# ---- mesh_resource_ni ----
==> mesh_resource_ni/met2.png <==
Cells faint in the background.
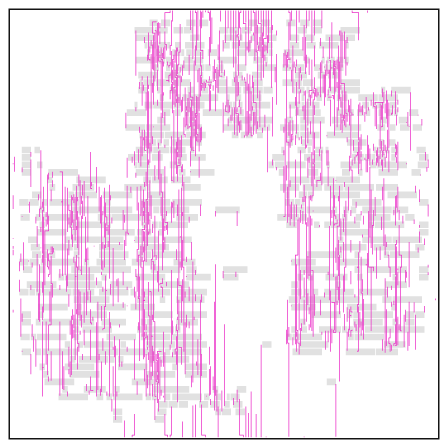

**src/rtl/mesh_resource_ni_pkg.sv**
```systemverilog
// Packet layout and status-bit definitions shared by the mesh switch and its resource network interface.
// The packet is {x, y, data}, with X in the MSBs.
package mesh_resource_ni_pkg;

    localparam int PCKT_XADDR_W_DEF = 4;
    localparam int PCKT_YADDR_W_DEF = 4;
    localparam int PCKT_DATA_W_DEF  = 8;
    localparam int FIFO_DEPTH_W_DEF = 2;
    localparam int CNT_W_DEF        = 16;

    // Bit positions inside the sticky err_o vector
    localparam int ERR_OVERFLOW_BIT = 0;
    localparam int ERR_MISROUTE_BIT = 1;

endpackage

```
**src/rtl/ni_sync_fifo.sv**
```systemverilog
// Single-clock fall-through FIFO with a synchronous active-high reset.
// Writes are accepted when not full, or when a read happens in the same cycle.
module ni_sync_fifo #(
    parameter int W       = 8,
    parameter int DEPTH_W = 2
) (
    input  logic         clk_i,
    input  logic         rst_i,
    input  logic         wr_en_i,
    input  logic [W-1:0] wr_data_i,
    input  logic         rd_en_i,
    output logic [W-1:0] rd_data_o,
    output logic         full_o,
    output logic         empty_o
);

    localparam int DEPTH = 1 << DEPTH_W;

    // Extra pointer MSB tells full apart from empty when the index bits match
    logic [DEPTH_W:0] wr_ptr;
    logic [DEPTH_W:0] rd_ptr;
    logic [W-1:0]     mem [DEPTH];
    logic             do_rd;
    logic             do_wr;

    assign empty_o   = (wr_ptr == rd_ptr);
    assign full_o    = (wr_ptr[DEPTH_W] != rd_ptr[DEPTH_W]) &&
                       (wr_ptr[DEPTH_W-1:0] == rd_ptr[DEPTH_W-1:0]);
    assign do_rd     = rd_en_i & ~empty_o;
    assign do_wr     = wr_en_i & (~full_o | do_rd);
    assign rd_data_o = mem[rd_ptr[DEPTH_W-1:0]];

    always_ff @(posedge clk_i) begin
        if (rst_i) begin
            wr_ptr <= '0;
            rd_ptr <= '0;
            for (int i = 0; i < DEPTH; i++) begin
                mem[i] <= '0;
            end
        end else begin
            if (do_wr) begin
                mem[wr_ptr[DEPTH_W-1:0]] <= wr_data_i;
                wr_ptr                   <= wr_ptr + 1'b1;
            end
            if (do_rd) begin
                rd_ptr <= rd_ptr + 1'b1;
            end
        end
    end

endmodule

```
**src/rtl/mesh_resource_ni.sv**
```systemverilog
// Network interface between a processing element and the resource port of an XY mesh switch.
// TX packs and injects packets under the switch FIFO full flag; RX checks the address and delivers payloads.
module mesh_resource_ni
    import mesh_resource_ni_pkg::*;
#(
    parameter int X_CORD       = 0,
    parameter int Y_CORD       = 0,
    parameter int PCKT_XADDR_W = PCKT_XADDR_W_DEF,
    parameter int PCKT_YADDR_W = PCKT_YADDR_W_DEF,
    parameter int PCKT_DATA_W  = PCKT_DATA_W_DEF,
    parameter int FIFO_DEPTH_W = FIFO_DEPTH_W_DEF,
    parameter int CNT_W        = CNT_W_DEF
) (
    input  logic                                                  clk_i,
    input  logic                                                  rst_i,
    input  logic                                                  tx_valid_i,
    output logic                                                  tx_ready_o,
    input  logic [PCKT_XADDR_W-1:0]                               tx_dst_x_i,
    input  logic [PCKT_YADDR_W-1:0]                               tx_dst_y_i,
    input  logic [PCKT_DATA_W-1:0]                                tx_data_i,
    input  logic                                                  sw_full_i,
    output logic                                                  sw_wr_en_o,
    output logic [PCKT_XADDR_W+PCKT_YADDR_W+PCKT_DATA_W-1:0]      sw_pckt_o,
    input  logic                                                  sw_wr_en_i,
    input  logic [PCKT_XADDR_W+PCKT_YADDR_W+PCKT_DATA_W-1:0]      sw_pckt_i,
    output logic                                                  rx_full_o,
    output logic                                                  rx_valid_o,
    input  logic                                                  rx_ready_i,
    output logic [PCKT_DATA_W-1:0]                                rx_data_o,
    output logic [1:0]                                            err_o,
    output logic [CNT_W-1:0]                                      tx_cnt_o,
    output logic [CNT_W-1:0]                                      rx_cnt_o
);

    localparam int PCKT_W = PCKT_XADDR_W + PCKT_YADDR_W + PCKT_DATA_W;
    localparam logic [PCKT_XADDR_W-1:0] NODE_X = PCKT_XADDR_W'(X_CORD);
    localparam logic [PCKT_YADDR_W-1:0] NODE_Y = PCKT_YADDR_W'(Y_CORD);

    logic [PCKT_W-1:0]       tx_wr_data;
    logic [PCKT_W-1:0]       tx_head;
    logic                    tx_full;
    logic                    tx_empty;
    logic                    tx_push;
    logic                    tx_pop;

    logic [PCKT_XADDR_W-1:0] rx_x;
    logic [PCKT_YADDR_W-1:0] rx_y;
    logic                    rx_addr_ok;
    logic                    rx_full;
    logic                    rx_empty;
    logic                    rx_pop;
    logic                    rx_wr_req;
    logic                    rx_misroute;
    logic                    rx_overflow;

    // TX path
    assign tx_wr_data = {tx_dst_x_i, tx_dst_y_i, tx_data_i};
    assign tx_pop     = ~tx_empty & ~sw_full_i;
    assign tx_ready_o = ~tx_full | tx_pop;
    assign tx_push    = tx_valid_i & tx_ready_o;
    assign sw_wr_en_o = tx_pop;
    assign sw_pckt_o  = tx_pop ? tx_head : '0;

    ni_sync_fifo #(
        .W       (PCKT_W),
        .DEPTH_W (FIFO_DEPTH_W)
    ) u_tx_fifo (
        .clk_i     (clk_i),
        .rst_i     (rst_i),
        .wr_en_i   (tx_push),
        .wr_data_i (tx_wr_data),
        .rd_en_i   (tx_pop),
        .rd_data_o (tx_head),
        .full_o    (tx_full),
        .empty_o   (tx_empty)
    );

    // RX path: only the payload is stored, the address has already been checked
    assign rx_x        = sw_pckt_i[PCKT_W-1 -: PCKT_XADDR_W];
    assign rx_y        = sw_pckt_i[PCKT_DATA_W+PCKT_YADDR_W-1 -: PCKT_YADDR_W];
    assign rx_addr_ok  = (rx_x == NODE_X) && (rx_y == NODE_Y);
    assign rx_valid_o  = ~rx_empty;
    assign rx_pop      = rx_valid_o & rx_ready_i;
    assign rx_wr_req   = sw_wr_en_i & rx_addr_ok;
    assign rx_misroute = sw_wr_en_i & ~rx_addr_ok;
    assign rx_overflow = rx_wr_req & rx_full & ~rx_pop;
    assign rx_full_o   = rx_full;

    ni_sync_fifo #(
        .W       (PCKT_DATA_W),
        .DEPTH_W (FIFO_DEPTH_W)
    ) u_rx_fifo (
        .clk_i     (clk_i),
        .rst_i     (rst_i),
        .wr_en_i   (rx_wr_req),
        .wr_data_i (sw_pckt_i[PCKT_DATA_W-1:0]),
        .rd_en_i   (rx_pop),
        .rd_data_o (rx_data_o),
        .full_o    (rx_full),
        .empty_o   (rx_empty)
    );

    // Sticky error flags and free-running packet counters
    always_ff @(posedge clk_i) begin
        if (rst_i) begin
            err_o    <= '0;
            tx_cnt_o <= '0;
            rx_cnt_o <= '0;
        end else begin
            if (rx_misroute) begin
                err_o[ERR_MISROUTE_BIT] <= 1'b1;
            end
            if (rx_overflow) begin
                err_o[ERR_OVERFLOW_BIT] <= 1'b1;
            end
            if (tx_pop) begin
                tx_cnt_o <= tx_cnt_o + 1'b1;
            end
            if (rx_pop) begin
                rx_cnt_o <= rx_cnt_o + 1'b1;
            end
        end
    end

endmodule
```
**config.mk**
```make
export PLATFORM = sky130hd
export DESIGN_NAME = mesh_resource_ni
export DESIGN_NICKNAME = d
export VERILOG_FILES = /design/src/rtl/mesh_resource_ni_pkg.sv /design/src/rtl/ni_sync_fifo.sv /design/src/rtl/mesh_resource_ni.sv
export SDC_FILE = /design/constraint.sdc
export NUM_CORES = 1
export LEC_CHECK = 0
export CORE_MARGIN = 3
export CORE_UTILIZATION = 30
export DETAILED_ROUTE_END_ITERATION = 16
export PLACE_DENSITY = 0.59
export SYNTH_ARGS = -nofsm -noshare
export SYNTH_HDL_FRONTEND = slang
export SYNTH_SLANG_ARGS = --single-unit
```
**constraint.sdc**
```tcl
create_clock -name clk_i -period 5.45 [get_ports clk_i]
set_input_delay 1.09 -clock clk_i [delete_from_list [all_inputs] [get_ports clk_i]]
set_output_delay 1.09 -clock clk_i [all_outputs]
set_load 0.02 [all_outputs]
```
# ---- data_memory_arbiter ----
===== src/rtl/data_memory_arbiter.sv =====
// Shares one data memory port between the CPU and DMA requesters using an IDLE/ACCESS/RESPOND
// sequence. Define DATA_MEMORY_ARBITER_ROUND_ROBIN_EN for round-robin ties (default: CPU wins).
module data_memory_arbiter #(
    parameter int unsigned ADDR_WIDTH = 16,
    parameter int unsigned DATA_WIDTH = 16,
    parameter int unsigned MEM_DEPTH  = 256
) (
    input  logic                  i_clock,
    input  logic                  i_reset_n,
    input  logic                  i_cpu_req,
    input  logic                  i_cpu_we,
    input  logic [ADDR_WIDTH-1:0] i_cpu_addr,
    input  logic [DATA_WIDTH-1:0] i_cpu_wdata,
    output logic                  o_cpu_ack,
    output logic                  o_cpu_done,
    output logic [DATA_WIDTH-1:0] o_cpu_rdata,
    output logic                  o_cpu_err,
    input  logic                  i_dma_req,
    input  logic                  i_dma_we,
    input  logic [ADDR_WIDTH-1:0] i_dma_addr,
    input  logic [DATA_WIDTH-1:0] i_dma_wdata,
    output logic                  o_dma_ack,
    output logic                  o_dma_done,
    output logic [DATA_WIDTH-1:0] o_dma_rdata,
    output logic                  o_dma_err,
    output logic [ADDR_WIDTH-1:0] o_mem_addr,
    output logic [DATA_WIDTH-1:0] o_mem_wdata,
    output logic                  o_mem_write_en,
    output logic                  o_mem_read_en,
    input  logic [DATA_WIDTH-1:0] i_mem_rdata,
    output logic                  o_busy
);
    localparam int unsigned CMP_WIDTH = (ADDR_WIDTH > 32) ? ADDR_WIDTH : 32;

    typedef enum logic [1:0] {StIdle, StAccess, StRespond} state_e;

    state_e                r_state, w_state_next;
    logic                  r_owner, r_we, r_oor;
    logic [ADDR_WIDTH-1:0] r_addr;
    logic [DATA_WIDTH-1:0] r_wdata;
    logic                  r_cpu_ack, r_dma_ack, r_cpu_done, r_dma_done;
    logic                  r_cpu_err, r_dma_err, r_mem_we, r_mem_re;
    logic [DATA_WIDTH-1:0] r_cpu_rdata, r_dma_rdata;

    logic                  w_any_req, w_grant_dma, w_sel_we, w_sel_oor;
    logic [ADDR_WIDTH-1:0] w_sel_addr;
    logic [DATA_WIDTH-1:0] w_sel_wdata, w_resp_data;
    logic                  w_take, w_cpu_ack, w_dma_ack, w_cpu_done, w_dma_done;
    logic                  w_mem_we, w_mem_re;

    assign w_any_req = i_cpu_req | i_dma_req;

`ifdef DATA_MEMORY_ARBITER_ROUND_ROBIN_EN
    logic r_last_grant;  // 1 = DMA was served last
    assign w_grant_dma = i_dma_req & (~i_cpu_req | ~r_last_grant);
`else
    assign w_grant_dma = i_dma_req & ~i_cpu_req;
`endif

    assign w_sel_we    = w_grant_dma ? i_dma_we    : i_cpu_we;
    assign w_sel_addr  = w_grant_dma ? i_dma_addr  : i_cpu_addr;
    assign w_sel_wdata = w_grant_dma ? i_dma_wdata : i_cpu_wdata;
    // Full-width compare: no truncation of high address bits
    assign w_sel_oor   = CMP_WIDTH'(w_sel_addr) >= CMP_WIDTH'(MEM_DEPTH);
    assign w_resp_data = (r_we | r_oor) ? '0 : i_mem_rdata;

    always_ff @(posedge i_clock or negedge i_reset_n) begin
        if (!i_reset_n) begin
            r_state <= StIdle;
        end else begin
            r_state <= w_state_next;
        end
    end

    always_comb begin
        w_state_next = r_state;
        w_take       = 1'b0;
        w_cpu_ack    = 1'b0;
        w_dma_ack    = 1'b0;
        w_cpu_done   = 1'b0;
        w_dma_done   = 1'b0;
        w_mem_we     = 1'b0;
        w_mem_re     = 1'b0;
        unique case (r_state)
            StIdle: begin
                if (w_any_req) begin
                    w_state_next = StAccess;
                    w_take       = 1'b1;
                    w_cpu_ack    = ~w_grant_dma;
                    w_dma_ack    = w_grant_dma;
                    w_mem_we     = w_sel_we & ~w_sel_oor;
                    w_mem_re     = ~w_sel_we & ~w_sel_oor;
                end
            end
            StAccess: w_state_next = StRespond;
            StRespond: begin
                w_state_next = StIdle;
                w_cpu_done   = ~r_owner;
                w_dma_done   = r_owner;
            end
            default: w_state_next = StIdle;
        endcase
    end

    always_ff @(posedge i_clock or negedge i_reset_n) begin
        if (!i_reset_n) begin
            r_owner     <= 1'b0;
            r_we        <= 1'b0;
            r_oor       <= 1'b0;
            r_addr      <= '0;
            r_wdata     <= '0;
            r_cpu_ack   <= 1'b0;
            r_dma_ack   <= 1'b0;
            r_cpu_done  <= 1'b0;
            r_dma_done  <= 1'b0;
            r_cpu_err   <= 1'b0;
            r_dma_err   <= 1'b0;
            r_cpu_rdata <= '0;
            r_dma_rdata <= '0;
            r_mem_we    <= 1'b0;
            r_mem_re    <= 1'b0;
`ifdef DATA_MEMORY_ARBITER_ROUND_ROBIN_EN
            r_last_grant <= 1'b1;
`endif
        end else begin
            r_cpu_ack  <= w_cpu_ack;
            r_dma_ack  <= w_dma_ack;
            r_cpu_done <= w_cpu_done;
            r_dma_done <= w_dma_done;
            r_mem_we   <= w_mem_we;
            r_mem_re   <= w_mem_re;
            if (w_take) begin
                r_owner <= w_grant_dma;
                r_we    <= w_sel_we;
                r_oor   <= w_sel_oor;
                r_addr  <= w_sel_addr;
                r_wdata <= w_sel_wdata;
            end
            if (w_cpu_done) begin
                r_cpu_rdata <= w_resp_data;
                r_cpu_err   <= r_oor;
            end
            if (w_dma_done) begin
                r_dma_rdata <= w_resp_data;
                r_dma_err   <= r_oor;
            end
`ifdef DATA_MEMORY_ARBITER_ROUND_ROBIN_EN
            if (r_state == StRespond) begin
                r_last_grant <= r_owner;
            end
`endif
        end
    end

    assign o_cpu_ack      = r_cpu_ack;
    assign o_dma_ack      = r_dma_ack;
    assign o_cpu_done     = r_cpu_done;
    assign o_dma_done     = r_dma_done;
    assign o_cpu_rdata    = r_cpu_rdata;
    assign o_dma_rdata    = r_dma_rdata;
    assign o_cpu_err      = r_cpu_err;
    assign o_dma_err      = r_dma_err;
    assign o_mem_addr     = r_addr;
    assign o_mem_wdata    = r_wdata;
    assign o_mem_write_en = r_mem_we;
    assign o_mem_read_en  = r_mem_re;
    assign o_busy         = (r_state != StIdle);

endmodule


===== config.mk =====
export PLATFORM = sky130hd
export DESIGN_NAME = data_memory_arbiter
export DESIGN_NICKNAME = d
export VERILOG_FILES = /design/src/rtl/data_memory_arbiter.sv
export SDC_FILE = /design/constraint.sdc
export NUM_CORES = 1
export LEC_CHECK = 0
export ABC_AREA = 1
export CAP_MARGIN = 20
export CORE_ASPECT_RATIO = 0.9
export CORE_UTILIZATION = 43
export CTS_BUF_LIST = sky130_fd_sc_hd__clkbuf_2 sky130_fd_sc_hd__clkbuf_4 sky130_fd_sc_hd__clkbuf_8
export DETAILED_ROUTE_END_ITERATION = 6
export PLACE_DENSITY = 0.83
export SYNTH_ARGS = -nofsm -noshare
export SYNTH_HDL_FRONTEND = slang
export SYNTH_SLANG_ARGS = --single-unit

===== constraint.sdc =====
create_clock -name i_clock -period 2.06 [get_ports i_clock]
set_clock_uncertainty 0.2 [all_clocks]
set_input_delay 0.515 -clock i_clock [delete_from_list [all_inputs] [get_ports i_clock]]
set_output_delay 0.515 -clock i_clock [all_outputs]
set_load 0.05 [all_outputs]

# ---- axi4s_upsizer_flat ----
[src/rtl/axi4s_upsizer_pkg.sv]
// Shared types, widths and parity helpers for the 64->256 AXI4-Stream upsizer.
package axi4s_upsizer_pkg;

    localparam int DEF_IN_DATA_WIDTH  = 64;
    localparam int DEF_OUT_DATA_WIDTH = 256;
    localparam int DEF_RATIO          = DEF_OUT_DATA_WIDTH / DEF_IN_DATA_WIDTH;
    localparam int DEF_PAR_SLICE      = 16;
    localparam int DEF_ERR_CNT_W      = 16;

    typedef logic [3:0]   bv4_t;
    typedef logic [15:0]  bv16_t;
    typedef logic [63:0]  bv64_t;
    typedef logic [255:0] bv256_t;

    // One packed wide beat as it travels from the accumulator to the output register.
    typedef struct packed {
        bv256_t      data;
        logic [31:0] keep;
        logic [31:0] strb;
        logic        last;
        bv4_t        id;
        bv4_t        dest;
    } wide_word_t;

    localparam wide_word_t WORD_ZERO = '{data: 256'd0, keep: 32'd0, strb: 32'd0,
                                         last: 1'b0, id: 4'd0, dest: 4'd0};

    // Even parity per 16-bit slice of a wide word.
    function automatic bv16_t calc_parity_t1(input bv256_t d);
        bv16_t p;
        p = 16'd0;
        for (int i = 0; i < 16; i++) begin
            p[i] = ^d[DEF_PAR_SLICE*i +: DEF_PAR_SLICE];
        end
        return p;
    endfunction

    // Even parity per 16-bit slice of a narrow word.
    function automatic bv4_t calc_parity_t2(input bv64_t d);
        bv4_t p;
        p = 4'd0;
        for (int i = 0; i < 4; i++) begin
            p[i] = ^d[DEF_PAR_SLICE*i +: DEF_PAR_SLICE];
        end
        return p;
    endfunction

endpackage

[src/rtl/axi4s_upsizer_if.sv]
// Generic AXI4-Stream bundle; src drives the beat, dst returns tready.
interface axi4_stream_if #(
    parameter int DATA_W = 64,
    parameter int USER_W = 4,
    parameter int ID_W   = 4,
    parameter int DEST_W = 4
);
    logic                  tvalid;
    logic                  tready;
    logic [DATA_W-1:0]     tdata;
    logic [DATA_W/8-1:0]   tkeep;
    logic [DATA_W/8-1:0]   tstrb;
    logic                  tlast;
    logic [ID_W-1:0]       tid;
    logic [DEST_W-1:0]     tdest;
    logic [USER_W-1:0]     tuser;

    modport src (output tvalid, tdata, tkeep, tstrb, tlast, tid, tdest, tuser,
                 input  tready);
    modport dst (input  tvalid, tdata, tkeep, tstrb, tlast, tid, tdest, tuser,
                 output tready);
endinterface

[src/rtl/axi4s_upsizer_outreg.sv]
// Output holding register for the upsizer: holds one wide beat until the
// consumer accepts it, drives zeros while empty, regenerates slice parity.
module axi4s_upsizer_outreg
    import axi4s_upsizer_pkg::*;
(
    input  logic       clk,
    input  logic       rst_n,
    input  logic       load,
    input  wide_word_t load_word,
    axi4_stream_if.src axis_out
);

    logic       valid_r;
    wide_word_t word_r;

    // Capture a closed word, or empty the register once the consumer takes it.
    always_ff @(posedge clk or negedge rst_n) begin
        if (!rst_n) begin
            valid_r <= 1'b0;
            word_r  <= WORD_ZERO;
        end else if (load) begin
            valid_r <= 1'b1;
            word_r  <= load_word;
        end else if (valid_r && axis_out.tready) begin
            valid_r <= 1'b0;
            word_r  <= WORD_ZERO;
        end else begin
            valid_r <= valid_r;
            word_r  <= word_r;
        end
    end

    // Present the held word; every field reads zero while nothing is held.
    always_comb begin
        axis_out.tvalid = 1'b0;
        axis_out.tdata  = 256'd0;
        axis_out.tkeep  = 32'd0;
        axis_out.tstrb  = 32'd0;
        axis_out.tlast  = 1'b0;
        axis_out.tid    = 4'd0;
        axis_out.tdest  = 4'd0;
        axis_out.tuser  = 16'd0;
        if (valid_r) begin
            axis_out.tvalid = 1'b1;
            axis_out.tdata  = word_r.data;
            axis_out.tkeep  = word_r.keep;
            axis_out.tstrb  = word_r.strb;
            axis_out.tlast  = word_r.last;
            axis_out.tid    = word_r.id;
            axis_out.tdest  = word_r.dest;
            axis_out.tuser  = calc_parity_t1(word_r.data);
        end else begin
            axis_out.tvalid = 1'b0;
        end
    end

endmodule

[src/rtl/axi4s_upsizer.sv]
// Packs four 64-bit AXI4-Stream beats into one 256-bit beat. An early tlast
// closes a zero-padded partial word. Input slice parity and tid/tdest
// consistency are checked per beat; a one-word pending slot in the
// accumulator absorbs output backpressure.
module axi4s_upsizer
    import axi4s_upsizer_pkg::*;
#(
    parameter int IN_DATA_WIDTH  = DEF_IN_DATA_WIDTH,
    parameter int OUT_DATA_WIDTH = DEF_OUT_DATA_WIDTH,
    parameter int PAR_SLICE      = DEF_PAR_SLICE,
    parameter int ERR_CNT_W      = DEF_ERR_CNT_W
) (
    input  logic                 clk,
    input  logic                 rst_n,
    axi4_stream_if.dst           axis_in,
    axi4_stream_if.src           axis_out,
    output logic                 parity_err,
    output logic                 id_err,
    output logic [ERR_CNT_W-1:0] err_cnt
);

    localparam int RATIO     = OUT_DATA_WIDTH / IN_DATA_WIDTH;
    localparam int LANE_W    = $clog2(RATIO);
    localparam int IN_KEEP_W = IN_DATA_WIDTH / 8;
    localparam int IN_PAR_W  = IN_DATA_WIDTH / PAR_SLICE;
    localparam logic [LANE_W-1:0]    LAST_LANE   = LANE_W'(RATIO - 1);
    localparam logic [LANE_W-1:0]    LANE_ZERO   = {LANE_W{1'b0}};
    localparam logic [LANE_W-1:0]    LANE_ONE    = {{(LANE_W-1){1'b0}}, 1'b1};
    localparam logic [ERR_CNT_W-1:0] ERR_CNT_MAX = {ERR_CNT_W{1'b1}};
    localparam logic [ERR_CNT_W-1:0] ERR_CNT_ONE = {{(ERR_CNT_W-1){1'b0}}, 1'b1};

    wide_word_t             acc_r;
    logic [LANE_W-1:0]      lane_idx_r;
    logic                   pend_r;
    logic                   parity_err_r;
    logic                   id_err_r;
    logic [ERR_CNT_W-1:0]   err_cnt_r;

    wide_word_t             merged_s;
    wide_word_t             load_word_s;
    logic                   load_s;
    logic                   in_fire_s;
    logic                   out_fire_s;
    logic                   complete_s;
    logic                   out_free_s;
    logic                   par_bad_s;
    logic                   id_bad_s;
    logic [IN_PAR_W-1:0]    in_par_s;

    assign axis_in.tready = ~pend_r;
    assign in_fire_s      = axis_in.tvalid & ~pend_r;
    assign out_fire_s     = axis_out.tvalid & axis_out.tready;
    // The output register can take a word on this edge if empty or draining now.
    assign out_free_s     = ~axis_out.tvalid | out_fire_s;
    assign complete_s     = (lane_idx_r == LAST_LANE) | axis_in.tlast;
    assign in_par_s       = calc_parity_t2(axis_in.tdata);
    assign par_bad_s      = (axis_in.tuser != in_par_s);
    assign id_bad_s       = (lane_idx_r != LANE_ZERO) &&
                            ((axis_in.tid != acc_r.id) || (axis_in.tdest != acc_r.dest));

    assign parity_err = parity_err_r;
    assign id_err     = id_err_r;
    assign err_cnt    = err_cnt_r;

    // Accumulator contents as they would be after writing the current beat into its lane.
    always_comb begin
        merged_s = acc_r;
        merged_s.data[IN_DATA_WIDTH*int'(lane_idx_r) +: IN_DATA_WIDTH] = axis_in.tdata;
        merged_s.keep[IN_KEEP_W*int'(lane_idx_r) +: IN_KEEP_W]         = axis_in.tkeep;
        merged_s.strb[IN_KEEP_W*int'(lane_idx_r) +: IN_KEEP_W]         = axis_in.tstrb;
        merged_s.last = axis_in.tlast;
        if (lane_idx_r == LANE_ZERO) begin
            merged_s.id   = axis_in.tid;
            merged_s.dest = axis_in.tdest;
        end else begin
            merged_s.id   = acc_r.id;
            merged_s.dest = acc_r.dest;
        end
    end

    // Choose what, if anything, enters the output register on this edge.
    always_comb begin
        load_s      = 1'b0;
        load_word_s = merged_s;
        if (pend_r) begin
            load_s      = out_fire_s;
            load_word_s = acc_r;
        end else if (in_fire_s && complete_s && out_free_s) begin
            load_s      = 1'b1;
            load_word_s = merged_s;
        end else begin
            load_s      = 1'b0;
            load_word_s = merged_s;
        end
    end

    // Lane packing and the pending slot; a closed word that cannot leave parks in the accumulator.
    always_ff @(posedge clk or negedge rst_n) begin
        if (!rst_n) begin
            acc_r      <= WORD_ZERO;
            lane_idx_r <= LANE_ZERO;
            pend_r     <= 1'b0;
        end else if (pend_r) begin
            if (out_fire_s) begin
                acc_r  <= WORD_ZERO;
                pend_r <= 1'b0;
            end
        end else if (in_fire_s) begin
            if (complete_s) begin
                lane_idx_r <= LANE_ZERO;
                if (out_free_s) begin
                    acc_r <= WORD_ZERO;
                end else begin
                    acc_r  <= merged_s;
                    pend_r <= 1'b1;
                end
            end else begin
                acc_r      <= merged_s;
                lane_idx_r <= lane_idx_r + LANE_ONE;
            end
        end
    end

    // Per-beat error pulses and the saturating parity error counter.
    always_ff @(posedge clk or negedge rst_n) begin
        if (!rst_n) begin
            parity_err_r <= 1'b0;
            id_err_r     <= 1'b0;
            err_cnt_r    <= {ERR_CNT_W{1'b0}};
        end else begin
            parity_err_r <= in_fire_s & par_bad_s;
            id_err_r     <= in_fire_s & id_bad_s;
            if (in_fire_s && par_bad_s && (err_cnt_r != ERR_CNT_MAX)) begin
                err_cnt_r <= err_cnt_r + ERR_CNT_ONE;
            end
        end
    end

    axi4s_upsizer_outreg u_outreg (
        .clk       (clk),
        .rst_n     (rst_n),
        .load      (load_s),
        .load_word (load_word_s),
        .axis_out  (axis_out)
    );

endmodule

[src/flat_wrapper.sv]
// flat-port wrapper written by rule: the top's interface ports become plain ports
module axi4s_upsizer_flat import axi4s_upsizer_pkg::*;
#(
    parameter int IN_DATA_WIDTH  = DEF_IN_DATA_WIDTH,
    parameter int OUT_DATA_WIDTH = DEF_OUT_DATA_WIDTH,
    parameter int PAR_SLICE      = DEF_PAR_SLICE,
    parameter int ERR_CNT_W      = DEF_ERR_CNT_W
)
  (clk, rst_n, parity_err, id_err, err_cnt, axis_in_tvalid, axis_in_tdata, axis_in_tkeep, axis_in_tstrb, axis_in_tlast, axis_in_tid, axis_in_tdest, axis_in_tuser, axis_in_tready, axis_out_tvalid, axis_out_tdata, axis_out_tkeep, axis_out_tstrb, axis_out_tlast, axis_out_tid, axis_out_tdest, axis_out_tuser, axis_out_tready);
  axi4_stream_if #(.DATA_W(64), .USER_W(4)) axis_in_i ();
  axi4_stream_if #(.DATA_W(256), .USER_W(16)) axis_out_i ();
  input  logic clk;
  input  logic rst_n;
  output logic parity_err;
  output logic id_err;
  output logic [ERR_CNT_W-1:0] err_cnt;
  input wire logic [$bits(axis_in_i.tvalid)-1:0] axis_in_tvalid;
  input wire logic [$bits(axis_in_i.tdata)-1:0] axis_in_tdata;
  input wire logic [$bits(axis_in_i.tkeep)-1:0] axis_in_tkeep;
  input wire logic [$bits(axis_in_i.tstrb)-1:0] axis_in_tstrb;
  input wire logic [$bits(axis_in_i.tlast)-1:0] axis_in_tlast;
  input wire logic [$bits(axis_in_i.tid)-1:0] axis_in_tid;
  input wire logic [$bits(axis_in_i.tdest)-1:0] axis_in_tdest;
  input wire logic [$bits(axis_in_i.tuser)-1:0] axis_in_tuser;
  output wire logic [$bits(axis_in_i.tready)-1:0] axis_in_tready;
  output wire logic [$bits(axis_out_i.tvalid)-1:0] axis_out_tvalid;
  output wire logic [$bits(axis_out_i.tdata)-1:0] axis_out_tdata;
  output wire logic [$bits(axis_out_i.tkeep)-1:0] axis_out_tkeep;
  output wire logic [$bits(axis_out_i.tstrb)-1:0] axis_out_tstrb;
  output wire logic [$bits(axis_out_i.tlast)-1:0] axis_out_tlast;
  output wire logic [$bits(axis_out_i.tid)-1:0] axis_out_tid;
  output wire logic [$bits(axis_out_i.tdest)-1:0] axis_out_tdest;
  output wire logic [$bits(axis_out_i.tuser)-1:0] axis_out_tuser;
  input wire logic [$bits(axis_out_i.tready)-1:0] axis_out_tready;
  assign axis_in_i.tvalid = axis_in_tvalid;
  assign axis_in_i.tdata = axis_in_tdata;
  assign axis_in_i.tkeep = axis_in_tkeep;
  assign axis_in_i.tstrb = axis_in_tstrb;
  assign axis_in_i.tlast = axis_in_tlast;
  assign axis_in_i.tid = axis_in_tid;
  assign axis_in_i.tdest = axis_in_tdest;
  assign axis_in_i.tuser = axis_in_tuser;
  assign axis_in_tready = axis_in_i.tready;
  assign axis_out_tvalid = axis_out_i.tvalid;
  assign axis_out_tdata = axis_out_i.tdata;
  assign axis_out_tkeep = axis_out_i.tkeep;
  assign axis_out_tstrb = axis_out_i.tstrb;
  assign axis_out_tlast = axis_out_i.tlast;
  assign axis_out_tid = axis_out_i.tid;
  assign axis_out_tdest = axis_out_i.tdest;
  assign axis_out_tuser = axis_out_i.tuser;
  assign axis_out_i.tready = axis_out_tready;
  axi4s_upsizer #(.IN_DATA_WIDTH(IN_DATA_WIDTH), .OUT_DATA_WIDTH(OUT_DATA_WIDTH), .PAR_SLICE(PAR_SLICE), .ERR_CNT_W(ERR_CNT_W)) u_core (.clk(clk), .rst_n(rst_n), .axis_in(axis_in_i), .axis_out(axis_out_i), .parity_err(parity_err), .id_err(id_err), .err_cnt(err_cnt));
endmodule
[config.mk]
export PLATFORM = sky130hd
export DESIGN_NAME = axi4s_upsizer_flat
export DESIGN_NICKNAME = d
export VERILOG_FILES = /design/src/rtl/axi4s_upsizer_pkg.sv /design/src/rtl/axi4s_upsizer_if.sv /design/src/rtl/axi4s_upsizer_outreg.sv /design/src/rtl/axi4s_upsizer.sv /design/src/flat_wrapper.sv
export SDC_FILE = /design/constraint.sdc
export NUM_CORES = 2
export LEC_CHECK = 0
export CAP_MARGIN = 20
export CORE_MARGIN = 3
export CORE_UTILIZATION = 55
export DETAILED_ROUTE_END_ITERATION = 16
export PLACE_DENSITY = 0.89
export SYNTH_ARGS = -nofsm -noshare
export SYNTH_HDL_FRONTEND = slang
export SYNTH_SLANG_ARGS = --single-unit
[constraint.sdc]
create_clock -name clk -period 3.4 [get_ports clk]
set_input_delay 0.68 -clock clk [delete_from_list [all_inputs] [get_ports clk]]
set_output_delay 0.68 -clock clk [all_outputs]
set_load 0.02 [all_outputs]

==> notes/layouts.md <==
Pictures saved along the way, in no particular order.

Wires at chosen ports, followed through buffers.
shot_01.png
Bar = 50 um.
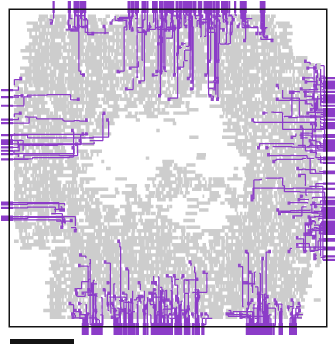
shot_02.png
Bar = 20 um.
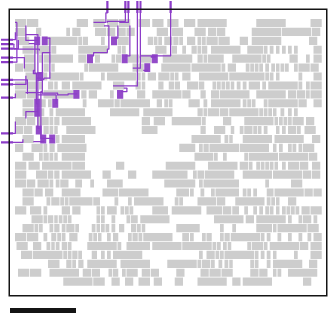
shot_03.png
Bar = 50 um.
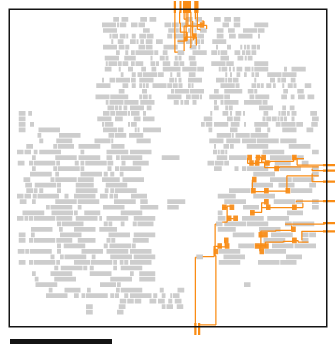
axi4s_upsizer_flat is shot_01.png.
data_memory_arbiter is shot_02.png.
mesh_resource_ni is shot_03.png.

==> data_memory_arbiter/met2.png <==
Cells faint in the background.
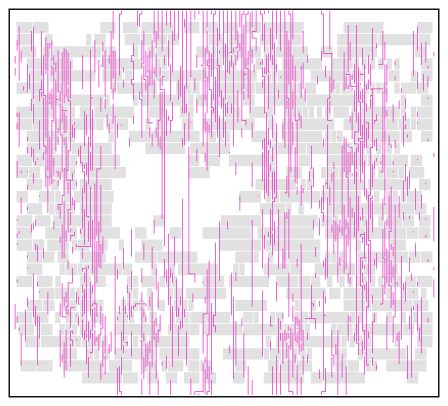
share of all routed wire	48%
nets with wire on the layer	543
wire length on this layer	4420 um
longest straight run	38.6 um
main direction	vertical

==> notes.md, data_memory_arbiter <==
flow finished, numbers: Post-CTS Resized=1, CP max-delay cell=dfrtp_2, FP Rows=30, Critical Path Stages=3, end point of the critical path=o_busy, sequential power share=29.1%, Synth async-reset ratio=100.0%, wire per inst=13.62 um, Met2 Wirelength=4.420 mm, status=complete, no violations, proportion of layout cells with a drive suffix above 1=19.97%, GPL Wtd Cong=0.8196, Die Y=86.93 um, WP buf/inv=2, routed vias/inst=4.831, die area=0.008376 mm2, Post-Syn Instances=419, sequential-to-total area share from yosys stat=55.92%, setup repair bufs after CTS=0, busiest layer in global routing=met2, main flop type=dfrtp_1, final wirelength=9.289 mm, Max Fanout on Critical Path=4, Tool Warnings=26, Die Width=96.36 um, ao+oa area frac=9.477%, First DRT Iteration DRCs=117, CP max stage delay=0.47 ns, Filler Cells Inserted=640, met3 Resource Use GR=5.497%, worst slack, placed=-0.06698 ns, synth unique cells=23, flop2flop setup slack=0.56 ns, Comb power frac=55.4%, met2 usage=38.68%, count of final hold-check violations=0, I/O Buffers=158, floorplan core density=45.00%, Hold Slack=0.2761 ns, mux share=0%, final setup fails=0
[data_memory_arbiter: kinds of logic after synthesis]
logic type / Yosys count
AOI/OAI and AO/OA: 62
buffers and inverters: 58
and+or+nand+nor: 222
DFF: 77
[data_memory_arbiter: layout make-up]
cell class	count	area, um2	area share, %
tap	96	120.1	2.289
clock buffer	10	137.6	2.623
inverter	39	151.4	2.885
timing repair buffer	172	1579	30.09
clock inverter	4	97.59	1.860
multi-input combinational	284	1234	23.51
sequential	77	1928	36.74
==> mesh_resource_ni/registers.png <==
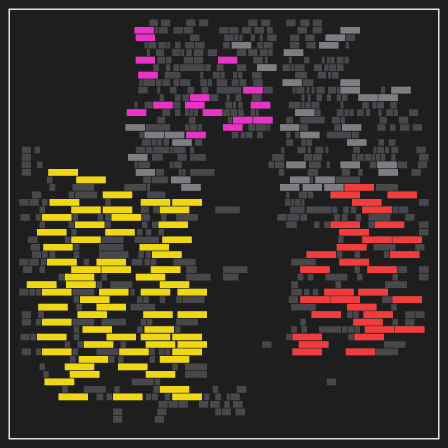
colour	netlist name	sequential cells
yellow	`u_tx_fifo.mem`	64
magenta	`tx_cnt_o`	16
red	`u_rx_fifo.mem`	32
not coloured	34

About mesh_resource_ni/met2.png:
longest straight run	47.6 um
main direction	vertical

==> notes.md, mesh_resource_ni <==
flow finished, numbers: status=complete, no violations, synth unique cells=47, main flop type=edfxtp_1, setup repair bufs after CTS=0, max-cap viol count=0, Max Fanout on Critical Path=34, Non-Filler Instances=915, Clock Sinks=146, first-pass GRT wire length=23.69 mm, Fin Clk Skew=0.01616 ns, wire per inst=16.37 um, Worst Min Path Start=err_o[1], CTS root buf=clkbuf_16, most numerous logic cell after layout=clkdlybuf4s50_1, end point of the critical path=sw_pckt_o[15], DRT antenna net count=0, RSZ-0062 raised after global routing=false, proportion of layout cells with a drive suffix above 1=12.91%, worst path cell trace=clkdlybuf4s50_1 -> a31o_2 -> nor2b_1 -> clkdlybuf4s50_1, biggest regs=u_tx_fifo.mem x64, u_rx_fifo.mem x32, WP buf/inv=2, Mapped Area=0.006715 mm2, Num CTS Buffers=17, Psw=0.7492 mW, final wirelength=14.98 mm, Slew Viols, Final=0, sequential-to-total area share from yosys stat=57.83%, yosys xor share=2.571%, Reg2Reg Launch Point=u_tx_fifo.wr_ptr[0], Crit Path Class=input port to output pin, number of synthesized flops with an enable pin=96, crit-path most repeated cell=clkdlybuf4s50_1, # diodes=0, worst slack, placed=1.311 ns, sequential power share=45.6%, top power group=sequential cells, clk ins delay skew pair=0.43 ns, Total Power=2.811 mW, Top Layout Cells=clkdlybuf4s50_1, edfxtp_1, and2_1, Highest Clock Rate=242.2 MHz, Reg with most FFs=u_tx_fifo.mem, routed vias/inst=4.908, CP top delay family=buffers and inverters, hold-fix buffers at CTS=0, adder share=1.118%, Final min period=4.128 ns, DPL Wire Length=10.09 mm, Ys Warns=0, yosys cell count=529, Lkg Pwr=2.959 nW, floorplan core density=30.68%
-- mesh_resource_ni: final cells by class --
class                           count  area [um2]
Sequential cell                   146        3884
Clock buffer                       17       425.4
Timing Repair Buffer              101        1001
Inverter                           10       37.54
Clock inverter                     15       182.7
Tap cell                          280       350.3
Multi-Input combinational cell    346        2676
Fill cell                        2131       13330
-- mesh_resource_ni: routing by layer --
layer | vias up | GRT usage, % | wire length [um]
met4 | 0 | 4.419 | 206
met1 | 2239 | 14.66 | 6334
li1 | 2157 | - | -
met3 | 17 | 2.691 | 463
met2 | 78 | 22.47 | 7971
met5 | - | 0 | 0
==> axi4s_upsizer_flat/final_congestion.png <==
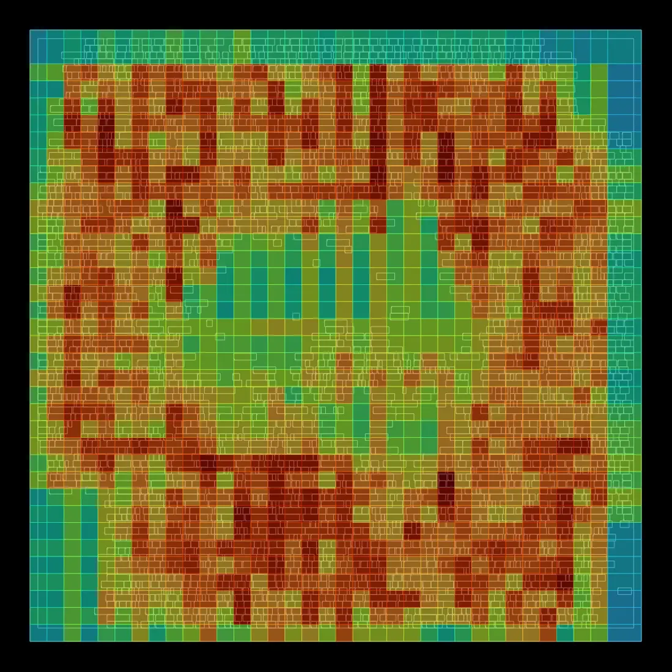
Total GRT Usage: 33.00%
GRT met1 Usage: 43.17%
final core occ: 70.00%
met2 usage: 52.79%

==> notes.md, axi4s_upsizer_flat <==
flow finished, numbers: status=complete, no violations, I/O Buffers=461, Worst-Margin Slew=1.109 ns, Reg2Reg Launch Point=u_core.lane_idx_r[0], final period utilization=98.00%, leading cell category by total area=sequential cells, Lkg Pwr=17.29 nW, RR Endpoint=u_core.acc_r[139], first-pass GRT wire length=158.6 mm, metal3 WL=11.01 mm, main flop type=dfrtp_1, max-cap viol count=0, Top Layout Cells=dfrtp_1, clkdlybuf4s50_1, and2_1, Slew Viols, Final=0, GPL Wtd Cong=0.8598, Total Power=28.41 mW, post-synth top area share=52.70%, Final min period=3.332 ns, Psw=10.77 mW, Placed Instances=4134, Reg area=0.01702 mm2, worst slack, placed=-0.1154 ns, CP max-delay cell=clkdlybuf4s50_1, antenna violations before repair=7, Final clock-cell share=5.895%, sequential power share=35.7%, floorplan core density=55.76%, R2R depth=8, Critical Path Stages=6, Clk pin slew, worst setup/hold paths=0.06 ns, Tool Warnings=43, total number of vias=27280, setup repair bufs after CTS=0, CTS tree=done, Comb area=0.01415 mm2, count of final hold-check violations=0, post-synthesis average cell area=10.44 um2, critical path required time=2.72 ns, and+or+nand+nor area frac=11.86%, post-synth top area cell=dfrtp_1, end point of the critical path=axis_out_tuser[13], DRT met1 WL=39.20 mm, # diodes=3, largest net degree at the start of global routing=198, GRT overflow=0, Signal buf overhead=14.77%, clock network power=8.03 mW, adder share=0.2712%, DPL Wire Length=63.58 mm, Placed Instance Area=0.03807 mm2, comb area leader=AND-OR/OR-AND gates, Tap Count=765, switching share of power=37.90%, IR drop worst, VDD=0.7935 mV, CP top delay family=XOR/XNOR gates, yosys cell count=3094
axi4s_upsizer_flat: synth_stat cells (2+ instances only):
master and number:
nor4_1 7, a22o_2 2, dfrtp_1 680, a22oi_1 320, ha_1 7, xnor3_1 3, a21oi_1 3, xnor2_1 276
nand2b_1 3, xor2_1 41, nor2b_1 2, o21ai_1 5, inv_1 6, o21ai_0 333, buf_4 7, nand2_1 345
mux2i_1 8, clkbuf_1 256, nor2_1 8, nor3_2 4, nor3_1 12, and3_1 3, xor2_2 2, nand3_1 15
buf_2 48, buf_6 3, buf_1 9, nand4_1 2, and2_1 345, a22o_1 326

# ---- multiplier_issue_buffer ----
[src/rtl/multiplier_issue_buffer.sv]
// multiplier_issue_buffer: issues tagged operand pairs to a fixed-latency multiplier
// and collects product+tag in an in-order result FIFO guarded by a credit count.
module multiplier_issue_buffer #(
    parameter int DATA_WIDTH = 16,
    parameter int TAG_WIDTH  = 11,
    parameter int LATENCY    = 2,
    parameter int DEPTH      = 4
) (
    input  logic                         clock,
    input  logic                         reset,
    input  logic                         req_valid,
    output logic                         req_ready,
    input  logic [DATA_WIDTH-1:0]        req_in0,
    input  logic [DATA_WIDTH-1:0]        req_in1,
    input  logic [TAG_WIDTH-1:0]         req_tag,
    output logic [DATA_WIDTH-1:0]        mul_in0,
    output logic [DATA_WIDTH-1:0]        mul_in1,
    output logic                         mul_valid_in,
    input  logic [DATA_WIDTH-1:0]        mul_out,
    output logic                         rsp_valid,
    input  logic                         rsp_ready,
    output logic [DATA_WIDTH-1:0]        rsp_data,
    output logic [TAG_WIDTH-1:0]         rsp_tag,
    output logic [$clog2(DEPTH+1)-1:0]   occupancy
);
    localparam int OW = $clog2(DEPTH + 1);
    localparam int PW = DEPTH > 1 ? $clog2(DEPTH) : 1;
    localparam logic [OW-1:0] FULL = OW'(DEPTH);
    localparam logic [PW-1:0] LAST = PW'(DEPTH - 1);

    logic                  accept;
    logic                  fifo_wr;
    logic                  pop;
    logic [LATENCY-1:0]    vld_pipe;
    logic [TAG_WIDTH-1:0]  tag_pipe [LATENCY];
    logic [DATA_WIDTH-1:0] data_mem [DEPTH];
    logic [TAG_WIDTH-1:0]  tag_mem [DEPTH];
    logic [PW-1:0]         wr_ptr;
    logic [PW-1:0]         rd_ptr;
    logic [OW-1:0]         count;

    // Credits cover in-flight ops too, so a pop only frees a slot on the following cycle.
    assign req_ready    = !reset && occupancy < FULL;
    assign accept       = req_valid && req_ready;
    assign mul_in0      = req_in0;
    assign mul_in1      = req_in1;
    assign mul_valid_in = accept;
    assign fifo_wr      = vld_pipe[LATENCY-1];
    assign rsp_valid    = count != '0;
    assign pop          = rsp_valid && rsp_ready;
    assign rsp_data     = data_mem[rd_ptr];
    assign rsp_tag      = tag_mem[rd_ptr];

    // Tag/valid shadow the multiplier pipeline; no enable because the multiplier cannot stall.
    always_ff @(posedge clock or posedge reset)
        if (reset) begin
            vld_pipe <= '0;
            for (int i = 0; i < LATENCY; i++) tag_pipe[i] <= '0;
        end else begin
            vld_pipe[0] <= accept;
            tag_pipe[0] <= req_tag;
            for (int i = 1; i < LATENCY; i++) begin
                vld_pipe[i] <= vld_pipe[i-1];
                tag_pipe[i] <= tag_pipe[i-1];
            end
        end

    always_ff @(posedge clock or posedge reset)
        if (reset) begin
            occupancy <= '0;
            count     <= '0;
            wr_ptr    <= '0;
            rd_ptr    <= '0;
        end else begin
            occupancy <= occupancy + OW'(accept) - OW'(pop);
            count     <= count + OW'(fifo_wr) - OW'(pop);
            wr_ptr    <= fifo_wr ? (wr_ptr == LAST ? '0 : wr_ptr + 1'b1) : wr_ptr;
            rd_ptr    <= pop ? (rd_ptr == LAST ? '0 : rd_ptr + 1'b1) : rd_ptr;
        end

    always_ff @(posedge clock)
        if (fifo_wr) begin
            data_mem[wr_ptr] <= mul_out;
            tag_mem[wr_ptr]  <= tag_pipe[LATENCY-1];
        end

    assert property (@(posedge clock) disable iff (reset) !(fifo_wr && count == FULL));
    assert property (@(posedge clock) disable iff (reset) occupancy <= FULL);
endmodule

[config.mk]
export PLATFORM = sky130hd
export DESIGN_NAME = multiplier_issue_buffer
export DESIGN_NICKNAME = d
export VERILOG_FILES = /design/src/rtl/multiplier_issue_buffer.sv
export SDC_FILE = /design/constraint.sdc
export NUM_CORES = 1
export LEC_CHECK = 0
export ABC_AREA = 1
export CAP_MARGIN = 30
export CORE_MARGIN = 3
export CORE_UTILIZATION = 50
export DETAILED_ROUTE_END_ITERATION = 7
export GPL_ROUTABILITY_DRIVEN = 0
export GPL_TIMING_DRIVEN = 0
export PLACE_DENSITY = 0.79
export SYNTH_ARGS = -nofsm -noshare
export SYNTH_HDL_FRONTEND = slang
export SYNTH_SLANG_ARGS = --single-unit
[constraint.sdc]
create_clock -name clock -period 6 [get_ports clock]
set_clock_uncertainty 0.2 [all_clocks]
set_input_delay 0.9 -clock clock [delete_from_list [all_inputs] [get_ports clock]]
set_output_delay 0.9 -clock clock [all_outputs]
set_load 0.02 [all_outputs]
# ---- matmul_apb_ctrl_flat ----
===== src/rtl/matmul_apb_ctrl_if.sv =====
// APB bus bundle between the requester and the matmul control front-end.
// Signal names keep the completer-side direction suffixes.
interface matmul_apb_ctrl_if #(
   parameter int ADDR_WIDTH = 16,
   parameter int BUS_WIDTH  = 32,
   parameter int MAX_DIM    = 4
) ();
   logic                  psel_i;
   logic                  penable_i;
   logic                  pwrite_i;
   logic [MAX_DIM-1:0]    pstrb_i;
   logic [BUS_WIDTH-1:0]  pwdata_i;
   logic [ADDR_WIDTH-1:0] paddr_i;
   logic                  pready_o;
   logic                  pslverr_o;
   logic [BUS_WIDTH-1:0]  prdata_o;

   modport master (
      output psel_i, penable_i, pwrite_i, pstrb_i, pwdata_i, paddr_i,
      input  pready_o, pslverr_o, prdata_o
   );

   modport slave (
      input  psel_i, penable_i, pwrite_i, pstrb_i, pwdata_i, paddr_i,
      output pready_o, pslverr_o, prdata_o
   );
endinterface


===== src/rtl/matmul_apb_ctrl.sv =====
// APB completer for the matmul accelerator: CTRL/STATUS registers plus a
// forwarded memory window with variable-latency reads and a read timeout.
module matmul_apb_ctrl #(
   parameter int DATA_WIDTH = 8,
   parameter int MAX_DIM    = 4,
   parameter int BUS_WIDTH  = DATA_WIDTH * MAX_DIM,
   parameter int ADDR_WIDTH = 16,
   parameter int MODE_WIDTH = 3,
   parameter int TIMEOUT    = 16
) (
   input  logic                  clk_i,
   input  logic                  rst_i,
   matmul_apb_ctrl_if.slave      apb,
   input  logic                  core_busy_i,
   output logic                  busy_o,
   output logic                  start_o,
   output logic [MODE_WIDTH-1:0] mode_o,
   output logic                  mem_req_o,
   output logic                  mem_we_o,
   output logic [ADDR_WIDTH-2:0] mem_addr_o,
   output logic [BUS_WIDTH-1:0]  mem_wdata_o,
   output logic [MAX_DIM-1:0]    mem_be_o,
   input  logic [BUS_WIDTH-1:0]  mem_rdata_i,
   input  logic                  mem_rvalid_i
);
   localparam int IDX_W = ADDR_WIDTH - 1;
   localparam int TMR_W = $clog2(TIMEOUT) + 1;
   localparam logic [TMR_W-1:0] TMR_LAST   = TMR_W'(TIMEOUT - 1);
   localparam logic [IDX_W-1:0] IDX_CTRL   = IDX_W'(0);
   localparam logic [IDX_W-1:0] IDX_STATUS = IDX_W'(1);

   typedef enum logic [1:0] {IDLE, ACCESS, RD_WAIT, RESP} state_e;

   state_e                state_q, state_d;
   logic                  is_mem_q, is_mem_d;
   logic [IDX_W-1:0]      idx_q, idx_d;
   logic                  write_q, write_d;
   logic [MODE_WIDTH:0]   cwdata_q, cwdata_d;
   logic                  strb0_q, strb0_d;
   logic                  cbusy_q, cbusy_d;
   logic [TMR_W-1:0]      tmr_q, tmr_d;
   logic                  done_q, done_d;
   logic                  done_clr;
   logic [MODE_WIDTH-1:0] mode_q, mode_d;
   logic                  busy_q, busy_d;
   logic                  start_q, start_d;
   logic                  pready_q, pready_d;
   logic                  pslverr_q, pslverr_d;
   logic [BUS_WIDTH-1:0]  prdata_q, prdata_d;
   logic                  mem_req_q, mem_req_d;
   logic                  mem_we_q, mem_we_d;
   logic [IDX_W-1:0]      mem_addr_q, mem_addr_d;
   logic [BUS_WIDTH-1:0]  mem_wdata_q, mem_wdata_d;
   logic [MAX_DIM-1:0]    mem_be_q, mem_be_d;

   always_comb begin
      state_d     = state_q;
      is_mem_d    = is_mem_q;
      idx_d       = idx_q;
      write_d     = write_q;
      cwdata_d    = cwdata_q;
      strb0_d     = strb0_q;
      cbusy_d     = cbusy_q;
      tmr_d       = tmr_q;
      mode_d      = mode_q;
      busy_d      = core_busy_i;
      done_clr    = 1'b0;
      start_d     = 1'b0;
      pready_d    = 1'b0;
      pslverr_d   = 1'b0;
      prdata_d    = '0;
      mem_req_d   = 1'b0;
      mem_we_d    = 1'b0;
      mem_addr_d  = '0;
      mem_wdata_d = '0;
      mem_be_d    = '0;

      unique case (state_q)
         IDLE: begin
            if (apb.psel_i && !apb.penable_i) begin
               is_mem_d = apb.paddr_i[ADDR_WIDTH-1];
               idx_d    = apb.paddr_i[ADDR_WIDTH-2:0];
               write_d  = apb.pwrite_i;
               cwdata_d = apb.pwdata_i[MODE_WIDTH:0];
               strb0_d  = apb.pstrb_i[0];
               cbusy_d  = core_busy_i;
               state_d  = ACCESS;
               // Launched from SETUP so the request is already on the pins during ACCESS.
               if (apb.paddr_i[ADDR_WIDTH-1] && !core_busy_i) begin
                  mem_req_d   = 1'b1;
                  mem_we_d    = apb.pwrite_i;
                  mem_addr_d  = apb.paddr_i[ADDR_WIDTH-2:0];
                  mem_wdata_d = apb.pwrite_i ? apb.pwdata_i : '0;
                  mem_be_d    = apb.pwrite_i ? apb.pstrb_i : '0;
               end
            end
         end
         ACCESS: begin
            if (!apb.psel_i) begin
               state_d = IDLE;
            end else if (is_mem_q && !cbusy_q && !write_q) begin
               state_d = RD_WAIT;
               tmr_d   = '0;
            end else begin
               state_d  = RESP;
               pready_d = 1'b1;
               if (is_mem_q) begin
                  pslverr_d = cbusy_q;
               end else if (idx_q == IDX_CTRL) begin
                  if (!write_q) begin
                     prdata_d = BUS_WIDTH'({mode_q, 1'b0});
                  end else if (strb0_q) begin
                     if (cwdata_q[0] && cbusy_q) begin
                        pslverr_d = 1'b1;
                     end else begin
                        mode_d  = cwdata_q[MODE_WIDTH:1];
                        start_d = cwdata_q[0];
                     end
                  end
               end else if (idx_q == IDX_STATUS && !write_q) begin
                  prdata_d = BUS_WIDTH'({done_q, cbusy_q});
                  done_clr = 1'b1;
               end else begin
                  pslverr_d = 1'b1;
               end
            end
         end
         RD_WAIT: begin
            if (!apb.psel_i) begin
               state_d = IDLE;
            end else if (mem_rvalid_i) begin
               state_d  = RESP;
               pready_d = 1'b1;
               prdata_d = mem_rdata_i;
            end else if (tmr_q == TMR_LAST) begin
               state_d   = RESP;
               pready_d  = 1'b1;
               pslverr_d = 1'b1;
            end else begin
               tmr_d = tmr_q + 1'b1;
            end
         end
         RESP:    state_d = IDLE;
         default: state_d = IDLE;
      endcase

      // A busy falling edge in the same cycle as a STATUS read keeps done set.
      done_d = (busy_q & ~core_busy_i) | (done_q & ~done_clr);
   end

   always_ff @(posedge clk_i or posedge rst_i) begin
      if (rst_i) begin
         state_q     <= IDLE;
         tmr_q       <= '0;
         done_q      <= 1'b0;
         mode_q      <= '0;
         busy_q      <= 1'b0;
         start_q     <= 1'b0;
         pready_q    <= 1'b0;
         pslverr_q   <= 1'b0;
         prdata_q    <= '0;
         mem_req_q   <= 1'b0;
         mem_we_q    <= 1'b0;
         mem_addr_q  <= '0;
         mem_wdata_q <= '0;
         mem_be_q    <= '0;
      end else begin
         state_q     <= state_d;
         tmr_q       <= tmr_d;
         done_q      <= done_d;
         mode_q      <= mode_d;
         busy_q      <= busy_d;
         start_q     <= start_d;
         pready_q    <= pready_d;
         pslverr_q   <= pslverr_d;
         prdata_q    <= prdata_d;
         mem_req_q   <= mem_req_d;
         mem_we_q    <= mem_we_d;
         mem_addr_q  <= mem_addr_d;
         mem_wdata_q <= mem_wdata_d;
         mem_be_q    <= mem_be_d;
      end
   end

   // Captured request fields are only consumed after IDLE has loaded them.
   always_ff @(posedge clk_i) begin
      is_mem_q <= is_mem_d;
      idx_q    <= idx_d;
      write_q  <= write_d;
      cwdata_q <= cwdata_d;
      strb0_q  <= strb0_d;
      cbusy_q  <= cbusy_d;
   end

   assign apb.pready_o  = pready_q;
   assign apb.pslverr_o = pslverr_q;
   assign apb.prdata_o  = prdata_q;
   assign busy_o        = busy_q;
   assign start_o       = start_q;
   assign mode_o        = mode_q;
   assign mem_req_o     = mem_req_q;
   assign mem_we_o      = mem_we_q;
   assign mem_addr_o    = mem_addr_q;
   assign mem_wdata_o   = mem_wdata_q;
   assign mem_be_o      = mem_be_q;
endmodule


===== src/flat_wrapper.sv =====
// flat-port wrapper written by rule: the top's interface ports become plain ports
module matmul_apb_ctrl_flat 
#(
   parameter int DATA_WIDTH = 8,
   parameter int MAX_DIM    = 4,
   parameter int BUS_WIDTH  = DATA_WIDTH * MAX_DIM,
   parameter int ADDR_WIDTH = 16,
   parameter int MODE_WIDTH = 3,
   parameter int TIMEOUT    = 16
)
  (clk_i, rst_i, core_busy_i, busy_o, start_o, mode_o, mem_req_o, mem_we_o, mem_addr_o, mem_wdata_o, mem_be_o, mem_rdata_i, mem_rvalid_i, apb_psel_i, apb_penable_i, apb_pwrite_i, apb_pstrb_i, apb_pwdata_i, apb_paddr_i, apb_pready_o, apb_pslverr_o, apb_prdata_o);
  matmul_apb_ctrl_if #(.ADDR_WIDTH(ADDR_WIDTH), .BUS_WIDTH(BUS_WIDTH), .MAX_DIM(MAX_DIM)) apb_i ();
  input  logic clk_i;
  input  logic rst_i;
  input  logic core_busy_i;
  output logic busy_o;
  output logic start_o;
  output logic [MODE_WIDTH-1:0] mode_o;
  output logic mem_req_o;
  output logic mem_we_o;
  output logic [ADDR_WIDTH-2:0] mem_addr_o;
  output logic [BUS_WIDTH-1:0] mem_wdata_o;
  output logic [MAX_DIM-1:0] mem_be_o;
  input  logic [BUS_WIDTH-1:0] mem_rdata_i;
  input  logic mem_rvalid_i;
  input wire logic [$bits(apb_i.psel_i)-1:0] apb_psel_i;
  input wire logic [$bits(apb_i.penable_i)-1:0] apb_penable_i;
  input wire logic [$bits(apb_i.pwrite_i)-1:0] apb_pwrite_i;
  input wire logic [$bits(apb_i.pstrb_i)-1:0] apb_pstrb_i;
  input wire logic [$bits(apb_i.pwdata_i)-1:0] apb_pwdata_i;
  input wire logic [$bits(apb_i.paddr_i)-1:0] apb_paddr_i;
  output wire logic [$bits(apb_i.pready_o)-1:0] apb_pready_o;
  output wire logic [$bits(apb_i.pslverr_o)-1:0] apb_pslverr_o;
  output wire logic [$bits(apb_i.prdata_o)-1:0] apb_prdata_o;
  assign apb_i.psel_i = apb_psel_i;
  assign apb_i.penable_i = apb_penable_i;
  assign apb_i.pwrite_i = apb_pwrite_i;
  assign apb_i.pstrb_i = apb_pstrb_i;
  assign apb_i.pwdata_i = apb_pwdata_i;
  assign apb_i.paddr_i = apb_paddr_i;
  assign apb_pready_o = apb_i.pready_o;
  assign apb_pslverr_o = apb_i.pslverr_o;
  assign apb_prdata_o = apb_i.prdata_o;
  matmul_apb_ctrl #(.DATA_WIDTH(DATA_WIDTH), .MAX_DIM(MAX_DIM), .BUS_WIDTH(BUS_WIDTH), .ADDR_WIDTH(ADDR_WIDTH), .MODE_WIDTH(MODE_WIDTH), .TIMEOUT(TIMEOUT)) u_core (.clk_i(clk_i), .rst_i(rst_i), .apb(apb_i), .core_busy_i(core_busy_i), .busy_o(busy_o), .start_o(start_o), .mode_o(mode_o), .mem_req_o(mem_req_o), .mem_we_o(mem_we_o), .mem_addr_o(mem_addr_o), .mem_wdata_o(mem_wdata_o), .mem_be_o(mem_be_o), .mem_rdata_i(mem_rdata_i), .mem_rvalid_i(mem_rvalid_i));
endmodule

===== config.mk =====
export PLATFORM = sky130hd
export DESIGN_NAME = matmul_apb_ctrl_flat
export DESIGN_NICKNAME = d
export VERILOG_FILES = /design/src/rtl/matmul_apb_ctrl_if.sv /design/src/rtl/matmul_apb_ctrl.sv /design/src/flat_wrapper.sv
export SDC_FILE = /design/constraint.sdc
export NUM_CORES = 1
export LEC_CHECK = 0
export CAP_MARGIN = 20
export CORE_MARGIN = 2
export CORE_UTILIZATION = 40
export CTS_BUF_LIST = sky130_fd_sc_hd__clkbuf_4 sky130_fd_sc_hd__clkbuf_8 sky130_fd_sc_hd__clkbuf_16
export DETAILED_ROUTE_END_ITERATION = 7
export PLACE_DENSITY = 0.76
export SLEW_MARGIN = 0
export SYNTH_ARGS = -nofsm -noshare
export SYNTH_HDL_FRONTEND = slang
export SYNTH_SLANG_ARGS = --single-unit

===== constraint.sdc =====
create_clock -name clk_i -period 5 [get_ports clk_i]
set_clock_uncertainty 0.2 [all_clocks]
set_input_delay 1 -clock clk_i [delete_from_list [all_inputs] [get_ports clk_i]]
set_output_delay 1 -clock clk_i [all_outputs]
set_load 0.005 [all_outputs]

# ---- seven_segment_capture ----
**src/rtl/seven_segment_capture.sv**
```systemverilog
// seven_segment_capture: samples multiplexed an/seg pins, glitch-filters them and decodes each digit
//   clk, rst_n          clock, asynchronous active-low reset
//   an, seg             active-low anodes and active-high segments {g,f,e,d,c,b,a}, asynchronous
//   clr                 synchronous clear of digit_valid/digit_err
//   digit_code          decoded 4-bit code per digit, digit i at [4*i+3:4*i]
//   digit_valid         digit captured since reset/clr
//   digit_err           last accepted pattern of the digit was not a known glyph
//   upd, upd_idx        one-cycle pulse and index when a digit's stored value changed
module seven_segment_capture #(
  parameter int NUM_DIGITS    = 4,
  parameter int STABLE_CYCLES = 4
) (
  input  logic                    clk,
  input  logic                    rst_n,
  input  logic [NUM_DIGITS-1:0]   an,
  input  logic [6:0]              seg,
  input  logic                    clr,
  output logic [4*NUM_DIGITS-1:0] digit_code,
  output logic [NUM_DIGITS-1:0]   digit_valid,
  output logic [NUM_DIGITS-1:0]   digit_err,
  output logic                    upd,
  output logic [2:0]              upd_idx
);
  localparam int W  = NUM_DIGITS + 7;
  localparam int CW = $clog2(STABLE_CYCLES + 1);
  typedef enum logic [1:0] {IDLE, FILTER, HELD} state_t;
  state_t          st;
  logic [CW-1:0]   cnt;
  logic [W-1:0]    m, s, s_d;
  logic [NUM_DIGITS-1:0] s_an;
  logic            addr, start, drop, adv, done, cmt;
  logic [2:0]      idx, cmt_idx;
  logic [4:0]      dec, cmt_dec;
  function automatic logic [4:0] decode(input logic [6:0] p);
    case (p)
      7'b0000110: decode = 5'b0_1001;
      7'b1011011: decode = 5'b0_1010;
      7'b1001111: decode = 5'b0_1011;
      7'b1100110: decode = 5'b0_1100;
      7'b1101101: decode = 5'b0_1101;
      7'b1111101: decode = 5'b0_1110;
      7'b0000111: decode = 5'b0_1111;
      7'b1111111: decode = 5'b0_1000;
      7'b0000000: decode = 5'b0_0000;
      default:    decode = 5'b1_0000;
    endcase
  endfunction
  // start: a fresh addressable value begins a stable run; drop: bus went idle/conflicting
  always_comb begin
    s_an = s[W-1:7];
    addr = $onehot(~s_an);
    idx = '0;
    for (int j = 0; j < NUM_DIGITS; j++) idx = s_an[j] ? idx : 3'(j);
    dec = decode(s[6:0]);
    start = (st == IDLE || s != s_d) && addr;
    drop = st != IDLE && s != s_d && !addr;
    adv = st == FILTER && s == s_d;
    done = start ? STABLE_CYCLES == 1 : adv && int'(cnt) + 1 == STABLE_CYCLES;
  end
  always_ff @(posedge clk or negedge rst_n) begin
    if (!rst_n) begin
      m <= '0;
      s <= '0;
      s_d <= '0;
      st <= IDLE;
      cnt <= '0;
      cmt <= 1'b0;
      cmt_idx <= '0;
      cmt_dec <= '0;
      digit_code <= '0;
      digit_valid <= '0;
      digit_err <= '0;
      upd <= 1'b0;
      upd_idx <= '0;
    end else begin
      m <= {an, seg};
      s <= m;
      s_d <= s;
      st <= done ? HELD : start ? FILTER : drop ? IDLE : st;
      cnt <= start ? CW'(1) : drop ? '0 : adv ? cnt + 1'b1 : cnt;
      cmt <= done;
      cmt_idx <= idx;
      cmt_dec <= dec;
      upd <= 1'b0;
      if (clr) begin
        digit_valid <= '0;
        digit_err <= '0;
      end else if (cmt) begin
        for (int j = 0; j < NUM_DIGITS; j++) begin
          if (3'(j) == cmt_idx) begin
            digit_code[4*j +: 4] <= cmt_dec[3:0];
            digit_valid[j] <= 1'b1;
            digit_err[j] <= cmt_dec[4];
            upd <= !digit_valid[j] || digit_code[4*j +: 4] != cmt_dec[3:0] || digit_err[j] != cmt_dec[4];
            upd_idx <= cmt_idx;
          end
        end
      end
    end
  end
endmodule

```
**config.mk**
```make
export PLATFORM = sky130hd
export DESIGN_NAME = seven_segment_capture
export DESIGN_NICKNAME = d
export VERILOG_FILES = /design/src/rtl/seven_segment_capture.sv
export SDC_FILE = /design/constraint.sdc
export NUM_CORES = 1
export LEC_CHECK = 0
export CORE_MARGIN = 2
export CORE_UTILIZATION = 42
export CTS_CLUSTER_SIZE = 25
export DETAILED_ROUTE_END_ITERATION = 10
export GPL_TIMING_DRIVEN = 0
export PLACE_DENSITY = 0.64
export SYNTH_ARGS = -nofsm -noshare
export SYNTH_HDL_FRONTEND = slang
export SYNTH_SLANG_ARGS = --single-unit
```
**constraint.sdc**
```tcl
create_clock -name clk -period 2.6 [get_ports clk]
set_clock_uncertainty 0.1 [all_clocks]
set_input_delay 0.52 -clock clk [delete_from_list [all_inputs] [get_ports clk]]
set_output_delay 0.52 -clock clk [all_outputs]
set_load 0.005 [all_outputs]
```
# ---- mmio_store_port ----
[src/rtl/mmio_store_port.sv]
// -----------------------------------------------------------------------------
// mmio_store_port
//
// Memory-mapped store port sitting on a CPU data bus. Stores that land in the
// TXDATA word of an 8-byte register window are queued in a small FIFO as
// lane-positioned data plus byte-lane enables. A downstream consumer drains
// the FIFO through a valid/ready port. A STATUS register reports the FIFO
// occupancy and a sticky error flag. The error flag is raised by an overflow
// or a misaligned store, and is cleared by writing 1 to STATUS bit 0.
//
// Register window (byte offsets from BASE_ADDR):
//   +0..+3 : TXDATA  (sb at any lane, sh at +0/+2, sw at +0)
//   +4     : STATUS  (lw reads status, sw with bit0=1 clears err)
//   +5..+7 : inside the window (hit asserts) but no register
//
// STATUS read layout:
//   [31:16] 0, [15:8] count, [7:3] 0, [2] err, [1] full, [0] m_valid
//
// Ports:
//   clk         single clock, all state updates on the rising edge
//   rst         asynchronous, active-low reset
//   address     CPU data address
//   write_data  CPU store data
//   sb/sh/sw    store byte / half / word strobes (at most one high)
//   lw          word-load strobe
//   read_data   STATUS value for lw at STATUS, else 0 (combinational)
//   hit         address inside the window with any access strobe high
//   m_valid     head entry available to the drain side
//   m_data      head entry data, lane-positioned (0 when empty)
//   m_strb      head entry byte-lane enables (0 when empty)
//   m_ready     drain side accepts the head entry
//   full        FIFO holds DEPTH entries
//   err         sticky overflow / misaligned-store flag
//
// Drain handshake: the head entry transfers on every rising edge where
// m_valid and m_ready are both 1. m_valid never drops and m_data/m_strb never
// change while an entry is waiting with m_ready low; m_valid does not depend
// on m_ready.
// -----------------------------------------------------------------------------
module mmio_store_port #(
    parameter logic [31:0] BASE_ADDR = 32'h0000_1000,
    parameter int          DEPTH     = 8
) (
    input  logic        clk,
    input  logic        rst,
    input  logic [31:0] address,
    input  logic [31:0] write_data,
    input  logic        sb,
    input  logic        sh,
    input  logic        sw,
    input  logic        lw,
    output logic [31:0] read_data,
    output logic        hit,
    output logic        m_valid,
    output logic [31:0] m_data,
    output logic [3:0]  m_strb,
    input  logic        m_ready,
    output logic        full,
    output logic        err
);

    localparam int AW = $clog2(DEPTH);
    localparam int CW = AW + 1;
    localparam logic [CW-1:0] DEPTH_C = CW'(DEPTH);

    // -------------------------------------------------------------------------
    // Address decode
    // -------------------------------------------------------------------------
    logic [31:0] offset;
    logic        in_window;
    logic        at_txdata;
    logic        at_status;
    logic [1:0]  lane;

    // The offset is unsigned, so addresses below BASE_ADDR wrap to large
    // values and fall outside the window without a second comparison.
    assign offset    = address - BASE_ADDR;
    assign in_window = (offset < 32'd8);
    assign at_txdata = (offset < 32'd4);
    assign at_status = (offset == 32'd4);
    assign lane      = offset[1:0];

    assign hit = in_window && (sb || sh || sw || lw);

    // -------------------------------------------------------------------------
    // Store decode: what would be pushed, or whether the store is misaligned
    // -------------------------------------------------------------------------
    logic        push_req;
    logic [31:0] push_data;
    logic [3:0]  push_strb;
    logic        misalign;
    logic        clear_req;

    always_comb begin
        push_req  = 1'b0;
        push_data = 32'd0;
        push_strb = 4'd0;
        misalign  = 1'b0;
        if (at_txdata) begin
            if (sb) begin
                push_req  = 1'b1;
                push_strb = 4'b0001 << lane;
                push_data = {24'd0, write_data[7:0]} << {lane, 3'b000};
            end else if (sh) begin
                if (lane[0]) begin
                    misalign = 1'b1;
                end else begin
                    push_req = 1'b1;
                    if (lane[1]) begin
                        push_strb = 4'b1100;
                        push_data = {write_data[15:0], 16'd0};
                    end else begin
                        push_strb = 4'b0011;
                        push_data = {16'd0, write_data[15:0]};
                    end
                end
            end else if (sw) begin
                if (lane != 2'd0) begin
                    misalign = 1'b1;
                end else begin
                    push_req  = 1'b1;
                    push_strb = 4'b1111;
                    push_data = write_data;
                end
            end
        end
    end

    // sb/sh to STATUS fall through every branch above and are ignored.
    assign clear_req = sw && at_status && write_data[0];

    // -------------------------------------------------------------------------
    // FIFO control
    // -------------------------------------------------------------------------
    logic [AW-1:0] wr_ptr;
    logic [AW-1:0] rd_ptr;
    logic [CW-1:0] count;
    logic          err_q;

    logic          pop;
    logic          overflow;
    logic          do_push;
    logic [CW-1:0] count_next;
    logic          err_next;

    assign m_valid = (count != '0);
    assign full    = (count == DEPTH_C);
    assign err     = err_q;

    assign pop = m_valid && m_ready;

    // A push into a full FIFO is still accepted when the head leaves in the
    // same cycle, because that pop frees the slot the push lands in.
    assign overflow = push_req && full && !pop;
    assign do_push  = push_req && !overflow;

    always_comb begin
        count_next = count;
        case ({do_push, pop})
            2'b10:   count_next = count + CW'(1);
            2'b01:   count_next = count - CW'(1);
            default: count_next = count;
        endcase
    end

    // Set events win over a clear in the same cycle.
    always_comb begin
        err_next = err_q;
        if (overflow || misalign) begin
            err_next = 1'b1;
        end else if (clear_req) begin
            err_next = 1'b0;
        end
    end

    always_ff @(posedge clk or negedge rst) begin
        if (!rst) begin
            wr_ptr <= '0;
            rd_ptr <= '0;
            count  <= '0;
            err_q  <= 1'b0;
        end else begin
            // DEPTH is a power of two, so pointers wrap by natural overflow.
            if (do_push) begin
                wr_ptr <= wr_ptr + AW'(1);
            end
            if (pop) begin
                rd_ptr <= rd_ptr + AW'(1);
            end
            count <= count_next;
            err_q <= err_next;
        end
    end

    // -------------------------------------------------------------------------
    // Storage: not reset; outputs are masked while the FIFO is empty so stale
    // contents never reach the drain side.
    // -------------------------------------------------------------------------
    logic [35:0] mem [DEPTH];

    always_ff @(posedge clk) begin
        if (do_push) begin
            mem[wr_ptr] <= {push_strb, push_data};
        end
    end

    logic [35:0] head;

    assign head   = mem[rd_ptr];
    assign m_data = m_valid ? head[31:0]  : 32'd0;
    assign m_strb = m_valid ? head[35:32] : 4'd0;

    // -------------------------------------------------------------------------
    // STATUS read
    // -------------------------------------------------------------------------
    always_comb begin
        read_data = 32'd0;
        if (lw && at_status) begin
            read_data = {16'd0, 8'(count), 5'd0, err_q, full, m_valid};
        end
    end

endmodule

[config.mk]
export PLATFORM = sky130hd
export DESIGN_NAME = mmio_store_port
export DESIGN_NICKNAME = d
export VERILOG_FILES = /design/src/rtl/mmio_store_port.sv
export SDC_FILE = /design/constraint.sdc
export NUM_CORES = 1
export LEC_CHECK = 0
export CORE_ASPECT_RATIO = 0.75
export CORE_MARGIN = 5
export CORE_UTILIZATION = 54
export CTS_BUF_LIST = sky130_fd_sc_hd__clkbuf_4 sky130_fd_sc_hd__clkbuf_8 sky130_fd_sc_hd__clkbuf_16
export DETAILED_ROUTE_END_ITERATION = 8
export HOLD_SLACK_MARGIN = 0.06
export PLACE_DENSITY = 0.84
export SLEW_MARGIN = 10
export SYNTH_ARGS = -nofsm -noshare
export SYNTH_HDL_FRONTEND = slang
export SYNTH_SLANG_ARGS = --single-unit
[constraint.sdc]
create_clock -name clk -period 15.8 [get_ports clk]
set_input_delay 2.37 -clock clk [delete_from_list [all_inputs] [get_ports clk]]
set_output_delay 2.37 -clock clk [all_outputs]
set_load 0.02 [all_outputs]
==> multiplier_issue_buffer/registers.png <==
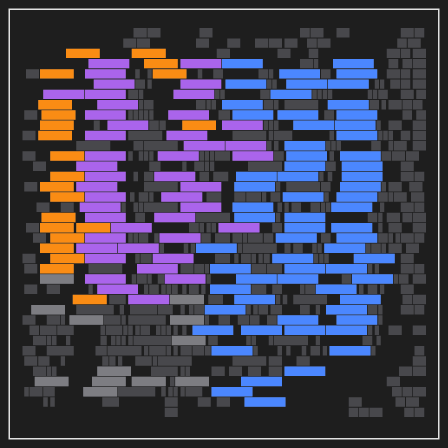
colour	netlist name	sequential cells
orange	`tag_pipe`	22
blue	`data_mem`	64
purple	`tag_mem`	44
not coloured	12

==> multiplier_issue_buffer/port_nets.png <==
Bar = 20 um.
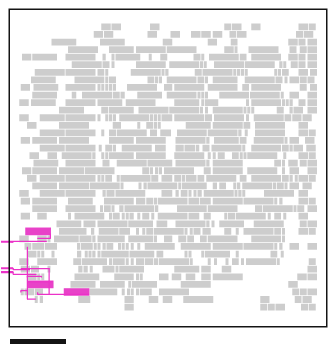
colour	port	direction	end cells	wire
magenta	`occupancy`	output	3	114 um

==> notes.md, multiplier_issue_buffer <==
flow finished, numbers: P&R area growth vs syn=31.25%, CP arrival=2.40 ns, met3 Resource Use GR=5.093%, ao+oa area frac=7.276%, GRT overflow=0, uppermost layer routed=met4, CORE AREA=0.01108 mm2, Die Width=113.5 um, met2 usage=32.94%, chip area in the Yosys report=0.005778 mm2, Hold Slack=0.1488 ns, CTS root buf=clkbuf_16, Tap Count=140, Seq/total area=53.98%, status=complete, no violations, Startpoint Class=input port, GRT met1 Usage=21.80%, Floorplan Nets=515, setup repair bufs after CTS=0, antenna violations before repair=0, setup TNS=0 ns, hold-fix buffers at CTS=0, clock network power=0.947 mW, end point of the critical path=mul_valid_in, Psw=1.200 mW, Top Layout Cells=edfxtp_1, nand2_1, clkdlybuf4s50_1, Comb area=0.001005 mm2, Met2 Wirelength=6.117 mm, crit-path most repeated cell=clkdlybuf4s50_1, DRT antenna net count=0, clk ins delay skew pair=0.41 ns, Filler Cells Inserted=767, sequential power share=35.2%
-- multiplier_issue_buffer: through the flow --
| step | utilization (%) | total power [mW] | area, um2 | setup WS [ns] |
|---|---|---|---|---|
| after floorplan | - | 2.002 | 5778 | 3.373 |
| after global placement | 62.32 | 2.489 | 6904 | 2.550 |
| after detailed placement | 63.50 | 2.548 | 7034 | 2.488 |
| after CTS | 68.45 | 3.506 | 7584 | 2.476 |
| after global routing | 68.45 | 3.650 | 7584 | 2.408 |
| final | 68.45 | 3.483 | 7584 | 2.502 |
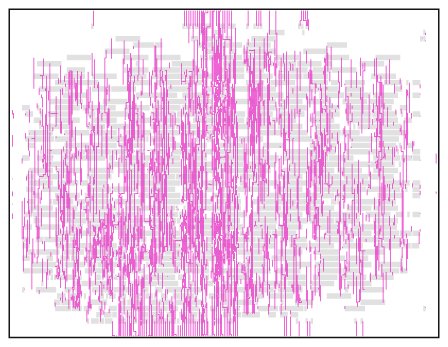
(mmio_store_port/met2.png)
Cells faint in the background.
main direction	vertical
share of all routed wire	50%
wire length on this layer	13800 um
nets with wire on the layer	759

==> mmio_store_port/met1.png <==
Supply wires on this layer in grey. Cells faint in the background.
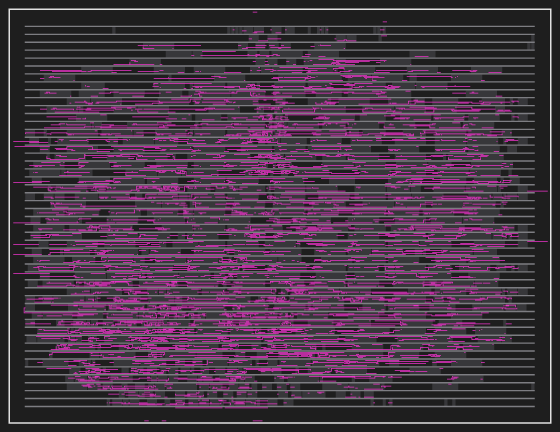
main direction	horizontal
nets with wire on the layer	811
share of all routed wire	39%
longest straight run	50.1 um

==> notes.md, mmio_store_port <==
flow finished, numbers: status=complete, no violations, Clock Sinks=299, CORE AREA=0.02288 mm2, Reg2Reg Launch Point=count[3], DRT antenna net count=0, metal3 WL=2.343 mm, Comb power=0.531 mW, vias in the first global route=6903, comb area leader=multiplexers, Seq/total area=60.38%, CP max-delay cell=clkdlybuf4s50_1, combinational share of cell area=22.55%, wire per inst=24.80 um, critical path required time=13.43 ns, Ys Warns=0, leading cell category by total area=sequential cells, RR Endpoint=mem[1][17], count of final hold-check violations=0, routed vias/inst=5.962, final setup fails=0, WP buf/inv=2, met2 usage=34.42%, pwr dens=139.1 mW/mm2, flop2flop setup slack=12.85 ns, Mapped Area=0.01248 mm2, Top Layout Cells=edfxtp_1, clkdlybuf4s50_1, mux4_2, Filler Cells Inserted=1546, # DRC=0, total number of vias=6665, end point of the critical path=read_data[2], Top cells by area=edfxtp_1, mux4_2, mux2i_1, nor2_1, dfrtp_1, Lkg Pwr=4.895 nW, setup repair bufs after CTS=0, nets@finish=874, multi-input gate count=330, CP top delay family=simple AND/OR/NAND/NOR gates, Clock power frac=30.4%, # IOs=143, Comb area=0.003334 mm2, busiest layer in global routing=met2, GRT overflow=0, Slew Viols, Final=0, CP max stage delay=0.62 ns, DRT met1 WL=10.93 mm, sequential power=0.901 mW, synth unique cells=42, Buffers, non-clock=132, clock buf count=30, Fin Clk Skew=0.01533 ns, Highest Clock Rate=136.0 MHz, Comb power frac=25.8%, ao+oa area frac=2.688%, worst path cell trace=clkdlybuf4s50_1 -> nor4_1 -> nand2_1 -> nor4_4 -> and4_1 -> and2_1 -> clkdlybuf4s50_1, floorplan core density=54.53%
[mmio_store_port: through the flow]
step                worst slack, ns  util (%)  instances  total power [mW]  cell area [um2]
finish                        8.448     64.63       1118             2.058            14790
global route                  8.280     64.63       1118             2.144            14790
CTS                           8.427     64.63       1118             2.076            14790
detailed placement            8.460     60.98       1069             1.457            13950
global placement              8.520     60.98       1069             1.456            13950
floorplan                     8.354         -        694             1.254            12570
[mmio_store_port: registers in the layout (all words and copies together) (netlist names)]
| signal | cells |
|---|---|
| count | 4 |
| mem | 288 |
| wr_ptr | 3 |
| err | 1 |
| rd_ptr | 3 |
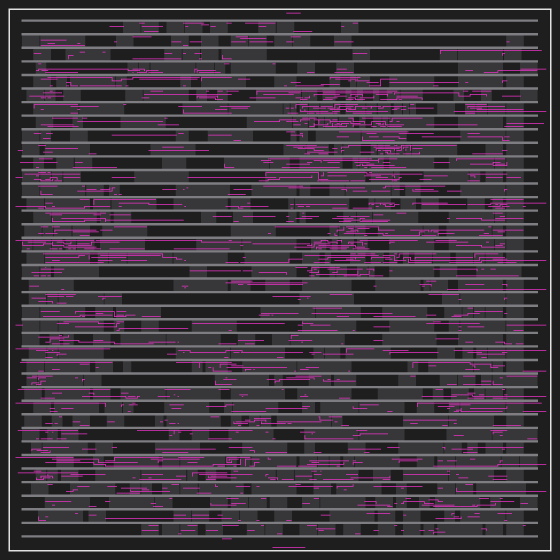
(matmul_apb_ctrl_flat/met1.png)
Supply wires on this layer in grey. Cells faint in the background.
main direction	horizontal
nets with wire on the layer	485
share of all routed wire	39%

==> notes.md, matmul_apb_ctrl_flat <==
flow finished, numbers: P&R area growth vs syn=61.20%, comb area leader=simple AND/OR/NAND/NOR gates, Buffers, non-clock=188, count of final hold-check violations=0, wire per inst=15.71 um, max_slew headroom=70.27%, and+or+nand+nor area frac=18.06%, Post-Syn Instances=300, IR drop worst, VDD=0.1633 mV, GRT overflow=0, Hold Slack=0.2709 ns, CP arrival=1.45 ns, First DRT Iteration DRCs=114, top power group=the clock network, hold path depth=1, status=complete, no violations, met2 usage=30.23%, DPL Wire Length=7.160 mm, Clock Sinks=123
matmul_apb_ctrl_flat: sequential cells by signal, indices dropped and copies added, names as in the netlist:
name,flops
u_core.apb.prdata_o,32
u_core.mem_wdata_o,32
u_core.idx_q,15
u_core.mem_addr_o,15
u_core.tmr_q,5
u_core.cwdata_q,4
u_core.mem_be_o,4
u_core.mode_o,3
u_core.state_q,2
u_core.apb.pready_o,1
u_core.apb.pslverr_o,1
u_core.busy_o,1
u_core.cbusy_q,1
u_core.done_q,1
u_core.is_mem_q,1
u_core.mem_req_o,1
u_core.mem_we_o,1
u_core.start_o,1
u_core.strb0_q,1
u_core.write_q,1
==> seven_segment_capture/met2.png <==
Cells faint in the background.
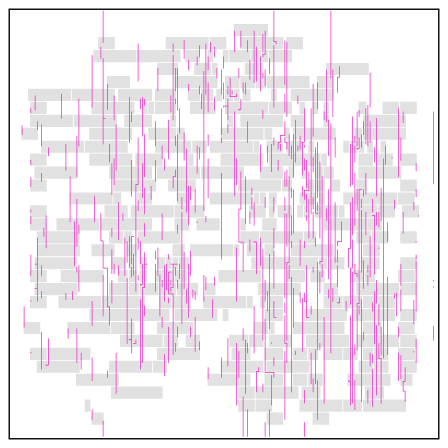
nets with wire on the layer	264
share of all routed wire	50%
longest straight run	48.3 um
wire length on this layer	2560 um
main direction	vertical

==> notes.md, seven_segment_capture <==
flow finished, numbers: status=complete, no violations, Comb power=0.161 mW, # IOs=42, yosys xor share=10.01%, mux share=7.950%, max_slew headroom=41.56%, wire per inst=12.99 um, antenna violations before repair=0, proportion of layout cells with a drive suffix above 1=16.78%, die area=0.008086 mm2, Crit Path Class=flop to flop, Psw=0.5148 mW, CP top delay family=adder cells, top power group=the clock network, CP max stage delay=0.55 ns, sequential power share=46.1%, CP max-delay cell=fa_1, FP Rows=31, Post-CTS Resized=0, Total GRT Usage=14.50%, GRT met1 Usage=17.88%, ao+oa area frac=5.771%, Highest Clock Rate=418.4 MHz, Placed Instance Area=0.003612 mm2, max-cap viol count=0, final setup fails=0, final worst setup slack=0.2098 ns, post-synth top area cell=dfrtp_1, Die Width=89.92 um, R2R depth=8, Floorplan Nets=261, WP buf/inv=1, P&R area growth vs syn=26.07%, post-synthesis average cell area=12.76 um2, worst hold path type=input port to async pin, Worst-Margin Slew=0.8766 ns, pwr dens=670.7 mW/mm2, chip area in the Yosys report=0.003100 mm2, critical path required time=2.71 ns, RR Endpoint=cnt[1], DRT antenna net count=0, final period utilization=91.93%, yosys cell count=243, Reg with most FFs=digit_code, max reg flops=16, GPL Wtd Cong=0.7943, adder share=1.856%, Final Instance Area=0.003909 mm2, Non-Filler Instances=397, GRT overflow=0, sequential power=1.21 mW, and+or+nand+nor area frac=12.75%, met2 usage=23.61%, nets@finish=311, final wirelength=5.157 mm, I/O Buffers=39, # diodes=0, # DRC=0, Clk pin slew, worst setup/hold paths=0.07 ns, Synth async-reset ratio=100.0%, clk ins delay skew pair=0.33 ns, end point of the critical path=cnt[1], Setup crit start=s[7], Top Layout Cells=dfrtp_1, clkdlybuf4s50_1, xor2_1
## seven_segment_capture: final cells by class
| cell class | instances | area, um2 | share of cell area [%] |
|---|---|---|---|
| clock inverters | 5 | 150.1 | 3.841 |
| clock buffers | 11 | 141.4 | 3.617 |
| repair buffers | 39 | 387.9 | 9.923 |
| plain buffers | 12 | 58.81 | 1.504 |
| well taps | 99 | 123.9 | 3.169 |
| flip-flops and latches | 73 | 1827 | 46.73 |
| inverters | 6 | 22.52 | 0.5762 |
| multi-input cells | 152 | 1197 | 30.63 |

# ---- bit_compare ----
==> bit_compare/met1.png <==
Supply wires on this layer in grey. Cells faint in the background.
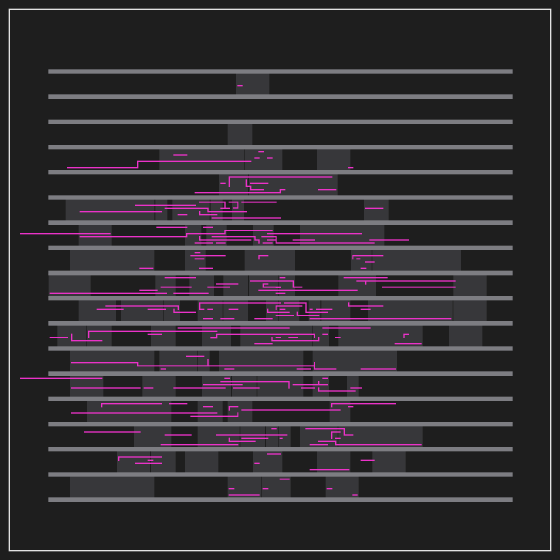

File: src/rtl/bit_compare.sv
// Registered WIDTH-bit comparator with greater/equal/less/not-equal flags and a
// saturating mismatch counter. Define BITCOMPARE_SIGNED_EN for signed C/E flags.
module bit_compare #(
    parameter int WIDTH = 1,
    parameter int CNT_W = 8
) (
    input  logic             clk,
    input  logic             rst_n,
    input  logic             EN,
    input  logic [WIDTH-1:0] A,
    input  logic [WIDTH-1:0] B,
    output logic             C,
    output logic             D,
    output logic             E,
    output logic             F,
    output logic             VLD,
    output logic [CNT_W-1:0] NE_CNT
);

    logic gt, lt, eq;

`ifdef BITCOMPARE_SIGNED_EN
    // With WIDTH=1 the single bit is the sign, so 1 reads as -1.
    assign gt = $signed(A) > $signed(B);
    assign lt = $signed(A) < $signed(B);
`else
    assign gt = A > B;
    assign lt = A < B;
`endif
    assign eq = (A == B);

    logic             c_q, d_q, e_q, f_q, vld_q;
    logic             c_d, d_d, e_d, f_d, vld_d;
    logic [CNT_W-1:0] cnt_q, cnt_d;
    logic             cnt_full;

    assign cnt_full = (cnt_q == {CNT_W{1'b1}});

    always_comb begin
        c_d   = c_q;
        d_d   = d_q;
        e_d   = e_q;
        f_d   = f_q;
        vld_d = vld_q;
        cnt_d = cnt_q;
        if (EN) begin
            c_d   = gt;
            d_d   = eq;
            e_d   = lt;
            f_d   = ~eq;
            vld_d = 1'b1;
            // Saturate rather than wrap so a long mismatch run never reads as few.
            if (!eq && !cnt_full)
                cnt_d = cnt_q + CNT_W'(1);
        end
    end

    always_ff @(posedge clk or negedge rst_n) begin
        if (!rst_n) begin
            c_q   <= 1'b0;
            d_q   <= 1'b0;
            e_q   <= 1'b0;
            f_q   <= 1'b0;
            vld_q <= 1'b0;
            cnt_q <= '0;
        end else begin
            c_q   <= c_d;
            d_q   <= d_d;
            e_q   <= e_d;
            f_q   <= f_d;
            vld_q <= vld_d;
            cnt_q <= cnt_d;
        end
    end

    assign C      = c_q;
    assign D      = d_q;
    assign E      = e_q;
    assign F      = f_q;
    assign VLD    = vld_q;
    assign NE_CNT = cnt_q;

endmodule

File: config.mk
export PLATFORM = sky130hd
export DESIGN_NAME = bit_compare
export DESIGN_NICKNAME = d
export VERILOG_FILES = /design/src/rtl/bit_compare.sv
export SDC_FILE = /design/constraint.sdc
export NUM_CORES = 1
export LEC_CHECK = 0
export CAP_MARGIN = 20
export CORE_MARGIN = 4
export CORE_UTILIZATION = 25
export DETAILED_ROUTE_END_ITERATION = 8
export SYNTH_ARGS = -nofsm -noshare
export SYNTH_HDL_FRONTEND = slang
export SYNTH_SLANG_ARGS = --single-unit
File: constraint.sdc
create_clock -name clk -period 1.64 [get_ports clk]
set_input_delay 0.328 -clock clk [delete_from_list [all_inputs] [get_ports clk]]
set_output_delay 0.328 -clock clk [all_outputs]
set_load 0.01 [all_outputs]
# ---- mem_access_stage ----
==> config.mk <==
export PLATFORM = sky130hd
export DESIGN_NAME = mem_access_stage
export DESIGN_NICKNAME = d
export VERILOG_FILES = /design/src/rtl/mem_stage_pkg.sv /design/src/rtl/load_store_align.sv /design/src/rtl/mem_access_stage.sv
export SDC_FILE = /design/constraint.sdc
export NUM_CORES = 1
export LEC_CHECK = 0
export CORE_MARGIN = 2
export CORE_UTILIZATION = 45
export DETAILED_ROUTE_END_ITERATION = 10
export GPL_ROUTABILITY_DRIVEN = 1
export PLACE_DENSITY_LB_ADDON = 0.12
export REMOVE_ABC_BUFFERS = 1
export SLEW_MARGIN = 20
export SYNTH_ARGS = -nofsm -noshare
export SYNTH_HDL_FRONTEND = slang
export SYNTH_SLANG_ARGS = --single-unit
export TNS_END_PERCENT = 20
==> constraint.sdc <==
create_clock -name clk -period 2.4 [get_ports clk]
set_input_delay 0.24 -clock clk [delete_from_list [all_inputs] [get_ports clk]]
set_output_delay 0.24 -clock clk [all_outputs]
set_load 0.02 [all_outputs]
==> src/rtl/mem_stage_pkg.sv <==
// Shared encodings for the MEM stage: access sizes, FSM states and byte-enable patterns.
package mem_stage_pkg;

    localparam logic [1:0] SIZE_BYTE = 2'd0;
    localparam logic [1:0] SIZE_HALF = 2'd1;
    localparam logic [1:0] SIZE_WORD = 2'd2;

    typedef enum logic [1:0] {
        IDLE,
        ACCESS,
        RESP
    } mem_state_t;

    localparam logic [3:0] BE_NONE    = 4'b0000;
    localparam logic [3:0] BE_BYTE0   = 4'b0001;
    localparam logic [3:0] BE_LO_HALF = 4'b0011;
    localparam logic [3:0] BE_HI_HALF = 4'b1100;
    localparam logic [3:0] BE_WORD    = 4'b1111;

endpackage

==> src/rtl/load_store_align.sv <==
// Combinational lane steering: byte enables and replicated store data out,
// lane-selected and sign/zero-extended load data back in.
module load_store_align
    import mem_stage_pkg::*;
(
    input  logic [1:0]  addr,
    input  logic [1:0]  size,
    input  logic        is_signed,
    input  logic [31:0] store_data,
    input  logic [31:0] rdata,
    output logic [3:0]  be,
    output logic [31:0] wdata,
    output logic [31:0] load_data,
    output logic        misaligned
);

    logic [7:0]  byte_lane;
    logic [15:0] half_lane;

    always_comb begin
        byte_lane  = rdata[{addr, 3'b000} +: 8];
        half_lane  = addr[1] ? rdata[31:16] : rdata[15:0];
        be         = BE_WORD;
        wdata      = store_data;
        load_data  = rdata;
        misaligned = 1'b0;
        case (size)
            SIZE_BYTE: begin
                be        = BE_BYTE0 << addr;
                wdata     = {4{store_data[7:0]}};
                load_data = {{24{is_signed & byte_lane[7]}}, byte_lane};
            end
            SIZE_HALF: begin
                be         = addr[1] ? BE_HI_HALF : BE_LO_HALF;
                wdata      = {2{store_data[15:0]}};
                load_data  = {{16{is_signed & half_lane[15]}}, half_lane};
                misaligned = addr[0];
            end
            // reserved size 3 behaves as a word access
            default: begin
                misaligned = (addr != 2'b00);
            end
        endcase
    end

endmodule

==> src/rtl/mem_access_stage.sv <==
// MEM pipeline stage: req/ack data-memory access with upstream stall.
// Optional ack watchdog and bus_error output when MEM_TIMEOUT_EN is defined.
module mem_access_stage
    import mem_stage_pkg::*;
#(
    parameter int unsigned TIMEOUT_CYCLES = 16
) (
    input  logic        clk,
    input  logic        reset,
    input  logic        valid_in,
    input  logic        MemRead_in,
    input  logic        MemWrite_in,
    input  logic [1:0]  MemSize_in,
    input  logic        MemSigned_in,
    input  logic        RegWrite_in,
    input  logic [4:0]  RegWriteDst_in,
    input  logic [31:0] ALUResult_in,
    input  logic [31:0] StoreData_in,
    output logic        dmem_req,
    output logic        dmem_we,
    output logic [31:0] dmem_addr,
    output logic [3:0]  dmem_be,
    output logic [31:0] dmem_wdata,
    input  logic [31:0] dmem_rdata,
    input  logic        dmem_ack,
    output logic        stall,
    output logic        misalign,
`ifdef MEM_TIMEOUT_EN
    output logic        bus_error,
`endif
    output logic        RegWrite,
    output logic [31:0] MEM_WB_Forward_Data,
    output logic [4:0]  RegWriteDst
);

    mem_state_t  state;
    logic [31:0] load_reg;
    logic        mem_op;
    logic        misaligned;
    logic        aborted;
    logic [3:0]  be_next;
    logic [31:0] wdata_next;
    logic [31:0] load_data;

    assign mem_op = valid_in & (MemRead_in | MemWrite_in);

    load_store_align u_align (
        .addr       (ALUResult_in[1:0]),
        .size       (MemSize_in),
        .is_signed  (MemSigned_in),
        .store_data (StoreData_in),
        .rdata      (dmem_rdata),
        .be         (be_next),
        .wdata      (wdata_next),
        .load_data  (load_data),
        .misaligned (misaligned)
    );

`ifdef MEM_TIMEOUT_EN
    localparam int unsigned CNT_W = $clog2(TIMEOUT_CYCLES) + 1;
    localparam logic [CNT_W-1:0] WAIT_LAST = CNT_W'(TIMEOUT_CYCLES - 1);
    logic [CNT_W-1:0] wait_cnt;
    // bus_error is high exactly during the RESP cycle of an aborted access
    assign aborted = bus_error;
`else
    assign aborted = 1'b0;
    if (TIMEOUT_CYCLES == 0) begin : g_bad_timeout
        $error("TIMEOUT_CYCLES must be nonzero");
    end
`endif

    always_comb begin
        stall               = 1'b0;
        misalign            = 1'b0;
        RegWrite            = 1'b0;
        MEM_WB_Forward_Data = ALUResult_in;
        RegWriteDst         = RegWriteDst_in;
        case (state)
            IDLE: begin
                if (!mem_op) begin
                    RegWrite = valid_in & RegWrite_in;
                end else if (misaligned) begin
                    misalign = 1'b1;
                end else begin
                    stall = 1'b1;
                end
            end
            ACCESS: stall = 1'b1;
            RESP: begin
                if (MemRead_in && !MemWrite_in) begin
                    RegWrite            = RegWrite_in & ~aborted;
                    MEM_WB_Forward_Data = load_reg;
                end
            end
            default: stall = 1'b0;
        endcase
    end

    always_ff @(posedge clk or negedge reset) begin
        if (!reset) begin
            state      <= IDLE;
            dmem_req   <= 1'b0;
            dmem_we    <= 1'b0;
            dmem_addr  <= '0;
            dmem_be    <= BE_NONE;
            dmem_wdata <= '0;
            load_reg   <= '0;
`ifdef MEM_TIMEOUT_EN
            wait_cnt   <= '0;
            bus_error  <= 1'b0;
`endif
        end else begin
`ifdef MEM_TIMEOUT_EN
            bus_error <= 1'b0;
`endif
            case (state)
                IDLE: begin
                    if (mem_op && !misaligned) begin
                        dmem_req   <= 1'b1;
                        dmem_we    <= MemWrite_in;
                        dmem_addr  <= {ALUResult_in[31:2], 2'b00};
                        dmem_be    <= be_next;
                        dmem_wdata <= wdata_next;
                        state      <= ACCESS;
`ifdef MEM_TIMEOUT_EN
                        wait_cnt   <= '0;
`endif
                    end
                end
                ACCESS: begin
                    if (dmem_ack) begin
                        load_reg <= load_data;
                        dmem_req <= 1'b0;
                        state    <= RESP;
                    end
`ifdef MEM_TIMEOUT_EN
                    else if (wait_cnt == WAIT_LAST) begin
                        dmem_req  <= 1'b0;
                        bus_error <= 1'b1;
                        state     <= RESP;
                    end else begin
                        wait_cnt <= wait_cnt + CNT_W'(1);
                    end
`endif
                end
                RESP:    state <= IDLE;
                default: state <= IDLE;
            endcase
        end
    end

endmodule

# ---- arbitro_memoria ----
$ cat src/rtl/arbitro_memoria.sv
// Two-port arbiter/sequencer in front of the single-port data memory.
// Define ARB_PRIORIDADE_FIXA_EN for fixed port-0 priority instead of round-robin.
module arbitro_memoria #(
  parameter int bits = 16
) (
  input  logic            clock,
  input  logic            reset_n,
  input  logic            req0,
  input  logic            req1,
  input  logic            we0,
  input  logic            we1,
  input  logic [bits-1:0] addr0,
  input  logic [bits-1:0] addr1,
  input  logic [bits-1:0] wdata0,
  input  logic [bits-1:0] wdata1,
  output logic            ack0,
  output logic            ack1,
  output logic [bits-1:0] rdata0,
  output logic [bits-1:0] rdata1,
  output logic            mem_write,
  output logic [bits-1:0] mem_endereco,
  output logic [bits-1:0] mem_dado_in,
  input  logic [bits-1:0] mem_dado_out,
  output logic            ocupado
);

  typedef enum logic [1:0] {
    OCIOSO   = 2'd0,
    ACESSO   = 2'd1,
    RESPOSTA = 2'd2
  } estado_t;

  estado_t         state_q;
  logic            sel_q;
  logic [bits-1:0] addr_q;
  logic [bits-1:0] wdata_q;
  logic            mw_q;
  logic            ocup_q;
  logic            ack0_q;
  logic            ack1_q;
  logic [bits-1:0] rdata0_q;
  logic [bits-1:0] rdata1_q;
  logic            gnt_sel_d;

`ifdef ARB_PRIORIDADE_FIXA_EN
  always_comb begin
    gnt_sel_d = req1 && !req0;
  end
`else
  logic ultimo_q;

  // On a tie the port that was not served last wins.
  always_comb begin
    gnt_sel_d = 1'b0;
    unique case (1'b1)
      req0 && req1:  gnt_sel_d = ~ultimo_q;
      req1 && !req0: gnt_sel_d = 1'b1;
      default:       gnt_sel_d = 1'b0;
    endcase
  end

  always_ff @(posedge clock or negedge reset_n) begin
    if (!reset_n) begin
      ultimo_q <= 1'b1;
    end else if (state_q == ACESSO) begin
      ultimo_q <= sel_q;
    end
  end
`endif

  // mem_write is a register so reset clears it at once, killing the write.
  always_ff @(posedge clock or negedge reset_n) begin
    if (!reset_n) begin
      state_q  <= OCIOSO;
      sel_q    <= 1'b0;
      addr_q   <= '0;
      wdata_q  <= '0;
      mw_q     <= 1'b0;
      ocup_q   <= 1'b0;
      ack0_q   <= 1'b0;
      ack1_q   <= 1'b0;
      rdata0_q <= '0;
      rdata1_q <= '0;
    end else begin
      ack0_q <= 1'b0;
      ack1_q <= 1'b0;
      unique case (state_q)
        OCIOSO: begin
          if (req0 || req1) begin
            sel_q   <= gnt_sel_d;
            addr_q  <= gnt_sel_d ? addr1 : addr0;
            wdata_q <= gnt_sel_d ? wdata1 : wdata0;
            mw_q    <= gnt_sel_d ? we1 : we0;
            ocup_q  <= 1'b1;
            state_q <= ACESSO;
          end
        end
        ACESSO: begin
          mw_q <= 1'b0;
          if (sel_q) begin
            rdata1_q <= mem_dado_out;
            ack1_q   <= 1'b1;
          end else begin
            rdata0_q <= mem_dado_out;
            ack0_q   <= 1'b1;
          end
          state_q <= RESPOSTA;
        end
        RESPOSTA: begin
          ocup_q  <= 1'b0;
          state_q <= OCIOSO;
        end
        default: begin
          mw_q    <= 1'b0;
          ocup_q  <= 1'b0;
          state_q <= OCIOSO;
        end
      endcase
    end
  end

  assign ack0         = ack0_q;
  assign ack1         = ack1_q;
  assign rdata0       = rdata0_q;
  assign rdata1       = rdata1_q;
  assign mem_write    = mw_q;
  assign mem_endereco = addr_q;
  assign mem_dado_in  = wdata_q;
  assign ocupado      = ocup_q;

endmodule
$ cat config.mk
export PLATFORM = sky130hd
export DESIGN_NAME = arbitro_memoria
export DESIGN_NICKNAME = d
export VERILOG_FILES = /design/src/rtl/arbitro_memoria.sv
export SDC_FILE = /design/constraint.sdc
export NUM_CORES = 1
export LEC_CHECK = 0
export ABC_AREA = 1
export CAP_MARGIN = 20
export CORE_ASPECT_RATIO = 0.6
export CORE_MARGIN = 3
export CORE_UTILIZATION = 42
export CTS_CLUSTER_DIAMETER = 150
export CTS_CLUSTER_SIZE = 30
export DETAILED_ROUTE_END_ITERATION = 7
export PLACE_DENSITY = 0.88
export RECOVER_POWER = 25
export SYNTH_ARGS = -nofsm -noshare
export SYNTH_HDL_FRONTEND = slang
export SYNTH_SLANG_ARGS = --single-unit
$ cat constraint.sdc
create_clock -name clock -period 1.3 [get_ports clock]
set_clock_uncertainty 0.1 [all_clocks]
set_input_delay 0.195 -clock clock [delete_from_list [all_inputs] [get_ports clock]]
set_output_delay 0.195 -clock clock [all_outputs]
set_load 0.05 [all_outputs]
# ---- button_pulse_frontend_flat ----
File: src/rtl/button_pulse_frontend_if.sv
// Button/lamp/pulse bundle between the controller side (master) and the button front end (slave).
interface button_pulse_frontend_if;
    logic [11:0] rawRealFloorButton;
    logic [9:1]  rawInternalButton1;
    logic [9:1]  rawInternalButton2;
    logic [11:0] currentRealFloorButton;
    logic [9:1]  currentInternalButton1;
    logic [9:1]  currentInternalButton2;
    logic [11:0] newRealFloorButton;
    logic [9:1]  newInternalButton1;
    logic [9:1]  newInternalButton2;
    logic [29:0] debouncedButtons;

    modport master (
        output rawRealFloorButton, rawInternalButton1, rawInternalButton2,
        output currentRealFloorButton, currentInternalButton1, currentInternalButton2,
        input  newRealFloorButton, newInternalButton1, newInternalButton2,
        input  debouncedButtons
    );

    modport slave (
        input  rawRealFloorButton, rawInternalButton1, rawInternalButton2,
        input  currentRealFloorButton, currentInternalButton1, currentInternalButton2,
        output newRealFloorButton, newInternalButton1, newInternalButton2,
        output debouncedButtons
    );
endinterface

File: src/rtl/button_pulse_frontend.sv
// Syncs + debounces 30 push-buttons, emits one-cycle press pulses unless the lamp is already lit.
// Latency raw->pulse: 2 + (STABLE_TICKS-1..STABLE_TICKS)*TICK_DIV + 2 cycles.
// No backpressure: pulses are fire-and-forget, simultaneous presses all pulse together.
module button_pulse_frontend #(
    parameter int TICK_DIV     = 40,
    parameter int STABLE_TICKS = 4
) (
    input  logic              clk,
    input  logic              reset,
    button_pulse_frontend_if.slave bus
);
    localparam int N  = 30;
    localparam int CW = (STABLE_TICKS > 0) ? $clog2(STABLE_TICKS + 1) : 1;
    localparam int PW = (TICK_DIV > 1) ? $clog2(TICK_DIV) : 1;

    typedef enum logic {RELEASED = 1'b0, PRESSED = 1'b1} deb_t;

    logic [N-1:0]  raw_all;
    logic [N-1:0]  lamp_all;
    logic [N-1:0]  sync_a;
    logic [N-1:0]  sync_b;
    logic [PW-1:0] pre;
    logic          tick;
    deb_t          deb_q [N];
    deb_t          deb_n [N];
    logic [CW-1:0] cnt_q [N];
    logic [CW-1:0] cnt_n [N];
    logic [N-1:0]  deb_vec;
    logic [N-1:0]  deb_d;
    logic [N-1:0]  pulse_q;

    assign raw_all  = {bus.rawInternalButton2, bus.rawInternalButton1, bus.rawRealFloorButton};
    assign lamp_all = {bus.currentInternalButton2, bus.currentInternalButton1,
                       bus.currentRealFloorButton};
    assign tick     = (pre == PW'(TICK_DIV - 1));

    always_ff @(posedge clk or negedge reset) begin
        if (!reset) begin
            sync_a <= '0;
            sync_b <= '0;
            pre    <= '0;
        end else begin
            sync_a <= raw_all;
            sync_b <= sync_a;
            pre    <= tick ? '0 : pre + PW'(1);
        end
    end

    // A tick that sees agreement restarts the window, so only an unbroken run of disagreeing ticks flips deb.
    always_comb begin
        for (int i = 0; i < N; i++) begin
            deb_n[i] = deb_q[i];
            cnt_n[i] = cnt_q[i];
            if (tick) begin
                if (sync_b[i] != logic'(deb_q[i])) begin
                    if (cnt_q[i] == CW'(STABLE_TICKS - 1)) begin
                        deb_n[i] = (deb_q[i] == PRESSED) ? RELEASED : PRESSED;
                        cnt_n[i] = '0;
                    end else begin
                        cnt_n[i] = cnt_q[i] + CW'(1);
                    end
                end else begin
                    cnt_n[i] = '0;
                end
            end
        end
    end

    always_ff @(posedge clk or negedge reset) begin
        if (!reset) begin
            for (int i = 0; i < N; i++) begin
                deb_q[i] <= RELEASED;
                cnt_q[i] <= '0;
            end
        end else begin
            for (int i = 0; i < N; i++) begin
                deb_q[i] <= deb_n[i];
                cnt_q[i] <= cnt_n[i];
            end
        end
    end

    always_comb begin
        deb_vec = '0;
        for (int i = 0; i < N; i++) begin
            deb_vec[i] = (deb_q[i] == PRESSED);
        end
    end

    // Lamp is sampled in the cycle deb is first high, so a lamp lit in that window suppresses the pulse.
    always_ff @(posedge clk or negedge reset) begin
        if (!reset) begin
            deb_d   <= '0;
            pulse_q <= '0;
        end else begin
            deb_d   <= deb_vec;
            pulse_q <= deb_vec & ~deb_d & ~lamp_all;
        end
    end

    assign bus.newRealFloorButton = pulse_q[11:0];
    assign bus.newInternalButton1 = pulse_q[20:12];
    assign bus.newInternalButton2 = pulse_q[29:21];
    assign bus.debouncedButtons   = deb_vec;
endmodule

File: src/flat_wrapper.sv
// flat-port wrapper written by rule: the top's interface ports become plain ports
module button_pulse_frontend_flat 
#(
    parameter int TICK_DIV     = 40,
    parameter int STABLE_TICKS = 4
)
  (clk, reset, bus_rawRealFloorButton, bus_rawInternalButton1, bus_rawInternalButton2, bus_currentRealFloorButton, bus_currentInternalButton1, bus_currentInternalButton2, bus_newRealFloorButton, bus_newInternalButton1, bus_newInternalButton2, bus_debouncedButtons);
  button_pulse_frontend_if bus_i ();
  input  logic clk;
  input  logic reset;
  input wire logic [$bits(bus_i.rawRealFloorButton)-1:0] bus_rawRealFloorButton;
  input wire logic [$bits(bus_i.rawInternalButton1)-1:0] bus_rawInternalButton1;
  input wire logic [$bits(bus_i.rawInternalButton2)-1:0] bus_rawInternalButton2;
  input wire logic [$bits(bus_i.currentRealFloorButton)-1:0] bus_currentRealFloorButton;
  input wire logic [$bits(bus_i.currentInternalButton1)-1:0] bus_currentInternalButton1;
  input wire logic [$bits(bus_i.currentInternalButton2)-1:0] bus_currentInternalButton2;
  output wire logic [$bits(bus_i.newRealFloorButton)-1:0] bus_newRealFloorButton;
  output wire logic [$bits(bus_i.newInternalButton1)-1:0] bus_newInternalButton1;
  output wire logic [$bits(bus_i.newInternalButton2)-1:0] bus_newInternalButton2;
  output wire logic [$bits(bus_i.debouncedButtons)-1:0] bus_debouncedButtons;
  assign bus_i.rawRealFloorButton = bus_rawRealFloorButton;
  assign bus_i.rawInternalButton1 = bus_rawInternalButton1;
  assign bus_i.rawInternalButton2 = bus_rawInternalButton2;
  assign bus_i.currentRealFloorButton = bus_currentRealFloorButton;
  assign bus_i.currentInternalButton1 = bus_currentInternalButton1;
  assign bus_i.currentInternalButton2 = bus_currentInternalButton2;
  assign bus_newRealFloorButton = bus_i.newRealFloorButton;
  assign bus_newInternalButton1 = bus_i.newInternalButton1;
  assign bus_newInternalButton2 = bus_i.newInternalButton2;
  assign bus_debouncedButtons = bus_i.debouncedButtons;
  button_pulse_frontend #(.TICK_DIV(TICK_DIV), .STABLE_TICKS(STABLE_TICKS)) u_core (.clk(clk), .reset(reset), .bus(bus_i));
endmodule
File: config.mk
export PLATFORM = sky130hd
export DESIGN_NAME = button_pulse_frontend_flat
export DESIGN_NICKNAME = d
export VERILOG_FILES = /design/src/rtl/button_pulse_frontend_if.sv /design/src/rtl/button_pulse_frontend.sv /design/src/flat_wrapper.sv
export SDC_FILE = /design/constraint.sdc
export NUM_CORES = 1
export LEC_CHECK = 0
export CORE_UTILIZATION = 45
export CTS_CLUSTER_DIAMETER = 30
export DETAILED_ROUTE_END_ITERATION = 8
export GPL_TIMING_DRIVEN = 0
export PLACE_DENSITY = 0.66
export SYNTH_ARGS = -nofsm -noshare
export SYNTH_HDL_FRONTEND = slang
export SYNTH_SLANG_ARGS = --single-unit
File: constraint.sdc
create_clock -name clk -period 4.3 [get_ports clk]
set_input_delay 0.86 -clock clk [delete_from_list [all_inputs] [get_ports clk]]
set_output_delay 0.86 -clock clk [all_outputs]
set_load 0.1 [all_outputs]
# ---- clock_pulse_monitor ----
### src/rtl/clock_pulse_monitor.sv
// Monitors a divided clock sampled in the clk_in domain. It produces edge strobes, measures period and high time,
// and reports lock, err and stall. Strobes follow div_in by three clk_in edges. All outputs are registered.
module clock_pulse_monitor #(
  parameter int CNT_W      = 8,
  parameter int EXP_PERIOD = 5,
  parameter int LOCK_COUNT = 4
) (
  input  logic             clk_in,
  input  logic             rst,
  input  logic             div_in,
  output logic             rise_pulse,
  output logic             fall_pulse,
  output logic [CNT_W-1:0] period_cnt,
  output logic [CNT_W-1:0] high_cnt,
  output logic             period_valid,
  output logic             lock,
  output logic             err,
  output logic             stall
);

  localparam logic [CNT_W-1:0] CNT_MAX = '1;
  localparam logic [CNT_W-1:0] CNT_ONE = CNT_W'(1);
  localparam logic [CNT_W-1:0] EXP_CNT = CNT_W'(EXP_PERIOD);
  localparam logic [3:0]       LOCK_N  = 4'(LOCK_COUNT);

  typedef enum logic [1:0] {IDLE, ARMED, TRACK} state_t;

  state_t           state;
  logic             s1, s2, s3;
  logic             rise, fall;
  logic [CNT_W-1:0] pcnt, hcnt;
  logic [3:0]       mcnt;

  assign rise = s2 & ~s3;
  assign fall = ~s2 & s3;

  always_ff @(posedge clk_in) begin
    if (!rst) begin
      s1           <= 1'b0;
      s2           <= 1'b0;
      s3           <= 1'b0;
      pcnt         <= '0;
      hcnt         <= '0;
      mcnt         <= '0;
      state        <= IDLE;
      rise_pulse   <= 1'b0;
      fall_pulse   <= 1'b0;
      period_cnt   <= '0;
      high_cnt     <= '0;
      period_valid <= 1'b0;
      lock         <= 1'b0;
      err          <= 1'b0;
      stall        <= 1'b0;
    end else begin
      s1           <= div_in;
      s2           <= s1;
      s3           <= s2;
      rise_pulse   <= rise;
      fall_pulse   <= fall;
      period_valid <= 1'b0;
      err          <= 1'b0;

      if (rise)
        hcnt <= CNT_ONE;
      else if (s2 && hcnt != CNT_MAX)
        hcnt <= hcnt + CNT_ONE;
      if (fall)
        high_cnt <= hcnt;

      case (state)
        IDLE: begin
          if (rise) begin
            pcnt  <= CNT_ONE;
            state <= ARMED;
            stall <= 1'b0;
          end else begin
            pcnt  <= '0;
          end
        end
        // ARMED holds the first reference edge. Whatever preceded that edge is discarded.
        // A timeout before the first full period returns to IDLE silently.
        ARMED, TRACK: begin
          if (rise) begin
            pcnt         <= CNT_ONE;
            state        <= TRACK;
            period_cnt   <= pcnt;
            period_valid <= 1'b1;
            if (pcnt == EXP_CNT) begin
              if (mcnt != LOCK_N)
                mcnt <= mcnt + 4'd1;
              if (mcnt >= LOCK_N - 4'd1)
                lock <= 1'b1;
            end else begin
              err  <= 1'b1;
              mcnt <= '0;
              lock <= 1'b0;
            end
          end else if (pcnt == CNT_MAX) begin
            pcnt  <= '0;
            state <= IDLE;
            if (state == TRACK) begin
              stall <= 1'b1;
              lock  <= 1'b0;
              mcnt  <= '0;
            end
          end else begin
            pcnt <= pcnt + CNT_ONE;
          end
        end
        default: begin
          pcnt  <= '0;
          state <= IDLE;
        end
      endcase
    end
  end

endmodule

### config.mk
export PLATFORM = sky130hd
export DESIGN_NAME = clock_pulse_monitor
export DESIGN_NICKNAME = d
export VERILOG_FILES = /design/src/rtl/clock_pulse_monitor.sv
export SDC_FILE = /design/constraint.sdc
export NUM_CORES = 1
export LEC_CHECK = 0
export CAP_MARGIN = 20
export CORE_MARGIN = 3
export CORE_UTILIZATION = 40
export DETAILED_ROUTE_END_ITERATION = 16
export DONT_BUFFER_PORTS = 1
export GPL_ROUTABILITY_DRIVEN = 1
export GPL_TIMING_DRIVEN = 0
export PLACE_DENSITY = 0.63
export SYNTH_ARGS = -nofsm -noshare
export SYNTH_HDL_FRONTEND = slang
export SYNTH_SLANG_ARGS = --single-unit
### constraint.sdc
create_clock -name clk_in -period 2.1 [get_ports clk_in]
set_input_delay 0.63 -clock clk_in [delete_from_list [all_inputs] [get_ports clk_in]]
set_output_delay 0.63 -clock clk_in [all_outputs]
set_load 0.05 [all_outputs]
==> bit_compare/final_congestion.png <==
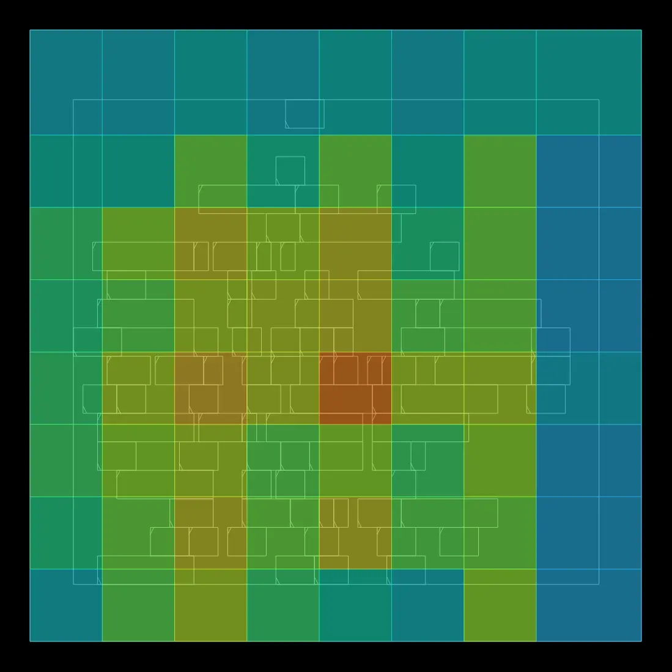
met2 usage: 14.51%
met3 Resource Use GR: 1.535%
GRT met1 Usage: 11.68%
busiest layer in global routing: met2

==> bit_compare/port_nets.png <==
Bar = 20 um.
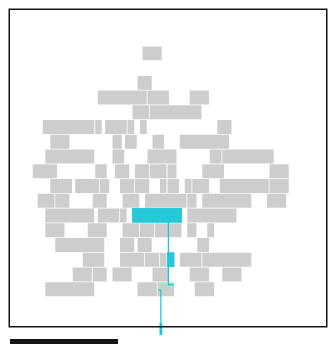
colour	port	direction	end cells	wire
cyan	`B`	input	2	20.4 um

About bit_compare/met1.png:
nets with wire on the layer	79
main direction	horizontal
longest straight run	19.1 um
wire length on this layer	612 um

==> notes.md, bit_compare <==
flow finished, numbers: status=complete, no violations, Reg area=329.1 um2, leading cell category by total area=sequential cells, Signal buf overhead=24.61%, FP Rows=17, final setup fails=0, R2R depth=5, floorplan core density=27.31%, Total Power=1.250 mW, Highest Clock Rate=633.7 MHz, RSZ-0062 raised after global routing=false, Seq/total area=34.07%, Reg2Reg Launch Point=NE_CNT[1], Comb power frac=42.1%, Comb power=0.527 mW, yosys xor share=4.150%, multi-input gate count=36, die area=0.003402 mm2, adder share=5.929%, proportion of layout cells with a drive suffix above 1=34.94%, clock buffer depth=2, Ys Warns=0, max_slew headroom=78.42%, sequential-to-total area share from yosys stat=51.38%, final worst setup slack=0.06205 ns, Post-Syn Instances=53, Placed Instances=106, total number of vias=501, P_int=0.8221 mW, Final Instance Area=965.9 um2, clock buf count=4, Non-Filler Instances=111, first-pass GRT wire length=2.387 mm, # DRC=0, clk ins delay skew pair=0.27 ns, Die Width=58.33 um, Hold Slack=0.3421 ns, Post-CTS Resized=8, IR drop worst, VDD=0.6635 mV, flop2flop setup slack=0.20 ns, worst slack, placed=-0.4976 ns, registers=13, WP buf/inv=1, P&R area growth vs syn=52.57%, routed vias/inst=4.514, clock network power=0.199 mW, hold-fix buffers at CTS=0, final period utilization=96.22%, Startpoint Class=flop, mux share=12.45%, post-synth top area cell=dfrtp_1, GRT overflow=0, DRT antenna net count=0, max-cap viol count=0, I/O Buffers=17, wire per inst=12.16 um, Comb area=322.8 um2, final core occ=41.66%, Clock Sinks=13
## bit_compare: worst max path at each step
stage          depth (start not counted)  slack (ns)         to  startpoint
2_1_floorplan                          5        0.06  NE_CNT[7]           A
3_3_place_gp                           6       -0.46  NE_CNT[7]           A
3_5_place_dp                           6       -0.50  NE_CNT[7]           A
4_1_cts                                2       0.005  NE_CNT[0]   NE_CNT[0]
5_1_grt                                1      0.0009  NE_CNT[2]   NE_CNT[2]
6_report                               1        0.06  NE_CNT[2]   NE_CNT[2]
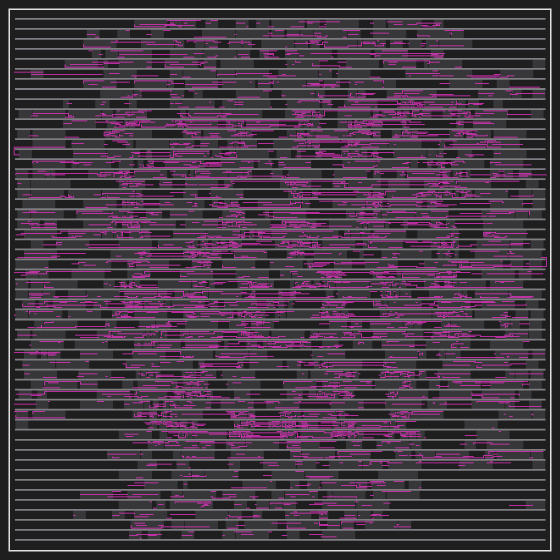
(button_pulse_frontend_flat/met1.png)
Supply wires on this layer in grey. Cells faint in the background.
longest straight run	36.3 um
share of all routed wire	42%
wire length on this layer	8510 um

==> button_pulse_frontend_flat/port_nets.png <==
Bar = 50 um.
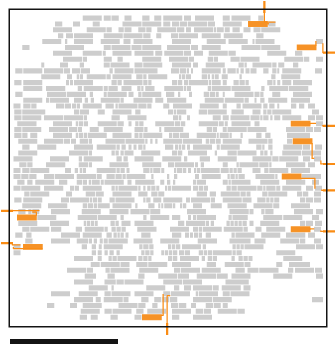
colour	port	direction	end cells	wire
orange	`bus_newInternalButton1`	output	9	112 um

==> notes.md, button_pulse_frontend_flat <==
flow finished, numbers: Placed Instances=1106, H-tree levels=2, max reg flops=90, yosys xor share=3.073%, P&R area growth vs syn=34.11%, # DRC=0, pwr dens=488.3 mW/mm2, vias in the first global route=6857, mux share=5.136%, hold-fix buffers at CTS=0, First DRT Iteration DRCs=292, wire per inst=16.99 um, Startpoint Class=flop, status=complete, no violations, met3 Resource Use GR=4.438%, end point of the critical path=bus_debouncedButtons[1], # diodes=0, metal3 WL=1.204 mm
[button_pulse_frontend_flat: per-stage QoR]
stage,hold slack (ns),instance area (um2)
after floorplan,0.3312,9404
after global placement,0.3316,10950
after detailed placement,0.3347,11010
after CTS,0.2593,12610
after global routing,0.2846,12610
final,0.2563,12610
[button_pulse_frontend_flat: power breakdown]
group	internal [mW]	switching [mW]	leakage [nW]
Sequential	2.37	0.0270	3.22
Combinational	0.0827	0.0823	1.75
Clock	2.43	1.17	0.772
==> clock_pulse_monitor/met2.png <==
Cells faint in the background.
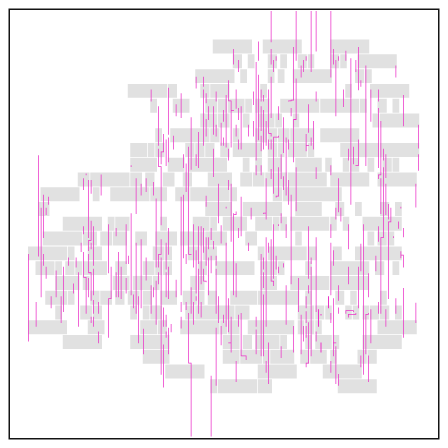
main direction	vertical
nets with wire on the layer	200
wire length on this layer	1700 um

==> notes.md, clock_pulse_monitor <==
flow finished, numbers: final setup fails=0, Tap Count=67, Synth Register Bits=47, proportion of layout cells with a drive suffix above 1=11.86%, worst slack, placed=0.2961 ns, clk ins delay skew pair=0.30 ns, Clk pin slew, worst setup/hold paths=0.09 ns, CORE AREA=0.004911 mm2, GRT overflow=0, busiest layer in global routing=met1, pwr dens=709.7 mW/mm2, Slew Viols, Final=0, antenna violations before repair=0, Hold Slack=0.4392 ns, routed vias/inst=5.134, status=complete, no violations, # IOs=25, Total Power=1.647 mW
clock_pulse_monitor: critical path, delay by kind of cell, from the launching register on:
family                     cells  cell delay, ns
adders and majority gates      1            0.28
buffers and inverters          3            0.24
DFF                            1            0.39
and+or+nand+nor                3            0.84
clock_pulse_monitor: power groups by stage:
stage	Sequential [mW]	Combinational, mW	Clock (mW)
finish	0.909	0.0642	0.674
detailed placement	0.930	0.0649	0
global route	0.910	0.0733	0.726
CTS	0.909	0.0652	0.705
global placement	0.930	0.0641	0
floorplan	0.928	0.0506	0
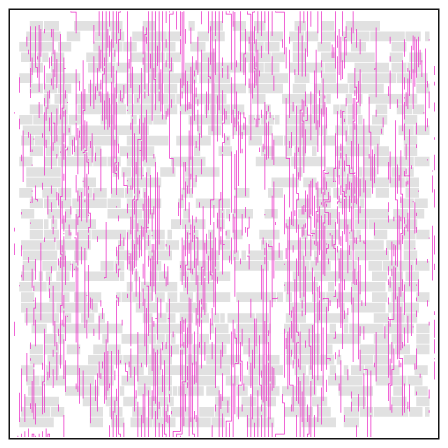
(mem_access_stage/met2.png)
Cells faint in the background.
wire length on this layer	7370 um
main direction	vertical
nets with wire on the layer	687

==> mem_access_stage/port_nets.png <==
Bar = 20 um.
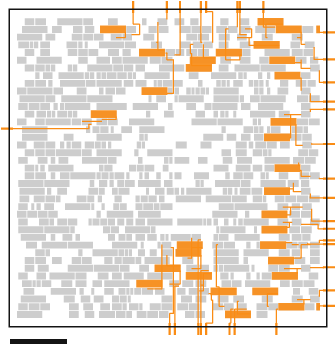
colour	port	direction	end cells	wire
orange	`dmem_addr`	output	32	681 um

==> notes.md, mem_access_stage <==
flow finished, numbers: FP Rows=39, RR Endpoint=dmem_addr[24], Met2 Wirelength=7.367 mm, Setup crit start=state[1], P_int=4.349 mW, Total GRT Usage=24.70%, clk ins delay skew pair=0.34 ns, setup TNS=0 ns, max_slew headroom=59.80%, mux share=25.13%, Signal buf overhead=29.78%, final worst setup slack=0.1143 ns, CP max-delay cell=dfrtp_1, Max Fanout on Critical Path=16, Reg area=0.002552 mm2, antenna violations before repair=0, status=complete, no violations, Total Power=6.497 mW, total number of vias=4361, comb area leader=multiplexers, CP arrival=2.05 ns, yosys xor share=0%, Filler Cells Inserted=896, # diodes=0, top cells by count=dfrtp_1, mux2_1, nand2_1, nand3_1, a21oi_1, Final clock-cell share=3.860%, CTS root buf=clkbuf_16, routed vias/inst=5.397, First DRT Iteration DRCs=182, Seq/total area=32.81%, final period utilization=95.24%, Critical Path Stages=6, multi-input gate count=310, Die Width=111.6 um, CP max stage delay=0.40 ns, IR drop worst, VDD=0.4944 mV, Lkg Pwr=3.352 nW
-- mem_access_stage: logic make-up (layout without fill, tap and decap cells) --
logic type / after synthesis / in the layout
multiplexers: 117 / 117
flip-flops: 102 / 102
AND/OR/NAND/NOR: 102 / 102
AND-OR/OR-AND: 89 / 89
other: 1 / 2
buffers and inverters: 44 / 253
-- mem_access_stage: timing repair --
action                                 in CTS  in global routing
setup endpoints to repair                  32                 16
setup buffers                               2                  1
cloned                                      1                  0
gates resized                              64                  4
hold buffers                                1                  0
endpoints found under the hold margin      43                  0
pin swaps                                   1                  1
==> arbitro_memoria/final_congestion.png <==
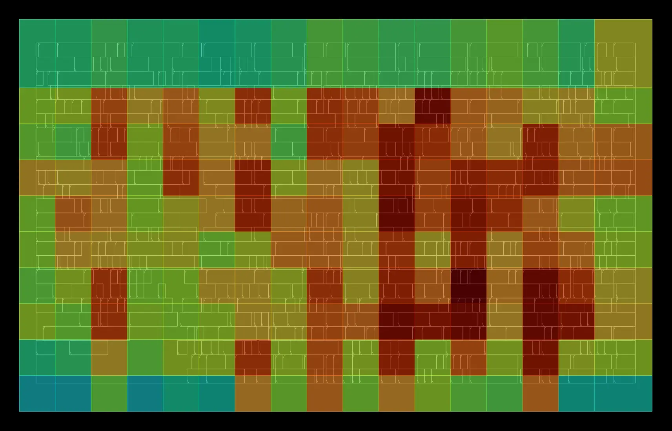
busiest layer in global routing: met2
wire per inst: 20.20 um

==> arbitro_memoria/met2.png <==
Cells faint in the background.
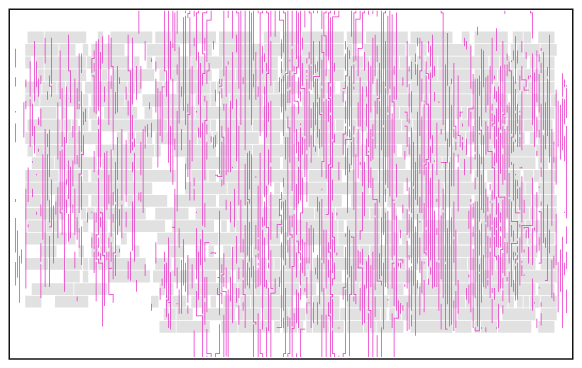
nets with wire on the layer	613
main direction	vertical
longest straight run	35.4 um

==> notes.md, arbitro_memoria <==
flow finished, numbers: status=complete, but fails checks, violated checks=setup timing, Post-Syn Instances=427, P_int=10.81 mW, pwr dens=2990 mW/mm2, hold-fix buffers at CTS=1, synth unique cells=19, final worst setup slack=-0.1424 ns, DPL Wire Length=8.590 mm, routed vias/inst=5.209, sequential-to-total area share from yosys stat=53.69%, critical path required time=1.41 ns, CORE AREA=0.007507 mm2, Slew Viols, Final=0, CTS root buf=clkbuf_16, uppermost layer routed=met4, Die Y=75.27 um, count of final hold-check violations=0, and+or+nand+nor area frac=27.05%, Met2 Wirelength=7.328 mm, met2 usage=47.95%, Signal buf overhead=40.09%, Floorplan Nets=513, Crit Path Class=flop to flop, sequential power share=23.7%, Startpoint Class=flop, Non-Filler Instances=709, sequential power=4.69 mW, nets@finish=686, switching share of power=45.25%, met3 Resource Use GR=8.333%, Tap Count=104, CP endpoint kind=flop, Signal inverters=87, antenna violations before repair=0, final setup fails=33, TritonRoute pass-1 iters=4, Clk pin slew, worst setup/hold paths=0.06 ns
==> arbitro_memoria: cells by family after synthesis <==
| family | after synthesis |
|---|---|
| AND/OR/NAND/NOR | 211 |
| buffers and inverters | 109 |
| flip-flops | 72 |
| AND-OR/OR-AND | 35 |
==> arbitro_memoria: how the worst max path moves through the flow <==
stage,endpoint,cells past startpoint
2_1_floorplan,mem_write,6
3_3_place_gp,mem_endereco[9],6
3_5_place_dp,mem_dado_in[12],6
4_1_cts,mem_dado_in[8],6
5_1_grt,mem_dado_in[13],6
6_report,mem_dado_in[13],6

# ---- ifetch_ctrl ----
==> ifetch_ctrl/final_congestion.png <==
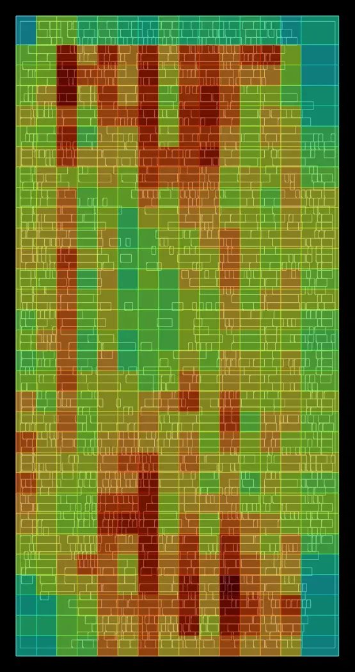

$ cat config.mk
export PLATFORM = sky130hd
export DESIGN_NAME = ifetch_ctrl
export DESIGN_NICKNAME = d
export VERILOG_FILES = /design/src/rtl/ifetch_ctrl.sv
export SDC_FILE = /design/constraint.sdc
export NUM_CORES = 1
export LEC_CHECK = 0
export ABC_AREA = 1
export CORE_ASPECT_RATIO = 2
export CORE_UTILIZATION = 49
export CTS_BUF_LIST = sky130_fd_sc_hd__clkbuf_4 sky130_fd_sc_hd__clkbuf_8
export DETAILED_ROUTE_END_ITERATION = 16
export PLACE_DENSITY = 0.79
export SLEW_MARGIN = 20
export SYNTH_ARGS = -nofsm -noshare
export SYNTH_HDL_FRONTEND = slang
export SYNTH_SLANG_ARGS = --single-unit
$ cat constraint.sdc
create_clock -name clk -period 7.75 [get_ports clk]
set_clock_uncertainty 0.05 [all_clocks]
set_input_delay 1.55 -clock clk [delete_from_list [all_inputs] [get_ports clk]]
set_output_delay 1.55 -clock clk [all_outputs]
set_load 0.05 [all_outputs]
$ cat src/rtl/ifetch_ctrl.sv
// ifetch_ctrl: instruction-fetch sequencer for a single-ported combinational
// instruction memory. Owns the fetch PC and captures each returned word into
// a 2-entry buffer. The word is tagged with its PC and any fetch fault. The
// buffer is drained by decode over a valid/ready handshake. After a fault is
// captured, fetch halts until a redirect restarts it.
module ifetch_ctrl #(
    parameter logic [63:0] RESET_PC  = 64'h0,
    parameter int          MEM_WORDS = 2048
) (
    input  logic        clk,
    input  logic        rst_n,
    output logic [63:0] imem_addr,
    input  logic [31:0] imem_instr,
    input  logic        redirect_en,
    input  logic [63:0] redirect_pc,
    output logic        out_valid,
    input  logic        out_ready,
    output logic [31:0] out_instr,
    output logic [63:0] out_pc,
    output logic        out_exc_en,
    output logic [3:0]  out_exc_code,
    output logic [63:0] out_exc_val
);

    localparam logic [31:0] NOP_INSTR = 32'h0000_0013;
    // First byte address past the end of instruction memory.
    localparam logic [63:0] PC_LIMIT  = 64'(MEM_WORDS) * 64'd4;
    localparam logic [3:0]  EXC_MISALIGNED = 4'd0;
    localparam logic [3:0]  EXC_ACCESS     = 4'd1;

    typedef enum logic {
        RUN  = 1'b0,
        HALT = 1'b1
    } state_t;

    state_t      state_q, state_d;
    logic [63:0] pc_q, pc_d;

    // Buffer bookkeeping: read/write slot pointers and occupancy (0..2).
    logic       rd_q, wr_q;
    logic [1:0] count_q, count_d;

    // Buffer storage, one slot per entry.
    logic [63:0] ent_pc    [2];
    logic [31:0] ent_instr [2];
    logic        ent_exc   [2];
    logic [3:0]  ent_code  [2];

    logic        pop;
    logic        issue;
    logic        fault;
    logic [3:0]  fault_code;
    logic [1:0]  count_after_pop;

    assign imem_addr = pc_q;

    assign pop             = out_valid & out_ready;
    assign count_after_pop = count_q - {1'b0, pop};
    assign issue           = (state_q == RUN) & ~redirect_en & (count_after_pop < 2'd2);

    // Fault classification for the current PC; misalignment takes priority.
    always_comb begin
        // NOTE: every combinational output gets a default first so no path leaves it unassigned and a latch is never inferred.
        fault      = 1'b0;
        fault_code = EXC_MISALIGNED;
        if (pc_q[1:0] != 2'b00) begin
            fault      = 1'b1;
            fault_code = EXC_MISALIGNED;
        end else if (pc_q >= PC_LIMIT) begin
            fault      = 1'b1;
            fault_code = EXC_ACCESS;
        end
    end

    // State and PC register.
    always_ff @(posedge clk or negedge rst_n) begin
        if (!rst_n) begin
            // NOTE: sequential state uses non-blocking assignments so every register samples pre-edge values.
            state_q <= RUN;
            pc_q    <= RESET_PC;
        end else begin
            state_q <= state_d;
            pc_q    <= pc_d;
        end
    end

    // Next state and next PC: redirect wins, then issue; a faulting issue halts and holds the PC.
    always_comb begin
        state_d = state_q;
        pc_d    = pc_q;
        if (redirect_en) begin
            state_d = RUN;
            pc_d    = redirect_pc;
        end else if (issue) begin
            if (fault) begin
                state_d = HALT;
            end else begin
                pc_d = pc_q + 64'd4;
            end
        end
    end

    // Occupancy update: redirect flushes, otherwise pop and push net out.
    always_comb begin
        count_d = count_after_pop;
        if (redirect_en) begin
            count_d = 2'd0;
        end else if (issue) begin
            count_d = count_after_pop + 2'd1;
        end
    end

    // Buffer pointers and occupancy.
    always_ff @(posedge clk or negedge rst_n) begin
        if (!rst_n) begin
            rd_q    <= 1'b0;
            wr_q    <= 1'b0;
            count_q <= 2'd0;
        end else begin
            count_q <= count_d;
            if (redirect_en) begin
                rd_q <= 1'b0;
                wr_q <= 1'b0;
            end else begin
                if (pop) begin
                    rd_q <= ~rd_q;
                end
                if (issue) begin
                    wr_q <= ~wr_q;
                end
            end
        end
    end

    // Capture the fetched word (or a NOP on a fault) into the tail slot.
    always_ff @(posedge clk) begin
        // NOTE: storage has no reset; the outputs are masked by occupancy, so stale slot contents are never visible.
        if (issue) begin
            ent_pc[wr_q]    <= pc_q;
            ent_instr[wr_q] <= fault ? NOP_INSTR : imem_instr;
            ent_exc[wr_q]   <= fault;
            ent_code[wr_q]  <= fault ? fault_code : 4'd0;
        end
    end

    // Head presentation; idle values are shown when the buffer is empty.
    always_comb begin
        out_valid    = (count_q != 2'd0);
        out_instr    = NOP_INSTR;
        out_pc       = 64'd0;
        out_exc_en   = 1'b0;
        out_exc_code = 4'd0;
        out_exc_val  = 64'd0;
        if (out_valid) begin
            out_instr    = ent_instr[rd_q];
            out_pc       = ent_pc[rd_q];
            out_exc_en   = ent_exc[rd_q];
            out_exc_code = ent_code[rd_q];
            out_exc_val  = ent_exc[rd_q] ? ent_pc[rd_q] : 64'd0;
        end
    end

endmodule

# ---- entropy_conditioner ----
### config.mk
export PLATFORM = sky130hd
export DESIGN_NAME = entropy_conditioner
export DESIGN_NICKNAME = d
export VERILOG_FILES = /design/src/rtl/entropy_conditioner.sv
export SDC_FILE = /design/constraint.sdc
export NUM_CORES = 1
export LEC_CHECK = 0
export CORE_ASPECT_RATIO = 0.7
export CORE_MARGIN = 2
export CORE_UTILIZATION = 55
export CTS_CLUSTER_SIZE = 14
export DETAILED_ROUTE_END_ITERATION = 7
export PLACE_DENSITY = 0.91
export SLEW_MARGIN = 30
export SYNTH_ARGS = -nofsm -noshare
export SYNTH_HDL_FRONTEND = slang
export SYNTH_SLANG_ARGS = --single-unit
### constraint.sdc
create_clock -name clk -period 3.4 [get_ports clk]
set_clock_uncertainty 0.15 [all_clocks]
set_input_delay 0.68 -clock clk [delete_from_list [all_inputs] [get_ports clk]]
set_output_delay 0.68 -clock clk [all_outputs]
set_load 0.005 [all_outputs]
### src/rtl/entropy_conditioner.sv
// entropy_conditioner
//
// Turns a raw, asynchronous entropy source into debiased single random bits
// suitable for XORing into an LFSR feedback path.
//
// Pipeline: raw_in -> synchroniser -> divided sample strobe -> von Neumann
// debiaser, with a repetition-count health test watching every sample.
//
// Ports:
//   clk          clock, all logic on the rising edge
//   rst          synchronous active-high reset
//   raw_in       asynchronous raw entropy source
//   enable       sampling enable; dropping it abandons a half-built pair
//   random_bit   debiased bit, forced to 0 whenever random_valid is 0
//   random_valid one-cycle pulse per emitted bit
//   health_fail  sticky repetition-test failure, cleared only by rst
//   bit_count    saturating count of emitted bits
module entropy_conditioner #(
  parameter int unsigned SYNC_STAGES = 2,
  parameter int unsigned SAMPLE_DIV  = 4,
  parameter int unsigned DIV_WIDTH   = 8,
  parameter int unsigned REP_LIMIT   = 32,
  parameter int unsigned REP_WIDTH   = 6,
  parameter int unsigned COUNT_WIDTH = 16
) (
  input  logic                   clk,
  input  logic                   rst,
  input  logic                   raw_in,
  input  logic                   enable,
  output logic                   random_bit,
  output logic                   random_valid,
  output logic                   health_fail,
  output logic [COUNT_WIDTH-1:0] bit_count
);

  typedef enum logic [0:0] {StIdle, StHaveFirst} state_e;

  localparam logic [DIV_WIDTH-1:0] DivLast = DIV_WIDTH'(SAMPLE_DIV - 1);
  localparam logic [REP_WIDTH-1:0] RepMax  = REP_WIDTH'(REP_LIMIT);

  // ---------------------------------------------------------------------------
  // Synchroniser; runs regardless of enable so s is always fresh.
  // ---------------------------------------------------------------------------
  logic [SYNC_STAGES-1:0] sync_q;
  logic                   s;

  always_ff @(posedge clk) begin
    if (rst) begin
      sync_q <= '0;
    end else begin
      sync_q <= {sync_q[SYNC_STAGES-2:0], raw_in};
    end
  end

  assign s = sync_q[SYNC_STAGES-1];

  // ---------------------------------------------------------------------------
  // Sample divider. Held at 0 while disabled so the first strobe after
  // enable rises always lands SAMPLE_DIV cycles later.
  // ---------------------------------------------------------------------------
  logic [DIV_WIDTH-1:0] div_q, div_d;
  logic                 strobe;

  assign strobe = enable && (div_q == DivLast);

  always_comb begin
    div_d = div_q;
    if (!enable || (div_q == DivLast)) begin
      div_d = '0;
    end else begin
      div_d = div_q + DIV_WIDTH'(1);
    end
  end

  always_ff @(posedge clk) begin
    if (rst) begin
      div_q <= '0;
    end else begin
      div_q <= div_d;
    end
  end

  // ---------------------------------------------------------------------------
  // Repetition-count health test. With last_sample and rep_cnt both reset
  // to 0, the first strobe naturally yields rep_cnt=1 whatever s is.
  // ---------------------------------------------------------------------------
  logic [REP_WIDTH-1:0] rep_q, rep_next;
  logic                 last_q;
  logic                 trip;
  logic                 health_q, health_d;

  always_comb begin
    rep_next = REP_WIDTH'(1);
    if (s == last_q) begin
      rep_next = (rep_q == RepMax) ? RepMax : rep_q + REP_WIDTH'(1);
    end
  end

  assign trip     = strobe && (rep_next == RepMax);
  assign health_d = health_q | trip;

  always_ff @(posedge clk) begin
    if (rst) begin
      rep_q    <= '0;
      last_q   <= 1'b0;
      health_q <= 1'b0;
    end else begin
      health_q <= health_d;
      if (strobe) begin
        rep_q  <= rep_next;
        last_q <= s;
      end
    end
  end

  // ---------------------------------------------------------------------------
  // Von Neumann debias FSM. Emits the first bit of a differing pair; equal
  // pairs are discarded. The health interlock wins over everything, so the
  // strobe that trips the test can never complete a pair.
  // ---------------------------------------------------------------------------
  state_e state_q, state_d;
  logic   first_q, first_d;
  logic   valid_d, bit_d;

  always_comb begin
    state_d = state_q;
    first_d = first_q;
    valid_d = 1'b0;
    bit_d   = 1'b0;
    if (health_q || trip) begin
      state_d = StIdle;
    end else if (!enable) begin
      state_d = StIdle;
    end else if (strobe) begin
      unique case (state_q)
        StIdle: begin
          first_d = s;
          state_d = StHaveFirst;
        end
        StHaveFirst: begin
          if (s != first_q) begin
            valid_d = 1'b1;
            bit_d   = first_q;
          end
          state_d = StIdle;
        end
      endcase
    end
  end

  always_ff @(posedge clk) begin
    if (rst) begin
      state_q <= StIdle;
      first_q <= 1'b0;
    end else begin
      state_q <= state_d;
      first_q <= first_d;
    end
  end

  // ---------------------------------------------------------------------------
  // Registered outputs. bit_count moves on the same edge the pulse appears.
  // ---------------------------------------------------------------------------
  logic                   valid_q, bit_q;
  logic [COUNT_WIDTH-1:0] count_q, count_d;

  always_comb begin
    count_d = count_q;
    if (valid_d && (count_q != '1)) begin
      count_d = count_q + COUNT_WIDTH'(1);
    end
  end

  always_ff @(posedge clk) begin
    if (rst) begin
      valid_q <= 1'b0;
      bit_q   <= 1'b0;
      count_q <= '0;
    end else begin
      valid_q <= valid_d;
      bit_q   <= bit_d;
      count_q <= count_d;
    end
  end

  assign random_valid = valid_q;
  assign random_bit   = bit_q;
  assign health_fail  = health_q;
  assign bit_count    = count_q;

endmodule


==> layout pictures side by side <==
Signal wires on met2.
Cells faint in the background.
panel A
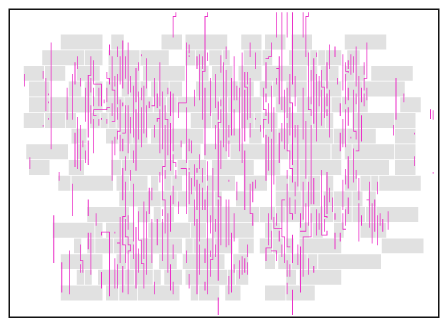
panel B
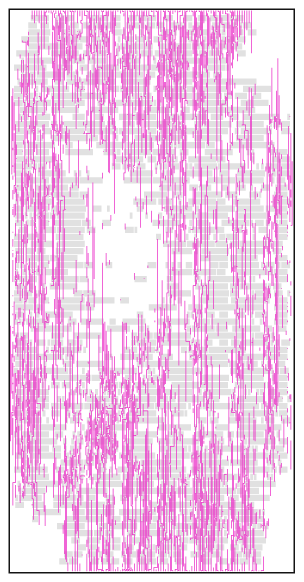
entropy_conditioner -> panel A
ifetch_ctrl -> panel B

==> ifetch_ctrl/registers.png <==
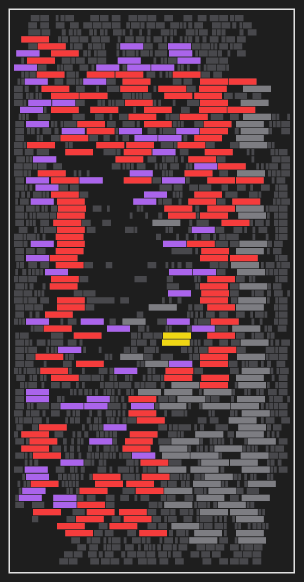
colour	netlist name	sequential cells
yellow	`ent_code`	2
red	`ent_pc`	128
purple	`imem_addr`	64

## Picture notes: ifetch_ctrl/final_congestion.png
Total GRT Usage: 25.38%
met3 Resource Use GR: 4.782%

==> notes.md, ifetch_ctrl <==
flow finished, numbers: routed vias/inst=5.255, post-synthesis average cell area=10.89 um2, Reg with most FFs=ent_pc, first-pass GRT wire length=44.95 mm, top power group=combinational logic, max reg flops=128, floorplan core density=49.87%, chip area in the Yosys report=0.01129 mm2, Num CTS Buffers=36, Endpoint, Worst Hold=state_q, Highest Clock Rate=184.5 MHz, antenna violations before repair=6, status=complete, no violations, proportion of layout cells with a drive suffix above 1=6.899%, vias in the first global route=8415, GRT met1 Usage=26.93%
-- ifetch_ctrl: worst max-delay path, stage by stage (launching register included) --
cell and delay [ns]:
dfrtp_4 0.90, mux2i_4 0.94, buf_4 0.52, nor3_1 0.10, clkdlybuf4s50_1 0.75
-- ifetch_ctrl: per-stage QoR --
step	cell area [um2]	hold slack (ns)	utilization (%)	power, mW
after floorplan	11300	0.4330	-	4.219
after global placement	14730	0.4517	65.07	5.236
after detailed placement	14730	0.4630	65.07	5.272
after CTS	15520	0.4742	68.55	6.399
after global routing	15530	0.5024	68.61	6.616
final	15540	0.4753	68.62	6.363
==> entropy_conditioner/final_congestion.png <==
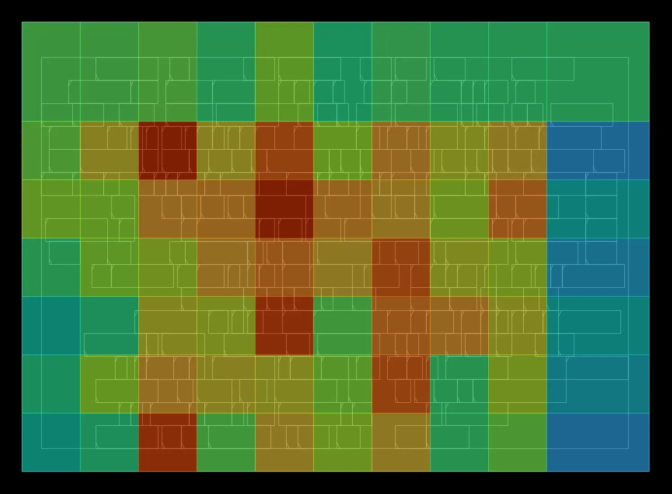
wire per inst: 13.58 um
final core occ: 71.80%
met2 usage: 33.78%
GRT met1 Usage: 30.85%
Total GRT Usage: 22.65%

==> entropy_conditioner/registers.png <==
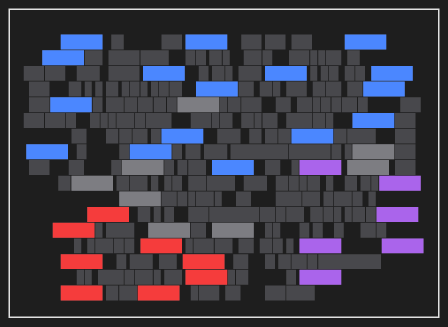
colour	netlist name	sequential cells
purple	`rep_q`	6
blue	`bit_count`	16
red	`div_q`	8

==> notes.md, entropy_conditioner <==
flow finished, numbers: status=complete, no violations, Num CTS Buffers=5, mux share=3.164%, H-tree levels=2, nets@finish=254, First DRT Iteration DRCs=108, Synth Register Bits=38, Die Width=74.22 um, combinational share of cell area=45.85%, Signal buf overhead=12.70%, Worst Min Path Start=sync_q[0], critical path required time=3.44 ns, Comb area=0.001057 mm2, Signal inverters=8, top cells by count=dfxtp_1, nor2_1, a21oi_1, nand3_1
==> entropy_conditioner: layer usage <==
metal / up-vias / GRT usage, % / wire length (um)
met5: - / 0 / 0
li1: 849 / - / -
met4: 0 / 10.12 / 70
met3: 8 / 5.714 / 191
met2: 32 / 33.78 / 1787
met1: 800 / 30.85 / 1943
==> entropy_conditioner: sequential cells by signal, summed over array words and instances (netlist names) <==
| signal | flops |
|---|---|
| rep_q | 6 |
| div_q | 8 |
| state_q | 1 |
| random_valid | 1 |
| first_q | 1 |
| health_fail | 1 |
| sync_q | 2 |
| random_bit | 1 |
| last_q | 1 |
| bit_count | 16 |


==> layout pictures side by side <==
Metal 1.
Supply wires on this layer in grey. Cells faint in the background.
image #1
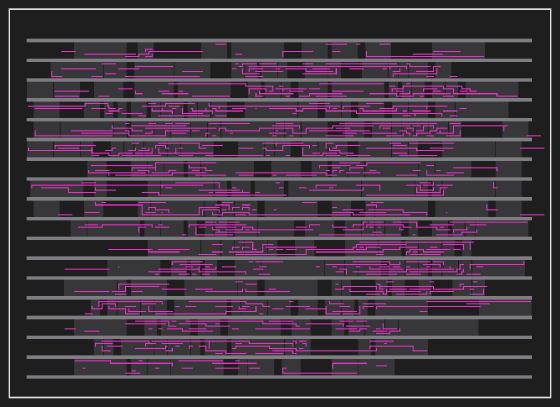
image #2
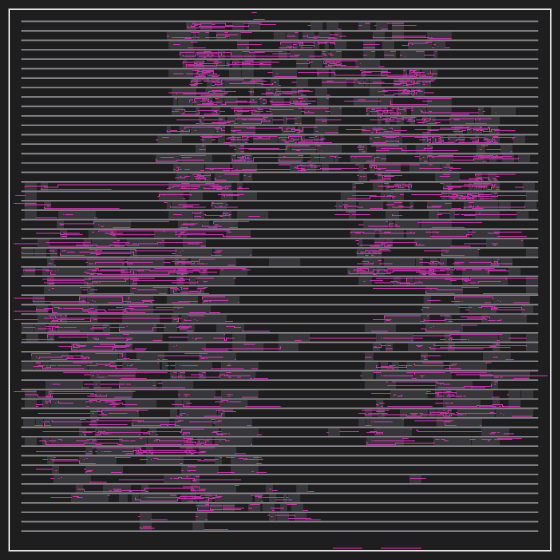
image #3
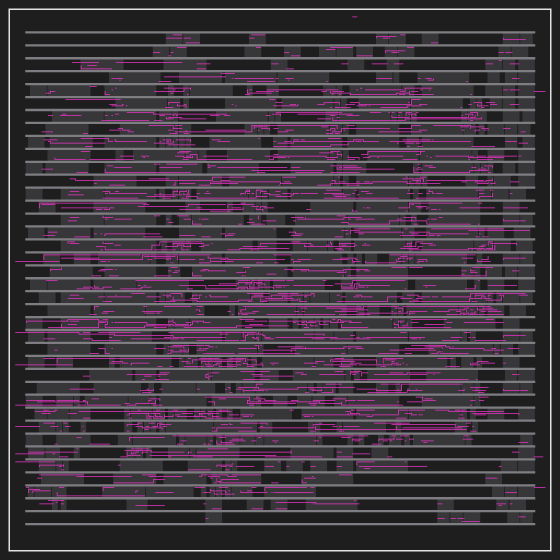
image #4
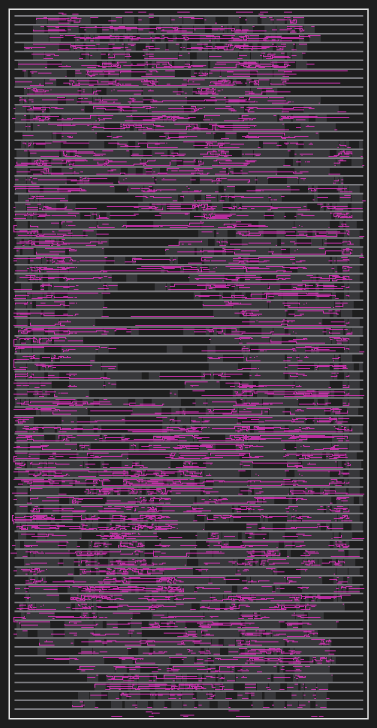
image #5
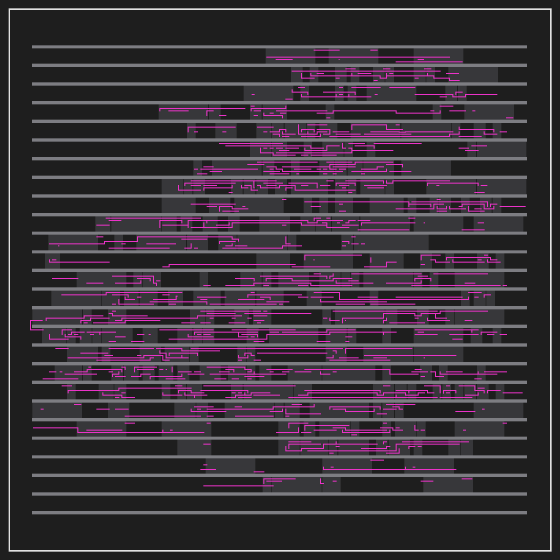
image #6
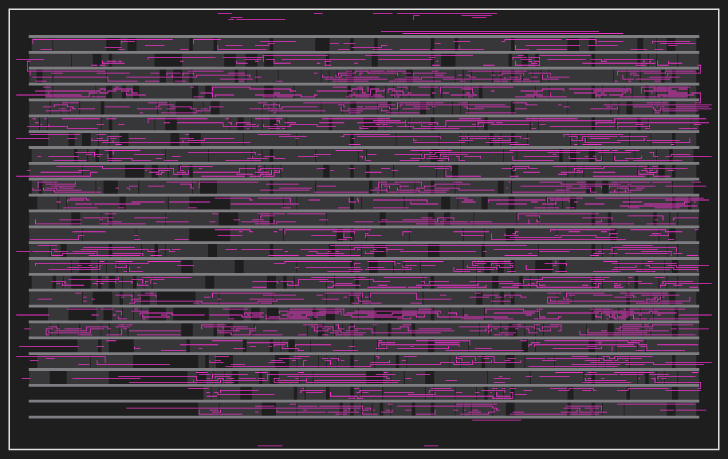
image #4: ifetch_ctrl
image #3: multiplier_issue_buffer
image #2: mesh_resource_ni
image #1: entropy_conditioner
image #5: clock_pulse_monitor
image #6: arbitro_memoria


==> screenshots <==
Metal 1.
Supply wires on this layer in grey. Cells faint in the background.
Plate I
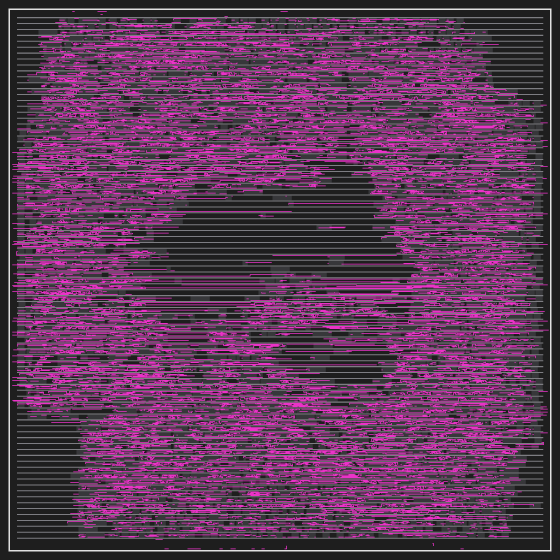
Plate II
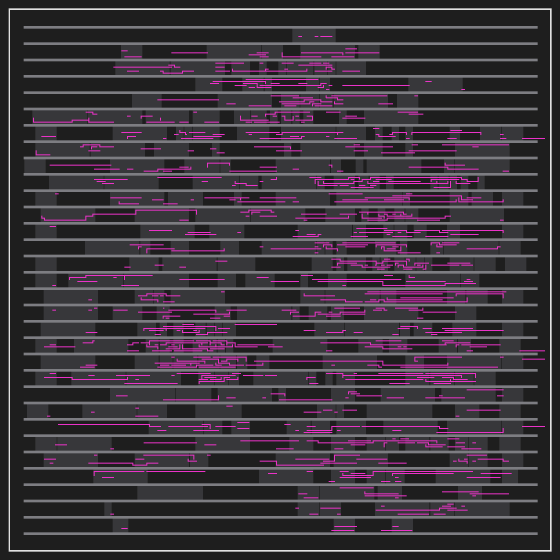
Plate III
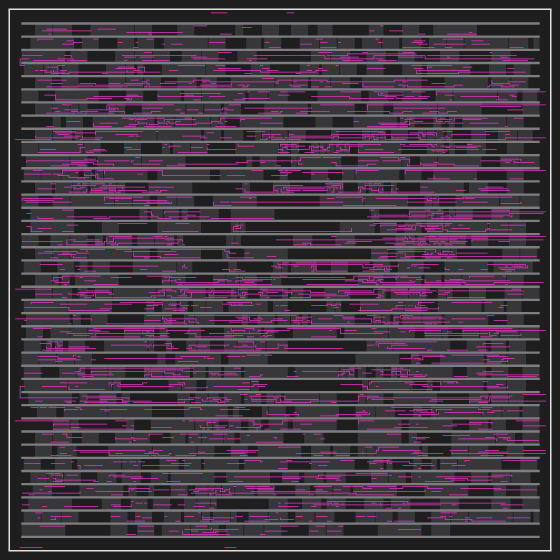
Plate IV
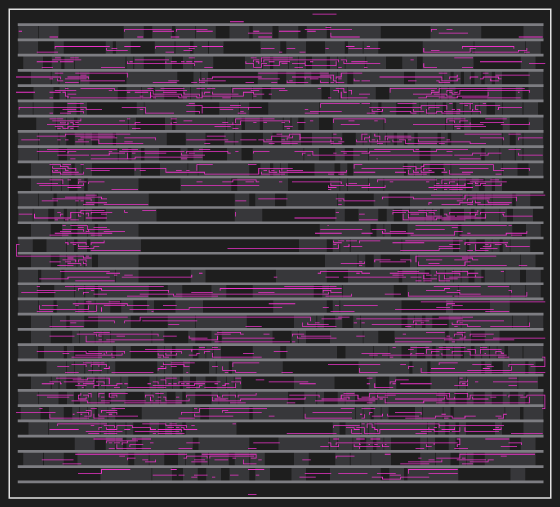
Plate III -> mem_access_stage
Plate I -> axi4s_upsizer_flat
Plate IV -> data_memory_arbiter
Plate II -> seven_segment_capture

No activity file was given, so power comes from the tool's default toggle rates.
